=== serial_sub_ctrl_flat ===
[config.mk]
export PLATFORM = sky130hd
export DESIGN_NAME = serial_sub_ctrl_flat
export DESIGN_NICKNAME = d
export VERILOG_FILES = /design/src/rtl/serial_sub_ctrl_if.sv /design/src/rtl/serial_sub_ctrl.sv /design/src/flat_wrapper.sv
export SDC_FILE = /design/constraint.sdc
export NUM_CORES = 1
export LEC_CHECK = 0
export CORE_AREA = 4 4 67 69
export CTS_CLUSTER_DIAMETER = 150
export DETAILED_ROUTE_END_ITERATION = 7
export DIE_AREA = 0 0 71 73
export GPL_TIMING_DRIVEN = 0
export MAX_ROUTING_LAYER = met4
export PLACE_DENSITY = 0.76
export SYNTH_ARGS = -nofsm -noshare
export SYNTH_HDL_FRONTEND = slang
export SYNTH_SLANG_ARGS = --single-unit
[constraint.sdc]
create_clock -name clk_i -period 1.9 [get_ports clk_i]
set_input_delay 0.38 -clock clk_i [delete_from_list [all_inputs] [get_ports clk_i]]
set_output_delay 0.38 -clock clk_i [all_outputs]
set_load 0.05 [all_outputs]
[src/rtl/serial_sub_ctrl_if.sv]
// serial_sub_ctrl_if
// Bundles the operand and result handshakes of serial_sub_ctrl.
//   in_valid_i / in_ready_o   : operand handshake (a_i, b_i, brw_i)
//   out_valid_o / out_ready_i : result handshake (dif_o, brw_o, zero_o)
//   busy_o                    : subtraction in progress
// The slave modport is the controller's view; master is the driver/consumer view.
interface serial_sub_ctrl_if #(
    parameter int WIDTH = 8
);
    logic             in_valid_i;
    logic             in_ready_o;
    logic [WIDTH-1:0] a_i;
    logic [WIDTH-1:0] b_i;
    logic             brw_i;
    logic             out_valid_o;
    logic             out_ready_i;
    logic [WIDTH-1:0] dif_o;
    logic             brw_o;
    logic             zero_o;
    logic             busy_o;

    modport slave (
        input  in_valid_i, a_i, b_i, brw_i, out_ready_i,
        output in_ready_o, out_valid_o, dif_o, brw_o, zero_o, busy_o
    );

    modport master (
        output in_valid_i, a_i, b_i, brw_i, out_ready_i,
        input  in_ready_o, out_valid_o, dif_o, brw_o, zero_o, busy_o
    );
endinterface

[src/rtl/serial_sub_ctrl.sv]
// serial_sub_ctrl
// Bit-serial a - b - brw over WIDTH bits, one bit per clock, LSB first, using
// a single full subtractor cell built from two half subtractors.
// Ports:
//   clk_i  : clock, rising edge
//   rst_i  : synchronous active-high reset
//   bus    : serial_sub_ctrl_if.slave (operand/result handshakes, busy)
//
// state | meaning
// IDLE  | in_ready_o=1, waiting for operands
// RUN   | one subtract step per edge, WIDTH edges total
// DONE  | out_valid_o=1, result held until out_ready_i

module full_sub_with_halfsub (
    input  logic a_i,
    input  logic b_i,
    input  logic brw_i,
    output logic dif_o,
    output logic brw_o
);
    logic d1;
    logic b1;
    logic b2;

    assign d1    = a_i ^ b_i;
    assign b1    = ~a_i & b_i;
    assign dif_o = d1 ^ brw_i;
    assign b2    = ~d1 & brw_i;
    assign brw_o = b1 | b2;
endmodule

module serial_sub_ctrl #(
    parameter int WIDTH = 8
) (
    input  logic              clk_i,
    input  logic              rst_i,
    serial_sub_ctrl_if.slave  bus
);
    localparam int CW = $clog2(WIDTH + 1);

    typedef enum logic [1:0] {
        IDLE = 2'd0,
        RUN  = 2'd1,
        DONE = 2'd2
    } state_t;

    state_t           state_q, state_d;
    logic [WIDTH-1:0] a_sr_q, b_sr_q, res_sr_q;
    logic             brw_q;
    logic [CW-1:0]    cnt_q;
    logic [WIDTH-1:0] dif_q;
    logic             brw_out_q;
    logic             zero_q;

    logic             cell_dif;
    logic             cell_brw;
    logic [WIDTH-1:0] res_next;
    logic             last_bit;

    full_sub_with_halfsub u_cell (
        .a_i   (a_sr_q[0]),
        .b_i   (b_sr_q[0]),
        .brw_i (brw_q),
        .dif_o (cell_dif),
        .brw_o (cell_brw)
    );

    // Difference bits enter at the MSB so after WIDTH steps bit 0 sits at LSB.
    always_comb begin
        res_next            = res_sr_q >> 1;
        res_next[WIDTH-1]   = cell_dif;
    end

    assign last_bit = (cnt_q == CW'(WIDTH - 1));

    always_ff @(posedge clk_i) begin
        if (rst_i) begin
            state_q <= IDLE;
        end else begin
            state_q <= state_d;
        end
    end

    always_comb begin
        state_d = state_q;
        case (state_q)
            IDLE:    if (bus.in_valid_i)  state_d = RUN;
            RUN:     if (last_bit)        state_d = DONE;
            DONE:    if (bus.out_ready_i) state_d = IDLE;
            default:                      state_d = IDLE;
        endcase
    end

    always_comb begin
        bus.in_ready_o  = (state_q == IDLE);
        bus.busy_o      = (state_q == RUN);
        bus.out_valid_o = (state_q == DONE);
    end

    always_ff @(posedge clk_i) begin
        if (rst_i) begin
            a_sr_q    <= '0;
            b_sr_q    <= '0;
            res_sr_q  <= '0;
            brw_q     <= 1'b0;
            cnt_q     <= '0;
            dif_q     <= '0;
            brw_out_q <= 1'b0;
            zero_q    <= 1'b0;
        end else begin
            case (state_q)
                IDLE: begin
                    if (bus.in_valid_i) begin
                        a_sr_q <= bus.a_i;
                        b_sr_q <= bus.b_i;
                        brw_q  <= bus.brw_i;
                        cnt_q  <= '0;
                    end
                end
                RUN: begin
                    a_sr_q   <= a_sr_q >> 1;
                    b_sr_q   <= b_sr_q >> 1;
                    res_sr_q <= res_next;
                    brw_q    <= cell_brw;
                    cnt_q    <= cnt_q + 1'b1;
                    if (last_bit) begin
                        dif_q     <= res_next;
                        brw_out_q <= cell_brw;
                        zero_q    <= (res_next == '0);
                    end
                end
                default: ;
            endcase
        end
    end

    assign bus.dif_o  = dif_q;
    assign bus.brw_o  = brw_out_q;
    assign bus.zero_o = zero_q;
endmodule

[src/flat_wrapper.sv]
// flat-port wrapper written by rule: the top's interface ports become plain ports
module serial_sub_ctrl_flat 
#(
    parameter int WIDTH = 8
)
  (clk_i, rst_i, bus_in_valid_i, bus_a_i, bus_b_i, bus_brw_i, bus_out_ready_i, bus_in_ready_o, bus_out_valid_o, bus_dif_o, bus_brw_o, bus_zero_o, bus_busy_o);
  serial_sub_ctrl_if #(.WIDTH(WIDTH)) bus_i ();
  input  logic clk_i;
  input  logic rst_i;
  input wire logic [$bits(bus_i.in_valid_i)-1:0] bus_in_valid_i;
  input wire logic [$bits(bus_i.a_i)-1:0] bus_a_i;
  input wire logic [$bits(bus_i.b_i)-1:0] bus_b_i;
  input wire logic [$bits(bus_i.brw_i)-1:0] bus_brw_i;
  input wire logic [$bits(bus_i.out_ready_i)-1:0] bus_out_ready_i;
  output wire logic [$bits(bus_i.in_ready_o)-1:0] bus_in_ready_o;
  output wire logic [$bits(bus_i.out_valid_o)-1:0] bus_out_valid_o;
  output wire logic [$bits(bus_i.dif_o)-1:0] bus_dif_o;
  output wire logic [$bits(bus_i.brw_o)-1:0] bus_brw_o;
  output wire logic [$bits(bus_i.zero_o)-1:0] bus_zero_o;
  output wire logic [$bits(bus_i.busy_o)-1:0] bus_busy_o;
  assign bus_i.in_valid_i = bus_in_valid_i;
  assign bus_i.a_i = bus_a_i;
  assign bus_i.b_i = bus_b_i;
  assign bus_i.brw_i = bus_brw_i;
  assign bus_i.out_ready_i = bus_out_ready_i;
  assign bus_in_ready_o = bus_i.in_ready_o;
  assign bus_out_valid_o = bus_i.out_valid_o;
  assign bus_dif_o = bus_i.dif_o;
  assign bus_brw_o = bus_i.brw_o;
  assign bus_zero_o = bus_i.zero_o;
  assign bus_busy_o = bus_i.busy_o;
  serial_sub_ctrl #(.WIDTH(WIDTH)) u_core (.clk_i(clk_i), .rst_i(rst_i), .bus(bus_i));
endmodule
=== sync_fifo_param_flat ===
## config.mk

```make
export PLATFORM = sky130hd
export DESIGN_NAME = sync_fifo_param_flat
export DESIGN_NICKNAME = d
export VERILOG_FILES = /design/src/rtl/sync_fifo_pkg.sv /design/src/rtl/sync_fifo_param_if.sv /design/src/rtl/sync_fifo_ram.sv /design/src/rtl/sync_fifo_param.sv /design/src/flat_wrapper.sv
export SDC_FILE = /design/constraint.sdc
export NUM_CORES = 1
export LEC_CHECK = 0
export CELL_PAD_IN_SITES_DETAIL_PLACEMENT = 1
export CELL_PAD_IN_SITES_GLOBAL_PLACEMENT = 1
export CORE_MARGIN = 5
export CORE_UTILIZATION = 44
export CTS_CLUSTER_SIZE = 10
export DETAILED_ROUTE_END_ITERATION = 8
export PLACE_DENSITY_LB_ADDON = 0.08
export SKIP_LAST_GASP = 1
export SLEW_MARGIN = 0
export SYNTH_ARGS = -nofsm -noshare
export SYNTH_HDL_FRONTEND = slang
export SYNTH_SLANG_ARGS = --single-unit
export TNS_END_PERCENT = 10
```

## constraint.sdc

```tcl
create_clock -name clk -period 3.45 [get_ports clk]
set_input_delay 0.8625 -clock clk [delete_from_list [all_inputs] [get_ports clk]]
set_output_delay 0.8625 -clock clk [all_outputs]
set_load 0.02 [all_outputs]
```

## src/rtl/sync_fifo_pkg.sv

```systemverilog
// sync_fifo_pkg: shared defaults and count/flag next-state helpers
// for the single-clock FIFO family.
package sync_fifo_pkg;

   localparam int unsigned DEF_DATA_W    = 16;
   localparam int unsigned DEF_ADDR_W    = 3;
   localparam int unsigned DEF_AFULL_TH  = 6;
   localparam int unsigned DEF_AEMPTY_TH = 2;

   typedef struct packed {
      logic full;
      logic empty;
      logic afull;
      logic aempty;
   } flags_t;

   function automatic int unsigned next_count(
      input int unsigned cnt,
      input logic        inc,
      input logic        dec
   );
      return cnt + 32'(inc) - 32'(dec);
   endfunction

   function automatic flags_t next_flags(
      input int unsigned cnt,
      input int unsigned depth,
      input int unsigned afull_th,
      input int unsigned aempty_th
   );
      flags_t f;
      f.full   = (cnt == depth);
      f.empty  = (cnt == 0);
      f.afull  = (cnt >= afull_th);
      f.aempty = (cnt <= aempty_th);
      return f;
   endfunction

endpackage

```

## src/rtl/sync_fifo_param_if.sv

```systemverilog
// sync_fifo_param_if: producer/consumer bundle of the FIFO.
// master = user of the FIFO, slave = the FIFO itself.
interface sync_fifo_param_if
   import sync_fifo_pkg::*;
#(
   parameter int unsigned DATA_W = DEF_DATA_W,
   parameter int unsigned ADDR_W = DEF_ADDR_W
) ();

   logic              flush;
   logic              wrt_en;
   logic [DATA_W-1:0] wrt_data;
   logic              rd_en;
   logic [DATA_W-1:0] rd_data;
   logic              rd_valid;
   logic              full;
   logic              empty;
   logic              almost_full;
   logic              almost_empty;
   logic [ADDR_W:0]   fill_count;
   logic              overflow;
   logic              underflow;

   modport master (
      output flush, wrt_en, wrt_data, rd_en,
      input  rd_data, rd_valid, full, empty,
      input  almost_full, almost_empty,
      input  fill_count, overflow, underflow
   );

   modport slave (
      input  flush, wrt_en, wrt_data, rd_en,
      output rd_data, rd_valid, full, empty,
      output almost_full, almost_empty,
      output fill_count, overflow, underflow
   );

endinterface

```

## src/rtl/sync_fifo_ram.sv

```systemverilog
// sync_fifo_ram: DEPTH x DATA_W storage, synchronous write,
// asynchronous read so the top can register or prefetch the head.
module sync_fifo_ram #(
   parameter int unsigned DATA_W = 16,
   parameter int unsigned ADDR_W = 3
) (
   input  logic              clk,
   input  logic              we,
   input  logic [ADDR_W-1:0] waddr,
   input  logic [DATA_W-1:0] wdata,
   input  logic [ADDR_W-1:0] raddr,
   output logic [DATA_W-1:0] rdata
);

   logic [DATA_W-1:0] mem_q [2**ADDR_W];

   always_ff @(posedge clk) begin
      if (we) begin
         mem_q[waddr] <= wdata;
      end
   end

   assign rdata = mem_q[raddr];

endmodule

```

## src/rtl/sync_fifo_param.sv

```systemverilog
// sync_fifo_param: single-clock FIFO with count, thresholds, sticky
// errors and flush. Define SYNC_FIFO_FWFT_EN for first-word fall-through.
module sync_fifo_param
   import sync_fifo_pkg::*;
#(
   parameter int unsigned DATA_W    = DEF_DATA_W,
   parameter int unsigned ADDR_W    = DEF_ADDR_W,
   parameter int unsigned AFULL_TH  = DEF_AFULL_TH,
   parameter int unsigned AEMPTY_TH = DEF_AEMPTY_TH
) (
   input logic              clk,
   input logic              rst_n,
   sync_fifo_param_if.slave bus
);

   localparam int unsigned DEPTH = 1 << ADDR_W;
   localparam int unsigned PW    = ADDR_W + 1;

   logic [PW-1:0]     wr_ptr_q, wr_ptr_d;
   logic [PW-1:0]     rd_ptr_q, rd_ptr_d;
   logic [PW-1:0]     cnt_q, cnt_d;
   logic              full_q, full_d;
   logic              empty_q, empty_d;
   logic              afull_q, afull_d;
   logic              aempty_q, aempty_d;
   logic              ovf_q, ovf_d;
   logic              unf_q, unf_d;
   logic              rd_valid_q, rd_valid_d;
   logic [DATA_W-1:0] rd_data_q, rd_data_d;
   logic [DATA_W-1:0] ram_rdata;
   logic              wr_acc;
   logic              pop;
   logic              load;
   flags_t            flg;

   sync_fifo_ram #(
      .DATA_W (DATA_W),
      .ADDR_W (ADDR_W)
   ) u_ram (
      .clk   (clk),
      .we    (wr_acc),
      .waddr (wr_ptr_q[ADDR_W-1:0]),
      .wdata (bus.wrt_data),
      .raddr (rd_ptr_q[ADDR_W-1:0]),
      .rdata (ram_rdata)
   );

   always_comb begin
      wr_acc = bus.wrt_en && !full_q && !bus.flush;
      pop    = bus.rd_en && !empty_q && !bus.flush;
`ifdef SYNC_FIFO_FWFT_EN
      // refill the output register when it is free or being popped
      load = (wr_ptr_q != rd_ptr_q) && (empty_q || pop) && !bus.flush;
`else
      load = pop;
`endif

      wr_ptr_d = bus.flush ? '0 : wr_ptr_q + PW'(wr_acc);
      rd_ptr_d = bus.flush ? '0 : rd_ptr_q + PW'(load);
      cnt_d    = bus.flush ? '0
               : PW'(next_count(32'(cnt_q), wr_acc, pop));

      flg = next_flags(32'(cnt_d), DEPTH, AFULL_TH, AEMPTY_TH);

      full_d   = flg.full;
      afull_d  = flg.afull;
      aempty_d = flg.aempty;
`ifdef SYNC_FIFO_FWFT_EN
      empty_d    = !load && (empty_q || pop || bus.flush);
      rd_valid_d = !empty_d;
`else
      empty_d    = flg.empty;
      rd_valid_d = pop;
`endif

      ovf_d = !bus.flush && (ovf_q || (bus.wrt_en && full_q));
      unf_d = !bus.flush && (unf_q || (bus.rd_en && empty_q));

      rd_data_d = load ? ram_rdata : rd_data_q;
   end

   always_ff @(posedge clk or negedge rst_n) begin
      if (!rst_n) begin
         wr_ptr_q   <= '0;
         rd_ptr_q   <= '0;
         cnt_q      <= '0;
         full_q     <= 1'b0;
         empty_q    <= 1'b1;
         afull_q    <= 1'b0;
         aempty_q   <= 1'b1;
         ovf_q      <= 1'b0;
         unf_q      <= 1'b0;
         rd_valid_q <= 1'b0;
         rd_data_q  <= '0;
      end else begin
         wr_ptr_q   <= wr_ptr_d;
         rd_ptr_q   <= rd_ptr_d;
         cnt_q      <= cnt_d;
         full_q     <= full_d;
         empty_q    <= empty_d;
         afull_q    <= afull_d;
         aempty_q   <= aempty_d;
         ovf_q      <= ovf_d;
         unf_q      <= unf_d;
         rd_valid_q <= rd_valid_d;
         rd_data_q  <= rd_data_d;
      end
   end

   assign bus.rd_data      = rd_data_q;
   assign bus.rd_valid     = rd_valid_q;
   assign bus.full         = full_q;
   assign bus.empty        = empty_q;
   assign bus.almost_full  = afull_q;
   assign bus.almost_empty = aempty_q;
   assign bus.fill_count   = cnt_q;
   assign bus.overflow     = ovf_q;
   assign bus.underflow    = unf_q;

endmodule

```

## src/flat_wrapper.sv

```systemverilog
// flat-port wrapper written by rule: the top's interface ports become plain ports
module sync_fifo_param_flat import sync_fifo_pkg::*;
#(
   parameter int unsigned DATA_W    = DEF_DATA_W,
   parameter int unsigned ADDR_W    = DEF_ADDR_W,
   parameter int unsigned AFULL_TH  = DEF_AFULL_TH,
   parameter int unsigned AEMPTY_TH = DEF_AEMPTY_TH
)
  (clk, rst_n, bus_flush, bus_wrt_en, bus_wrt_data, bus_rd_en, bus_rd_data, bus_rd_valid, bus_full, bus_empty, bus_almost_full, bus_almost_empty, bus_fill_count, bus_overflow, bus_underflow);
  sync_fifo_param_if #(.DATA_W(DATA_W), .ADDR_W(ADDR_W)) bus_i ();
  input logic clk;
  input logic rst_n;
  input wire logic [$bits(bus_i.flush)-1:0] bus_flush;
  input wire logic [$bits(bus_i.wrt_en)-1:0] bus_wrt_en;
  input wire logic [$bits(bus_i.wrt_data)-1:0] bus_wrt_data;
  input wire logic [$bits(bus_i.rd_en)-1:0] bus_rd_en;
  output wire logic [$bits(bus_i.rd_data)-1:0] bus_rd_data;
  output wire logic [$bits(bus_i.rd_valid)-1:0] bus_rd_valid;
  output wire logic [$bits(bus_i.full)-1:0] bus_full;
  output wire logic [$bits(bus_i.empty)-1:0] bus_empty;
  output wire logic [$bits(bus_i.almost_full)-1:0] bus_almost_full;
  output wire logic [$bits(bus_i.almost_empty)-1:0] bus_almost_empty;
  output wire logic [$bits(bus_i.fill_count)-1:0] bus_fill_count;
  output wire logic [$bits(bus_i.overflow)-1:0] bus_overflow;
  output wire logic [$bits(bus_i.underflow)-1:0] bus_underflow;
  assign bus_i.flush = bus_flush;
  assign bus_i.wrt_en = bus_wrt_en;
  assign bus_i.wrt_data = bus_wrt_data;
  assign bus_i.rd_en = bus_rd_en;
  assign bus_rd_data = bus_i.rd_data;
  assign bus_rd_valid = bus_i.rd_valid;
  assign bus_full = bus_i.full;
  assign bus_empty = bus_i.empty;
  assign bus_almost_full = bus_i.almost_full;
  assign bus_almost_empty = bus_i.almost_empty;
  assign bus_fill_count = bus_i.fill_count;
  assign bus_overflow = bus_i.overflow;
  assign bus_underflow = bus_i.underflow;
  sync_fifo_param #(.DATA_W(DATA_W), .ADDR_W(ADDR_W), .AFULL_TH(AFULL_TH), .AEMPTY_TH(AEMPTY_TH)) u_core (.clk(clk), .rst_n(rst_n), .bus(bus_i));
endmodule
```


==> layout pictures side by side <==
Track usage over the die.
shot_01.png
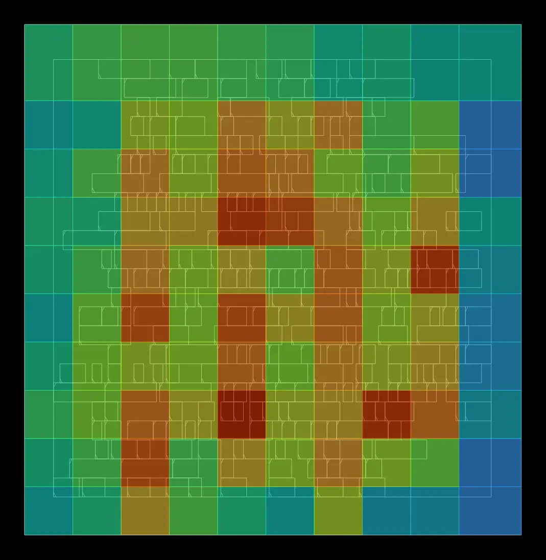
shot_02.png
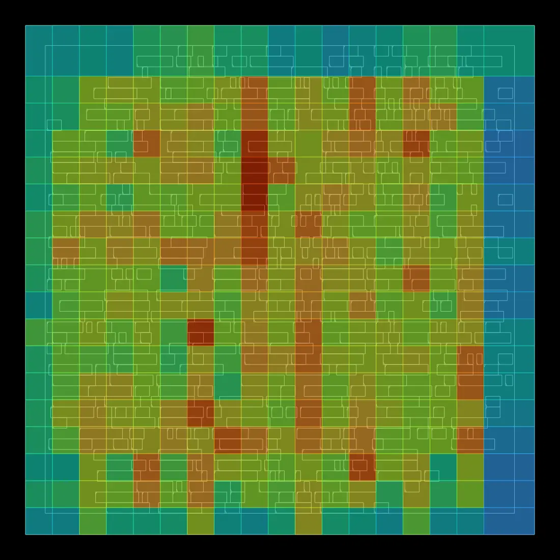
For serial_sub_ctrl_flat, see shot_01.png.
For sync_fifo_param_flat, see shot_02.png.
Of these, highest utilization: shot_01.png
Of these, most wire per cell: shot_02.png

Figure 1. Layout detail (serial_sub_ctrl_flat).
The bar under the picture is 5 um long. Region (26, 41) to (46, 61) um. Cells in gray, sequential cells in the stronger gray; small squares are vias.
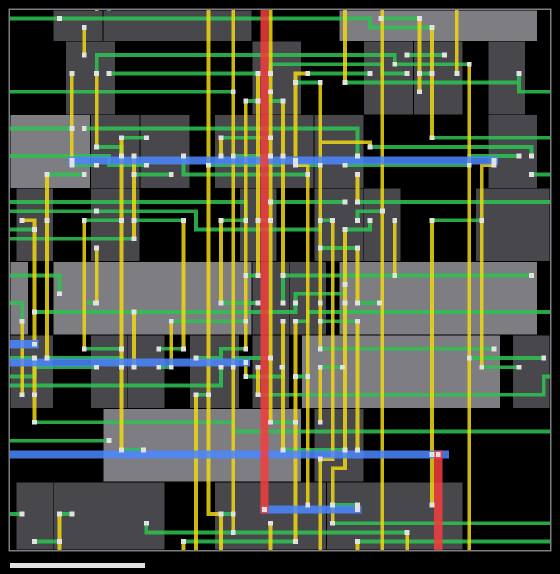
| layer | color |
|---|---|
| metal 1 | green |
| metal 4 | red |
| metal 3 | blue |
| metal 2 | yellow |
most frequent: nand2_1 (7), nand3_1 (7), a21oi_1 (5)
netlist names of flops here include: `u_core.res_sr_q` (3), `u_core.bus.dif_o` (1)
cells with their middle in the window: 33
sequential cells in the window: 4

==> impl_metrics.toml, serial_sub_ctrl_flat <==
# flow metrics
[synthesis]
syn_inst = 235
edf_count = 0
ys_cells = 235

[clock_network]
insertion_delay_ns = 0.28
cts_sinks = 40
cts_root_buf = "clkbuf_8"
clk_pin_slew_worst_paths_ns = 0.07

[place]
gp_congestion = 0.808
dp_cells = 317

[cells_and_area]
comb_area_sq_um = 966
area_growth_pct = 24.0
buffers = 53

[route]
drtAntennaViolNets = 0
vias_per_cell = 5.35

[setup_path]
r2r_start = "u_core.b_sr_q[0]"
cp_num_cells = 1

[final_timing]
min_period_over_period_pct = 96.1
hold-worst-slack_ns = 0.483

[min_path]
worstHoldEndpoint = "u_core.a_sr_q[7]"

[power]
powerClk_uw = 520
clock_power_share_pct = 30.6
power_uw = 1700
power_frac_comb_pct = 16.1
ir_drop_mv = 0.458

[outcome]
outcome = "finished clean"

[grt]
antenna_found_initial = 0
top_usage_layer = "met2"
grt_start_max_net_pins = 12

[floorplan]
die-area_sq_mm = 0.00518
-- serial_sub_ctrl_flat: cell usage after synthesis, drive strengths merged (2+ instances only) --
master	count	share of area [%]
a21bo	8	4.1
a211oi	3	1.2
nor2b	5	1.6
nand2	18	3.5
o221a	7	4.1
a21oi	41	11
inv	11	2.1
a22oi	2	0.77
dfxtp	40	41
nand3	11	2.8
o22ai	2	0.65
clkbuf	8	1.5
nand2b	9	2.9
buf	13	5.2
nor3	8	2.1
nor2	27	5.2
or3b	7	3.2
-- serial_sub_ctrl_flat: cell families after synthesis --
group | synth area share [%]
simple gates | 23.4
compound gates | 24.2
flops | 41.3
buf+inv | 8.84
fa+ha+maj | 1.68
mux | 0.516
-- serial_sub_ctrl_flat: routing by layer --
layer / up-vias / wire length [um]
li1: 888 / -
met1: 801 / 2050
met2: 36 / 2210
met3: 10 / 239
met4: 0 / 67
met5: - / 0
-- serial_sub_ctrl_flat: flip-flops by register name, indices dropped and copies added, names as in the netlist --
name               count
u_core.cnt_q           4
u_core.bus.zero_o      1
u_core.brw_q           1
u_core.state_q         2
u_core.bus.dif_o       8
u_core.res_sr_q        7
u_core.b_sr_q          8
u_core.a_sr_q          8
u_core.bus.brw_o       1
Figure 2. Sequential cells colored by netlist name (sync_fifo_param_flat).
The bar under the picture is 50 um long.
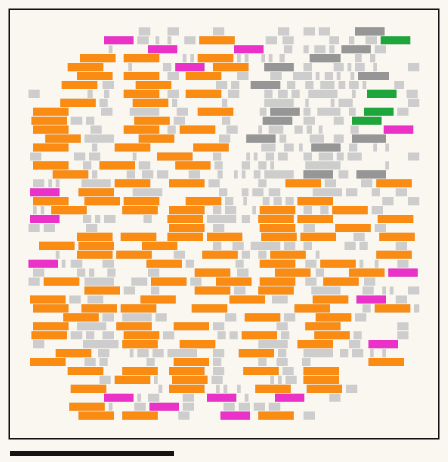
| signal | color | flops | where |
|---|---|---|---|
| `u_core.u_ram.mem_q` | orange | 128 | widely spread |
| `u_core.bus.rd_data` | magenta | 16 | widely spread |
| `u_core.bus.fill_count` | green | 4 | upper right |

Figure 3. Signal wires by layer (sync_fifo_param_flat).
The bar under the picture is 50 um long.
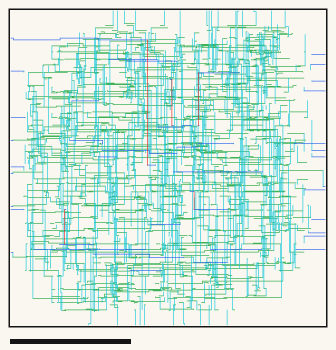
| layer | color | wire length |
|---|---|---|
| metal 2 | cyan | 7040 um |
| metal 4 | red | 114 um |
| metal 3 | blue | 551 um |
| metal 1 | green | 6070 um |
routed len/inst: 21.2 um
Routed Wire Length: 13800 um

==> impl_metrics.toml, sync_fifo_param_flat <==
# flow metrics
[outcome]
outcome = "finished clean"

[cells_and_area]
ff_count = 161
finalNetCount = 483
inv_count = 4

[synthesis]
area_leaders = "edfxtp_1, dfrtp_1, mux2i_1"
top_logic_kind = "multiplexers"
xor_share_pct = 0.688
yosysWarnings = 0
ys_cells = 386

[final_timing]
skew_ns = 0.0122
hold-worst-slack_ns = 0.476

[route]
drc = 0

[clock_network]
h-tree-depth = 4
numCtsBuffers = 17

[setup_path]
endpoint = "u_core.bus.almost_full"
worst_setup_path_end_kind = "register"

[floorplan]
rows = 44
## sync_fifo_param_flat: power by group
group	total, uW	switching [uW]	internal [uW]
Combinational	986	520	467
Sequential	2390	120	2270
Clock	1830	712	1120
Total	5210	1350	3860
## sync_fifo_param_flat: layer usage
layer / vias to the layer above / GRT usage, % / part of all wire (%)
li1: 1590 / - / -
met1: 1806 / 22.4 / 44
met2: 67 / 29.4 / 51
met3: 10 / 4.58 / 4.0
met4: 0 / 5.13 / 0.83
met5: - / 0 / 0
## sync_fifo_param_flat: critical path, delay by kind of cell
| kind | cells | cell delay [ns] |
|---|---|---|
| xor gates and xnor gates | 1 | 0.37 |
| buffers and inverters | 1 | 0.48 |
| adders and majority gates | 2 | 0.65 |
| and+or+nand+nor | 4 | 0.86 |
| AOI/OAI and AO/OA | 1 | 0.07 |
## sync_fifo_param_flat: synthesized netlist by cell type (all sizes together) (2+ instances only)
cell,instances
a21oi,4
a22oi,32
a31o,2
and2b,3
buf,14
clkbuf,4
dfrtp,31
dfstp,2
edfxtp,128
ha,7
inv,3
mux2i,64
nand2,38
nand2b,5
nand3,16
nor2,14
nor2b,5
nor3,3
xnor2,4

=== piso_transmitter ===
### src/rtl/piso_pkg.sv
// Shared types and helpers for the parallel-in serial-out transmitter.
// No logic of its own; no latency.
// No flow control of its own.
package piso_pkg;

    typedef enum logic [1:0] {
        IDLE  = 2'd0,
        SHIFT = 2'd1,
        DONE  = 2'd2
    } state_t;

    localparam int DEFAULT_WIDTH = 8;

    // Bit-counter width; never below one bit so WIDTH=2 still gets a counter.
    function automatic int cnt_width(input int w);
        return (w > 2) ? $clog2(w) : 1;
    endfunction

endpackage

### src/rtl/piso_shift_datapath.sv
// Shift register and bit counter for the PISO transmitter; head bit is always bit 0.
// Load or shift takes effect on the next edge; head/first/last are purely registered.
// No backpressure of its own; the FSM gates load_en/shift_en with the pacing input.
module piso_shift_datapath
    import piso_pkg::*;
#(
    parameter int WIDTH     = DEFAULT_WIDTH,
    parameter bit LSB_FIRST = 1'b0
) (
    input  logic             clockpulse,
    input  logic             clear,
    input  logic             load_en,
    input  logic             shift_en,
    input  logic [WIDTH-1:0] data_parallel,
    output logic             head,
    output logic             first,
    output logic             last
);

    localparam int CW = cnt_width(WIDTH);

    logic [WIDTH-1:0] shreg;
    logic [WIDTH-1:0] load_word;
    logic [CW-1:0]    cnt;

    // MSB-first words are stored reversed so the shifter always drains from bit 0.
    always_comb begin
        load_word = data_parallel;
        if (!LSB_FIRST) begin
            for (int i = 0; i < WIDTH; i++) begin
                load_word[i] = data_parallel[WIDTH-1-i];
            end
        end
    end

    always_ff @(posedge clockpulse) begin
        if (clear) begin
            shreg <= '0;
            cnt   <= '0;
        end else if (load_en) begin
            shreg <= load_word;
            cnt   <= '0;
        end else if (shift_en) begin
            shreg <= {1'b0, shreg[WIDTH-1:1]};
            cnt   <= cnt + CW'(1);
        end
    end

    assign head  = shreg[0];
    assign first = (cnt == '0);
    assign last  = (cnt == CW'(WIDTH - 1));

endmodule

### src/rtl/piso_transmitter.sv
// Parallel-in serial-out transmitter: word accepted on ready&load, sent one bit per enabled cycle.
// First bit appears the cycle after accept; done pulses after the last bit; ready returns one cycle later.
// enable=0 in SHIFT stalls the frame one cycle per low cycle; load is ignored unless ready=1.
module piso_transmitter
    import piso_pkg::*;
#(
    parameter int WIDTH     = DEFAULT_WIDTH,
    parameter bit LSB_FIRST = 1'b0
) (
    input  logic             clockpulse,
    input  logic             clear,
    input  logic             load,
    input  logic [WIDTH-1:0] data_parallel,
    input  logic             enable,
    output logic             ready,
    output logic             serial_out,
    output logic             serial_valid,
    output logic             frame_start,
    output logic             done
);

    state_t state;
    state_t state_nxt;
    logic   load_en;
    logic   shift_en;
    logic   head;
    logic   first;
    logic   last;

    piso_shift_datapath #(
        .WIDTH     (WIDTH),
        .LSB_FIRST (LSB_FIRST)
    ) u_datapath (
        .clockpulse    (clockpulse),
        .clear         (clear),
        .load_en       (load_en),
        .shift_en      (shift_en),
        .data_parallel (data_parallel),
        .head          (head),
        .first         (first),
        .last          (last)
    );

    always_ff @(posedge clockpulse) begin
        if (clear) begin
            state <= IDLE;
        end else begin
            state <= state_nxt;
        end
    end

    always_comb begin
        state_nxt    = state;
        load_en      = 1'b0;
        shift_en     = 1'b0;
        ready        = 1'b0;
        serial_out   = 1'b0;
        serial_valid = 1'b0;
        frame_start  = 1'b0;
        done         = 1'b0;
        case (state)
            IDLE: begin
                ready = 1'b1;
                if (load) begin
                    load_en   = 1'b1;
                    state_nxt = SHIFT;
                end
            end
            SHIFT: begin
                serial_out   = head;
                serial_valid = enable;
                frame_start  = first & enable;
                // The last bit leaves via the state change, so the counter never wraps.
                if (enable) begin
                    if (last) begin
                        state_nxt = DONE;
                    end else begin
                        shift_en = 1'b1;
                    end
                end
            end
            DONE: begin
                done      = 1'b1;
                state_nxt = IDLE;
            end
            default: state_nxt = IDLE;
        endcase
    end

endmodule
### config.mk
export PLATFORM = sky130hd
export DESIGN_NAME = piso_transmitter
export DESIGN_NICKNAME = d
export VERILOG_FILES = /design/src/rtl/piso_pkg.sv /design/src/rtl/piso_shift_datapath.sv /design/src/rtl/piso_transmitter.sv
export SDC_FILE = /design/constraint.sdc
export NUM_CORES = 1
export LEC_CHECK = 0
export ABC_CLOCK_PERIOD_IN_PS = 1600
export CAP_MARGIN = 20
export CORE_MARGIN = 10
export CORE_UTILIZATION = 42
export DETAILED_ROUTE_END_ITERATION = 8
export HOLD_SLACK_MARGIN = 0.15
export PLACE_DENSITY = 0.83
export SLEW_MARGIN = 40
export SYNTH_ARGS = -nofsm -noshare
export SYNTH_HDL_FRONTEND = slang
export SYNTH_SLANG_ARGS = --single-unit
### constraint.sdc
create_clock -name clockpulse -period 1.6 [get_ports clockpulse]
set_input_delay 0.24 -clock clockpulse [delete_from_list [all_inputs] [get_ports clockpulse]]
set_output_delay 0.24 -clock clockpulse [all_outputs]
set_load 0.01 [all_outputs]
=== instruction_decode ===
[src/rtl/instruction_decode_pkg.sv]
// instruction_decode_pkg: opcode/funct constants and control bundle for the ID stage
package instruction_decode_pkg;
  localparam logic [5:0] OP_R_TYPE = 6'h00;
  localparam logic [5:0] OP_J      = 6'h02;
  localparam logic [5:0] OP_JAL    = 6'h03;
  localparam logic [5:0] OP_BEQ    = 6'h04;
  localparam logic [5:0] OP_BNE    = 6'h05;
  localparam logic [5:0] OP_ADDI   = 6'h08;
  localparam logic [5:0] OP_SLTI   = 6'h0a;
  localparam logic [5:0] OP_ANDI   = 6'h0c;
  localparam logic [5:0] OP_ORI    = 6'h0d;
  localparam logic [5:0] OP_XORI   = 6'h0e;
  localparam logic [5:0] OP_LUI    = 6'h0f;
  localparam logic [5:0] OP_LB     = 6'h20;
  localparam logic [5:0] OP_LH     = 6'h21;
  localparam logic [5:0] OP_LW     = 6'h23;
  localparam logic [5:0] OP_LBU    = 6'h24;
  localparam logic [5:0] OP_LHU    = 6'h25;
  localparam logic [5:0] OP_SB     = 6'h28;
  localparam logic [5:0] OP_SH     = 6'h29;
  localparam logic [5:0] OP_SW     = 6'h2b;
  localparam logic [5:0] OP_HALT   = 6'h3f;
  localparam logic [5:0] FN_SLL  = 6'h00;
  localparam logic [5:0] FN_SRL  = 6'h02;
  localparam logic [5:0] FN_SRA  = 6'h03;
  localparam logic [5:0] FN_SLLV = 6'h04;
  localparam logic [5:0] FN_SRLV = 6'h06;
  localparam logic [5:0] FN_SRAV = 6'h07;
  localparam logic [5:0] FN_JR   = 6'h08;
  localparam logic [5:0] FN_JALR = 6'h09;
  localparam logic [5:0] FN_ADD  = 6'h20;
  localparam logic [5:0] FN_ADDU = 6'h21;

  typedef struct packed {
    logic reg_write;
    logic mem_read;
    logic mem_write;
    logic mem_to_reg;
    logic alu_src;
    logic reg_dst;
    logic link;
  } ctrl_t;

  function automatic ctrl_t decode_ctrl(input logic [5:0] op, input logic [5:0] funct);
    ctrl_t c;
    c = '0;
    case (op)
      OP_R_TYPE: begin
        c.reg_write = funct != FN_JR;
        c.reg_dst   = funct != FN_JR;
        c.link      = funct == FN_JALR;
      end
      OP_JAL: begin
        c.reg_write = 1'b1;
        c.link      = 1'b1;
      end
      OP_ADDI, OP_SLTI, OP_ANDI, OP_ORI, OP_XORI, OP_LUI: begin
        c.reg_write = 1'b1;
        c.alu_src   = 1'b1;
      end
      OP_LW, OP_LH, OP_LB, OP_LHU, OP_LBU: begin
        c.reg_write  = 1'b1;
        c.mem_read   = 1'b1;
        c.mem_to_reg = 1'b1;
        c.alu_src    = 1'b1;
      end
      OP_SW, OP_SH, OP_SB: begin
        c.mem_write = 1'b1;
        c.alu_src   = 1'b1;
      end
      default: c = '0;
    endcase
    return c;
  endfunction

  function automatic logic reads_rt(input logic [5:0] op, input logic [5:0] funct);
    return (op == OP_R_TYPE && funct != FN_JR && funct != FN_JALR) ||
           op == OP_BEQ || op == OP_BNE || op == OP_SW || op == OP_SH || op == OP_SB;
  endfunction
endpackage

[src/rtl/instruction_decode_register_file.sv]
// register_file: 32x32 regfile, two async write-first reads, one sync write, r0 hardwired to zero
module register_file #(
  parameter int NB_DATA = 32,
  parameter int NB_REG  = 5
) (
  input  logic               clk,
  input  logic               i_rst_n,
  input  logic               we,
  input  logic [NB_REG-1:0]  wr_addr,
  input  logic [NB_DATA-1:0] wr_data,
  input  logic [NB_REG-1:0]  rd_addr_a,
  input  logic [NB_REG-1:0]  rd_addr_b,
  output logic [NB_DATA-1:0] rd_data_a,
  output logic [NB_DATA-1:0] rd_data_b
);
  logic [NB_DATA-1:0] regs [2**NB_REG];

  always_ff @(posedge clk) begin
    if (!i_rst_n) begin
      for (int i = 0; i < 2**NB_REG; i++) regs[i] <= '0;
    end else if (we && wr_addr != '0) begin
      regs[wr_addr] <= wr_data;
    end
  end

  assign rd_data_a = rd_addr_a == '0 ? '0 : (we && wr_addr == rd_addr_a) ? wr_data : regs[rd_addr_a];
  assign rd_data_b = rd_addr_b == '0 ? '0 : (we && wr_addr == rd_addr_b) ? wr_data : regs[rd_addr_b];
endmodule

[src/rtl/instruction_decode.sv]
// instruction_decode: ID stage with regfile, control decode, in-ID jump/branch resolve, hazard stall and ID/EX register
module instruction_decode
  import instruction_decode_pkg::*;
#(
  parameter int          NB_DATA     = 32,
  parameter int          NB_REG      = 5,
  parameter logic [5:0]  HALT_OPCODE = OP_HALT
) (
  input  logic               clk,
  input  logic               i_rst_n,
  input  logic [31:0]        i_instruction,
  input  logic [NB_DATA-1:0] i_pcounter,
  input  logic               i_wb_we,
  input  logic [NB_REG-1:0]  i_wb_addr,
  input  logic [NB_DATA-1:0] i_wb_data,
  input  logic               i_ex_reg_write,
  input  logic               i_ex_mem_read,
  input  logic [NB_REG-1:0]  i_ex_wr_addr,
  input  logic               i_mem_mem_read,
  input  logic [NB_REG-1:0]  i_mem_wr_addr,
  output logic               o_stall,
  output logic               o_jump,
  output logic [NB_DATA-1:0] o_addr2jump,
  output logic               o_halt,
  output logic [NB_DATA-1:0] o_rs_data,
  output logic [NB_DATA-1:0] o_rt_data,
  output logic [NB_DATA-1:0] o_imm_ext,
  output logic [NB_REG-1:0]  o_rs,
  output logic [NB_REG-1:0]  o_rt,
  output logic [NB_REG-1:0]  o_rd,
  output logic [4:0]         o_shamt,
  output logic [5:0]         o_funct,
  output logic [5:0]         o_opcode,
  output logic [NB_DATA-1:0] o_pcounter,
  output logic               o_reg_write,
  output logic               o_mem_read,
  output logic               o_mem_write,
  output logic               o_mem_to_reg,
  output logic               o_alu_src,
  output logic               o_reg_dst,
  output logic               o_link
);
  logic [5:0]         op, funct;
  logic [NB_REG-1:0]  rs, rt, rd;
  logic [4:0]         shamt;
  logic [15:0]        imm;
  logic [NB_DATA-1:0] rs_data, rt_data, imm_ext;
  logic               is_halt, is_j, is_jr, is_br, use_rt, ld_use, br_use, br_ld, taken;
  ctrl_t              ctrl;

  assign op    = i_instruction[31:26];
  assign rs    = i_instruction[25:21];
  assign rt    = i_instruction[20:16];
  assign rd    = i_instruction[15:11];
  assign shamt = i_instruction[10:6];
  assign funct = i_instruction[5:0];
  assign imm   = i_instruction[15:0];

  register_file #(.NB_DATA(NB_DATA), .NB_REG(NB_REG)) u_register_file (
    .clk       (clk),
    .i_rst_n   (i_rst_n),
    .we        (i_wb_we),
    .wr_addr   (i_wb_addr),
    .wr_data   (i_wb_data),
    .rd_addr_a (rs),
    .rd_addr_b (rt),
    .rd_data_a (rs_data),
    .rd_data_b (rt_data)
  );

  assign is_halt = op == HALT_OPCODE;
  assign ctrl    = is_halt ? '0 : decode_ctrl(op, funct);
  assign use_rt  = reads_rt(op, funct);
  assign is_j    = op == OP_J || op == OP_JAL;
  assign is_jr   = op == OP_R_TYPE && (funct == FN_JR || funct == FN_JALR);
  assign is_br   = op == OP_BEQ || op == OP_BNE;
  assign imm_ext = op == OP_LUI ? {imm, 16'b0} :
                   (op == OP_ANDI || op == OP_ORI || op == OP_XORI) ? {{(NB_DATA-16){1'b0}}, imm} :
                   {{(NB_DATA-16){imm[15]}}, imm};
  assign ld_use  = i_ex_mem_read && i_ex_wr_addr != '0 &&
                   (i_ex_wr_addr == rs || (use_rt && i_ex_wr_addr == rt));
  // branch compare happens here in ID, so any in-flight producer of a source must drain first
  assign br_use  = (is_br || is_jr) && i_ex_reg_write && i_ex_wr_addr != '0 &&
                   (i_ex_wr_addr == rs || (is_br && i_ex_wr_addr == rt));
  assign br_ld   = (is_br || is_jr) && i_mem_mem_read && i_mem_wr_addr != '0 &&
                   (i_mem_wr_addr == rs || (is_br && i_mem_wr_addr == rt));
  assign o_stall = ld_use || br_use || br_ld;
  assign taken   = is_j || is_jr || (op == OP_BEQ && rs_data == rt_data) || (op == OP_BNE && rs_data != rt_data);
  assign o_jump  = taken && !o_stall && !o_halt;
  assign o_addr2jump = is_j ? {i_pcounter[NB_DATA-1:26], i_instruction[25:0]} :
                       is_jr ? rs_data : i_pcounter + NB_DATA'(1) + imm_ext;

  always_ff @(posedge clk) begin
    if (!i_rst_n || (!o_halt && o_stall)) begin
      o_halt     <= 1'b0;
      o_rs_data  <= '0;
      o_rt_data  <= '0;
      o_imm_ext  <= '0;
      o_rs       <= '0;
      o_rt       <= '0;
      o_rd       <= '0;
      o_shamt    <= '0;
      o_funct    <= '0;
      o_opcode   <= '0;
      o_pcounter <= '0;
      {o_reg_write, o_mem_read, o_mem_write, o_mem_to_reg, o_alu_src, o_reg_dst, o_link} <= 7'b0;
    end else if (!o_halt) begin
      o_halt     <= is_halt;
      o_rs_data  <= rs_data;
      o_rt_data  <= rt_data;
      o_imm_ext  <= imm_ext;
      o_rs       <= rs;
      o_rt       <= rt;
      o_rd       <= rd;
      o_shamt    <= shamt;
      o_funct    <= funct;
      o_opcode   <= op;
      o_pcounter <= i_pcounter + NB_DATA'(2);
      {o_reg_write, o_mem_read, o_mem_write, o_mem_to_reg, o_alu_src, o_reg_dst, o_link} <= ctrl;
    end
  end
endmodule

[config.mk]
export PLATFORM = sky130hd
export DESIGN_NAME = instruction_decode
export DESIGN_NICKNAME = d
export VERILOG_FILES = /design/src/rtl/instruction_decode_pkg.sv /design/src/rtl/instruction_decode_register_file.sv /design/src/rtl/instruction_decode.sv
export SDC_FILE = /design/constraint.sdc
export NUM_CORES = 2
export LEC_CHECK = 0
export CAP_MARGIN = 30
export CORE_AREA = 4 4 470 286
export CTS_BUF_LIST = sky130_fd_sc_hd__clkbuf_8
export CTS_CLUSTER_SIZE = 30
export DETAILED_ROUTE_END_ITERATION = 16
export DIE_AREA = 0 0 474 290
export PLACE_DENSITY = 0.7
export SLEW_MARGIN = 40
export SYNTH_ARGS = -nofsm -noshare
export SYNTH_HDL_FRONTEND = slang
export SYNTH_SLANG_ARGS = --single-unit
[constraint.sdc]
create_clock -name clk -period 6.7 [get_ports clk]
set_clock_uncertainty 0.15 [all_clocks]
set_input_delay 1.34 -clock clk [delete_from_list [all_inputs] [get_ports clk]]
set_output_delay 1.34 -clock clk [all_outputs]
set_load 0.1 [all_outputs]
=== snoop_bus_initiator ===
<file path="src/rtl/snoop_bus_initiator.sv">
// Cache-side snooping bus initiator: 4-line direct-mapped MSI cache, RM/WM/INV.
// Optional WAIT abort compiled in with `define SNOOP_INITIATOR_TIMEOUT_EN.
module snoop_bus_initiator #(
    parameter int TIMEOUT_CYCLES = 8
) (
    input  logic        i_Clock,
    input  logic        i_Reset_n,
    input  logic        i_Req_Valid,
    input  logic        i_Req_Write,
    input  logic [2:0]  i_Req_Tag,
    input  logic [6:0]  i_Req_Data,
    output logic        o_Req_Ready,
    output logic        o_Resp_Valid,
    output logic [6:0]  o_Resp_Data,
    output logic        o_Resp_Err,
    output logic        o_Bus_Req,
    input  logic        i_Bus_Grant,
    output logic [23:0] o_Bus,
    input  logic [23:0] i_Bus,
    input  logic        i_Bus_Valid
);

    localparam logic [2:0] S_IDLE   = 3'd0;
    localparam logic [2:0] S_LOOKUP = 3'd1;
    localparam logic [2:0] S_ARB    = 3'd2;
    localparam logic [2:0] S_BUS    = 3'd3;
    localparam logic [2:0] S_WAIT   = 3'd4;
    localparam logic [2:0] S_DONE   = 3'd5;

    localparam logic [1:0] L_I = 2'd0;
    localparam logic [1:0] L_S = 2'd1;
    localparam logic [1:0] L_M = 2'd2;

    localparam logic [1:0] OP_RM  = 2'd0;
    localparam logic [1:0] OP_WM  = 2'd1;
    localparam logic [1:0] OP_INV = 2'd2;

    logic [2:0] state;
    logic       req_write;
    logic [2:0] req_tag;
    logic [6:0] req_data;
    logic [1:0] op;
    logic       wb;
    logic [2:0] wb_tag;
    logic [6:0] wb_data;
    logic [6:0] resp_data;
    logic       resp_err;

    logic [1:0] line_st   [4];
    logic [2:0] line_tag  [4];
    logic [6:0] line_data [4];

    logic [1:0] idx;
    logic       hit;
    logic       rsp_match;
    logic       timeout;
    logic       bus_act;

    assign idx       = req_tag[1:0];
    assign hit       = (line_st[idx] != L_I) && (line_tag[idx] == req_tag);
    assign rsp_match = i_Bus_Valid && (i_Bus[22:21] == OP_RM)
                       && (i_Bus[20:18] == req_tag);

`ifdef SNOOP_INITIATOR_TIMEOUT_EN
    localparam int CW = $clog2(TIMEOUT_CYCLES) + 1;
    logic [CW-1:0] wait_cnt;

    always_ff @(posedge i_Clock or negedge i_Reset_n) begin
        if (!i_Reset_n)
            wait_cnt <= '0;
        else if (state == S_BUS)
            wait_cnt <= '0;
        else if (state == S_WAIT)
            wait_cnt <= wait_cnt + 1'b1;
    end

    assign timeout = (wait_cnt == CW'(TIMEOUT_CYCLES - 1));
`else
    logic unused_cfg;
    assign unused_cfg = ^TIMEOUT_CYCLES;
    assign timeout    = 1'b0;
`endif

    logic unused_bus;
    assign unused_bus = ^{i_Bus[23], i_Bus[10:0]};

    always_ff @(posedge i_Clock or negedge i_Reset_n) begin
        if (!i_Reset_n) begin
            state     <= S_IDLE;
            req_write <= 1'b0;
            req_tag   <= '0;
            req_data  <= '0;
            op        <= OP_RM;
            wb        <= 1'b0;
            wb_tag    <= '0;
            wb_data   <= '0;
            resp_data <= '0;
            resp_err  <= 1'b0;
            for (int i = 0; i < 4; i++) begin
                line_st[i]   <= L_I;
                line_tag[i]  <= '0;
                line_data[i] <= '0;
            end
        end else begin
            unique case (state)
                S_IDLE: begin
                    if (i_Req_Valid) begin
                        req_write <= i_Req_Write;
                        req_tag   <= i_Req_Tag;
                        req_data  <= i_Req_Data;
                        state     <= S_LOOKUP;
                    end
                end
                S_LOOKUP: begin
                    resp_err <= 1'b0;
                    wb       <= 1'b0;
                    wb_tag   <= '0;
                    wb_data  <= '0;
                    if (hit && !req_write) begin
                        resp_data <= line_data[idx];
                        state     <= S_DONE;
                    end else if (hit && line_st[idx] == L_M) begin
                        line_data[idx] <= req_data;
                        resp_data      <= req_data;
                        state          <= S_DONE;
                    end else if (hit) begin
                        op    <= OP_INV;
                        state <= S_ARB;
                    end else begin
                        op <= req_write ? OP_WM : OP_RM;
                        // Modified victim rides along on the miss word
                        if (line_st[idx] == L_M) begin
                            wb      <= 1'b1;
                            wb_tag  <= line_tag[idx];
                            wb_data <= line_data[idx];
                        end
                        state <= S_ARB;
                    end
                end
                S_ARB: begin
                    if (i_Bus_Grant)
                        state <= S_BUS;
                end
                S_BUS: begin
                    if (op == OP_RM) begin
                        state <= S_WAIT;
                    end else begin
                        line_st[idx]   <= L_M;
                        line_tag[idx]  <= req_tag;
                        line_data[idx] <= req_data;
                        resp_data      <= req_data;
                        state          <= S_DONE;
                    end
                end
                S_WAIT: begin
                    if (rsp_match) begin
                        line_st[idx]   <= L_S;
                        line_tag[idx]  <= req_tag;
                        line_data[idx] <= i_Bus[17:11];
                        resp_data      <= i_Bus[17:11];
                        state          <= S_DONE;
                    end else if (timeout) begin
                        resp_err  <= 1'b1;
                        resp_data <= '0;
                        state     <= S_DONE;
                    end
                end
                S_DONE: begin
                    state <= S_IDLE;
                end
                default: begin
                    state <= S_IDLE;
                end
            endcase
        end
    end

    assign bus_act      = (state == S_BUS) || (state == S_WAIT);
    assign o_Req_Ready  = (state == S_IDLE) && i_Reset_n;
    assign o_Bus_Req    = bus_act || (state == S_ARB);
    assign o_Bus        = bus_act ?
                          {1'b1, op, req_tag,
                           (op == OP_WM) ? req_data : 7'd0,
                           wb, wb_tag, wb_data} : 24'd0;
    assign o_Resp_Valid = (state == S_DONE);
    assign o_Resp_Data  = (state == S_DONE) ? resp_data : 7'd0;
    assign o_Resp_Err   = (state == S_DONE) && resp_err;

endmodule
</file>
<file path="config.mk">
export PLATFORM = sky130hd
export DESIGN_NAME = snoop_bus_initiator
export DESIGN_NICKNAME = d
export VERILOG_FILES = /design/src/rtl/snoop_bus_initiator.sv
export SDC_FILE = /design/constraint.sdc
export NUM_CORES = 1
export LEC_CHECK = 0
export ABC_CLOCK_PERIOD_IN_PS = 3200
export CAP_MARGIN = 20
export CORE_MARGIN = 8
export CORE_UTILIZATION = 50
export CTS_CLUSTER_SIZE = 20
export DETAILED_ROUTE_END_ITERATION = 16
export HOLD_SLACK_MARGIN = 0.15
export PLACE_DENSITY = 0.85
export RECOVER_POWER = 50
export SYNTH_ARGS = -nofsm -noshare
export SYNTH_HDL_FRONTEND = slang
export SYNTH_SLANG_ARGS = --single-unit
</file>
<file path="constraint.sdc">
create_clock -name i_Clock -period 3.2 [get_ports i_Clock]
set_input_delay 0.32 -clock i_Clock [delete_from_list [all_inputs] [get_ports i_Clock]]
set_output_delay 0.32 -clock i_Clock [all_outputs]
set_load 0.02 [all_outputs]
</file>
=== cpu_clock_ctrl_flat ===
<file path="src/rtl/cpu_clock_ctrl_pkg.sv">
// cpu_clock_ctrl_pkg: state codes and default debounce constants for the CPU clock controller.
package cpu_clock_ctrl_pkg;
    typedef enum logic [1:0] {
        S_STOP = 2'd0,
        S_RUN  = 2'd1,
        S_STEP = 2'd2,
        S_HLT  = 2'd3
    } state_t;
    localparam int DEB_WIDTH_DEF  = 20;
    localparam int DEB_CYCLES_DEF = 500000;
endpackage

</file>
<file path="src/rtl/cpu_clock_ctrl_if.sv">
// cpu_clock_ctrl_if: control/status bundle between the environment (master) and the clock controller (slave).
// FAST exists only when CPU_CLOCK_CTRL_FAST_RUN_EN is defined.
interface cpu_clock_ctrl_if;
    logic       T4hz;
    logic       RUN_SW;
    logic       STEP_BTN;
    logic       HLT;
    logic       CPU_CE;
    logic       RUNNING;
    logic       HALTED;
    logic [7:0] CYC_CNT;
`ifdef CPU_CLOCK_CTRL_FAST_RUN_EN
    logic       FAST;
    modport master (output T4hz, RUN_SW, STEP_BTN, HLT, FAST, input CPU_CE, RUNNING, HALTED, CYC_CNT);
    modport slave  (input T4hz, RUN_SW, STEP_BTN, HLT, FAST, output CPU_CE, RUNNING, HALTED, CYC_CNT);
`else
    modport master (output T4hz, RUN_SW, STEP_BTN, HLT, input CPU_CE, RUNNING, HALTED, CYC_CNT);
    modport slave  (input T4hz, RUN_SW, STEP_BTN, HLT, output CPU_CE, RUNNING, HALTED, CYC_CNT);
`endif
endinterface

</file>
<file path="src/rtl/cpu_clock_ctrl_btn_debounce.sv">
// btn_debounce: 2-flop synchronizer plus counter debouncer; level changes after DEB_CYCLES
// consecutive differing samples, rise pulses for one cycle on an accepted 0->1 change.
module btn_debounce
    import cpu_clock_ctrl_pkg::*;
#(
    parameter int DEB_WIDTH  = DEB_WIDTH_DEF,
    parameter int DEB_CYCLES = DEB_CYCLES_DEF
) (
    input  logic CLK,
    input  logic CLR,
    input  logic btn_in,
    output logic level,
    output logic rise
);
    logic [1:0]           sync_q;
    logic [DEB_WIDTH-1:0] cnt_q;
    logic                 level_q;
    logic                 rise_q;
    logic                 differ;
    logic                 accept;

    assign differ = sync_q[1] ^ level_q;
    assign accept = differ && (cnt_q == DEB_WIDTH'(DEB_CYCLES - 1));
    assign level  = level_q;
    assign rise   = rise_q;

    always_ff @(posedge CLK) begin
        if (CLR) begin
            sync_q  <= '0;
            cnt_q   <= '0;
            level_q <= 1'b0;
            rise_q  <= 1'b0;
        end else begin
            sync_q  <= {sync_q[0], btn_in};
            cnt_q   <= (differ && !accept) ? cnt_q + DEB_WIDTH'(1) : '0;
            level_q <= accept ? sync_q[1] : level_q;
            rise_q  <= accept && sync_q[1];
        end
    end
endmodule

</file>
<file path="src/rtl/cpu_clock_ctrl.sv">
// cpu_clock_ctrl: run/step/halt controller turning T4hz rising edges into one-cycle CPU_CE pulses.
// Optional CPU_CLOCK_CTRL_FAST_RUN_EN adds FAST: pulse every cycle while running.
module cpu_clock_ctrl
    import cpu_clock_ctrl_pkg::*;
#(
    parameter int DEB_WIDTH  = DEB_WIDTH_DEF,
    parameter int DEB_CYCLES = DEB_CYCLES_DEF
) (
    input logic             CLK,
    input logic             CLR,
    cpu_clock_ctrl_if.slave bus
);
    state_t     state_q, state_d;
    logic       t_q;
    logic       ce_q, ce_d;
    logic       running_q, halted_q;
    logic [7:0] cnt_q;
    logic       tick;
    logic       step_level, step_rise, step_req;
    logic       fast;

`ifdef CPU_CLOCK_CTRL_FAST_RUN_EN
    assign fast = bus.FAST;
`else
    assign fast = 1'b0;
`endif

    btn_debounce #(.DEB_WIDTH(DEB_WIDTH), .DEB_CYCLES(DEB_CYCLES)) u_deb (
        .CLK   (CLK),
        .CLR   (CLR),
        .btn_in(bus.STEP_BTN),
        .level (step_level),
        .rise  (step_rise)
    );

    assign tick     = bus.T4hz & ~t_q;
    assign step_req = step_rise & step_level;

    always_comb begin
        state_d = (state_q == S_STOP) ? (bus.HLT ? S_HLT : bus.RUN_SW ? S_RUN : step_req ? S_STEP : S_STOP) :
                  (state_q == S_RUN)  ? (bus.HLT ? S_HLT : !bus.RUN_SW ? S_STOP : S_RUN) :
                  (state_q == S_STEP) ? (bus.HLT ? S_HLT : tick ? S_STOP : S_STEP) : S_HLT;
        ce_d    = (state_q == S_RUN  && !bus.HLT && bus.RUN_SW && (tick || fast)) ||
                  (state_q == S_STEP && !bus.HLT && tick);
    end

    always_ff @(posedge CLK) begin
        if (CLR) begin
            state_q   <= S_STOP;
            t_q       <= 1'b0;
            ce_q      <= 1'b0;
            running_q <= 1'b0;
            halted_q  <= 1'b0;
            cnt_q     <= '0;
        end else begin
            state_q   <= state_d;
            t_q       <= bus.T4hz;
            ce_q      <= ce_d;
            running_q <= state_d == S_RUN;
            halted_q  <= state_d == S_HLT;
            cnt_q     <= cnt_q + 8'(ce_d);
        end
    end

    assign bus.CPU_CE  = ce_q;
    assign bus.RUNNING = running_q;
    assign bus.HALTED  = halted_q;
    assign bus.CYC_CNT = cnt_q;
endmodule

</file>
<file path="src/flat_wrapper.sv">
// flat-port wrapper written by rule: the top's interface ports become plain ports
module cpu_clock_ctrl_flat import cpu_clock_ctrl_pkg::*;
#(
    parameter int DEB_WIDTH  = DEB_WIDTH_DEF,
    parameter int DEB_CYCLES = DEB_CYCLES_DEF
)
  (CLK, CLR, bus_T4hz, bus_RUN_SW, bus_STEP_BTN, bus_HLT, bus_CPU_CE, bus_RUNNING, bus_HALTED, bus_CYC_CNT);
  cpu_clock_ctrl_if bus_i ();
  input logic CLK;
  input logic CLR;
  input wire logic [$bits(bus_i.T4hz)-1:0] bus_T4hz;
  input wire logic [$bits(bus_i.RUN_SW)-1:0] bus_RUN_SW;
  input wire logic [$bits(bus_i.STEP_BTN)-1:0] bus_STEP_BTN;
  input wire logic [$bits(bus_i.HLT)-1:0] bus_HLT;
  output wire logic [$bits(bus_i.CPU_CE)-1:0] bus_CPU_CE;
  output wire logic [$bits(bus_i.RUNNING)-1:0] bus_RUNNING;
  output wire logic [$bits(bus_i.HALTED)-1:0] bus_HALTED;
  output wire logic [$bits(bus_i.CYC_CNT)-1:0] bus_CYC_CNT;
  assign bus_i.T4hz = bus_T4hz;
  assign bus_i.RUN_SW = bus_RUN_SW;
  assign bus_i.STEP_BTN = bus_STEP_BTN;
  assign bus_i.HLT = bus_HLT;
  assign bus_CPU_CE = bus_i.CPU_CE;
  assign bus_RUNNING = bus_i.RUNNING;
  assign bus_HALTED = bus_i.HALTED;
  assign bus_CYC_CNT = bus_i.CYC_CNT;
  cpu_clock_ctrl #(.DEB_WIDTH(DEB_WIDTH), .DEB_CYCLES(DEB_CYCLES)) u_core (.CLK(CLK), .CLR(CLR), .bus(bus_i));
endmodule
</file>
<file path="config.mk">
export PLATFORM = sky130hd
export DESIGN_NAME = cpu_clock_ctrl_flat
export DESIGN_NICKNAME = d
export VERILOG_FILES = /design/src/rtl/cpu_clock_ctrl_pkg.sv /design/src/rtl/cpu_clock_ctrl_if.sv /design/src/rtl/cpu_clock_ctrl_btn_debounce.sv /design/src/rtl/cpu_clock_ctrl.sv /design/src/flat_wrapper.sv
export SDC_FILE = /design/constraint.sdc
export NUM_CORES = 1
export LEC_CHECK = 0
export CAP_MARGIN = 20
export CORE_ASPECT_RATIO = 1.2
export CORE_UTILIZATION = 45
export CTS_BUF_LIST = sky130_fd_sc_hd__clkbuf_4 sky130_fd_sc_hd__clkbuf_8 sky130_fd_sc_hd__clkbuf_16
export CTS_CLUSTER_DIAMETER = 50
export CTS_CLUSTER_SIZE = 30
export DETAILED_ROUTE_END_ITERATION = 10
export DONT_BUFFER_PORTS = 1
export PLACE_DENSITY = 0.65
export RECOVER_POWER = 25
export SETUP_SLACK_MARGIN = 0.02
export SLEW_MARGIN = 20
export SYNTH_ARGS = -nofsm -noshare
export SYNTH_HDL_FRONTEND = slang
export SYNTH_SLANG_ARGS = --single-unit
</file>
<file path="constraint.sdc">
create_clock -name CLK -period 4.7 [get_ports CLK]
set_input_delay 0.94 -clock CLK [delete_from_list [all_inputs] [get_ports CLK]]
set_output_delay 0.94 -clock CLK [all_outputs]
set_load 0.01 [all_outputs]
</file>
Figure 4. Selected gate families (cpu_clock_ctrl_flat).
The bar under the picture is 20 um long.
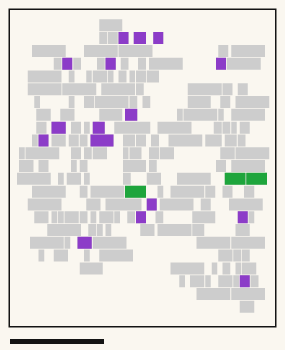
| family | color | cells |
|---|---|---|
| fa/ha/maj cells | green | 3 |
| and/or cells | purple | 16 |
final non-filler cell total: 210
logic share of the area: 46.9%
Top cell excl fill/tap: dfxtp_1

==> impl_metrics.toml, cpu_clock_ctrl_flat <==
# flow metrics
[route]
vias_per_cell = 5.78
drtIter0Drc = 51
wl_met3_um = 144
vias = 1213
routed.top_layer = "met4"

[clock_network]
post_cts_resized = 0
cts_sinks = 38
cts_root_buf = "clkbuf_8"
clk_pin_slew_worst_paths_ns = 0.07

[final_timing]
setup_ws_ns = 2.48
hold_viol_final = 0

[cells_and_area]
fillers = 336

[setup_path]
worst_setup_path_end_kind = "register"
crit_start = "u_core.u_deb.cnt_q[0]"

[grt]
grt_pass1_vias = 1214

[place]
portBuffers = 0

[floorplan]
core_util_floorplan_pct = 47.3

[synthesis]
ys_chip_area_sq_mm = 0.00159
ys.flop_type = "dfxtp_1"
top_cell = "dfxtp_1"
seq_area_frac_synth_pct = 47.8
syn-num-nets = 178

[power]
p_sw_uw = 113
power_density_mw_per_mm2 = 332

[outcome]
outcome = "finished clean"
-- cpu_clock_ctrl_flat: sequential cells by signal (all words and copies together), names as in the netlist, 2 cells and up --
signal / flops
u_core.state_q: 2
u_core.bus.CYC_CNT: 8
u_core.u_deb.sync_q: 2
u_core.u_deb.cnt_q: 20
-- cpu_clock_ctrl_flat: stage by stage --
| step | power, uW | instances | hold WS [ns] |
|---|---|---|---|
| after floorplan | 348 | 169 | 0.411 |
| after global placement | 347 | 202 | 0.423 |
| after detailed placement | 348 | 202 | 0.427 |
| after CTS | 576 | 210 | 0.450 |
| after global routing | 591 | 210 | 0.476 |
| final | 569 | 210 | 0.449 |
-- cpu_clock_ctrl_flat: cell type report --
cell class	count	area [sq um]	area share (%)
sequential	38	761	44.4
inverter	2	7.51	0.439
tap	37	46.3	2.70
clock inverter	1	5.00	0.292
clock buffer	7	90.1	5.26
multi-input combinational	125	802	46.9
-- cpu_clock_ctrl_flat: cells by family after synthesis --
kind of cell             share of synthesized area (%)
AND-OR/OR-AND                                     7.86
XOR/XNOR                                          10.4
adder cells (fa/ha/maj)                           2.36
buffers and inverters                             1.89
flip-flops                                        47.8
AND/OR/NAND/NOR                                   29.7
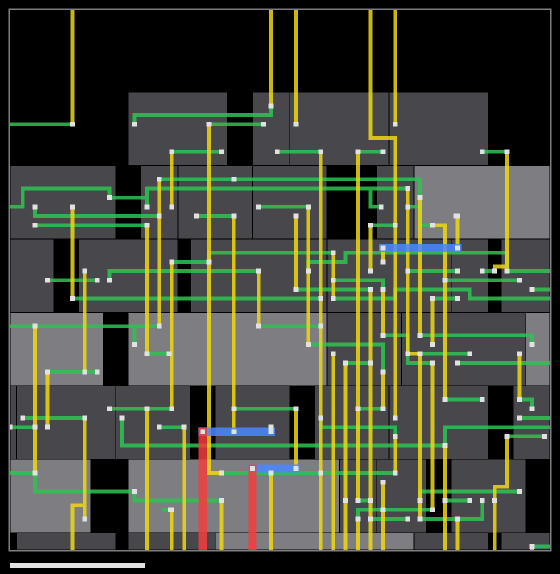
Figure 5: piso_transmitter, layout detail.
The bar under the picture is 5 um long. Region (20, 32) to (40, 52) um. Cells in gray, sequential cells in the stronger gray; small squares are vias.
| layer | color |
|---|---|
| metal 3 | blue |
| metal 2 | yellow |
| metal 1 | green |
| metal 4 | red |
cells with their middle in the window: 26
netlist names of flops here include: `u_datapath.shreg` (2), `u_datapath.cnt` (1)
sequential cells in the window: 3
most frequent: clkdlybuf4s50_1 (4), buf_4 (4)

==> impl_metrics.toml, piso_transmitter <==
# flow metrics
[power]
powerSeq_uw = 354
leakagePower_uw = 0.000388

[clock_network]
holdBufCountCts = 0
cts_tree = "built"

[place]
dp.final_hpwl_um = 1020

[grt]
use_met2_pct = 13.8
grt_pass1_wl_um = 2210

[setup_path]
worstPathRequired_ns = 1.77
crit_start = "u_datapath.cnt[0]"

[cells_and_area]
buffers = 28
fillers = 114
diodes = 0

[final_timing]
setup_ws_ns = 0.0596
drv_slew = 0
worst_pin_slew_ns = 0.213

[floorplan]
core_util_floorplan_pct = 44.8

[outcome]
outcome = "finished clean"

[synthesis]
syn-num-nets = 81
[piso_transmitter: cell usage in the layout, fill, tap and decap left out, types with 2 or more instances in the layout]
cell,synthesis,final
nor3b_1,3,3
dfxtp_1,13,11
ha_4,0,2
nor2_1,8,8
mux2i_1,9,8
inv_1,3,3
buf_4,0,12
dfxtp_2,0,2
clkdlybuf4s50_1,0,11
dlygate4sd2_1,0,4
a211oi_2,7,7
nor3_1,4,4
nand2_1,2,2
clkbuf_4,0,3
[piso_transmitter: synth_stat cells, drive strengths merged]
cell type	number	area, sq um
nand3	1	5.00
and2b	1	7.51
o21ai	1	5.00
nand3b	1	7.51
inv	3	11.3
ha	3	37.5
a21oi	1	5.00
a211oi	7	87.6
nor3	4	20.0
nor2b	1	6.26
and2	1	6.26
nand2	2	7.51
or3b	1	8.76
nor3b	3	22.5
and4bb	1	16.3
dfxtp	13	260
nor2	8	30.0
xnor2	1	8.76
buf	4	40.0
mux2i	9	90.1
[piso_transmitter: registers in the layout (all words and copies together), names as in the netlist]
name / cells
state: 2
u_datapath.shreg: 8
u_datapath.cnt: 3
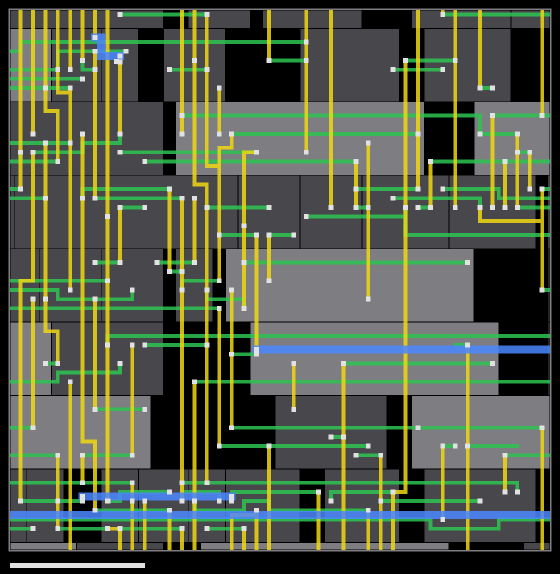
Figure 6: snoop_bus_initiator, layout detail.
The bar under the picture is 5 um long. Region (44, 65) to (64, 85) um. Cells in gray, sequential cells in the stronger gray; small squares are vias.
| layer | color |
|---|---|
| metal 1 | green |
| metal 2 | yellow |
| metal 3 | blue |
sequential cells in the window: 5
cells with their middle in the window: 28
netlist names of flops here include: `line_tag` (3)
most frequent: dfrtp_1 (5), and2_1 (3), mux2_2 (3)

Figure 7. Selected gate families (snoop_bus_initiator).
The bar under the picture is 20 um long.
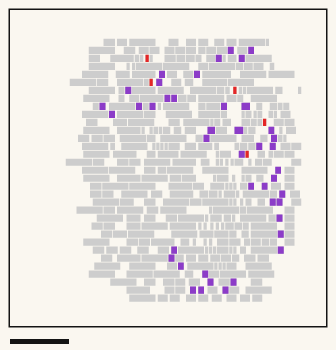
| family | color | cells |
|---|---|---|
| inv cells | red | 5 |
| and/or cells | purple | 43 |
final non-filler cell total: 524
Top cell excl fill/tap: dfrtp_1
logic share of the area: 39.7%

==> impl_metrics.toml, snoop_bus_initiator <==
# flow metrics
[final_timing]
finalSetupTns_ns = 0
setup_viol = 0
drv_slew = 83

[clock_network]
clk_pin_slew_worst_paths_ns = 0.09

[grt]
grt-ovfl-total = 0

[power]
ir_drop_mv = 0.290
power_uw = 4680
p_sw_uw = 1840
power_density_mw_per_mm2 = 919

[setup_path]
cp_slowest_stage_delay_ns = 0.61

[flow_run]
drv_cap = 1

[outcome]
outcome = "complete, but fails checks"
violations = "capacitance limit, slew limit"

[route]
first_pass_iters = 4

[synthesis]
syn_inst = 354
==> snoop_bus_initiator: cells by family (layout without fill, tap and decap cells) <==
family,Yosys count,after routing
muxes,69,69
and+or+nand+nor,118,118
AOI/OAI and AO/OA,52,52
buffers and inverters,28,93
DFF,82,82
other,1,1
xor gates and xnor gates,4,4
==> snoop_bus_initiator: final cells by class <==
class | instances | area (sq um)
Multi-Input combinational cell | 244 | 2020
Inverter | 5 | 18.8
Timing Repair Buffer | 72 | 681
Clock buffer | 13 | 169
Sequential cell | 82 | 2050
Fill cell | 622 | 3080
Clock inverter | 3 | 21.3
Tap cell | 105 | 131
==> snoop_bus_initiator: final timing paths <==
| check | start | end | slack [ns] | cells past startpoint |
|---|---|---|---|---|
| min in group asynchronous | i_Reset_n | state[1] | 0.66 | 2 |
| worst max-delay path | state[1] | o_Bus[11] | 0.14 | 7 |
| worst min register to register | wb | wb | 0.49 | 1 |
| max in group asynchronous | i_Reset_n | resp_data[1] | 1.34 | 2 |
| worst min-delay path | wb | wb | 0.49 | 1 |
| worst max register to register | req_tag[0] | wb_data[3] | 0.19 | 7 |
Figure 8. Signal wires by layer (instruction_decode).
The bar under the picture is 100 um long.
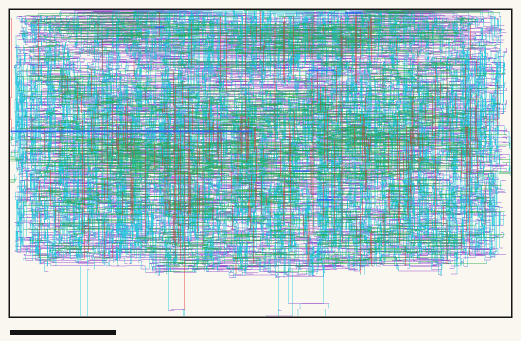
| layer | color | wire length |
|---|---|---|
| metal 1 | purple | 99.2 mm |
| metal 4 | red | 8500 um |
| metal 2 | cyan | 101 mm |
| metal 5 | blue | 299 um |
| metal 3 | green | 45.5 mm |

==> impl_metrics.toml, instruction_decode <==
# flow metrics
[outcome]
outcome = "complete, but fails checks"
violations = "setup timing"

[final_timing]
setup_viol = 1
hold-worst-slack_ns = 0.314
setup_ws_ns = -0.00464

[clock_network]
holdBufCountCts = 0
numCtsBuffers = 175
postCtsSetupBuffers = 10

[synthesis]
ys_async_sr_fraction_pct = 0
yosysWarnings = 0

[setup_path]
crit_family = "simple AND/OR/NAND/NOR gates"
crit_slowest_cell = "or4_1"

[min_path]
worstHoldEndpoint = "o_rt_data[12]"

[power]
clock_power_share_pct = 32.3
power.group.top = "sequential cells"

[cells_and_area]
buffers = 899
fillers = 9939

[route]
drtAntennaViolNets = 0

[place]
pre_cts_slack_ns = -0.952
instruction_decode: cell families (layout without fill, tap and decap cells):
kind of cell | after synthesis | count (layout) | synth area share [%]
AND-OR/OR-AND | 517 | 517 | 5.26
buffers and inverters | 475 | 1240 | 3.31
XOR/XNOR | 109 | 109 | 1.48
adder cells (fa/ha/maj) | 33 | 33 | 0.651
AND/OR/NAND/NOR | 1617 | 1618 | 14.0
other | 1 | 42 | 0.00580
flip-flops | 1191 | 1191 | 52.8
multiplexers | 772 | 772 | 22.5
instruction_decode: cell usage in the layout (no fill, tap or decap), types with 37 or more instances in the layout:
cell	Yosys	routed
nor2_4	0	37
and2_1	1017	1014
inv_1	16	63
a21oi_1	143	123
buf_4	36	499
mux4_2	543	543
xnor2_1	52	49
xor2_1	57	54
o22ai_1	55	52
buf_12	0	83
nand2_1	84	80
clkdlybuf4s50_1	0	96
a211oi_1	45	38
buf_2	69	169
clkinv_1	0	48
clkbuf_8	0	180
mux2i_1	213	210
dfxtp_1	167	166
edfxtp_1	1024	1024
nor2_1	330	289
instruction_decode: per-layer routing:
metal  routed length, um  share of wire, %
met5                 299              0.12
met1               99200                39
met4                8500               3.3
met3               45500                18
met2              101000                40

=== teclado_4x4 ===
Figure 9. Selected gate families (teclado_4x4).
The bar under the picture is 20 um long.
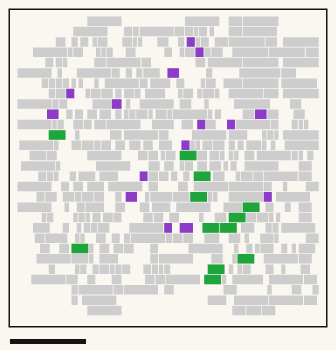

File: config.mk
export PLATFORM = sky130hd
export DESIGN_NAME = teclado_4x4
export DESIGN_NICKNAME = d
export VERILOG_FILES = /design/src/rtl/teclado_4x4.sv
export SDC_FILE = /design/constraint.sdc
export NUM_CORES = 1
export LEC_CHECK = 0
export CAP_MARGIN = 0
export CORE_MARGIN = 1.5
export CORE_UTILIZATION = 55
export CTS_CLUSTER_DIAMETER = 100
export CTS_CLUSTER_SIZE = 8
export DETAILED_ROUTE_END_ITERATION = 10
export PLACE_DENSITY = 0.74
export SLEW_MARGIN = 20
export SYNTH_ARGS = -nofsm -noshare
export SYNTH_HDL_FRONTEND = slang
export SYNTH_SLANG_ARGS = --single-unit
File: constraint.sdc
create_clock -name clk -period 2.5 [get_ports clk]
set_input_delay 0.5 -clock clk [delete_from_list [all_inputs] [get_ports clk]]
set_output_delay 0.5 -clock clk [all_outputs]
set_load 0.03 [all_outputs]
File: src/rtl/teclado_4x4.sv
`default_nettype none
// ============================================================================
// teclado_4x4 : 4x4 active-low keypad scanner, debouncer and key encoder
// Rev 1.0
// ============================================================================
module teclado_4x4 #(
    parameter int SCAN_DIV     = 50000,
    parameter int DEBOUNCE_CYC = 500000
) (
    input  logic       clk,
    input  logic       reset,
    input  logic [3:0] filas,
    output logic [3:0] columnas,
    output logic [3:0] tecla,
    output logic       numero_en,
    output logic       operando_en,
    output logic       igual_en,
    output logic       borrar_en,
    output logic       tecla_activa
);
    localparam int DIV_W = $clog2(SCAN_DIV);
    localparam int DEB_W = $clog2(DEBOUNCE_CYC);
    localparam logic [DIV_W-1:0] DIV_LAST = DIV_W'(SCAN_DIV - 1);
    localparam logic [DEB_W-1:0] DEB_LAST = DEB_W'(DEBOUNCE_CYC - 1);

    typedef enum logic [1:0] {
        SCAN      = 2'd0,
        DEB_PRESS = 2'd1,
        HELD      = 2'd2
    } state_t;

    state_t           state_q, state_d;
    logic [3:0]       sync_q, sync_d;
    logic [3:0]       f_s_q, f_s_d;
    logic [1:0]       col_q, col_d;
    logic [1:0]       row_q, row_d;
    logic [DIV_W-1:0] div_q, div_d;
    logic [DEB_W-1:0] deb_q, deb_d;
    logic [3:0]       pat_q, pat_d;
    logic [3:0]       tecla_q, tecla_d;
    logic             accept_q, accept_d;
    logic             activa_q, activa_d;
    logic [3:0]       stb_q, stb_d;     // {borrar, igual, operando, numero}
    logic [1:0]       low_row;
    logic [3:0]       code;

    always_comb begin
        low_row = 2'd3;
        if (!f_s_q[2]) low_row = 2'd2;
        if (!f_s_q[1]) low_row = 2'd1;
        if (!f_s_q[0]) low_row = 2'd0;
    end

    always_comb begin
        case ({row_q, col_q})
            4'd0:    code = 4'h1;
            4'd1:    code = 4'h2;
            4'd2:    code = 4'h3;
            4'd3:    code = 4'hA;
            4'd4:    code = 4'h4;
            4'd5:    code = 4'h5;
            4'd6:    code = 4'h6;
            4'd7:    code = 4'hB;
            4'd8:    code = 4'h7;
            4'd9:    code = 4'h8;
            4'd10:   code = 4'h9;
            4'd11:   code = 4'hC;
            4'd12:   code = 4'hE;
            4'd13:   code = 4'h0;
            4'd14:   code = 4'hF;
            default: code = 4'hD;
        endcase
    end

    always_comb begin
        sync_d   = filas;
        f_s_d    = sync_q;
        state_d  = state_q;
        col_d    = col_q;
        row_d    = row_q;
        div_d    = div_q;
        deb_d    = deb_q;
        pat_d    = pat_q;
        tecla_d  = tecla_q;
        accept_d = 1'b0;
        activa_d = activa_q;
        stb_d    = 4'b0000;

        // Code and strobe land together one cycle after acceptance.
        if (accept_q) begin
            tecla_d = code;
            if (code <= 4'h9)      stb_d[0] = 1'b1;
            else if (code == 4'hE) stb_d[3] = 1'b1;
            else if (code == 4'hF) stb_d[2] = 1'b1;
            else                   stb_d[1] = 1'b1;
        end

        case (state_q)
            SCAN: begin
                if (div_q == DIV_LAST) begin
                    div_d = '0;
                    if (f_s_q != 4'hF) begin
                        pat_d   = f_s_q;
                        row_d   = low_row;
                        deb_d   = '0;
                        state_d = DEB_PRESS;
                    end else begin
                        col_d = col_q + 2'd1;
                    end
                end else begin
                    div_d = div_q + 1'b1;
                end
            end
            DEB_PRESS: begin
                if (f_s_q != pat_q) begin
                    state_d = SCAN;
                    col_d   = col_q + 2'd1;
                    div_d   = '0;
                end else if (deb_q == DEB_LAST) begin
                    accept_d = 1'b1;
                    activa_d = 1'b1;
                    deb_d    = '0;
                    state_d  = HELD;
                end else begin
                    deb_d = deb_q + 1'b1;
                end
            end
            HELD: begin
                if (f_s_q != 4'hF) begin
                    deb_d = '0;
                end else if (deb_q == DEB_LAST) begin
                    activa_d = 1'b0;
                    deb_d    = '0;
                    div_d    = '0;
                    state_d  = SCAN;
                end else begin
                    deb_d = deb_q + 1'b1;
                end
            end
            default: state_d = SCAN;
        endcase
    end

    always_ff @(posedge clk or negedge reset) begin
        if (!reset) begin
            state_q  <= SCAN;
            sync_q   <= 4'hF;
            f_s_q    <= 4'hF;
            col_q    <= 2'd0;
            row_q    <= 2'd0;
            div_q    <= '0;
            deb_q    <= '0;
            pat_q    <= 4'hF;
            tecla_q  <= 4'h0;
            accept_q <= 1'b0;
            activa_q <= 1'b0;
            stb_q    <= 4'b0000;
        end else begin
            state_q  <= state_d;
            sync_q   <= sync_d;
            f_s_q    <= f_s_d;
            col_q    <= col_d;
            row_q    <= row_d;
            div_q    <= div_d;
            deb_q    <= deb_d;
            pat_q    <= pat_d;
            tecla_q  <= tecla_d;
            accept_q <= accept_d;
            activa_q <= activa_d;
            stb_q    <= stb_d;
        end
    end

    assign columnas     = ~(4'b0001 << col_q);
    assign tecla        = tecla_q;
    assign numero_en    = stb_q[0];
    assign operando_en  = stb_q[1];
    assign igual_en     = stb_q[2];
    assign borrar_en    = stb_q[3];
    assign tecla_activa = activa_q;

endmodule
`default_nettype wire

=== rand_pulse_scheduler_flat ===
==> src/rtl/rand_pulse_scheduler_if.sv <==
// Control/status bundle for rand_pulse_scheduler.
// The master drives run configuration and commands; the slave is the scheduler itself.
interface rand_pulse_scheduler_if #(
  parameter int LFSR_W  = 16,
  parameter int CNT_W   = 16,
  parameter int WIDTH_W = 8,
  parameter int BURST_W = 8
);
  logic               start;
  logic               stop;
  logic               seed_load;
  logic [LFSR_W-1:0]  seed;
  logic [CNT_W-1:0]   min_gap;
  logic [CNT_W-1:0]   gap_mask;
  logic [WIDTH_W-1:0] pulse_width;
  logic [BURST_W-1:0] burst_len;
  logic               irq_clr;
  logic               pulse_out;
  logic               busy;
  logic               done;
  logic [BURST_W-1:0] pulse_cnt;
  logic [LFSR_W-1:0]  lfsr_state;
  logic               irq;

  modport master (
    output start, stop, seed_load, seed, min_gap, gap_mask, pulse_width, burst_len, irq_clr,
    input  pulse_out, busy, done, pulse_cnt, lfsr_state, irq
  );

  modport slave (
    input  start, stop, seed_load, seed, min_gap, gap_mask, pulse_width, burst_len, irq_clr,
    output pulse_out, busy, done, pulse_cnt, lfsr_state, irq
  );
endinterface

==> src/rtl/rand_pulse_scheduler.sv <==
// Burst pulse scheduler with LFSR-randomised gaps between pulses.
// Optional sticky burst-done interrupt enabled by defining RPS_IRQ_EN.
module rand_pulse_scheduler #(
  parameter int                LFSR_W    = 16,
  parameter logic [LFSR_W-1:0] LFSR_TAPS = 16'hB400,
  parameter int                CNT_W     = 16,
  parameter int                WIDTH_W   = 8,
  parameter int                BURST_W   = 8
) (
  input logic clk,
  input logic rst,
  rand_pulse_scheduler_if.slave bus
);
  localparam logic [LFSR_W-1:0] SEED_DEFAULT = LFSR_W'(16'hACE1);

  typedef enum logic [1:0] {IDLE, GAP, PULSE, DONE} state_t;

  state_t             state;
  logic               pulse_out_q;
  logic               busy_q;
  logic               done_q;
  logic [BURST_W-1:0] pulse_cnt_q;
  logic [LFSR_W-1:0]  lfsr_q;
  logic [CNT_W-1:0]   gap_cnt;
  logic [WIDTH_W-1:0] width_cnt;
  logic [CNT_W-1:0]   min_gap_q;
  logic [CNT_W-1:0]   gap_mask_q;
  logic [WIDTH_W-1:0] width_m1_q;
  logic [BURST_W-1:0] burst_q;

  logic [LFSR_W-1:0]  seed_eff;
  logic [LFSR_W-1:0]  draw_src;
  logic [LFSR_W-1:0]  lfsr_next;
  logic [CNT_W-1:0]   use_min;
  logic [CNT_W-1:0]   use_mask;
  logic [CNT_W:0]     gap_sum;
  logic [CNT_W-1:0]   gap_val;
  logic [BURST_W-1:0] cnt_inc;

  // In IDLE the draw uses live config (and a same-cycle seed); during a run the shadows.
  always_comb begin
    seed_eff  = (bus.seed == '0) ? SEED_DEFAULT : bus.seed;
    draw_src  = (state == IDLE && bus.seed_load) ? seed_eff : lfsr_q;
    lfsr_next = (draw_src >> 1) ^ (draw_src[0] ? LFSR_TAPS : '0);
    use_min   = (state == IDLE) ? bus.min_gap  : min_gap_q;
    use_mask  = (state == IDLE) ? bus.gap_mask : gap_mask_q;
    gap_sum   = {1'b0, use_min} + {1'b0, lfsr_next[CNT_W-1:0] & use_mask};
    gap_val   = gap_sum[CNT_W] ? '1 : gap_sum[CNT_W-1:0];
    cnt_inc   = pulse_cnt_q + BURST_W'(1);
  end

  // Counters hold the remaining cycles minus one, so zero marks the last cycle of a phase.
  always_ff @(posedge clk or posedge rst) begin
    if (rst) begin
      state       <= IDLE;
      pulse_out_q <= 1'b0;
      busy_q      <= 1'b0;
      done_q      <= 1'b0;
      pulse_cnt_q <= '0;
      lfsr_q      <= SEED_DEFAULT;
      gap_cnt     <= '0;
      width_cnt   <= '0;
      min_gap_q   <= '0;
      gap_mask_q  <= '0;
      width_m1_q  <= '0;
      burst_q     <= '0;
    end else begin
      done_q <= 1'b0;
      case (state)
        IDLE: begin
          if (bus.seed_load) lfsr_q <= seed_eff;
          if (bus.start && !bus.stop) begin
            min_gap_q   <= bus.min_gap;
            gap_mask_q  <= bus.gap_mask;
            width_m1_q  <= (bus.pulse_width == '0) ? '0 : bus.pulse_width - WIDTH_W'(1);
            burst_q     <= bus.burst_len;
            pulse_cnt_q <= '0;
            lfsr_q      <= lfsr_next;
            gap_cnt     <= gap_val;
            busy_q      <= 1'b1;
            state       <= GAP;
          end
        end
        GAP: begin
          if (bus.stop) begin
            state  <= IDLE;
            busy_q <= 1'b0;
          end else if (gap_cnt == '0) begin
            state       <= PULSE;
            pulse_out_q <= 1'b1;
            width_cnt   <= width_m1_q;
          end else begin
            gap_cnt <= gap_cnt - CNT_W'(1);
          end
        end
        PULSE: begin
          if (bus.stop) begin
            state       <= IDLE;
            pulse_out_q <= 1'b0;
            busy_q      <= 1'b0;
          end else if (width_cnt != '0) begin
            width_cnt <= width_cnt - WIDTH_W'(1);
          end else begin
            pulse_out_q <= 1'b0;
            pulse_cnt_q <= cnt_inc;
            if (burst_q != '0 && cnt_inc == burst_q) begin
              state  <= DONE;
              done_q <= 1'b1;
            end else begin
              lfsr_q  <= lfsr_next;
              gap_cnt <= gap_val;
              state   <= GAP;
            end
          end
        end
        DONE: begin
          state  <= IDLE;
          busy_q <= 1'b0;
        end
        default: state <= IDLE;
      endcase
    end
  end

  assign bus.pulse_out  = pulse_out_q;
  assign bus.busy       = busy_q;
  assign bus.done       = done_q;
  assign bus.pulse_cnt  = pulse_cnt_q;
  assign bus.lfsr_state = lfsr_q;

`ifdef RPS_IRQ_EN
  logic irq_q;

  // Set is taken from the done strobe itself, so a clear during that cycle loses.
  always_ff @(posedge clk or posedge rst) begin
    if (rst) irq_q <= 1'b0;
    else     irq_q <= done_q | (irq_q & ~bus.irq_clr);
  end

  assign bus.irq = irq_q;
`else
  logic unused_irq_clr;
  assign unused_irq_clr = bus.irq_clr;
  assign bus.irq        = 1'b0;
`endif
endmodule

==> src/flat_wrapper.sv <==
// flat-port wrapper written by rule: the top's interface ports become plain ports
module rand_pulse_scheduler_flat 
#(
  parameter int                LFSR_W    = 16,
  parameter logic [LFSR_W-1:0] LFSR_TAPS = 16'hB400,
  parameter int                CNT_W     = 16,
  parameter int                WIDTH_W   = 8,
  parameter int                BURST_W   = 8
)
  (clk, rst, bus_start, bus_stop, bus_seed_load, bus_seed, bus_min_gap, bus_gap_mask, bus_pulse_width, bus_burst_len, bus_irq_clr, bus_pulse_out, bus_busy, bus_done, bus_pulse_cnt, bus_lfsr_state, bus_irq);
  rand_pulse_scheduler_if #(.LFSR_W(LFSR_W), .CNT_W(CNT_W), .WIDTH_W(WIDTH_W), .BURST_W(BURST_W)) bus_i ();
  input logic clk;
  input logic rst;
  input wire logic [$bits(bus_i.start)-1:0] bus_start;
  input wire logic [$bits(bus_i.stop)-1:0] bus_stop;
  input wire logic [$bits(bus_i.seed_load)-1:0] bus_seed_load;
  input wire logic [$bits(bus_i.seed)-1:0] bus_seed;
  input wire logic [$bits(bus_i.min_gap)-1:0] bus_min_gap;
  input wire logic [$bits(bus_i.gap_mask)-1:0] bus_gap_mask;
  input wire logic [$bits(bus_i.pulse_width)-1:0] bus_pulse_width;
  input wire logic [$bits(bus_i.burst_len)-1:0] bus_burst_len;
  input wire logic [$bits(bus_i.irq_clr)-1:0] bus_irq_clr;
  output wire logic [$bits(bus_i.pulse_out)-1:0] bus_pulse_out;
  output wire logic [$bits(bus_i.busy)-1:0] bus_busy;
  output wire logic [$bits(bus_i.done)-1:0] bus_done;
  output wire logic [$bits(bus_i.pulse_cnt)-1:0] bus_pulse_cnt;
  output wire logic [$bits(bus_i.lfsr_state)-1:0] bus_lfsr_state;
  output wire logic [$bits(bus_i.irq)-1:0] bus_irq;
  assign bus_i.start = bus_start;
  assign bus_i.stop = bus_stop;
  assign bus_i.seed_load = bus_seed_load;
  assign bus_i.seed = bus_seed;
  assign bus_i.min_gap = bus_min_gap;
  assign bus_i.gap_mask = bus_gap_mask;
  assign bus_i.pulse_width = bus_pulse_width;
  assign bus_i.burst_len = bus_burst_len;
  assign bus_i.irq_clr = bus_irq_clr;
  assign bus_pulse_out = bus_i.pulse_out;
  assign bus_busy = bus_i.busy;
  assign bus_done = bus_i.done;
  assign bus_pulse_cnt = bus_i.pulse_cnt;
  assign bus_lfsr_state = bus_i.lfsr_state;
  assign bus_irq = bus_i.irq;
  rand_pulse_scheduler #(.LFSR_W(LFSR_W), .LFSR_TAPS(LFSR_TAPS), .CNT_W(CNT_W), .WIDTH_W(WIDTH_W), .BURST_W(BURST_W)) u_core (.clk(clk), .rst(rst), .bus(bus_i));
endmodule
==> config.mk <==
export PLATFORM = sky130hd
export DESIGN_NAME = rand_pulse_scheduler_flat
export DESIGN_NICKNAME = d
export VERILOG_FILES = /design/src/rtl/rand_pulse_scheduler_if.sv /design/src/rtl/rand_pulse_scheduler.sv /design/src/flat_wrapper.sv
export SDC_FILE = /design/constraint.sdc
export NUM_CORES = 1
export LEC_CHECK = 0
export ABC_AREA = 0
export CAP_MARGIN = 30
export CORE_ASPECT_RATIO = 2
export CORE_MARGIN = 5
export CORE_UTILIZATION = 56
export DETAILED_ROUTE_END_ITERATION = 7
export PLACE_DENSITY = 0.86
export SLEW_MARGIN = 20
export SYNTH_ARGS = -nofsm -noshare
export SYNTH_HDL_FRONTEND = slang
export SYNTH_SLANG_ARGS = --single-unit
==> constraint.sdc <==
create_clock -name clk -period 4.92 [get_ports clk]
set_input_delay 1.476 -clock clk [delete_from_list [all_inputs] [get_ports clk]]
set_output_delay 1.476 -clock clk [all_outputs]
set_load 0.05 [all_outputs]
=== alu_issue_flat ===
[config.mk]
export PLATFORM = sky130hd
export DESIGN_NAME = alu_issue_flat
export DESIGN_NICKNAME = d
export VERILOG_FILES = /design/src/rtl/alu_pkg.sv /design/src/rtl/alu_issue_if.sv /design/src/rtl/alu_issue_regfile.sv /design/src/rtl/alu_issue.sv /design/src/flat_wrapper.sv
export SDC_FILE = /design/constraint.sdc
export NUM_CORES = 1
export LEC_CHECK = 0
export CAP_MARGIN = 10
export CORE_MARGIN = 4
export CORE_UTILIZATION = 35
export CTS_CLUSTER_DIAMETER = 30
export CTS_CLUSTER_SIZE = 20
export DETAILED_ROUTE_END_ITERATION = 8
export MAX_ROUTING_LAYER = met4
export PLACE_DENSITY_LB_ADDON = 0.15
export SYNTH_ARGS = -nofsm -noshare
export SYNTH_HDL_FRONTEND = slang
export SYNTH_HIERARCHICAL = 1
export SYNTH_SLANG_ARGS = --single-unit
[constraint.sdc]
create_clock -name clk -period 1.75 [get_ports clk]
set_input_delay 0.35 -clock clk [delete_from_list [all_inputs] [get_ports clk]]
set_output_delay 0.35 -clock clk [all_outputs]
set_load 0.01 [all_outputs]
[src/rtl/alu_pkg.sv]
// Shared types for the ALU issue block: opcodes, instruction word layout and
// FSM state encodings.
package alu_pkg;

    localparam int DATA_W  = 8;
    localparam int OP_W    = 3;
    localparam int FIELD_W = 2;
    localparam int INSTR_W = OP_W + 3 * FIELD_W;

    typedef enum logic [OP_W-1:0] {
        OP_ADD = 3'b000,
        OP_SUB = 3'b001,
        OP_AND = 3'b010,
        OP_XOR = 3'b011
    } alu_op_e;

    typedef enum logic [1:0] {
        ST_IDLE  = 2'b00,
        ST_ISSUE = 2'b01,
        ST_WB    = 2'b10
    } state_e;

    // Field order matches the instruction word: [8:6] op, [5:4] rd, [3:2] rs, [1:0] rt.
    typedef struct packed {
        logic [OP_W-1:0]    op;
        logic [FIELD_W-1:0] rd;
        logic [FIELD_W-1:0] rs;
        logic [FIELD_W-1:0] rt;
    } instr_t;

    function automatic logic op_illegal(input logic [OP_W-1:0] op);
        return op[OP_W-1];
    endfunction

endpackage

[src/rtl/alu_issue_if.sv]
// Instruction handshake plus the operand/result bus to the external ALU.
// slave = the issue block, master = whoever feeds instructions and hosts the ALU.
interface alu_issue_if;
    import alu_pkg::*;

    logic               instr_valid;
    logic               instr_ready;
    logic [INSTR_W-1:0] instr;
    logic [OP_W-1:0]    alu_op;
    logic [DATA_W-1:0]  alu_in1;
    logic [DATA_W-1:0]  alu_in2;
    logic [DATA_W-1:0]  alu_out;
    logic               alu_zero;

    modport master (
        output instr_valid, instr, alu_out, alu_zero,
        input  instr_ready, alu_op, alu_in1, alu_in2
    );

    modport slave (
        input  instr_valid, instr, alu_out, alu_zero,
        output instr_ready, alu_op, alu_in1, alu_in2
    );

endinterface

[src/rtl/alu_issue_regfile.sv]
// NREGS x 8 register file: two operand read ports, one debug read port,
// writeback port that overrides a same-address host write.
module alu_issue_regfile
    import alu_pkg::*;
#(
    parameter int NREGS = 4
) (
    input  logic                       clk,
    input  logic                       rst_n,
    input  logic [$clog2(NREGS)-1:0]   rs_addr,
    input  logic [$clog2(NREGS)-1:0]   rt_addr,
    output logic [DATA_W-1:0]          rs_data,
    output logic [DATA_W-1:0]          rt_data,
    input  logic [$clog2(NREGS)-1:0]   dbg_addr,
    output logic [DATA_W-1:0]          dbg_data,
    input  logic                       wb_en,
    input  logic [$clog2(NREGS)-1:0]   wb_addr,
    input  logic [DATA_W-1:0]          wb_data,
    input  logic                       host_en,
    input  logic [$clog2(NREGS)-1:0]   host_addr,
    input  logic [DATA_W-1:0]          host_data
);

    localparam int AW = $clog2(NREGS);

    logic [DATA_W-1:0] regs_q [NREGS];
    logic [DATA_W-1:0] regs_d [NREGS];

    assign rs_data  = regs_q[rs_addr];
    assign rt_data  = regs_q[rt_addr];
    assign dbg_data = regs_q[dbg_addr];

    always_comb begin
        regs_d = regs_q;
        for (int i = 0; i < NREGS; i++) begin
            if (wb_en && (wb_addr == AW'(i))) begin
                regs_d[i] = wb_data;
            end else if (host_en && (host_addr == AW'(i))) begin
                regs_d[i] = host_data;
            end
        end
    end

    always_ff @(posedge clk or negedge rst_n) begin
        if (!rst_n) begin
            regs_q <= '{default: '0};
        end else begin
            regs_q <= regs_d;
        end
    end

endmodule

[src/rtl/alu_issue.sv]
// Three-state issue/writeback sequencer driving an external combinational ALU.
// Build option: ALU_ISSUE_PIPE_EN also accepts in WB, overlapping issue with writeback.
module alu_issue
    import alu_pkg::*;
#(
    parameter int NREGS = 4
) (
    input  logic                      clk,
    input  logic                      rst_n,
    alu_issue_if.slave                bus,
    input  logic                      wr_en,
    input  logic [$clog2(NREGS)-1:0]  wr_addr,
    input  logic [DATA_W-1:0]         wr_data,
    input  logic [$clog2(NREGS)-1:0]  rd_addr,
    output logic [DATA_W-1:0]         rd_data,
    output logic                      done,
    output logic                      zero_flag,
    output logic                      err
);

    localparam int AW = $clog2(NREGS);

    localparam logic [1:0] IDLE  = ST_IDLE;
    localparam logic [1:0] ISSUE = ST_ISSUE;
    localparam logic [1:0] WB    = ST_WB;

    logic [1:0]        state_q, state_d;
    instr_t            ir_q, ir_d;
    logic [DATA_W-1:0] res_q, res_d;
    logic              zres_q, zres_d;
    logic              zero_flag_q, zero_flag_d;
    logic              done_q, done_d;
    logic              err_q, err_d;

    logic              ready;
    logic              accept;
    instr_t            new_ir;
    logic [DATA_W-1:0] rs_data, rt_data;

`ifdef ALU_ISSUE_PIPE_EN
    assign ready = (state_q == IDLE) || (state_q == WB);
`else
    assign ready = (state_q == IDLE);
`endif

    assign new_ir          = bus.instr;
    assign accept          = bus.instr_valid && ready;
    assign bus.instr_ready = ready;

    // ALU bus is quiet outside ISSUE so the external ALU sees a stable ADD 0,0.
    always_comb begin
        bus.alu_op  = '0;
        bus.alu_in1 = '0;
        bus.alu_in2 = '0;
        if (state_q == ISSUE) begin
            bus.alu_op  = ir_q.op;
            bus.alu_in1 = rs_data;
            bus.alu_in2 = rt_data;
        end
    end

    always_comb begin
        state_d     = state_q;
        ir_d        = ir_q;
        res_d       = res_q;
        zres_d      = zres_q;
        zero_flag_d = zero_flag_q;
        done_d      = 1'b0;
        err_d       = 1'b0;

        case (state_q)
            ISSUE: begin
                res_d   = bus.alu_out;
                zres_d  = bus.alu_zero;
                done_d  = 1'b1;
                state_d = WB;
            end
            WB: begin
                zero_flag_d = zres_q;
                state_d     = IDLE;
            end
            default: state_d = IDLE;
        endcase

        // In pipelined builds an accept in WB overrides the return to IDLE.
        if (accept) begin
            ir_d = new_ir;
            if (op_illegal(new_ir.op)) begin
                err_d   = 1'b1;
                state_d = IDLE;
            end else begin
                state_d = ISSUE;
            end
        end
    end

    always_ff @(posedge clk or negedge rst_n) begin
        if (!rst_n) begin
            state_q     <= IDLE;
            ir_q        <= '0;
            res_q       <= '0;
            zres_q      <= 1'b0;
            zero_flag_q <= 1'b0;
            done_q      <= 1'b0;
            err_q       <= 1'b0;
        end else begin
            state_q     <= state_d;
            ir_q        <= ir_d;
            res_q       <= res_d;
            zres_q      <= zres_d;
            zero_flag_q <= zero_flag_d;
            done_q      <= done_d;
            err_q       <= err_d;
        end
    end

    assign done      = done_q;
    assign err       = err_q;
    assign zero_flag = zero_flag_q;

    alu_issue_regfile #(
        .NREGS (NREGS)
    ) u_regfile (
        .clk       (clk),
        .rst_n     (rst_n),
        .rs_addr   (AW'(ir_q.rs)),
        .rt_addr   (AW'(ir_q.rt)),
        .rs_data   (rs_data),
        .rt_data   (rt_data),
        .dbg_addr  (rd_addr),
        .dbg_data  (rd_data),
        .wb_en     (state_q == WB),
        .wb_addr   (AW'(ir_q.rd)),
        .wb_data   (res_q),
        .host_en   (wr_en),
        .host_addr (wr_addr),
        .host_data (wr_data)
    );

endmodule
[src/flat_wrapper.sv]
// flat-port wrapper written by rule: the top's interface ports become plain ports
module alu_issue_flat import alu_pkg::*;
#(
    parameter int NREGS = 4
)
  (clk, rst_n, wr_en, wr_addr, wr_data, rd_addr, rd_data, done, zero_flag, err, bus_instr_valid, bus_instr, bus_alu_out, bus_alu_zero, bus_instr_ready, bus_alu_op, bus_alu_in1, bus_alu_in2);
  alu_issue_if bus_i ();
  input  logic clk;
  input  logic rst_n;
  input  logic wr_en;
  input  logic [$clog2(NREGS)-1:0] wr_addr;
  input  logic [DATA_W-1:0] wr_data;
  input  logic [$clog2(NREGS)-1:0] rd_addr;
  output logic [DATA_W-1:0] rd_data;
  output logic done;
  output logic zero_flag;
  output logic err;
  input wire logic [$bits(bus_i.instr_valid)-1:0] bus_instr_valid;
  input wire logic [$bits(bus_i.instr)-1:0] bus_instr;
  input wire logic [$bits(bus_i.alu_out)-1:0] bus_alu_out;
  input wire logic [$bits(bus_i.alu_zero)-1:0] bus_alu_zero;
  output wire logic [$bits(bus_i.instr_ready)-1:0] bus_instr_ready;
  output wire logic [$bits(bus_i.alu_op)-1:0] bus_alu_op;
  output wire logic [$bits(bus_i.alu_in1)-1:0] bus_alu_in1;
  output wire logic [$bits(bus_i.alu_in2)-1:0] bus_alu_in2;
  assign bus_i.instr_valid = bus_instr_valid;
  assign bus_i.instr = bus_instr;
  assign bus_i.alu_out = bus_alu_out;
  assign bus_i.alu_zero = bus_alu_zero;
  assign bus_instr_ready = bus_i.instr_ready;
  assign bus_alu_op = bus_i.alu_op;
  assign bus_alu_in1 = bus_i.alu_in1;
  assign bus_alu_in2 = bus_i.alu_in2;
  alu_issue #(.NREGS(NREGS)) u_core (.clk(clk), .rst_n(rst_n), .bus(bus_i), .wr_en(wr_en), .wr_addr(wr_addr), .wr_data(wr_data), .rd_addr(rd_addr), .rd_data(rd_data), .done(done), .zero_flag(zero_flag), .err(err));
endmodule
Figure 10. Signal wires by layer (teclado_4x4).
The bar under the picture is 20 um long.
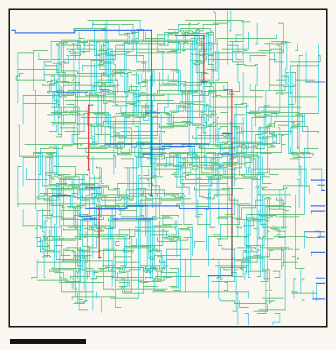
| layer | color | wire length |
|---|---|---|
| metal 3 | blue | 222 um |
| metal 2 | cyan | 3630 um |
| metal 1 | green | 3730 um |
| metal 4 | red | 135 um |

Notes on Figure 9 above:
| family | color | cells |
|---|---|---|
| and/or cells | purple | 15 |
| fa/ha/maj cells | green | 12 |
logic share of the area: 43.1%
Top cell excl fill/tap: dfrtp_1
final non-filler cell total: 478

==> impl_metrics.toml, teclado_4x4 <==
# flow metrics
[route]
vias_per_cell = 6.17

[cells_and_area]
finalInstanceArea_sq_mm = 0.00411
nClkBuffers = 10
comb_area_sq_mm = 0.00177
fillers = 497
drive_gt1_share_pct = 17.2
sh_seq_area_pct = 38.7

[synthesis]
xor_share_pct = 1.49
seq_area_frac_synth_pct = 45.0
syn_inst = 364
top_area_share_pct = 36.1
ys.flop_type = "dfrtp_1"
ys_sh_adder_pct = 4.24

[floorplan]
core_sq_mm = 0.00628

[setup_path]
r2r_start = "div_q[13]"
endpoint = "columnas[0]"

[place]
pre_cts_slack_ns = 0.104
dp_cells = 460

[final_timing]
rsz0062_at_grt = "no"
setup_ws_ns = 0.124
finalSetupTns_ns = 0

[clock_network]
cts_root_buf = "clkbuf_8"
clock_path_buffers = 2
h-tree-depth = 3

[grt]
grt-ovfl-total = 0

[flow_run]
warnings = 34

[outcome]
outcome = "finished clean"
teclado_4x4: sequential cells by signal, summed over array words and instances (netlist names):
register      count
tecla             4
div_q            16
deb_q            19
pat_q             4
f_s_d             4
state_q           2
col_q             2
f_s_q             4
accept_q          1
row_q             2
stb_q             4
tecla_activa      1
teclado_4x4: worst max-delay path: stages, from the launching register on:
cell	delay [ns]
dfrtp_1	0.45
inv_1	0.14
ha_1	0.21
inv_1	0.06
clkdlybuf4s50_1	0.66
teclado_4x4: where the power goes:
group	switching (uW)	internal [uW]	leakage, uW
combinational	24.6	11.9	0.000720
clock	444	533	0.000109
sequential	5.78	1030	0.000824
total	475	1580	0.00165
teclado_4x4: how the worst min path moves through the flow:
stage               depth (start not counted)      from         to  slack [ns]
floorplan                                   0     reset   accept_q        0.20
global placement                            0  f_s_d[1]   f_s_q[1]        0.35
detailed placement                          0  f_s_d[1]   f_s_q[1]        0.35
CTS                                         2     reset  deb_q[14]        0.19
global route                                2     reset   stb_q[2]        0.22
finish                                      2     reset   tecla[2]        0.18
teclado_4x4: routing by layer:
metal	wire (um)	track usage (%)
met1	3730	31.2
met2	3630	39.0
met3	222	3.68
met4	134	10.2
met5	0	0
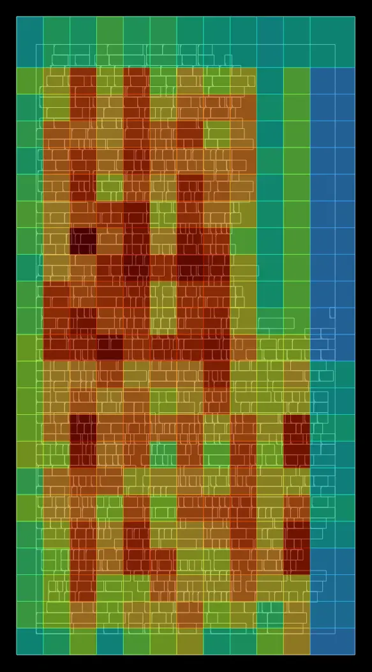
Figure 11: rand_pulse_scheduler_flat, track usage over the die.
Tot GR Track Use: 26.5%
Layout Utilization: 71.3%
busiest grt layer: met2
routed len/inst: 18.8 um

Figure 12. Signal wires by layer (rand_pulse_scheduler_flat).
The bar under the picture is 20 um long.
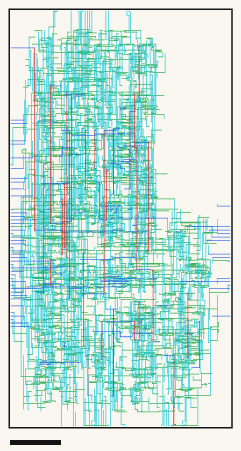
| layer | color | wire length |
|---|---|---|
| metal 4 | red | 967 um |
| metal 2 | cyan | 10300 um |
| metal 3 | blue | 842 um |
| metal 1 | green | 6430 um |
Routed Wire Length: 18600 um
via count: 6140

==> impl_metrics.toml, rand_pulse_scheduler_flat <==
# flow metrics
[outcome]
outcome = "finished clean"

[final_timing]
worst_pin_slew_ns = 0.712

[power]
ir_drop_mv = 0.604
p_int_uw = 3510
powerClk_uw = 692
power_frac_comb_pct = 64.8

[synthesis]
syn_inst = 721
ys_ff = 101
ys.flop_type = "dfrtp_1"
simple_gate_area_share_pct = 15.6
ys_cells = 721
synth.cell_area_sq_mm = 0.00672
top_cell = "dfrtp_1"

[cells_and_area]
comb_cells = 564

[floorplan]
die_y_um = 165

[route]
drc = 0

[place]
pre_cts_slack_ns = -0.0968

[min_path]
hp-start = "u_core.width_m1_q[3]"

[setup_path]
path_class = "in -> reg"
reg2reg_slack_ns = 0.91
## rand_pulse_scheduler_flat: stage by stage
stage          util [%]  instance area (sq um)  instances  power (uW)  setup TNS [ns]
6_report           71.3                   8390        989        6500               0
2_1_floorplan         -                   6720        721        4430               0
4_1_cts            71.0                   8360        987        6410               0
3_3_place_gp       68.4                   8050        970        5480         -0.0366
3_5_place_dp       68.7                   8080        971        5680          -0.357
5_1_grt            71.3                   8390        989        6970         -0.0286
## rand_pulse_scheduler_flat: timing repair
action	in CTS	in global routing
endpoints found under the hold margin	0	0
setup endpoints to repair	0	7
buffers inserted	0	0
gates resized	0	4
## rand_pulse_scheduler_flat: registers in the layout, summed over array words and instances, names as in the netlist
name                   flops
u_core.bus.lfsr_state     16
u_core.gap_cnt            16
u_core.width_cnt           8
u_core.gap_mask_q         16
u_core.state               2
u_core.bus.busy            1
u_core.burst_q             8
u_core.bus.pulse_out       1
u_core.bus.pulse_cnt       8
u_core.bus.done            1
u_core.min_gap_q          16
u_core.width_m1_q          8
Figure 13. Track usage over the die (alu_issue_flat).
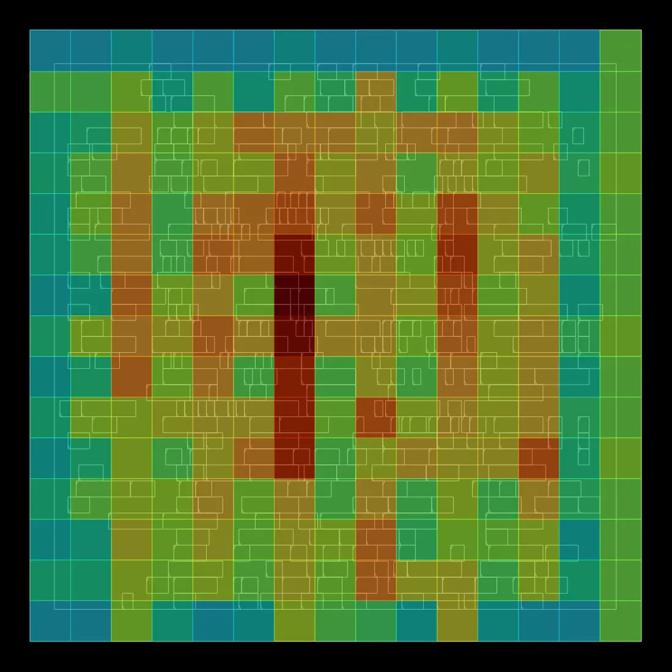
busiest grt layer: met2
routed len/inst: 17.6 um
Tot GR Track Use: 16.9%
Layout Utilization: 49.9%

Figure 14. Sequential cells colored by netlist name (alu_issue_flat).
The bar under the picture is 20 um long.
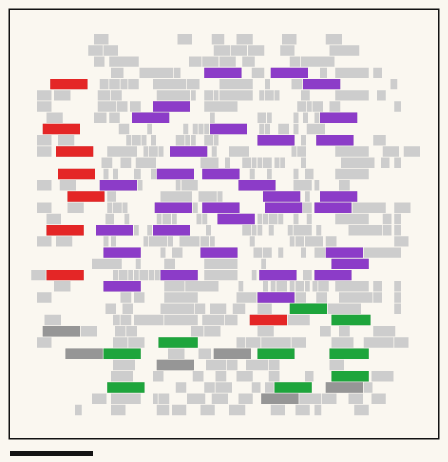
| signal | color | flops |
|---|---|---|
| `u_core/res_q` | red | 8 |
| `u_core/u_regfile/regs_q` | purple | 32 |
| `u_core/ir_q` | green | 9 |
not colored: 6

==> impl_metrics.toml, alu_issue_flat <==
# flow metrics
[final_timing]
setup_ws_ns = -0.248
drv_slew = 0
max-slew-margin-rel_pct = 64.3
min_period_over_period_pct = 114
setup_viol = 16

[setup_path]
worstRegToRegCells = 7
endpoint = "bus_alu_in1[7]"
path_class = "reg -> out"
cp_slowest_stage_delay_ns = 0.50
crit_family = "multiplexers"
crit_slowest_cell = "mux4_2"

[synthesis]
largest_area_cell = "dfrtp_1"
ys_ff = 55
avgSynthCellArea_sq_um = 11.2

[clock_network]
numCtsBuffers = 5
cts_root_buf = "clkbuf_8"
clock_path_buffers = 2

[outcome]
outcome = "complete, but fails checks"
violations = "setup timing"

[power]
swShare_pct = 31.2

[flow_run]
warnings = 28

[cells_and_area]
final_cell_mix = "nand2_1, dfrtp_1, buf_4"

[floorplan]
tap-cell-count = 108
alu_issue_flat: flip-flops by register name, summed over array words and instances, names as in the netlist:
signal / count
u_core/done: 1
u_core/err: 1
u_core/ir_q: 9
u_core/res_q: 8
u_core/state_q: 2
u_core/u_regfile/regs_q: 32
u_core/zero_flag: 1
u_core/zres_q: 1
alu_issue_flat: metrics by stage:
step	total power, uW	utilization, %	area [sq um]	TNS [ns]
2_1_floorplan	2740	-	3200	0
3_5_place_dp	3500	48.3	4250	-9.29
5_1_grt	4470	49.9	4400	-4.31
4_1_cts	4200	49.2	4330	-4.46
6_report	4210	49.9	4400	-3.44
3_3_place_gp	3460	48.3	4250	-9.07
alu_issue_flat: what timing repair did:
item                                   in CTS  in global routing
resized                                   116                 31
endpoints found under the hold margin       0                  0
setup endpoints to repair                  28                 30
gates cloned                                2                  0
pin swaps                                   1                  1
setup buffers                               4                  1
alu_issue_flat: cells by family after synthesis:
kind of cell | count (synthesis) | share of synthesized area, %
AND-OR/OR-AND | 32 | 8.09
multiplexers | 43 | 24.5
AND/OR/NAND/NOR | 134 | 19.9
flip-flops | 55 | 43.0
buffers and inverters | 22 | 4.53

## Gallery

Layout detail.
picture 1
The bar under the picture is 5 um long. Region (42, 63) to (62, 83) um. Cells in gray, sequential cells in the stronger gray; small squares are vias.
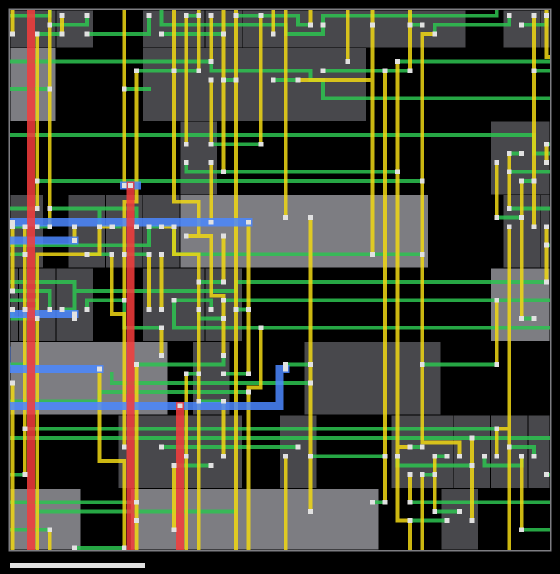
picture 2
The bar under the picture is 5 um long. Region (34, 105) to (54, 125) um. Cells in gray, sequential cells in the stronger gray; small squares are vias.
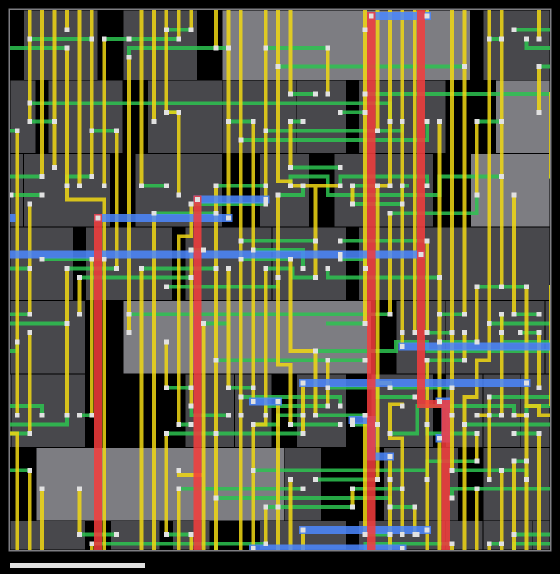
picture 3
The bar under the picture is 5 um long. Region (32, 48) to (52, 68) um. Cells in gray, sequential cells in the stronger gray; small squares are vias.
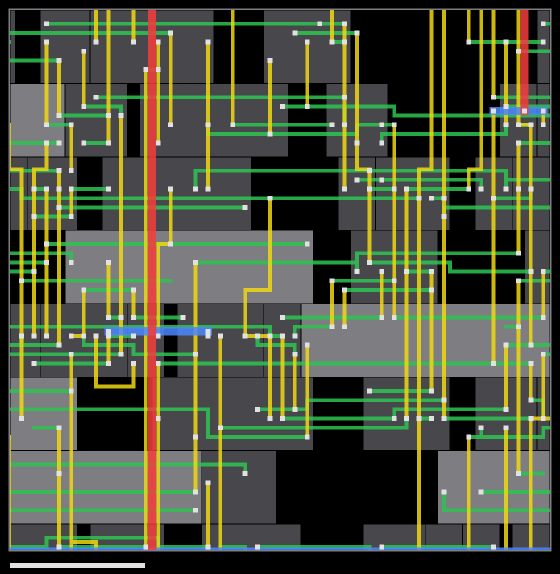
For rand_pulse_scheduler_flat, see picture 2.
For teclado_4x4, see picture 3.
For alu_issue_flat, see picture 1.
Of these, smallest die: picture 3


=== dest_reg_pipeline_flat ===
Figure 15. Track usage over the die (dest_reg_pipeline_flat).
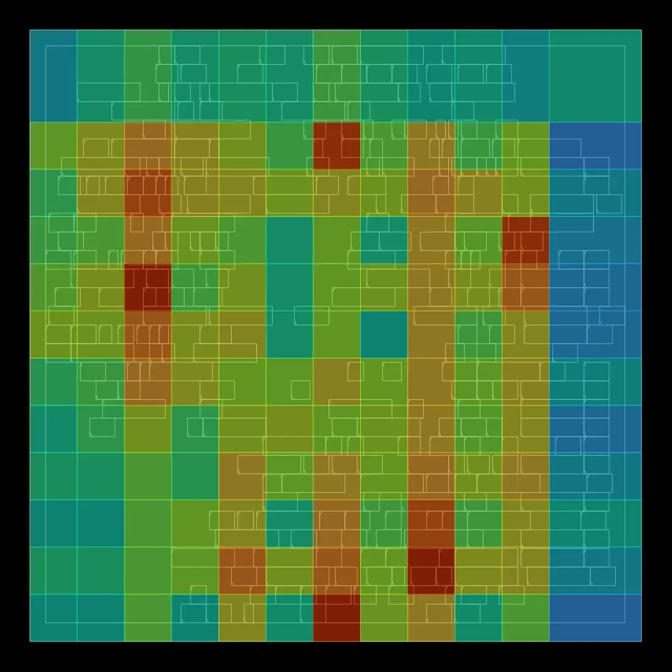

**src/rtl/dest_reg_if.sv**
```systemverilog
// Decode-side inputs and pipeline-register metadata outputs of dest_reg_pipeline.
// The decoder/forwarding side uses the master modport, and the pipeline uses the slave modport.
interface dest_reg_if #(
  parameter int CNT_W = 16
);
  logic [3:0]       ID_SrcReg1;
  logic [3:0]       ID_SrcReg2;
  logic [3:0]       ID_reg_rd;
  logic             ID_Uses1;
  logic             ID_Uses2;
  logic             ID_RegWrite;
  logic             ID_MemRead;
  logic             ID_MemWrite;
  logic             Flush;

  logic [3:0]       ID_EX_SrcReg1;
  logic [3:0]       ID_EX_SrcReg2;
  logic [3:0]       ID_EX_reg_rd;
  logic             ID_EX_RegWrite;
  logic             ID_EX_MemRead;
  logic             ID_EX_MemWrite;
  logic [3:0]       EX_MEM_SrcReg2;
  logic [3:0]       EX_MEM_reg_rd;
  logic             EX_MEM_RegWrite;
  logic             EX_MEM_MemRead;
  logic [3:0]       MEM_WB_reg_rd;
  logic             MEM_WB_RegWrite;
  logic             Stall;
  logic [CNT_W-1:0] stall_count;
  logic [CNT_W-1:0] flush_count;

  modport master (
    output ID_SrcReg1, ID_SrcReg2, ID_reg_rd, ID_Uses1, ID_Uses2,
           ID_RegWrite, ID_MemRead, ID_MemWrite, Flush,
    input  ID_EX_SrcReg1, ID_EX_SrcReg2, ID_EX_reg_rd,
           ID_EX_RegWrite, ID_EX_MemRead, ID_EX_MemWrite,
           EX_MEM_SrcReg2, EX_MEM_reg_rd, EX_MEM_RegWrite, EX_MEM_MemRead,
           MEM_WB_reg_rd, MEM_WB_RegWrite, Stall, stall_count, flush_count
  );

  modport slave (
    input  ID_SrcReg1, ID_SrcReg2, ID_reg_rd, ID_Uses1, ID_Uses2,
           ID_RegWrite, ID_MemRead, ID_MemWrite, Flush,
    output ID_EX_SrcReg1, ID_EX_SrcReg2, ID_EX_reg_rd,
           ID_EX_RegWrite, ID_EX_MemRead, ID_EX_MemWrite,
           EX_MEM_SrcReg2, EX_MEM_reg_rd, EX_MEM_RegWrite, EX_MEM_MemRead,
           MEM_WB_reg_rd, MEM_WB_RegWrite, Stall, stall_count, flush_count
  );
endinterface

```
**src/rtl/dest_reg_pipeline.sv**
```systemverilog
// Carries register-ID/write-control metadata through ID/EX, EX/MEM and MEM/WB,
// detects load-use hazards against decode, and counts stalls and flushes.
module dest_reg_pipeline #(
  parameter int CNT_W = 16
) (
  input logic       clk,
  input logic       rst,
  dest_reg_if.slave bus
);

  logic [3:0]       id_ex_src1_q;
  logic [3:0]       id_ex_src2_q;
  logic [3:0]       id_ex_rd_q;
  logic             id_ex_regwrite_q;
  logic             id_ex_memread_q;
  logic             id_ex_memwrite_q;
  logic [3:0]       ex_mem_src2_q;
  logic [3:0]       ex_mem_rd_q;
  logic             ex_mem_regwrite_q;
  logic             ex_mem_memread_q;
  logic [3:0]       mem_wb_rd_q;
  logic             mem_wb_regwrite_q;
  logic [CNT_W-1:0] stall_count_q;
  logic [CNT_W-1:0] flush_count_q;

  logic hit_src1;
  logic hit_src2;
  logic load_use;
  logic stall;
  logic bubble;

  // A store reading the loaded register only as data is served by MEM-to-MEM
  // forwarding, so that match alone does not stall.
  always_comb begin
    hit_src1 = bus.ID_Uses1 && (id_ex_rd_q == bus.ID_SrcReg1);
    hit_src2 = bus.ID_Uses2 && (id_ex_rd_q == bus.ID_SrcReg2) && !bus.ID_MemWrite;
    load_use = id_ex_memread_q && (id_ex_rd_q != 4'd0) && (hit_src1 || hit_src2);
    stall    = load_use && !bus.Flush;
    bubble   = stall || bus.Flush;
  end

  always_ff @(posedge clk or posedge rst) begin
    if (rst) begin
      id_ex_src1_q      <= 4'd0;
      id_ex_src2_q      <= 4'd0;
      id_ex_rd_q        <= 4'd0;
      id_ex_regwrite_q  <= 1'b0;
      id_ex_memread_q   <= 1'b0;
      id_ex_memwrite_q  <= 1'b0;
      ex_mem_src2_q     <= 4'd0;
      ex_mem_rd_q       <= 4'd0;
      ex_mem_regwrite_q <= 1'b0;
      ex_mem_memread_q  <= 1'b0;
      mem_wb_rd_q       <= 4'd0;
      mem_wb_regwrite_q <= 1'b0;
    end else begin
      if (bubble) begin
        id_ex_src1_q     <= 4'd0;
        id_ex_src2_q     <= 4'd0;
        id_ex_rd_q       <= 4'd0;
        id_ex_regwrite_q <= 1'b0;
        id_ex_memread_q  <= 1'b0;
        id_ex_memwrite_q <= 1'b0;
      end else begin
        id_ex_src1_q     <= bus.ID_SrcReg1;
        id_ex_src2_q     <= bus.ID_SrcReg2;
        id_ex_rd_q       <= bus.ID_reg_rd;
        id_ex_regwrite_q <= bus.ID_RegWrite;
        id_ex_memread_q  <= bus.ID_MemRead;
        id_ex_memwrite_q <= bus.ID_MemWrite;
      end
      ex_mem_src2_q     <= id_ex_src2_q;
      ex_mem_rd_q       <= id_ex_rd_q;
      ex_mem_regwrite_q <= id_ex_regwrite_q;
      ex_mem_memread_q  <= id_ex_memread_q;
      mem_wb_rd_q       <= ex_mem_rd_q;
      mem_wb_regwrite_q <= ex_mem_regwrite_q;
    end
  end

  // Counters stick at all-ones instead of wrapping.
  always_ff @(posedge clk or posedge rst) begin
    if (rst) begin
      stall_count_q <= '0;
      flush_count_q <= '0;
    end else begin
      if (stall && (stall_count_q != '1)) begin
        stall_count_q <= stall_count_q + CNT_W'(1);
      end
      if (bus.Flush && (flush_count_q != '1)) begin
        flush_count_q <= flush_count_q + CNT_W'(1);
      end
    end
  end

  assign bus.ID_EX_SrcReg1   = id_ex_src1_q;
  assign bus.ID_EX_SrcReg2   = id_ex_src2_q;
  assign bus.ID_EX_reg_rd    = id_ex_rd_q;
  assign bus.ID_EX_RegWrite  = id_ex_regwrite_q;
  assign bus.ID_EX_MemRead   = id_ex_memread_q;
  assign bus.ID_EX_MemWrite  = id_ex_memwrite_q;
  assign bus.EX_MEM_SrcReg2  = ex_mem_src2_q;
  assign bus.EX_MEM_reg_rd   = ex_mem_rd_q;
  assign bus.EX_MEM_RegWrite = ex_mem_regwrite_q;
  assign bus.EX_MEM_MemRead  = ex_mem_memread_q;
  assign bus.MEM_WB_reg_rd   = mem_wb_rd_q;
  assign bus.MEM_WB_RegWrite = mem_wb_regwrite_q;
  assign bus.Stall           = stall;
  assign bus.stall_count     = stall_count_q;
  assign bus.flush_count     = flush_count_q;

endmodule

```
**src/flat_wrapper.sv**
```systemverilog
// flat-port wrapper written by rule: the top's interface ports become plain ports
module dest_reg_pipeline_flat 
#(
  parameter int CNT_W = 16
)
  (clk, rst, bus_ID_SrcReg1, bus_ID_SrcReg2, bus_ID_reg_rd, bus_ID_Uses1, bus_ID_Uses2, bus_ID_RegWrite, bus_ID_MemRead, bus_ID_MemWrite, bus_Flush, bus_ID_EX_SrcReg1, bus_ID_EX_SrcReg2, bus_ID_EX_reg_rd, bus_ID_EX_RegWrite, bus_ID_EX_MemRead, bus_ID_EX_MemWrite, bus_EX_MEM_SrcReg2, bus_EX_MEM_reg_rd, bus_EX_MEM_RegWrite, bus_EX_MEM_MemRead, bus_MEM_WB_reg_rd, bus_MEM_WB_RegWrite, bus_Stall, bus_stall_count, bus_flush_count);
  dest_reg_if #(.CNT_W(CNT_W)) bus_i ();
  input logic clk;
  input logic rst;
  input wire logic [$bits(bus_i.ID_SrcReg1)-1:0] bus_ID_SrcReg1;
  input wire logic [$bits(bus_i.ID_SrcReg2)-1:0] bus_ID_SrcReg2;
  input wire logic [$bits(bus_i.ID_reg_rd)-1:0] bus_ID_reg_rd;
  input wire logic [$bits(bus_i.ID_Uses1)-1:0] bus_ID_Uses1;
  input wire logic [$bits(bus_i.ID_Uses2)-1:0] bus_ID_Uses2;
  input wire logic [$bits(bus_i.ID_RegWrite)-1:0] bus_ID_RegWrite;
  input wire logic [$bits(bus_i.ID_MemRead)-1:0] bus_ID_MemRead;
  input wire logic [$bits(bus_i.ID_MemWrite)-1:0] bus_ID_MemWrite;
  input wire logic [$bits(bus_i.Flush)-1:0] bus_Flush;
  output wire logic [$bits(bus_i.ID_EX_SrcReg1)-1:0] bus_ID_EX_SrcReg1;
  output wire logic [$bits(bus_i.ID_EX_SrcReg2)-1:0] bus_ID_EX_SrcReg2;
  output wire logic [$bits(bus_i.ID_EX_reg_rd)-1:0] bus_ID_EX_reg_rd;
  output wire logic [$bits(bus_i.ID_EX_RegWrite)-1:0] bus_ID_EX_RegWrite;
  output wire logic [$bits(bus_i.ID_EX_MemRead)-1:0] bus_ID_EX_MemRead;
  output wire logic [$bits(bus_i.ID_EX_MemWrite)-1:0] bus_ID_EX_MemWrite;
  output wire logic [$bits(bus_i.EX_MEM_SrcReg2)-1:0] bus_EX_MEM_SrcReg2;
  output wire logic [$bits(bus_i.EX_MEM_reg_rd)-1:0] bus_EX_MEM_reg_rd;
  output wire logic [$bits(bus_i.EX_MEM_RegWrite)-1:0] bus_EX_MEM_RegWrite;
  output wire logic [$bits(bus_i.EX_MEM_MemRead)-1:0] bus_EX_MEM_MemRead;
  output wire logic [$bits(bus_i.MEM_WB_reg_rd)-1:0] bus_MEM_WB_reg_rd;
  output wire logic [$bits(bus_i.MEM_WB_RegWrite)-1:0] bus_MEM_WB_RegWrite;
  output wire logic [$bits(bus_i.Stall)-1:0] bus_Stall;
  output wire logic [$bits(bus_i.stall_count)-1:0] bus_stall_count;
  output wire logic [$bits(bus_i.flush_count)-1:0] bus_flush_count;
  assign bus_i.ID_SrcReg1 = bus_ID_SrcReg1;
  assign bus_i.ID_SrcReg2 = bus_ID_SrcReg2;
  assign bus_i.ID_reg_rd = bus_ID_reg_rd;
  assign bus_i.ID_Uses1 = bus_ID_Uses1;
  assign bus_i.ID_Uses2 = bus_ID_Uses2;
  assign bus_i.ID_RegWrite = bus_ID_RegWrite;
  assign bus_i.ID_MemRead = bus_ID_MemRead;
  assign bus_i.ID_MemWrite = bus_ID_MemWrite;
  assign bus_i.Flush = bus_Flush;
  assign bus_ID_EX_SrcReg1 = bus_i.ID_EX_SrcReg1;
  assign bus_ID_EX_SrcReg2 = bus_i.ID_EX_SrcReg2;
  assign bus_ID_EX_reg_rd = bus_i.ID_EX_reg_rd;
  assign bus_ID_EX_RegWrite = bus_i.ID_EX_RegWrite;
  assign bus_ID_EX_MemRead = bus_i.ID_EX_MemRead;
  assign bus_ID_EX_MemWrite = bus_i.ID_EX_MemWrite;
  assign bus_EX_MEM_SrcReg2 = bus_i.EX_MEM_SrcReg2;
  assign bus_EX_MEM_reg_rd = bus_i.EX_MEM_reg_rd;
  assign bus_EX_MEM_RegWrite = bus_i.EX_MEM_RegWrite;
  assign bus_EX_MEM_MemRead = bus_i.EX_MEM_MemRead;
  assign bus_MEM_WB_reg_rd = bus_i.MEM_WB_reg_rd;
  assign bus_MEM_WB_RegWrite = bus_i.MEM_WB_RegWrite;
  assign bus_Stall = bus_i.Stall;
  assign bus_stall_count = bus_i.stall_count;
  assign bus_flush_count = bus_i.flush_count;
  dest_reg_pipeline #(.CNT_W(CNT_W)) u_core (.clk(clk), .rst(rst), .bus(bus_i));
endmodule
```
**config.mk**
```make
export PLATFORM = sky130hd
export DESIGN_NAME = dest_reg_pipeline_flat
export DESIGN_NICKNAME = d
export VERILOG_FILES = /design/src/rtl/dest_reg_if.sv /design/src/rtl/dest_reg_pipeline.sv /design/src/flat_wrapper.sv
export SDC_FILE = /design/constraint.sdc
export NUM_CORES = 1
export LEC_CHECK = 0
export ABC_CLOCK_PERIOD_IN_PS = 4400
export CORE_MARGIN = 2
export CORE_UTILIZATION = 35
export DETAILED_ROUTE_END_ITERATION = 10
export PLACE_DENSITY = 0.73
export SKIP_CTS_REPAIR_TIMING = 1
export SYNTH_ARGS = -nofsm -noshare
export SYNTH_HDL_FRONTEND = slang
export SYNTH_SLANG_ARGS = --single-unit
```
**constraint.sdc**
```tcl
create_clock -name clk -period 4.4 [get_ports clk]
set_clock_uncertainty 0.2 [all_clocks]
set_input_delay 1.1 -clock clk [delete_from_list [all_inputs] [get_ports clk]]
set_output_delay 1.1 -clock clk [all_outputs]
set_load 0.01 [all_outputs]
```
=== fc_layer_ctrl_flat ===
$ cat src/rtl/fc_pkg.sv
// Shared types, constants and the output ReLU/saturation helper for the fully-connected layer.
package fc_pkg;

  localparam int unsigned DW   = 8;
  localparam int unsigned SatW = 64;

  typedef logic [2:0] fc_state_t;

  localparam fc_state_t StIdle  = 3'd0;
  localparam fc_state_t StBias  = 3'd1;
  localparam fc_state_t StMac   = 3'd2;
  localparam fc_state_t StDrain = 3'd3;
  localparam fc_state_t StWrite = 3'd4;
  localparam fc_state_t StDone  = 3'd5;

  // Negative sums clamp to 0, anything above the 8-bit range clamps to 255.
  function automatic logic [DW-1:0] relu_sat(input logic signed [SatW-1:0] v);
    if (v[SatW-1]) begin
      return '0;
    end else if (v > 64'sd255) begin
      return '1;
    end else begin
      return v[DW-1:0];
    end
  endfunction

endpackage

$ cat src/rtl/fc_layer_ctrl_if.sv
// Control, memory-read and result-write signals of the fully-connected layer controller.
interface fc_layer_ctrl_if #(
  parameter int unsigned N_IN  = 16,
  parameter int unsigned N_OUT = 200
) ();
  import fc_pkg::*;

  localparam int unsigned IAW = (N_IN > 1) ? $clog2(N_IN) : 1;
  localparam int unsigned WAW = (N_IN * N_OUT > 1) ? $clog2(N_IN * N_OUT) : 1;
  localparam int unsigned BAW = (N_OUT > 1) ? $clog2(N_OUT) : 1;

  logic           start;
  logic           busy;
  logic           done;
  logic           in_re;
  logic [IAW-1:0] in_addr;
  logic [DW-1:0]  in_rdata;
  logic           w_re;
  logic [WAW-1:0] w_addr;
  logic [DW-1:0]  w_rdata;
  logic           b_re;
  logic [BAW-1:0] b_addr;
  logic [DW-1:0]  b_rdata;
  logic           out_valid;
  logic           out_ready;
  logic [BAW-1:0] out_addr;
  logic [DW-1:0]  out_data;

  modport master (
    input  start, in_rdata, w_rdata, b_rdata, out_ready,
    output busy, done, in_re, in_addr, w_re, w_addr, b_re, b_addr,
           out_valid, out_addr, out_data
  );

  modport slave (
    output start, in_rdata, w_rdata, b_rdata, out_ready,
    input  busy, done, in_re, in_addr, w_re, w_addr, b_re, b_addr,
           out_valid, out_addr, out_data
  );

endinterface

$ cat src/rtl/fc_mac.sv
// Signed multiply-accumulate datapath: bias load, product accumulate, clear and saturated result.
module fc_mac
  import fc_pkg::*;
#(
  parameter int unsigned AW = 24
) (
  input  logic                 clk,
  input  logic                 rst,
  input  logic                 clear,
  input  logic                 load,
  input  logic                 accum,
  input  logic signed [DW-1:0] b_rdata,
  input  logic signed [DW-1:0] in_rdata,
  input  logic signed [DW-1:0] w_rdata,
  output logic        [DW-1:0] result
);

  logic signed [AW-1:0]   acc_q, acc_d;
  logic signed [2*DW-1:0] prod;

  assign prod = in_rdata * w_rdata;

  always_comb begin
    acc_d = acc_q;
    if (clear) begin
      acc_d = '0;
    end else if (load) begin
      acc_d = {{(AW - DW){b_rdata[DW-1]}}, b_rdata};
    end else if (accum) begin
      acc_d = acc_q + {{(AW - 2 * DW){prod[2*DW-1]}}, prod};
    end
  end

  always_ff @(posedge clk or posedge rst) begin
    if (rst) begin
      acc_q <= '0;
    end else begin
      acc_q <= acc_d;
    end
  end

  assign result = relu_sat({{(SatW - AW){acc_q[AW-1]}}, acc_q});

endmodule

$ cat src/rtl/fc_layer_ctrl.sv
// Fully-connected layer sequencer: per output node reads bias, streams N_IN activation/weight
// pairs through the MAC, then writes the saturated result with a valid/ready handshake.
module fc_layer_ctrl
  import fc_pkg::*;
#(
  parameter int unsigned N_IN  = 16,
  parameter int unsigned N_OUT = 200,
  parameter int unsigned AW    = 24
) (
  input logic             clk,
  input logic             rst,
  fc_layer_ctrl_if.master bus
);

  localparam int unsigned IAW = (N_IN > 1) ? $clog2(N_IN) : 1;
  localparam int unsigned WAW = (N_IN * N_OUT > 1) ? $clog2(N_IN * N_OUT) : 1;
  localparam int unsigned BAW = (N_OUT > 1) ? $clog2(N_OUT) : 1;

  fc_state_t      state_q, state_d;
  logic [BAW-1:0] n_q, n_d;
  logic [IAW-1:0] j_q, j_d;
  // Weight address runs linearly through the layer, equal to n*N_IN+j without a multiplier.
  logic [WAW-1:0] w_ptr_q, w_ptr_d;

  logic mac_clear, mac_load, mac_accum;

  always_comb begin
    state_d = state_q;
    n_d     = n_q;
    j_d     = j_q;
    w_ptr_d = w_ptr_q;
    case (state_q)
      StIdle: begin
        if (bus.start) begin
          n_d     = '0;
          w_ptr_d = '0;
          state_d = StBias;
        end
      end
      StBias: begin
        j_d     = '0;
        state_d = StMac;
      end
      StMac: begin
        j_d     = j_q + IAW'(1);
        w_ptr_d = w_ptr_q + WAW'(1);
        if (j_q == IAW'(N_IN - 1)) begin
          state_d = StDrain;
        end
      end
      StDrain: state_d = StWrite;
      StWrite: begin
        if (bus.out_ready) begin
          if (n_q == BAW'(N_OUT - 1)) begin
            state_d = StDone;
          end else begin
            n_d     = n_q + BAW'(1);
            state_d = StBias;
          end
        end
      end
      StDone:  state_d = StIdle;
      default: state_d = StIdle;
    endcase
  end

  always_ff @(posedge clk or posedge rst) begin
    if (rst) begin
      state_q <= StIdle;
      n_q     <= '0;
      j_q     <= '0;
      w_ptr_q <= '0;
    end else begin
      state_q <= state_d;
      n_q     <= n_d;
      j_q     <= j_d;
      w_ptr_q <= w_ptr_d;
    end
  end

  // Bias arrives during MAC j=0; each product lands one cycle after its read, DRAIN takes the last.
  assign mac_clear = (state_q == StIdle) && bus.start;
  assign mac_load  = (state_q == StMac) && (j_q == '0);
  assign mac_accum = ((state_q == StMac) && (j_q != '0)) || (state_q == StDrain);

  fc_mac #(
    .AW(AW)
  ) u_mac (
    .clk      (clk),
    .rst      (rst),
    .clear    (mac_clear),
    .load     (mac_load),
    .accum    (mac_accum),
    .b_rdata  (bus.b_rdata),
    .in_rdata (bus.in_rdata),
    .w_rdata  (bus.w_rdata),
    .result   (bus.out_data)
  );

  assign bus.busy      = (state_q != StIdle);
  assign bus.done      = (state_q == StDone);
  assign bus.b_re      = (state_q == StBias);
  assign bus.in_re     = (state_q == StMac);
  assign bus.w_re      = (state_q == StMac);
  assign bus.out_valid = (state_q == StWrite);
  assign bus.b_addr    = n_q;
  assign bus.in_addr   = j_q;
  assign bus.w_addr    = w_ptr_q;
  assign bus.out_addr  = n_q;

endmodule

$ cat src/flat_wrapper.sv
// flat-port wrapper written by rule: the top's interface ports become plain ports
module fc_layer_ctrl_flat import fc_pkg::*;
#(
  parameter int unsigned N_IN  = 16,
  parameter int unsigned N_OUT = 200,
  parameter int unsigned AW    = 24
)
  (clk, rst, bus_start, bus_in_rdata, bus_w_rdata, bus_b_rdata, bus_out_ready, bus_busy, bus_done, bus_in_re, bus_in_addr, bus_w_re, bus_w_addr, bus_b_re, bus_b_addr, bus_out_valid, bus_out_addr, bus_out_data);
  fc_layer_ctrl_if #(.N_IN(N_IN), .N_OUT(N_OUT)) bus_i ();
  input logic clk;
  input logic rst;
  input wire logic [$bits(bus_i.start)-1:0] bus_start;
  input wire logic [$bits(bus_i.in_rdata)-1:0] bus_in_rdata;
  input wire logic [$bits(bus_i.w_rdata)-1:0] bus_w_rdata;
  input wire logic [$bits(bus_i.b_rdata)-1:0] bus_b_rdata;
  input wire logic [$bits(bus_i.out_ready)-1:0] bus_out_ready;
  output wire logic [$bits(bus_i.busy)-1:0] bus_busy;
  output wire logic [$bits(bus_i.done)-1:0] bus_done;
  output wire logic [$bits(bus_i.in_re)-1:0] bus_in_re;
  output wire logic [$bits(bus_i.in_addr)-1:0] bus_in_addr;
  output wire logic [$bits(bus_i.w_re)-1:0] bus_w_re;
  output wire logic [$bits(bus_i.w_addr)-1:0] bus_w_addr;
  output wire logic [$bits(bus_i.b_re)-1:0] bus_b_re;
  output wire logic [$bits(bus_i.b_addr)-1:0] bus_b_addr;
  output wire logic [$bits(bus_i.out_valid)-1:0] bus_out_valid;
  output wire logic [$bits(bus_i.out_addr)-1:0] bus_out_addr;
  output wire logic [$bits(bus_i.out_data)-1:0] bus_out_data;
  assign bus_i.start = bus_start;
  assign bus_i.in_rdata = bus_in_rdata;
  assign bus_i.w_rdata = bus_w_rdata;
  assign bus_i.b_rdata = bus_b_rdata;
  assign bus_i.out_ready = bus_out_ready;
  assign bus_busy = bus_i.busy;
  assign bus_done = bus_i.done;
  assign bus_in_re = bus_i.in_re;
  assign bus_in_addr = bus_i.in_addr;
  assign bus_w_re = bus_i.w_re;
  assign bus_w_addr = bus_i.w_addr;
  assign bus_b_re = bus_i.b_re;
  assign bus_b_addr = bus_i.b_addr;
  assign bus_out_valid = bus_i.out_valid;
  assign bus_out_addr = bus_i.out_addr;
  assign bus_out_data = bus_i.out_data;
  fc_layer_ctrl #(.N_IN(N_IN), .N_OUT(N_OUT), .AW(AW)) u_core (.clk(clk), .rst(rst), .bus(bus_i));
endmodule
$ cat config.mk
export PLATFORM = sky130hd
export DESIGN_NAME = fc_layer_ctrl_flat
export DESIGN_NICKNAME = d
export VERILOG_FILES = /design/src/rtl/fc_pkg.sv /design/src/rtl/fc_layer_ctrl_if.sv /design/src/rtl/fc_mac.sv /design/src/rtl/fc_layer_ctrl.sv /design/src/flat_wrapper.sv
export SDC_FILE = /design/constraint.sdc
export NUM_CORES = 1
export LEC_CHECK = 0
export CAP_MARGIN = 25
export CORE_ASPECT_RATIO = 1.5
export CORE_MARGIN = 1
export CORE_UTILIZATION = 30
export CTS_CLUSTER_SIZE = 16
export DETAILED_ROUTE_END_ITERATION = 6
export PLACE_DENSITY = 0.45
export RECOVER_POWER = 100
export SYNTH_ARGS = -nofsm -noshare
export SYNTH_HDL_FRONTEND = slang
export SYNTH_SLANG_ARGS = --single-unit
$ cat constraint.sdc
create_clock -name clk -period 6.5 [get_ports clk]
set_input_delay 1.95 -clock clk [delete_from_list [all_inputs] [get_ports clk]]
set_output_delay 1.95 -clock clk [all_outputs]
set_load 0.03 [all_outputs]
=== ex_operand_stage ===
===== src/rtl/mips_pkg.sv =====
// Shared constants and types for the pipelined MIPS execute stage.
package mips_pkg;

    localparam int DW = 32;
    localparam int RW = 5;

    // ALU operation codes driven onto ALU_Control
    localparam logic [2:0] ALU_AND = 3'd0;
    localparam logic [2:0] ALU_OR  = 3'd1;
    localparam logic [2:0] ALU_ADD = 3'd2;
    localparam logic [2:0] ALU_SUB = 3'd6;
    localparam logic [2:0] ALU_SLT = 3'd7;

    // ALUOp encodings produced by the main decoder
    localparam logic [1:0] ALUOP_ADD   = 2'b00;
    localparam logic [1:0] ALUOP_SUB   = 2'b01;
    localparam logic [1:0] ALUOP_RTYPE = 2'b10;
    localparam logic [1:0] ALUOP_SLTI  = 2'b11;

    // R-type funct field values
    localparam logic [5:0] FUNCT_ADD = 6'b100000;
    localparam logic [5:0] FUNCT_SUB = 6'b100010;
    localparam logic [5:0] FUNCT_AND = 6'b100100;
    localparam logic [5:0] FUNCT_OR  = 6'b100101;
    localparam logic [5:0] FUNCT_SLT = 6'b101010;

    // Forward-select codes
    localparam logic [1:0] FWD_REG = 2'b00;
    localparam logic [1:0] FWD_WB  = 2'b01;
    localparam logic [1:0] FWD_MEM = 2'b10;

    // Contents of the ID/EX pipeline register; all-zero is a bubble
    typedef struct packed {
        logic          valid;
        logic          reg_write;
        logic          memto_reg;
        logic          mem_read;
        logic          mem_write;
        logic          reg_dst;
        logic          alu_src;
        logic [1:0]    alu_op;
        logic [DW-1:0] read_data1;
        logic [DW-1:0] read_data2;
        logic [DW-1:0] sign_ext;
        logic [RW-1:0] rs;
        logic [RW-1:0] rt;
        logic [RW-1:0] rd;
    } idex_t;

endpackage


===== src/rtl/forwarding_unit.sv =====
// Combinational forward-select for the two EX source operands (rs, rt).
module forwarding_unit
    import mips_pkg::*;
(
    input  logic [RW-1:0] ex_Rs,
    input  logic [RW-1:0] ex_Rt,
    input  logic          mem_RegWrite,
    input  logic [RW-1:0] mem_WriteReg,
    input  logic          wb_RegWrite,
    input  logic [RW-1:0] wb_WriteReg,
    output logic [1:0]    ForwardA,
    output logic [1:0]    ForwardB
);

    logic [RW-1:0] src_idx [2];
    logic [1:0]    fwd_sel [2];

    assign src_idx[0] = ex_Rs;
    assign src_idx[1] = ex_Rt;

    generate
        for (genvar gi = 0; gi < 2; gi++) begin : g_sel
            // MEM result is newer than WB, so it wins; $0 is hardwired and never forwarded
            always_comb begin
                fwd_sel[gi] = FWD_REG;
                if (mem_RegWrite && (mem_WriteReg != '0) && (mem_WriteReg == src_idx[gi])) begin
                    fwd_sel[gi] = FWD_MEM;
                end else if (wb_RegWrite && (wb_WriteReg != '0) && (wb_WriteReg == src_idx[gi])) begin
                    fwd_sel[gi] = FWD_WB;
                end
            end
        end
    endgenerate

    assign ForwardA = fwd_sel[0];
    assign ForwardB = fwd_sel[1];

endmodule


===== src/rtl/ex_operand_stage.sv =====
// ID/EX pipeline register with forwarding, immediate select and ALU control decode.
module ex_operand_stage
    import mips_pkg::*;
(
    input  logic          clk,
    input  logic          rst,
    input  logic          stall,
    input  logic          flush,
    input  logic          id_RegWrite,
    input  logic          id_MemtoReg,
    input  logic          id_MemRead,
    input  logic          id_MemWrite,
    input  logic          id_RegDst,
    input  logic          id_ALUSrc,
    input  logic [1:0]    id_ALUOp,
    input  logic [DW-1:0] id_ReadData1,
    input  logic [DW-1:0] id_ReadData2,
    input  logic [DW-1:0] id_SignExt,
    input  logic [RW-1:0] id_Rs,
    input  logic [RW-1:0] id_Rt,
    input  logic [RW-1:0] id_Rd,
    input  logic          mem_RegWrite,
    input  logic [RW-1:0] mem_WriteReg,
    input  logic [DW-1:0] mem_ALUResult,
    input  logic          wb_RegWrite,
    input  logic [RW-1:0] wb_WriteReg,
    input  logic [DW-1:0] wb_WriteData,
    output logic [DW-1:0] A,
    output logic [DW-1:0] B,
    output logic [2:0]    ALU_Control,
    output logic [DW-1:0] ex_StoreData,
    output logic [RW-1:0] ex_WriteReg,
    output logic          ex_RegWrite,
    output logic          ex_MemtoReg,
    output logic          ex_MemRead,
    output logic          ex_MemWrite,
    output logic [RW-1:0] ex_Rs,
    output logic [RW-1:0] ex_Rt,
    output logic          ex_valid,
    output logic [1:0]    ForwardA,
    output logic [1:0]    ForwardB
);

    idex_t idex_q, idex_d;
    logic [DW-1:0] fwd_rs_val, fwd_rt_val;

    // Next ID/EX contents: flush inserts a bubble, stall holds, otherwise load from ID
    always_comb begin
        idex_d = idex_q;
        if (flush) begin
            idex_d = '0;
        end else if (!stall) begin
            idex_d.valid      = 1'b1;
            idex_d.reg_write  = id_RegWrite;
            idex_d.memto_reg  = id_MemtoReg;
            idex_d.mem_read   = id_MemRead;
            idex_d.mem_write  = id_MemWrite;
            idex_d.reg_dst    = id_RegDst;
            idex_d.alu_src    = id_ALUSrc;
            idex_d.alu_op     = id_ALUOp;
            idex_d.read_data1 = id_ReadData1;
            idex_d.read_data2 = id_ReadData2;
            idex_d.sign_ext   = id_SignExt;
            idex_d.rs         = id_Rs;
            idex_d.rt         = id_Rt;
            idex_d.rd         = id_Rd;
        end
    end

    // ID/EX register; reset overrides stall and flush
    always_ff @(posedge clk) begin
        if (rst) begin
            idex_q <= '0;
        end else begin
            idex_q <= idex_d;
        end
    end

    forwarding_unit u_fwd (
        .ex_Rs        (idex_q.rs),
        .ex_Rt        (idex_q.rt),
        .mem_RegWrite (mem_RegWrite),
        .mem_WriteReg (mem_WriteReg),
        .wb_RegWrite  (wb_RegWrite),
        .wb_WriteReg  (wb_WriteReg),
        .ForwardA     (ForwardA),
        .ForwardB     (ForwardB)
    );

    // Operand muxes track the live mem/wb inputs even while the register is stalled
    always_comb begin
        unique case (ForwardA)
            FWD_MEM: fwd_rs_val = mem_ALUResult;
            FWD_WB:  fwd_rs_val = wb_WriteData;
            default: fwd_rs_val = idex_q.read_data1;
        endcase
        unique case (ForwardB)
            FWD_MEM: fwd_rt_val = mem_ALUResult;
            FWD_WB:  fwd_rt_val = wb_WriteData;
            default: fwd_rt_val = idex_q.read_data2;
        endcase
    end

    assign A            = fwd_rs_val;
    assign ex_StoreData = fwd_rt_val;
    assign B            = idex_q.alu_src ? idex_q.sign_ext : fwd_rt_val;

    // ALU control from ALUOp, using the funct field of the immediate for R-type
    always_comb begin
        ALU_Control = ALU_ADD;
        case (idex_q.alu_op)
            ALUOP_ADD:  ALU_Control = ALU_ADD;
            ALUOP_SUB:  ALU_Control = ALU_SUB;
            ALUOP_SLTI: ALU_Control = ALU_SLT;
            default: begin
                case (idex_q.sign_ext[5:0])
                    FUNCT_ADD: ALU_Control = ALU_ADD;
                    FUNCT_SUB: ALU_Control = ALU_SUB;
                    FUNCT_AND: ALU_Control = ALU_AND;
                    FUNCT_OR:  ALU_Control = ALU_OR;
                    FUNCT_SLT: ALU_Control = ALU_SLT;
                    default:   ALU_Control = ALU_ADD;
                endcase
            end
        endcase
    end

    assign ex_WriteReg = idex_q.reg_dst ? idex_q.rd : idex_q.rt;
    assign ex_RegWrite = idex_q.reg_write;
    assign ex_MemtoReg = idex_q.memto_reg;
    assign ex_MemRead  = idex_q.mem_read;
    assign ex_MemWrite = idex_q.mem_write;
    assign ex_Rs       = idex_q.rs;
    assign ex_Rt       = idex_q.rt;
    assign ex_valid    = idex_q.valid;

endmodule


===== config.mk =====
export PLATFORM = sky130hd
export DESIGN_NAME = ex_operand_stage
export DESIGN_NICKNAME = d
export VERILOG_FILES = /design/src/rtl/mips_pkg.sv /design/src/rtl/forwarding_unit.sv /design/src/rtl/ex_operand_stage.sv
export SDC_FILE = /design/constraint.sdc
export NUM_CORES = 1
export LEC_CHECK = 0
export CORE_MARGIN = 1
export CORE_UTILIZATION = 40
export CTS_CLUSTER_DIAMETER = 40
export DETAILED_ROUTE_END_ITERATION = 7
export PLACE_DENSITY = 0.79
export SYNTH_ARGS = -nofsm -noshare
export SYNTH_HDL_FRONTEND = slang
export SYNTH_SLANG_ARGS = --single-unit

===== constraint.sdc =====
create_clock -name clk -period 5.4 [get_ports clk]
set_input_delay 0.81 -clock clk [delete_from_list [all_inputs] [get_ports clk]]
set_output_delay 0.81 -clock clk [all_outputs]
set_load 0.01 [all_outputs]

Figure 16. Signal wires by layer (dest_reg_pipeline_flat).
The bar under the picture is 20 um long.
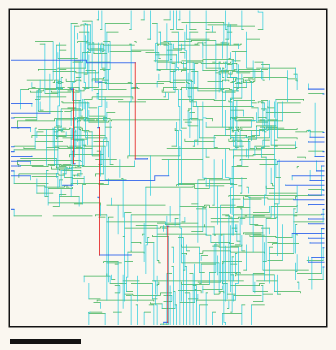
| layer | color | wire length |
|---|---|---|
| metal 2 | cyan | 2750 um |
| metal 4 | red | 112 um |
| metal 1 | green | 2460 um |
| metal 3 | blue | 229 um |

Figure 17. Sequential cells colored by netlist name (dest_reg_pipeline_flat).
The bar under the picture is 20 um long.
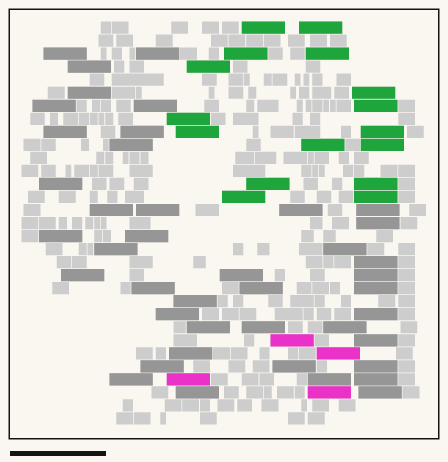
| signal | color | flops |
|---|---|---|
| `u_core.bus.ID_EX_SrcReg1` | magenta | 4 |
| `u_core.bus.stall_count` | green | 16 |
not colored: 42
sequential share of cell area: 41.8%
Layout Utilization: 52.0%
FF/Latch Area: 0.00155 sq mm

About Figure 15:
GR Util met3: 3.51%
busiest grt layer: met2
Tot GR Track Use: 14.8%
met2 Use GR: 23.5%

==> impl_metrics.toml, dest_reg_pipeline_flat <==
# flow metrics
[outcome]
outcome = "finished clean"

[clock_network]
clk_pin_slew_worst_paths_ns = 0.07
insertion_delay_ns = 0.34

[synthesis]
synth.cell_area_sq_mm = 0.00255
ys_chip_area_sq_mm = 0.00255
ys_sh_adder_pct = 0.981
mux_area_share_pct = 0.883

[floorplan]
core_sq_mm = 0.00714

[place]
dp_cells = 387

[min_path]
hold_path_depth = 0

[cells_and_area]
finalNetCount = 321
nClkBuffers = 9
ff_count = 62

[setup_path]
critPathMaxFanout = 2
-- dest_reg_pipeline_flat: worst max-delay path, delay by kind of cell --
kind                      cells  cell delay, ns
xor gates and xnor gates      1            0.12
buffers and inverters         2            1.06
AOI/OAI and AO/OA             1            0.18
and+or+nand+nor               2            0.50
-- dest_reg_pipeline_flat: cell usage after synthesis (3+ instances only) --
cell type	instances
and4_1	3
nor3_1	3
nor4_1	4
and2_1	17
dfrtp_1	62
inv_1	3
xnor2_1	27
nand3_1	13
nand2_1	15
and3_1	4
nor2_1	7
xor2_1	8
nand4b_1	3
nand4_1	11
-- dest_reg_pipeline_flat: through the flow --
| stage | utilization (%) | hold WS (ns) | worst slack [ns] |
|---|---|---|---|
| floorplan | - | 0.216 | 1.12 |
| global placement | 49.1 | 0.156 | 0.0726 |
| detailed placement | 49.1 | 0.161 | 0.0680 |
| CTS | 51.9 | 0.177 | 0.0646 |
| global route | 52.0 | 0.188 | 0.0437 |
| finish | 52.0 | 0.173 | 0.137 |
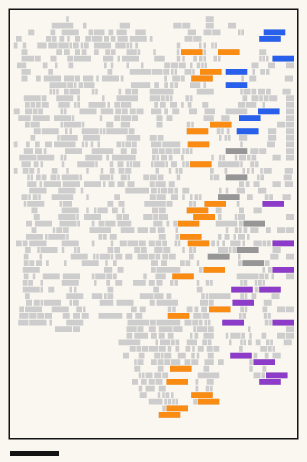
Figure 18: fc_layer_ctrl_flat, sequential cells colored by netlist name.
The bar under the picture is 20 um long.
| signal | color | flops |
|---|---|---|
| `u_core.bus.w_addr` | purple | 12 |
| `u_core.u_mac.acc_q` | orange | 24 |
| `u_core.bus.b_addr` | blue | 8 |
FF/Latch Area: 0.00128 sq mm
sequential share of cell area: 14.9%
Layout Utilization: 43.1%

==> impl_metrics.toml, fc_layer_ctrl_flat <==
# flow metrics
[clock_network]
cts_root_buf = "clkbuf_16"

[final_timing]
max_freq_mhz = 133
drv_slew = 52
setup_viol = 13
setup_ws_ns = -0.996

[synthesis]
edf_count = 0
ys_cells = 716
simple_gate_area_share_pct = 18.9
avgSynthCellArea_sq_um = 8.50

[flow_run]
drv_cap = 1

[cells_and_area]
regMostFlops = "u_core.u_mac.acc_q"
buffers = 197
comb_cells = 535

[route]
routed.top_layer = "met4"
vias = 5386
route.met2.wl_um = 8950

[outcome]
violations = "capacitance limit, slew limit, setup timing"
outcome = "complete, but fails checks"

[grt]
met1_usage_pct = 17.1
==> fc_layer_ctrl_flat: synth_stat cells (all sizes together) (2+ instances only) <==
| cell | n | share of area [%] |
|---|---|---|
| nor2 | 56 | 3.5 |
| nor3 | 8 | 0.66 |
| clkbuf | 11 | 0.74 |
| nor4 | 3 | 0.31 |
| nand2b | 6 | 0.62 |
| xor2 | 15 | 2.2 |
| mux2i | 3 | 0.49 |
| and2 | 46 | 4.7 |
| nand4 | 7 | 0.72 |
| buf | 11 | 1.2 |
| o21ba | 2 | 0.33 |
| and3 | 9 | 0.92 |
| o31a | 2 | 0.31 |
| nand3 | 21 | 1.7 |
| ha | 56 | 12 |
| inv | 108 | 6.7 |
| o41ai | 2 | 0.29 |
| nand2 | 69 | 4.3 |
| a2111oi | 2 | 0.90 |
| o21bai | 7 | 0.86 |
| dfrtp | 51 | 21 |
| a41oi | 3 | 0.55 |
| nor2b | 8 | 0.82 |
| fa | 56 | 18 |
| o31ai | 3 | 0.37 |
| a211oi | 3 | 0.37 |
| xnor2 | 29 | 4.3 |
| a21o | 9 | 1.1 |
| nor3b | 2 | 0.25 |
| o21ai | 62 | 5.1 |
| a21oi | 30 | 2.5 |
| o21a | 2 | 0.25 |
Figure 19. Sequential cells colored by netlist name (ex_operand_stage).
The bar under the picture is 50 um long.
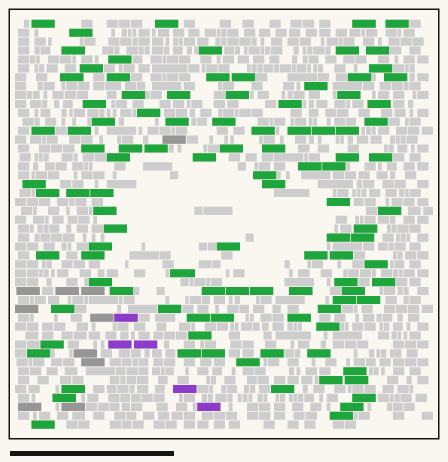
| signal | color | flops |
|---|---|---|
| `ex_Rs` | purple | 5 |
| `idex_q` | green | 105 |
not colored: 10

Figure 20. Selected gate families (ex_operand_stage).
The bar under the picture is 50 um long.
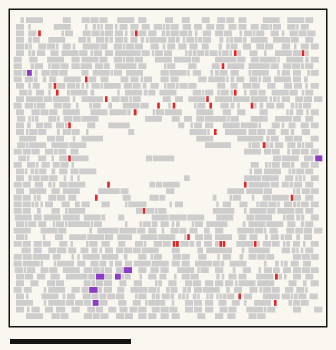
| family | color | cells |
|---|---|---|
| and/or cells | purple | 7 |
| inv cells | red | 34 |
Top cell excl fill/tap: clkdlybuf4s50_1
logic share of the area: 35.5%
final non-filler cell total: 1281

==> impl_metrics.toml, ex_operand_stage <==
# flow metrics
[final_timing]
hold-worst-slack_ns = 0.449

[synthesis]
ys.flop_type = "dfxtp_1"
ys_async_sr_fraction_pct = 0
synth.cell_area_sq_mm = 0.00663
largest_area_cell = "dfxtp_1"
xor_share_pct = 2.64
yosysWarnings = 0
synth.distinct_cells = 31

[setup_path]
r2r_end = "idex_q[113]"
worstRegToRegCells = 3

[clock_network]
cts_sinks = 120

[grt]
grt-ovfl-total = 0

[cells_and_area]
fillers = 1424
diodes = 1

[outcome]
outcome = "finished clean"

[floorplan]
core_sq_mm = 0.0160
[ex_operand_stage: stage by stage]
stage               std cells  setup WS (ns)
floorplan                 772           2.16
global placement         1248          0.918
detailed placement       1248          0.857
CTS                      1280          0.851
global route             1281          0.781
finish                   1281          0.856
[ex_operand_stage: critical path: stages]
cell             delay (ns)
clkdlybuf4s50_1        0.46
or4_1                  0.56
o21a_1                 0.20
and4_2                 0.27
buf_4                  0.26
mux2i_1                0.17
a221oi_1               0.36
clkdlybuf4s50_1        0.61
[ex_operand_stage: placed cells by master, fill, tap and decap left out, types with 2 or more instances in the layout]
master and n:
or4_1 2, inv_1 34, clkdlybuf4s50_1 320, nor2_1 153
mux2i_1 183, mux2_2 5, o21a_1 3, nor3_1 38
clkinv_2 6, and4_2 3, clkbuf_1 4, nand2_1 32
a21oi_1 33, o21ai_0 32, xor2_1 14, a221oi_1 32
clkbuf_16 17, buf_4 12, xnor2_1 6, bufinv_16 4
dfxtp_1 119
[ex_operand_stage: cells by family after synthesis]
logic type | count (synthesis)
multiplexers | 188
XOR/XNOR | 20
flip-flops | 120
AND-OR/OR-AND | 102
AND/OR/NAND/NOR | 235
buffers and inverters | 107


==> screenshots <==
Signal wires by layer.
panel A
The bar under the picture is 50 um long.
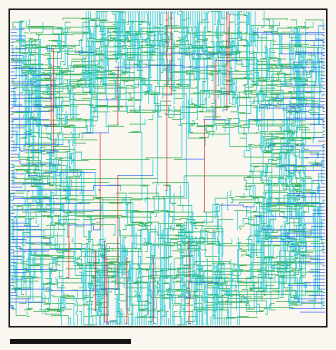
panel B
The bar under the picture is 20 um long.
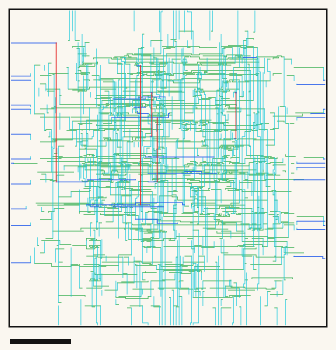
panel C
The bar under the picture is 20 um long.
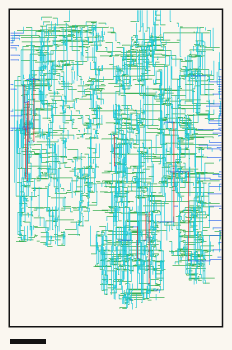
panel D
The bar under the picture is 20 um long.
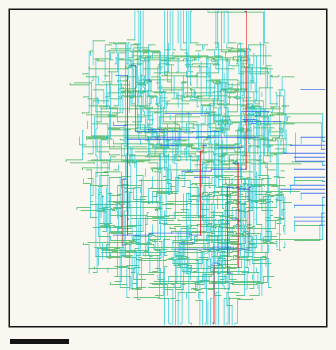
panel E
The bar under the picture is 20 um long.
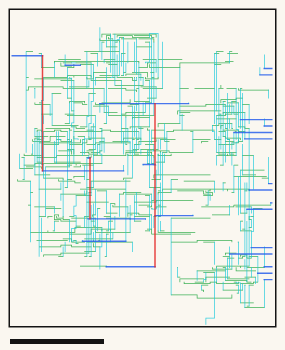
panel F
The bar under the picture is 20 um long.
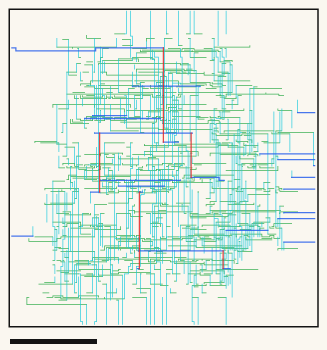
- smallest die: panel E
- most wire: panel A
snoop_bus_initiator: panel D
serial_sub_ctrl_flat: panel F
alu_issue_flat: panel B
cpu_clock_ctrl_flat: panel E
fc_layer_ctrl_flat: panel C
ex_operand_stage: panel A

Key to panel C:
| layer | color | wire length |
|---|---|---|
| metal 2 | cyan | 8950 um |
| metal 4 | red | 348 um |
| metal 1 | green | 6220 um |
| metal 3 | blue | 330 um |


==> notes/layouts.md <==
Pictures saved along the way, in no particular order.

Layout detail.
Plate I
The bar under the picture is 5 um long. Region (227, 193) to (247, 213) um. Cells in gray, sequential cells in the stronger gray; small squares are vias.
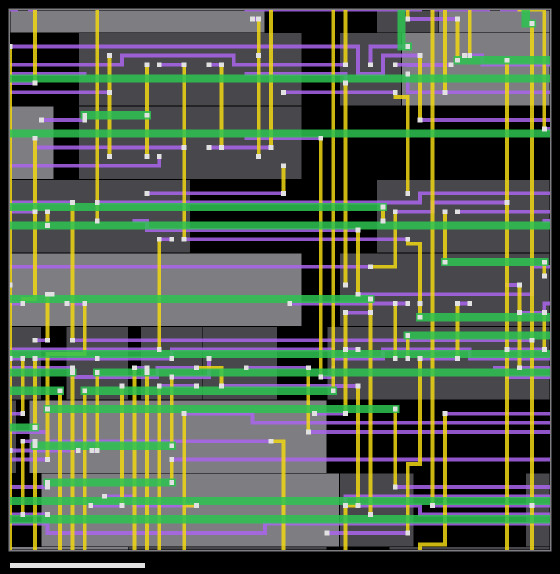
Plate II
The bar under the picture is 5 um long. Region (18, 37) to (38, 57) um. Cells in gray, sequential cells in the stronger gray; small squares are vias.
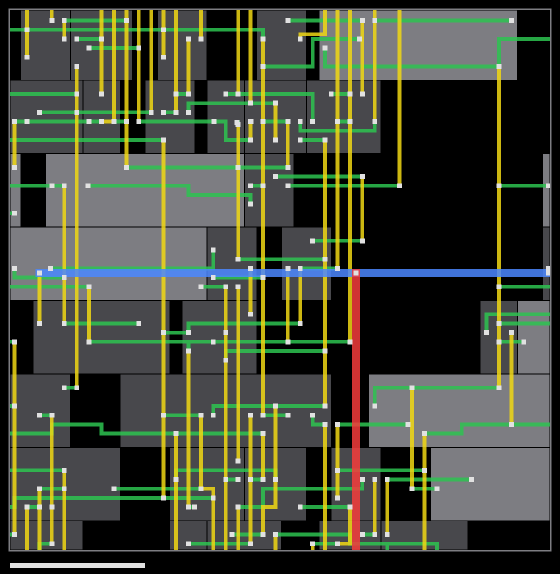
Plate III
The bar under the picture is 5 um long. Region (55, 81) to (75, 101) um. Cells in gray, sequential cells in the stronger gray; small squares are vias.
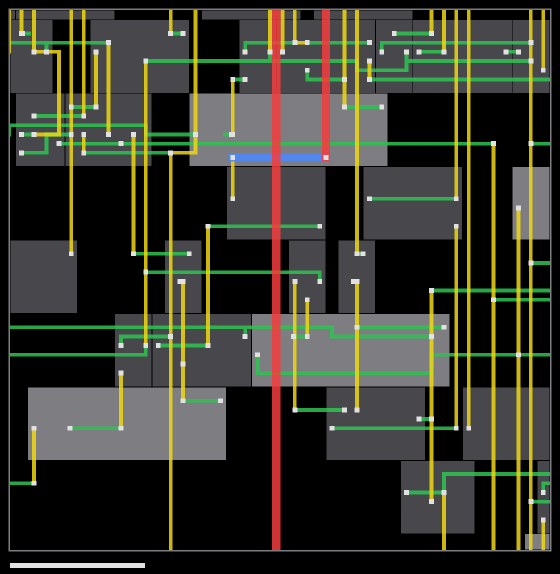
Plate IV
The bar under the picture is 5 um long. Region (49, 114) to (69, 134) um. Cells in gray, sequential cells in the stronger gray; small squares are vias.
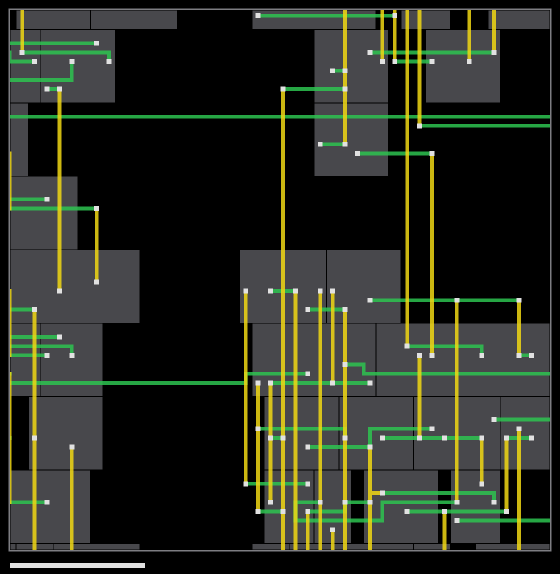
Plate V
The bar under the picture is 5 um long. Region (55, 81) to (75, 101) um. Cells in gray, sequential cells in the stronger gray; small squares are vias.
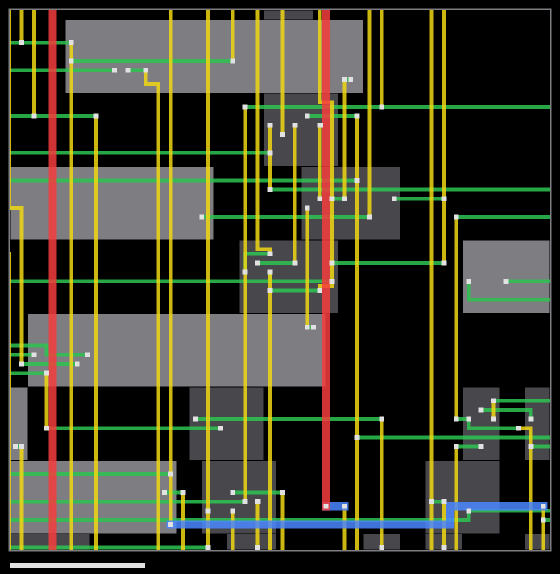
Plate VI
The bar under the picture is 5 um long. Region (35, 53) to (55, 73) um. Cells in gray, sequential cells in the stronger gray; small squares are vias.
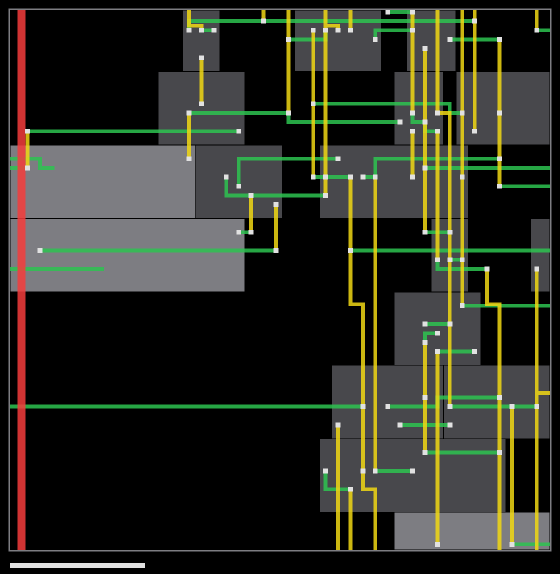
fc_layer_ctrl_flat: Plate IV
ex_operand_stage: Plate III
instruction_decode: Plate I
dest_reg_pipeline_flat: Plate VI
cpu_clock_ctrl_flat: Plate II
sync_fifo_param_flat: Plate V

Key to Plate III:
| layer | color |
|---|---|
| metal 3 | blue |
| metal 2 | yellow |
| metal 4 | red |
| metal 1 | green |
most frequent: clkdlybuf4s50_1 (6), nor2_1 (4)
cells with their middle in the window: 22
netlist names of flops here include: `idex_q` (3)
sequential cells in the window: 3

Power is estimated from default activity; no workload was simulated.
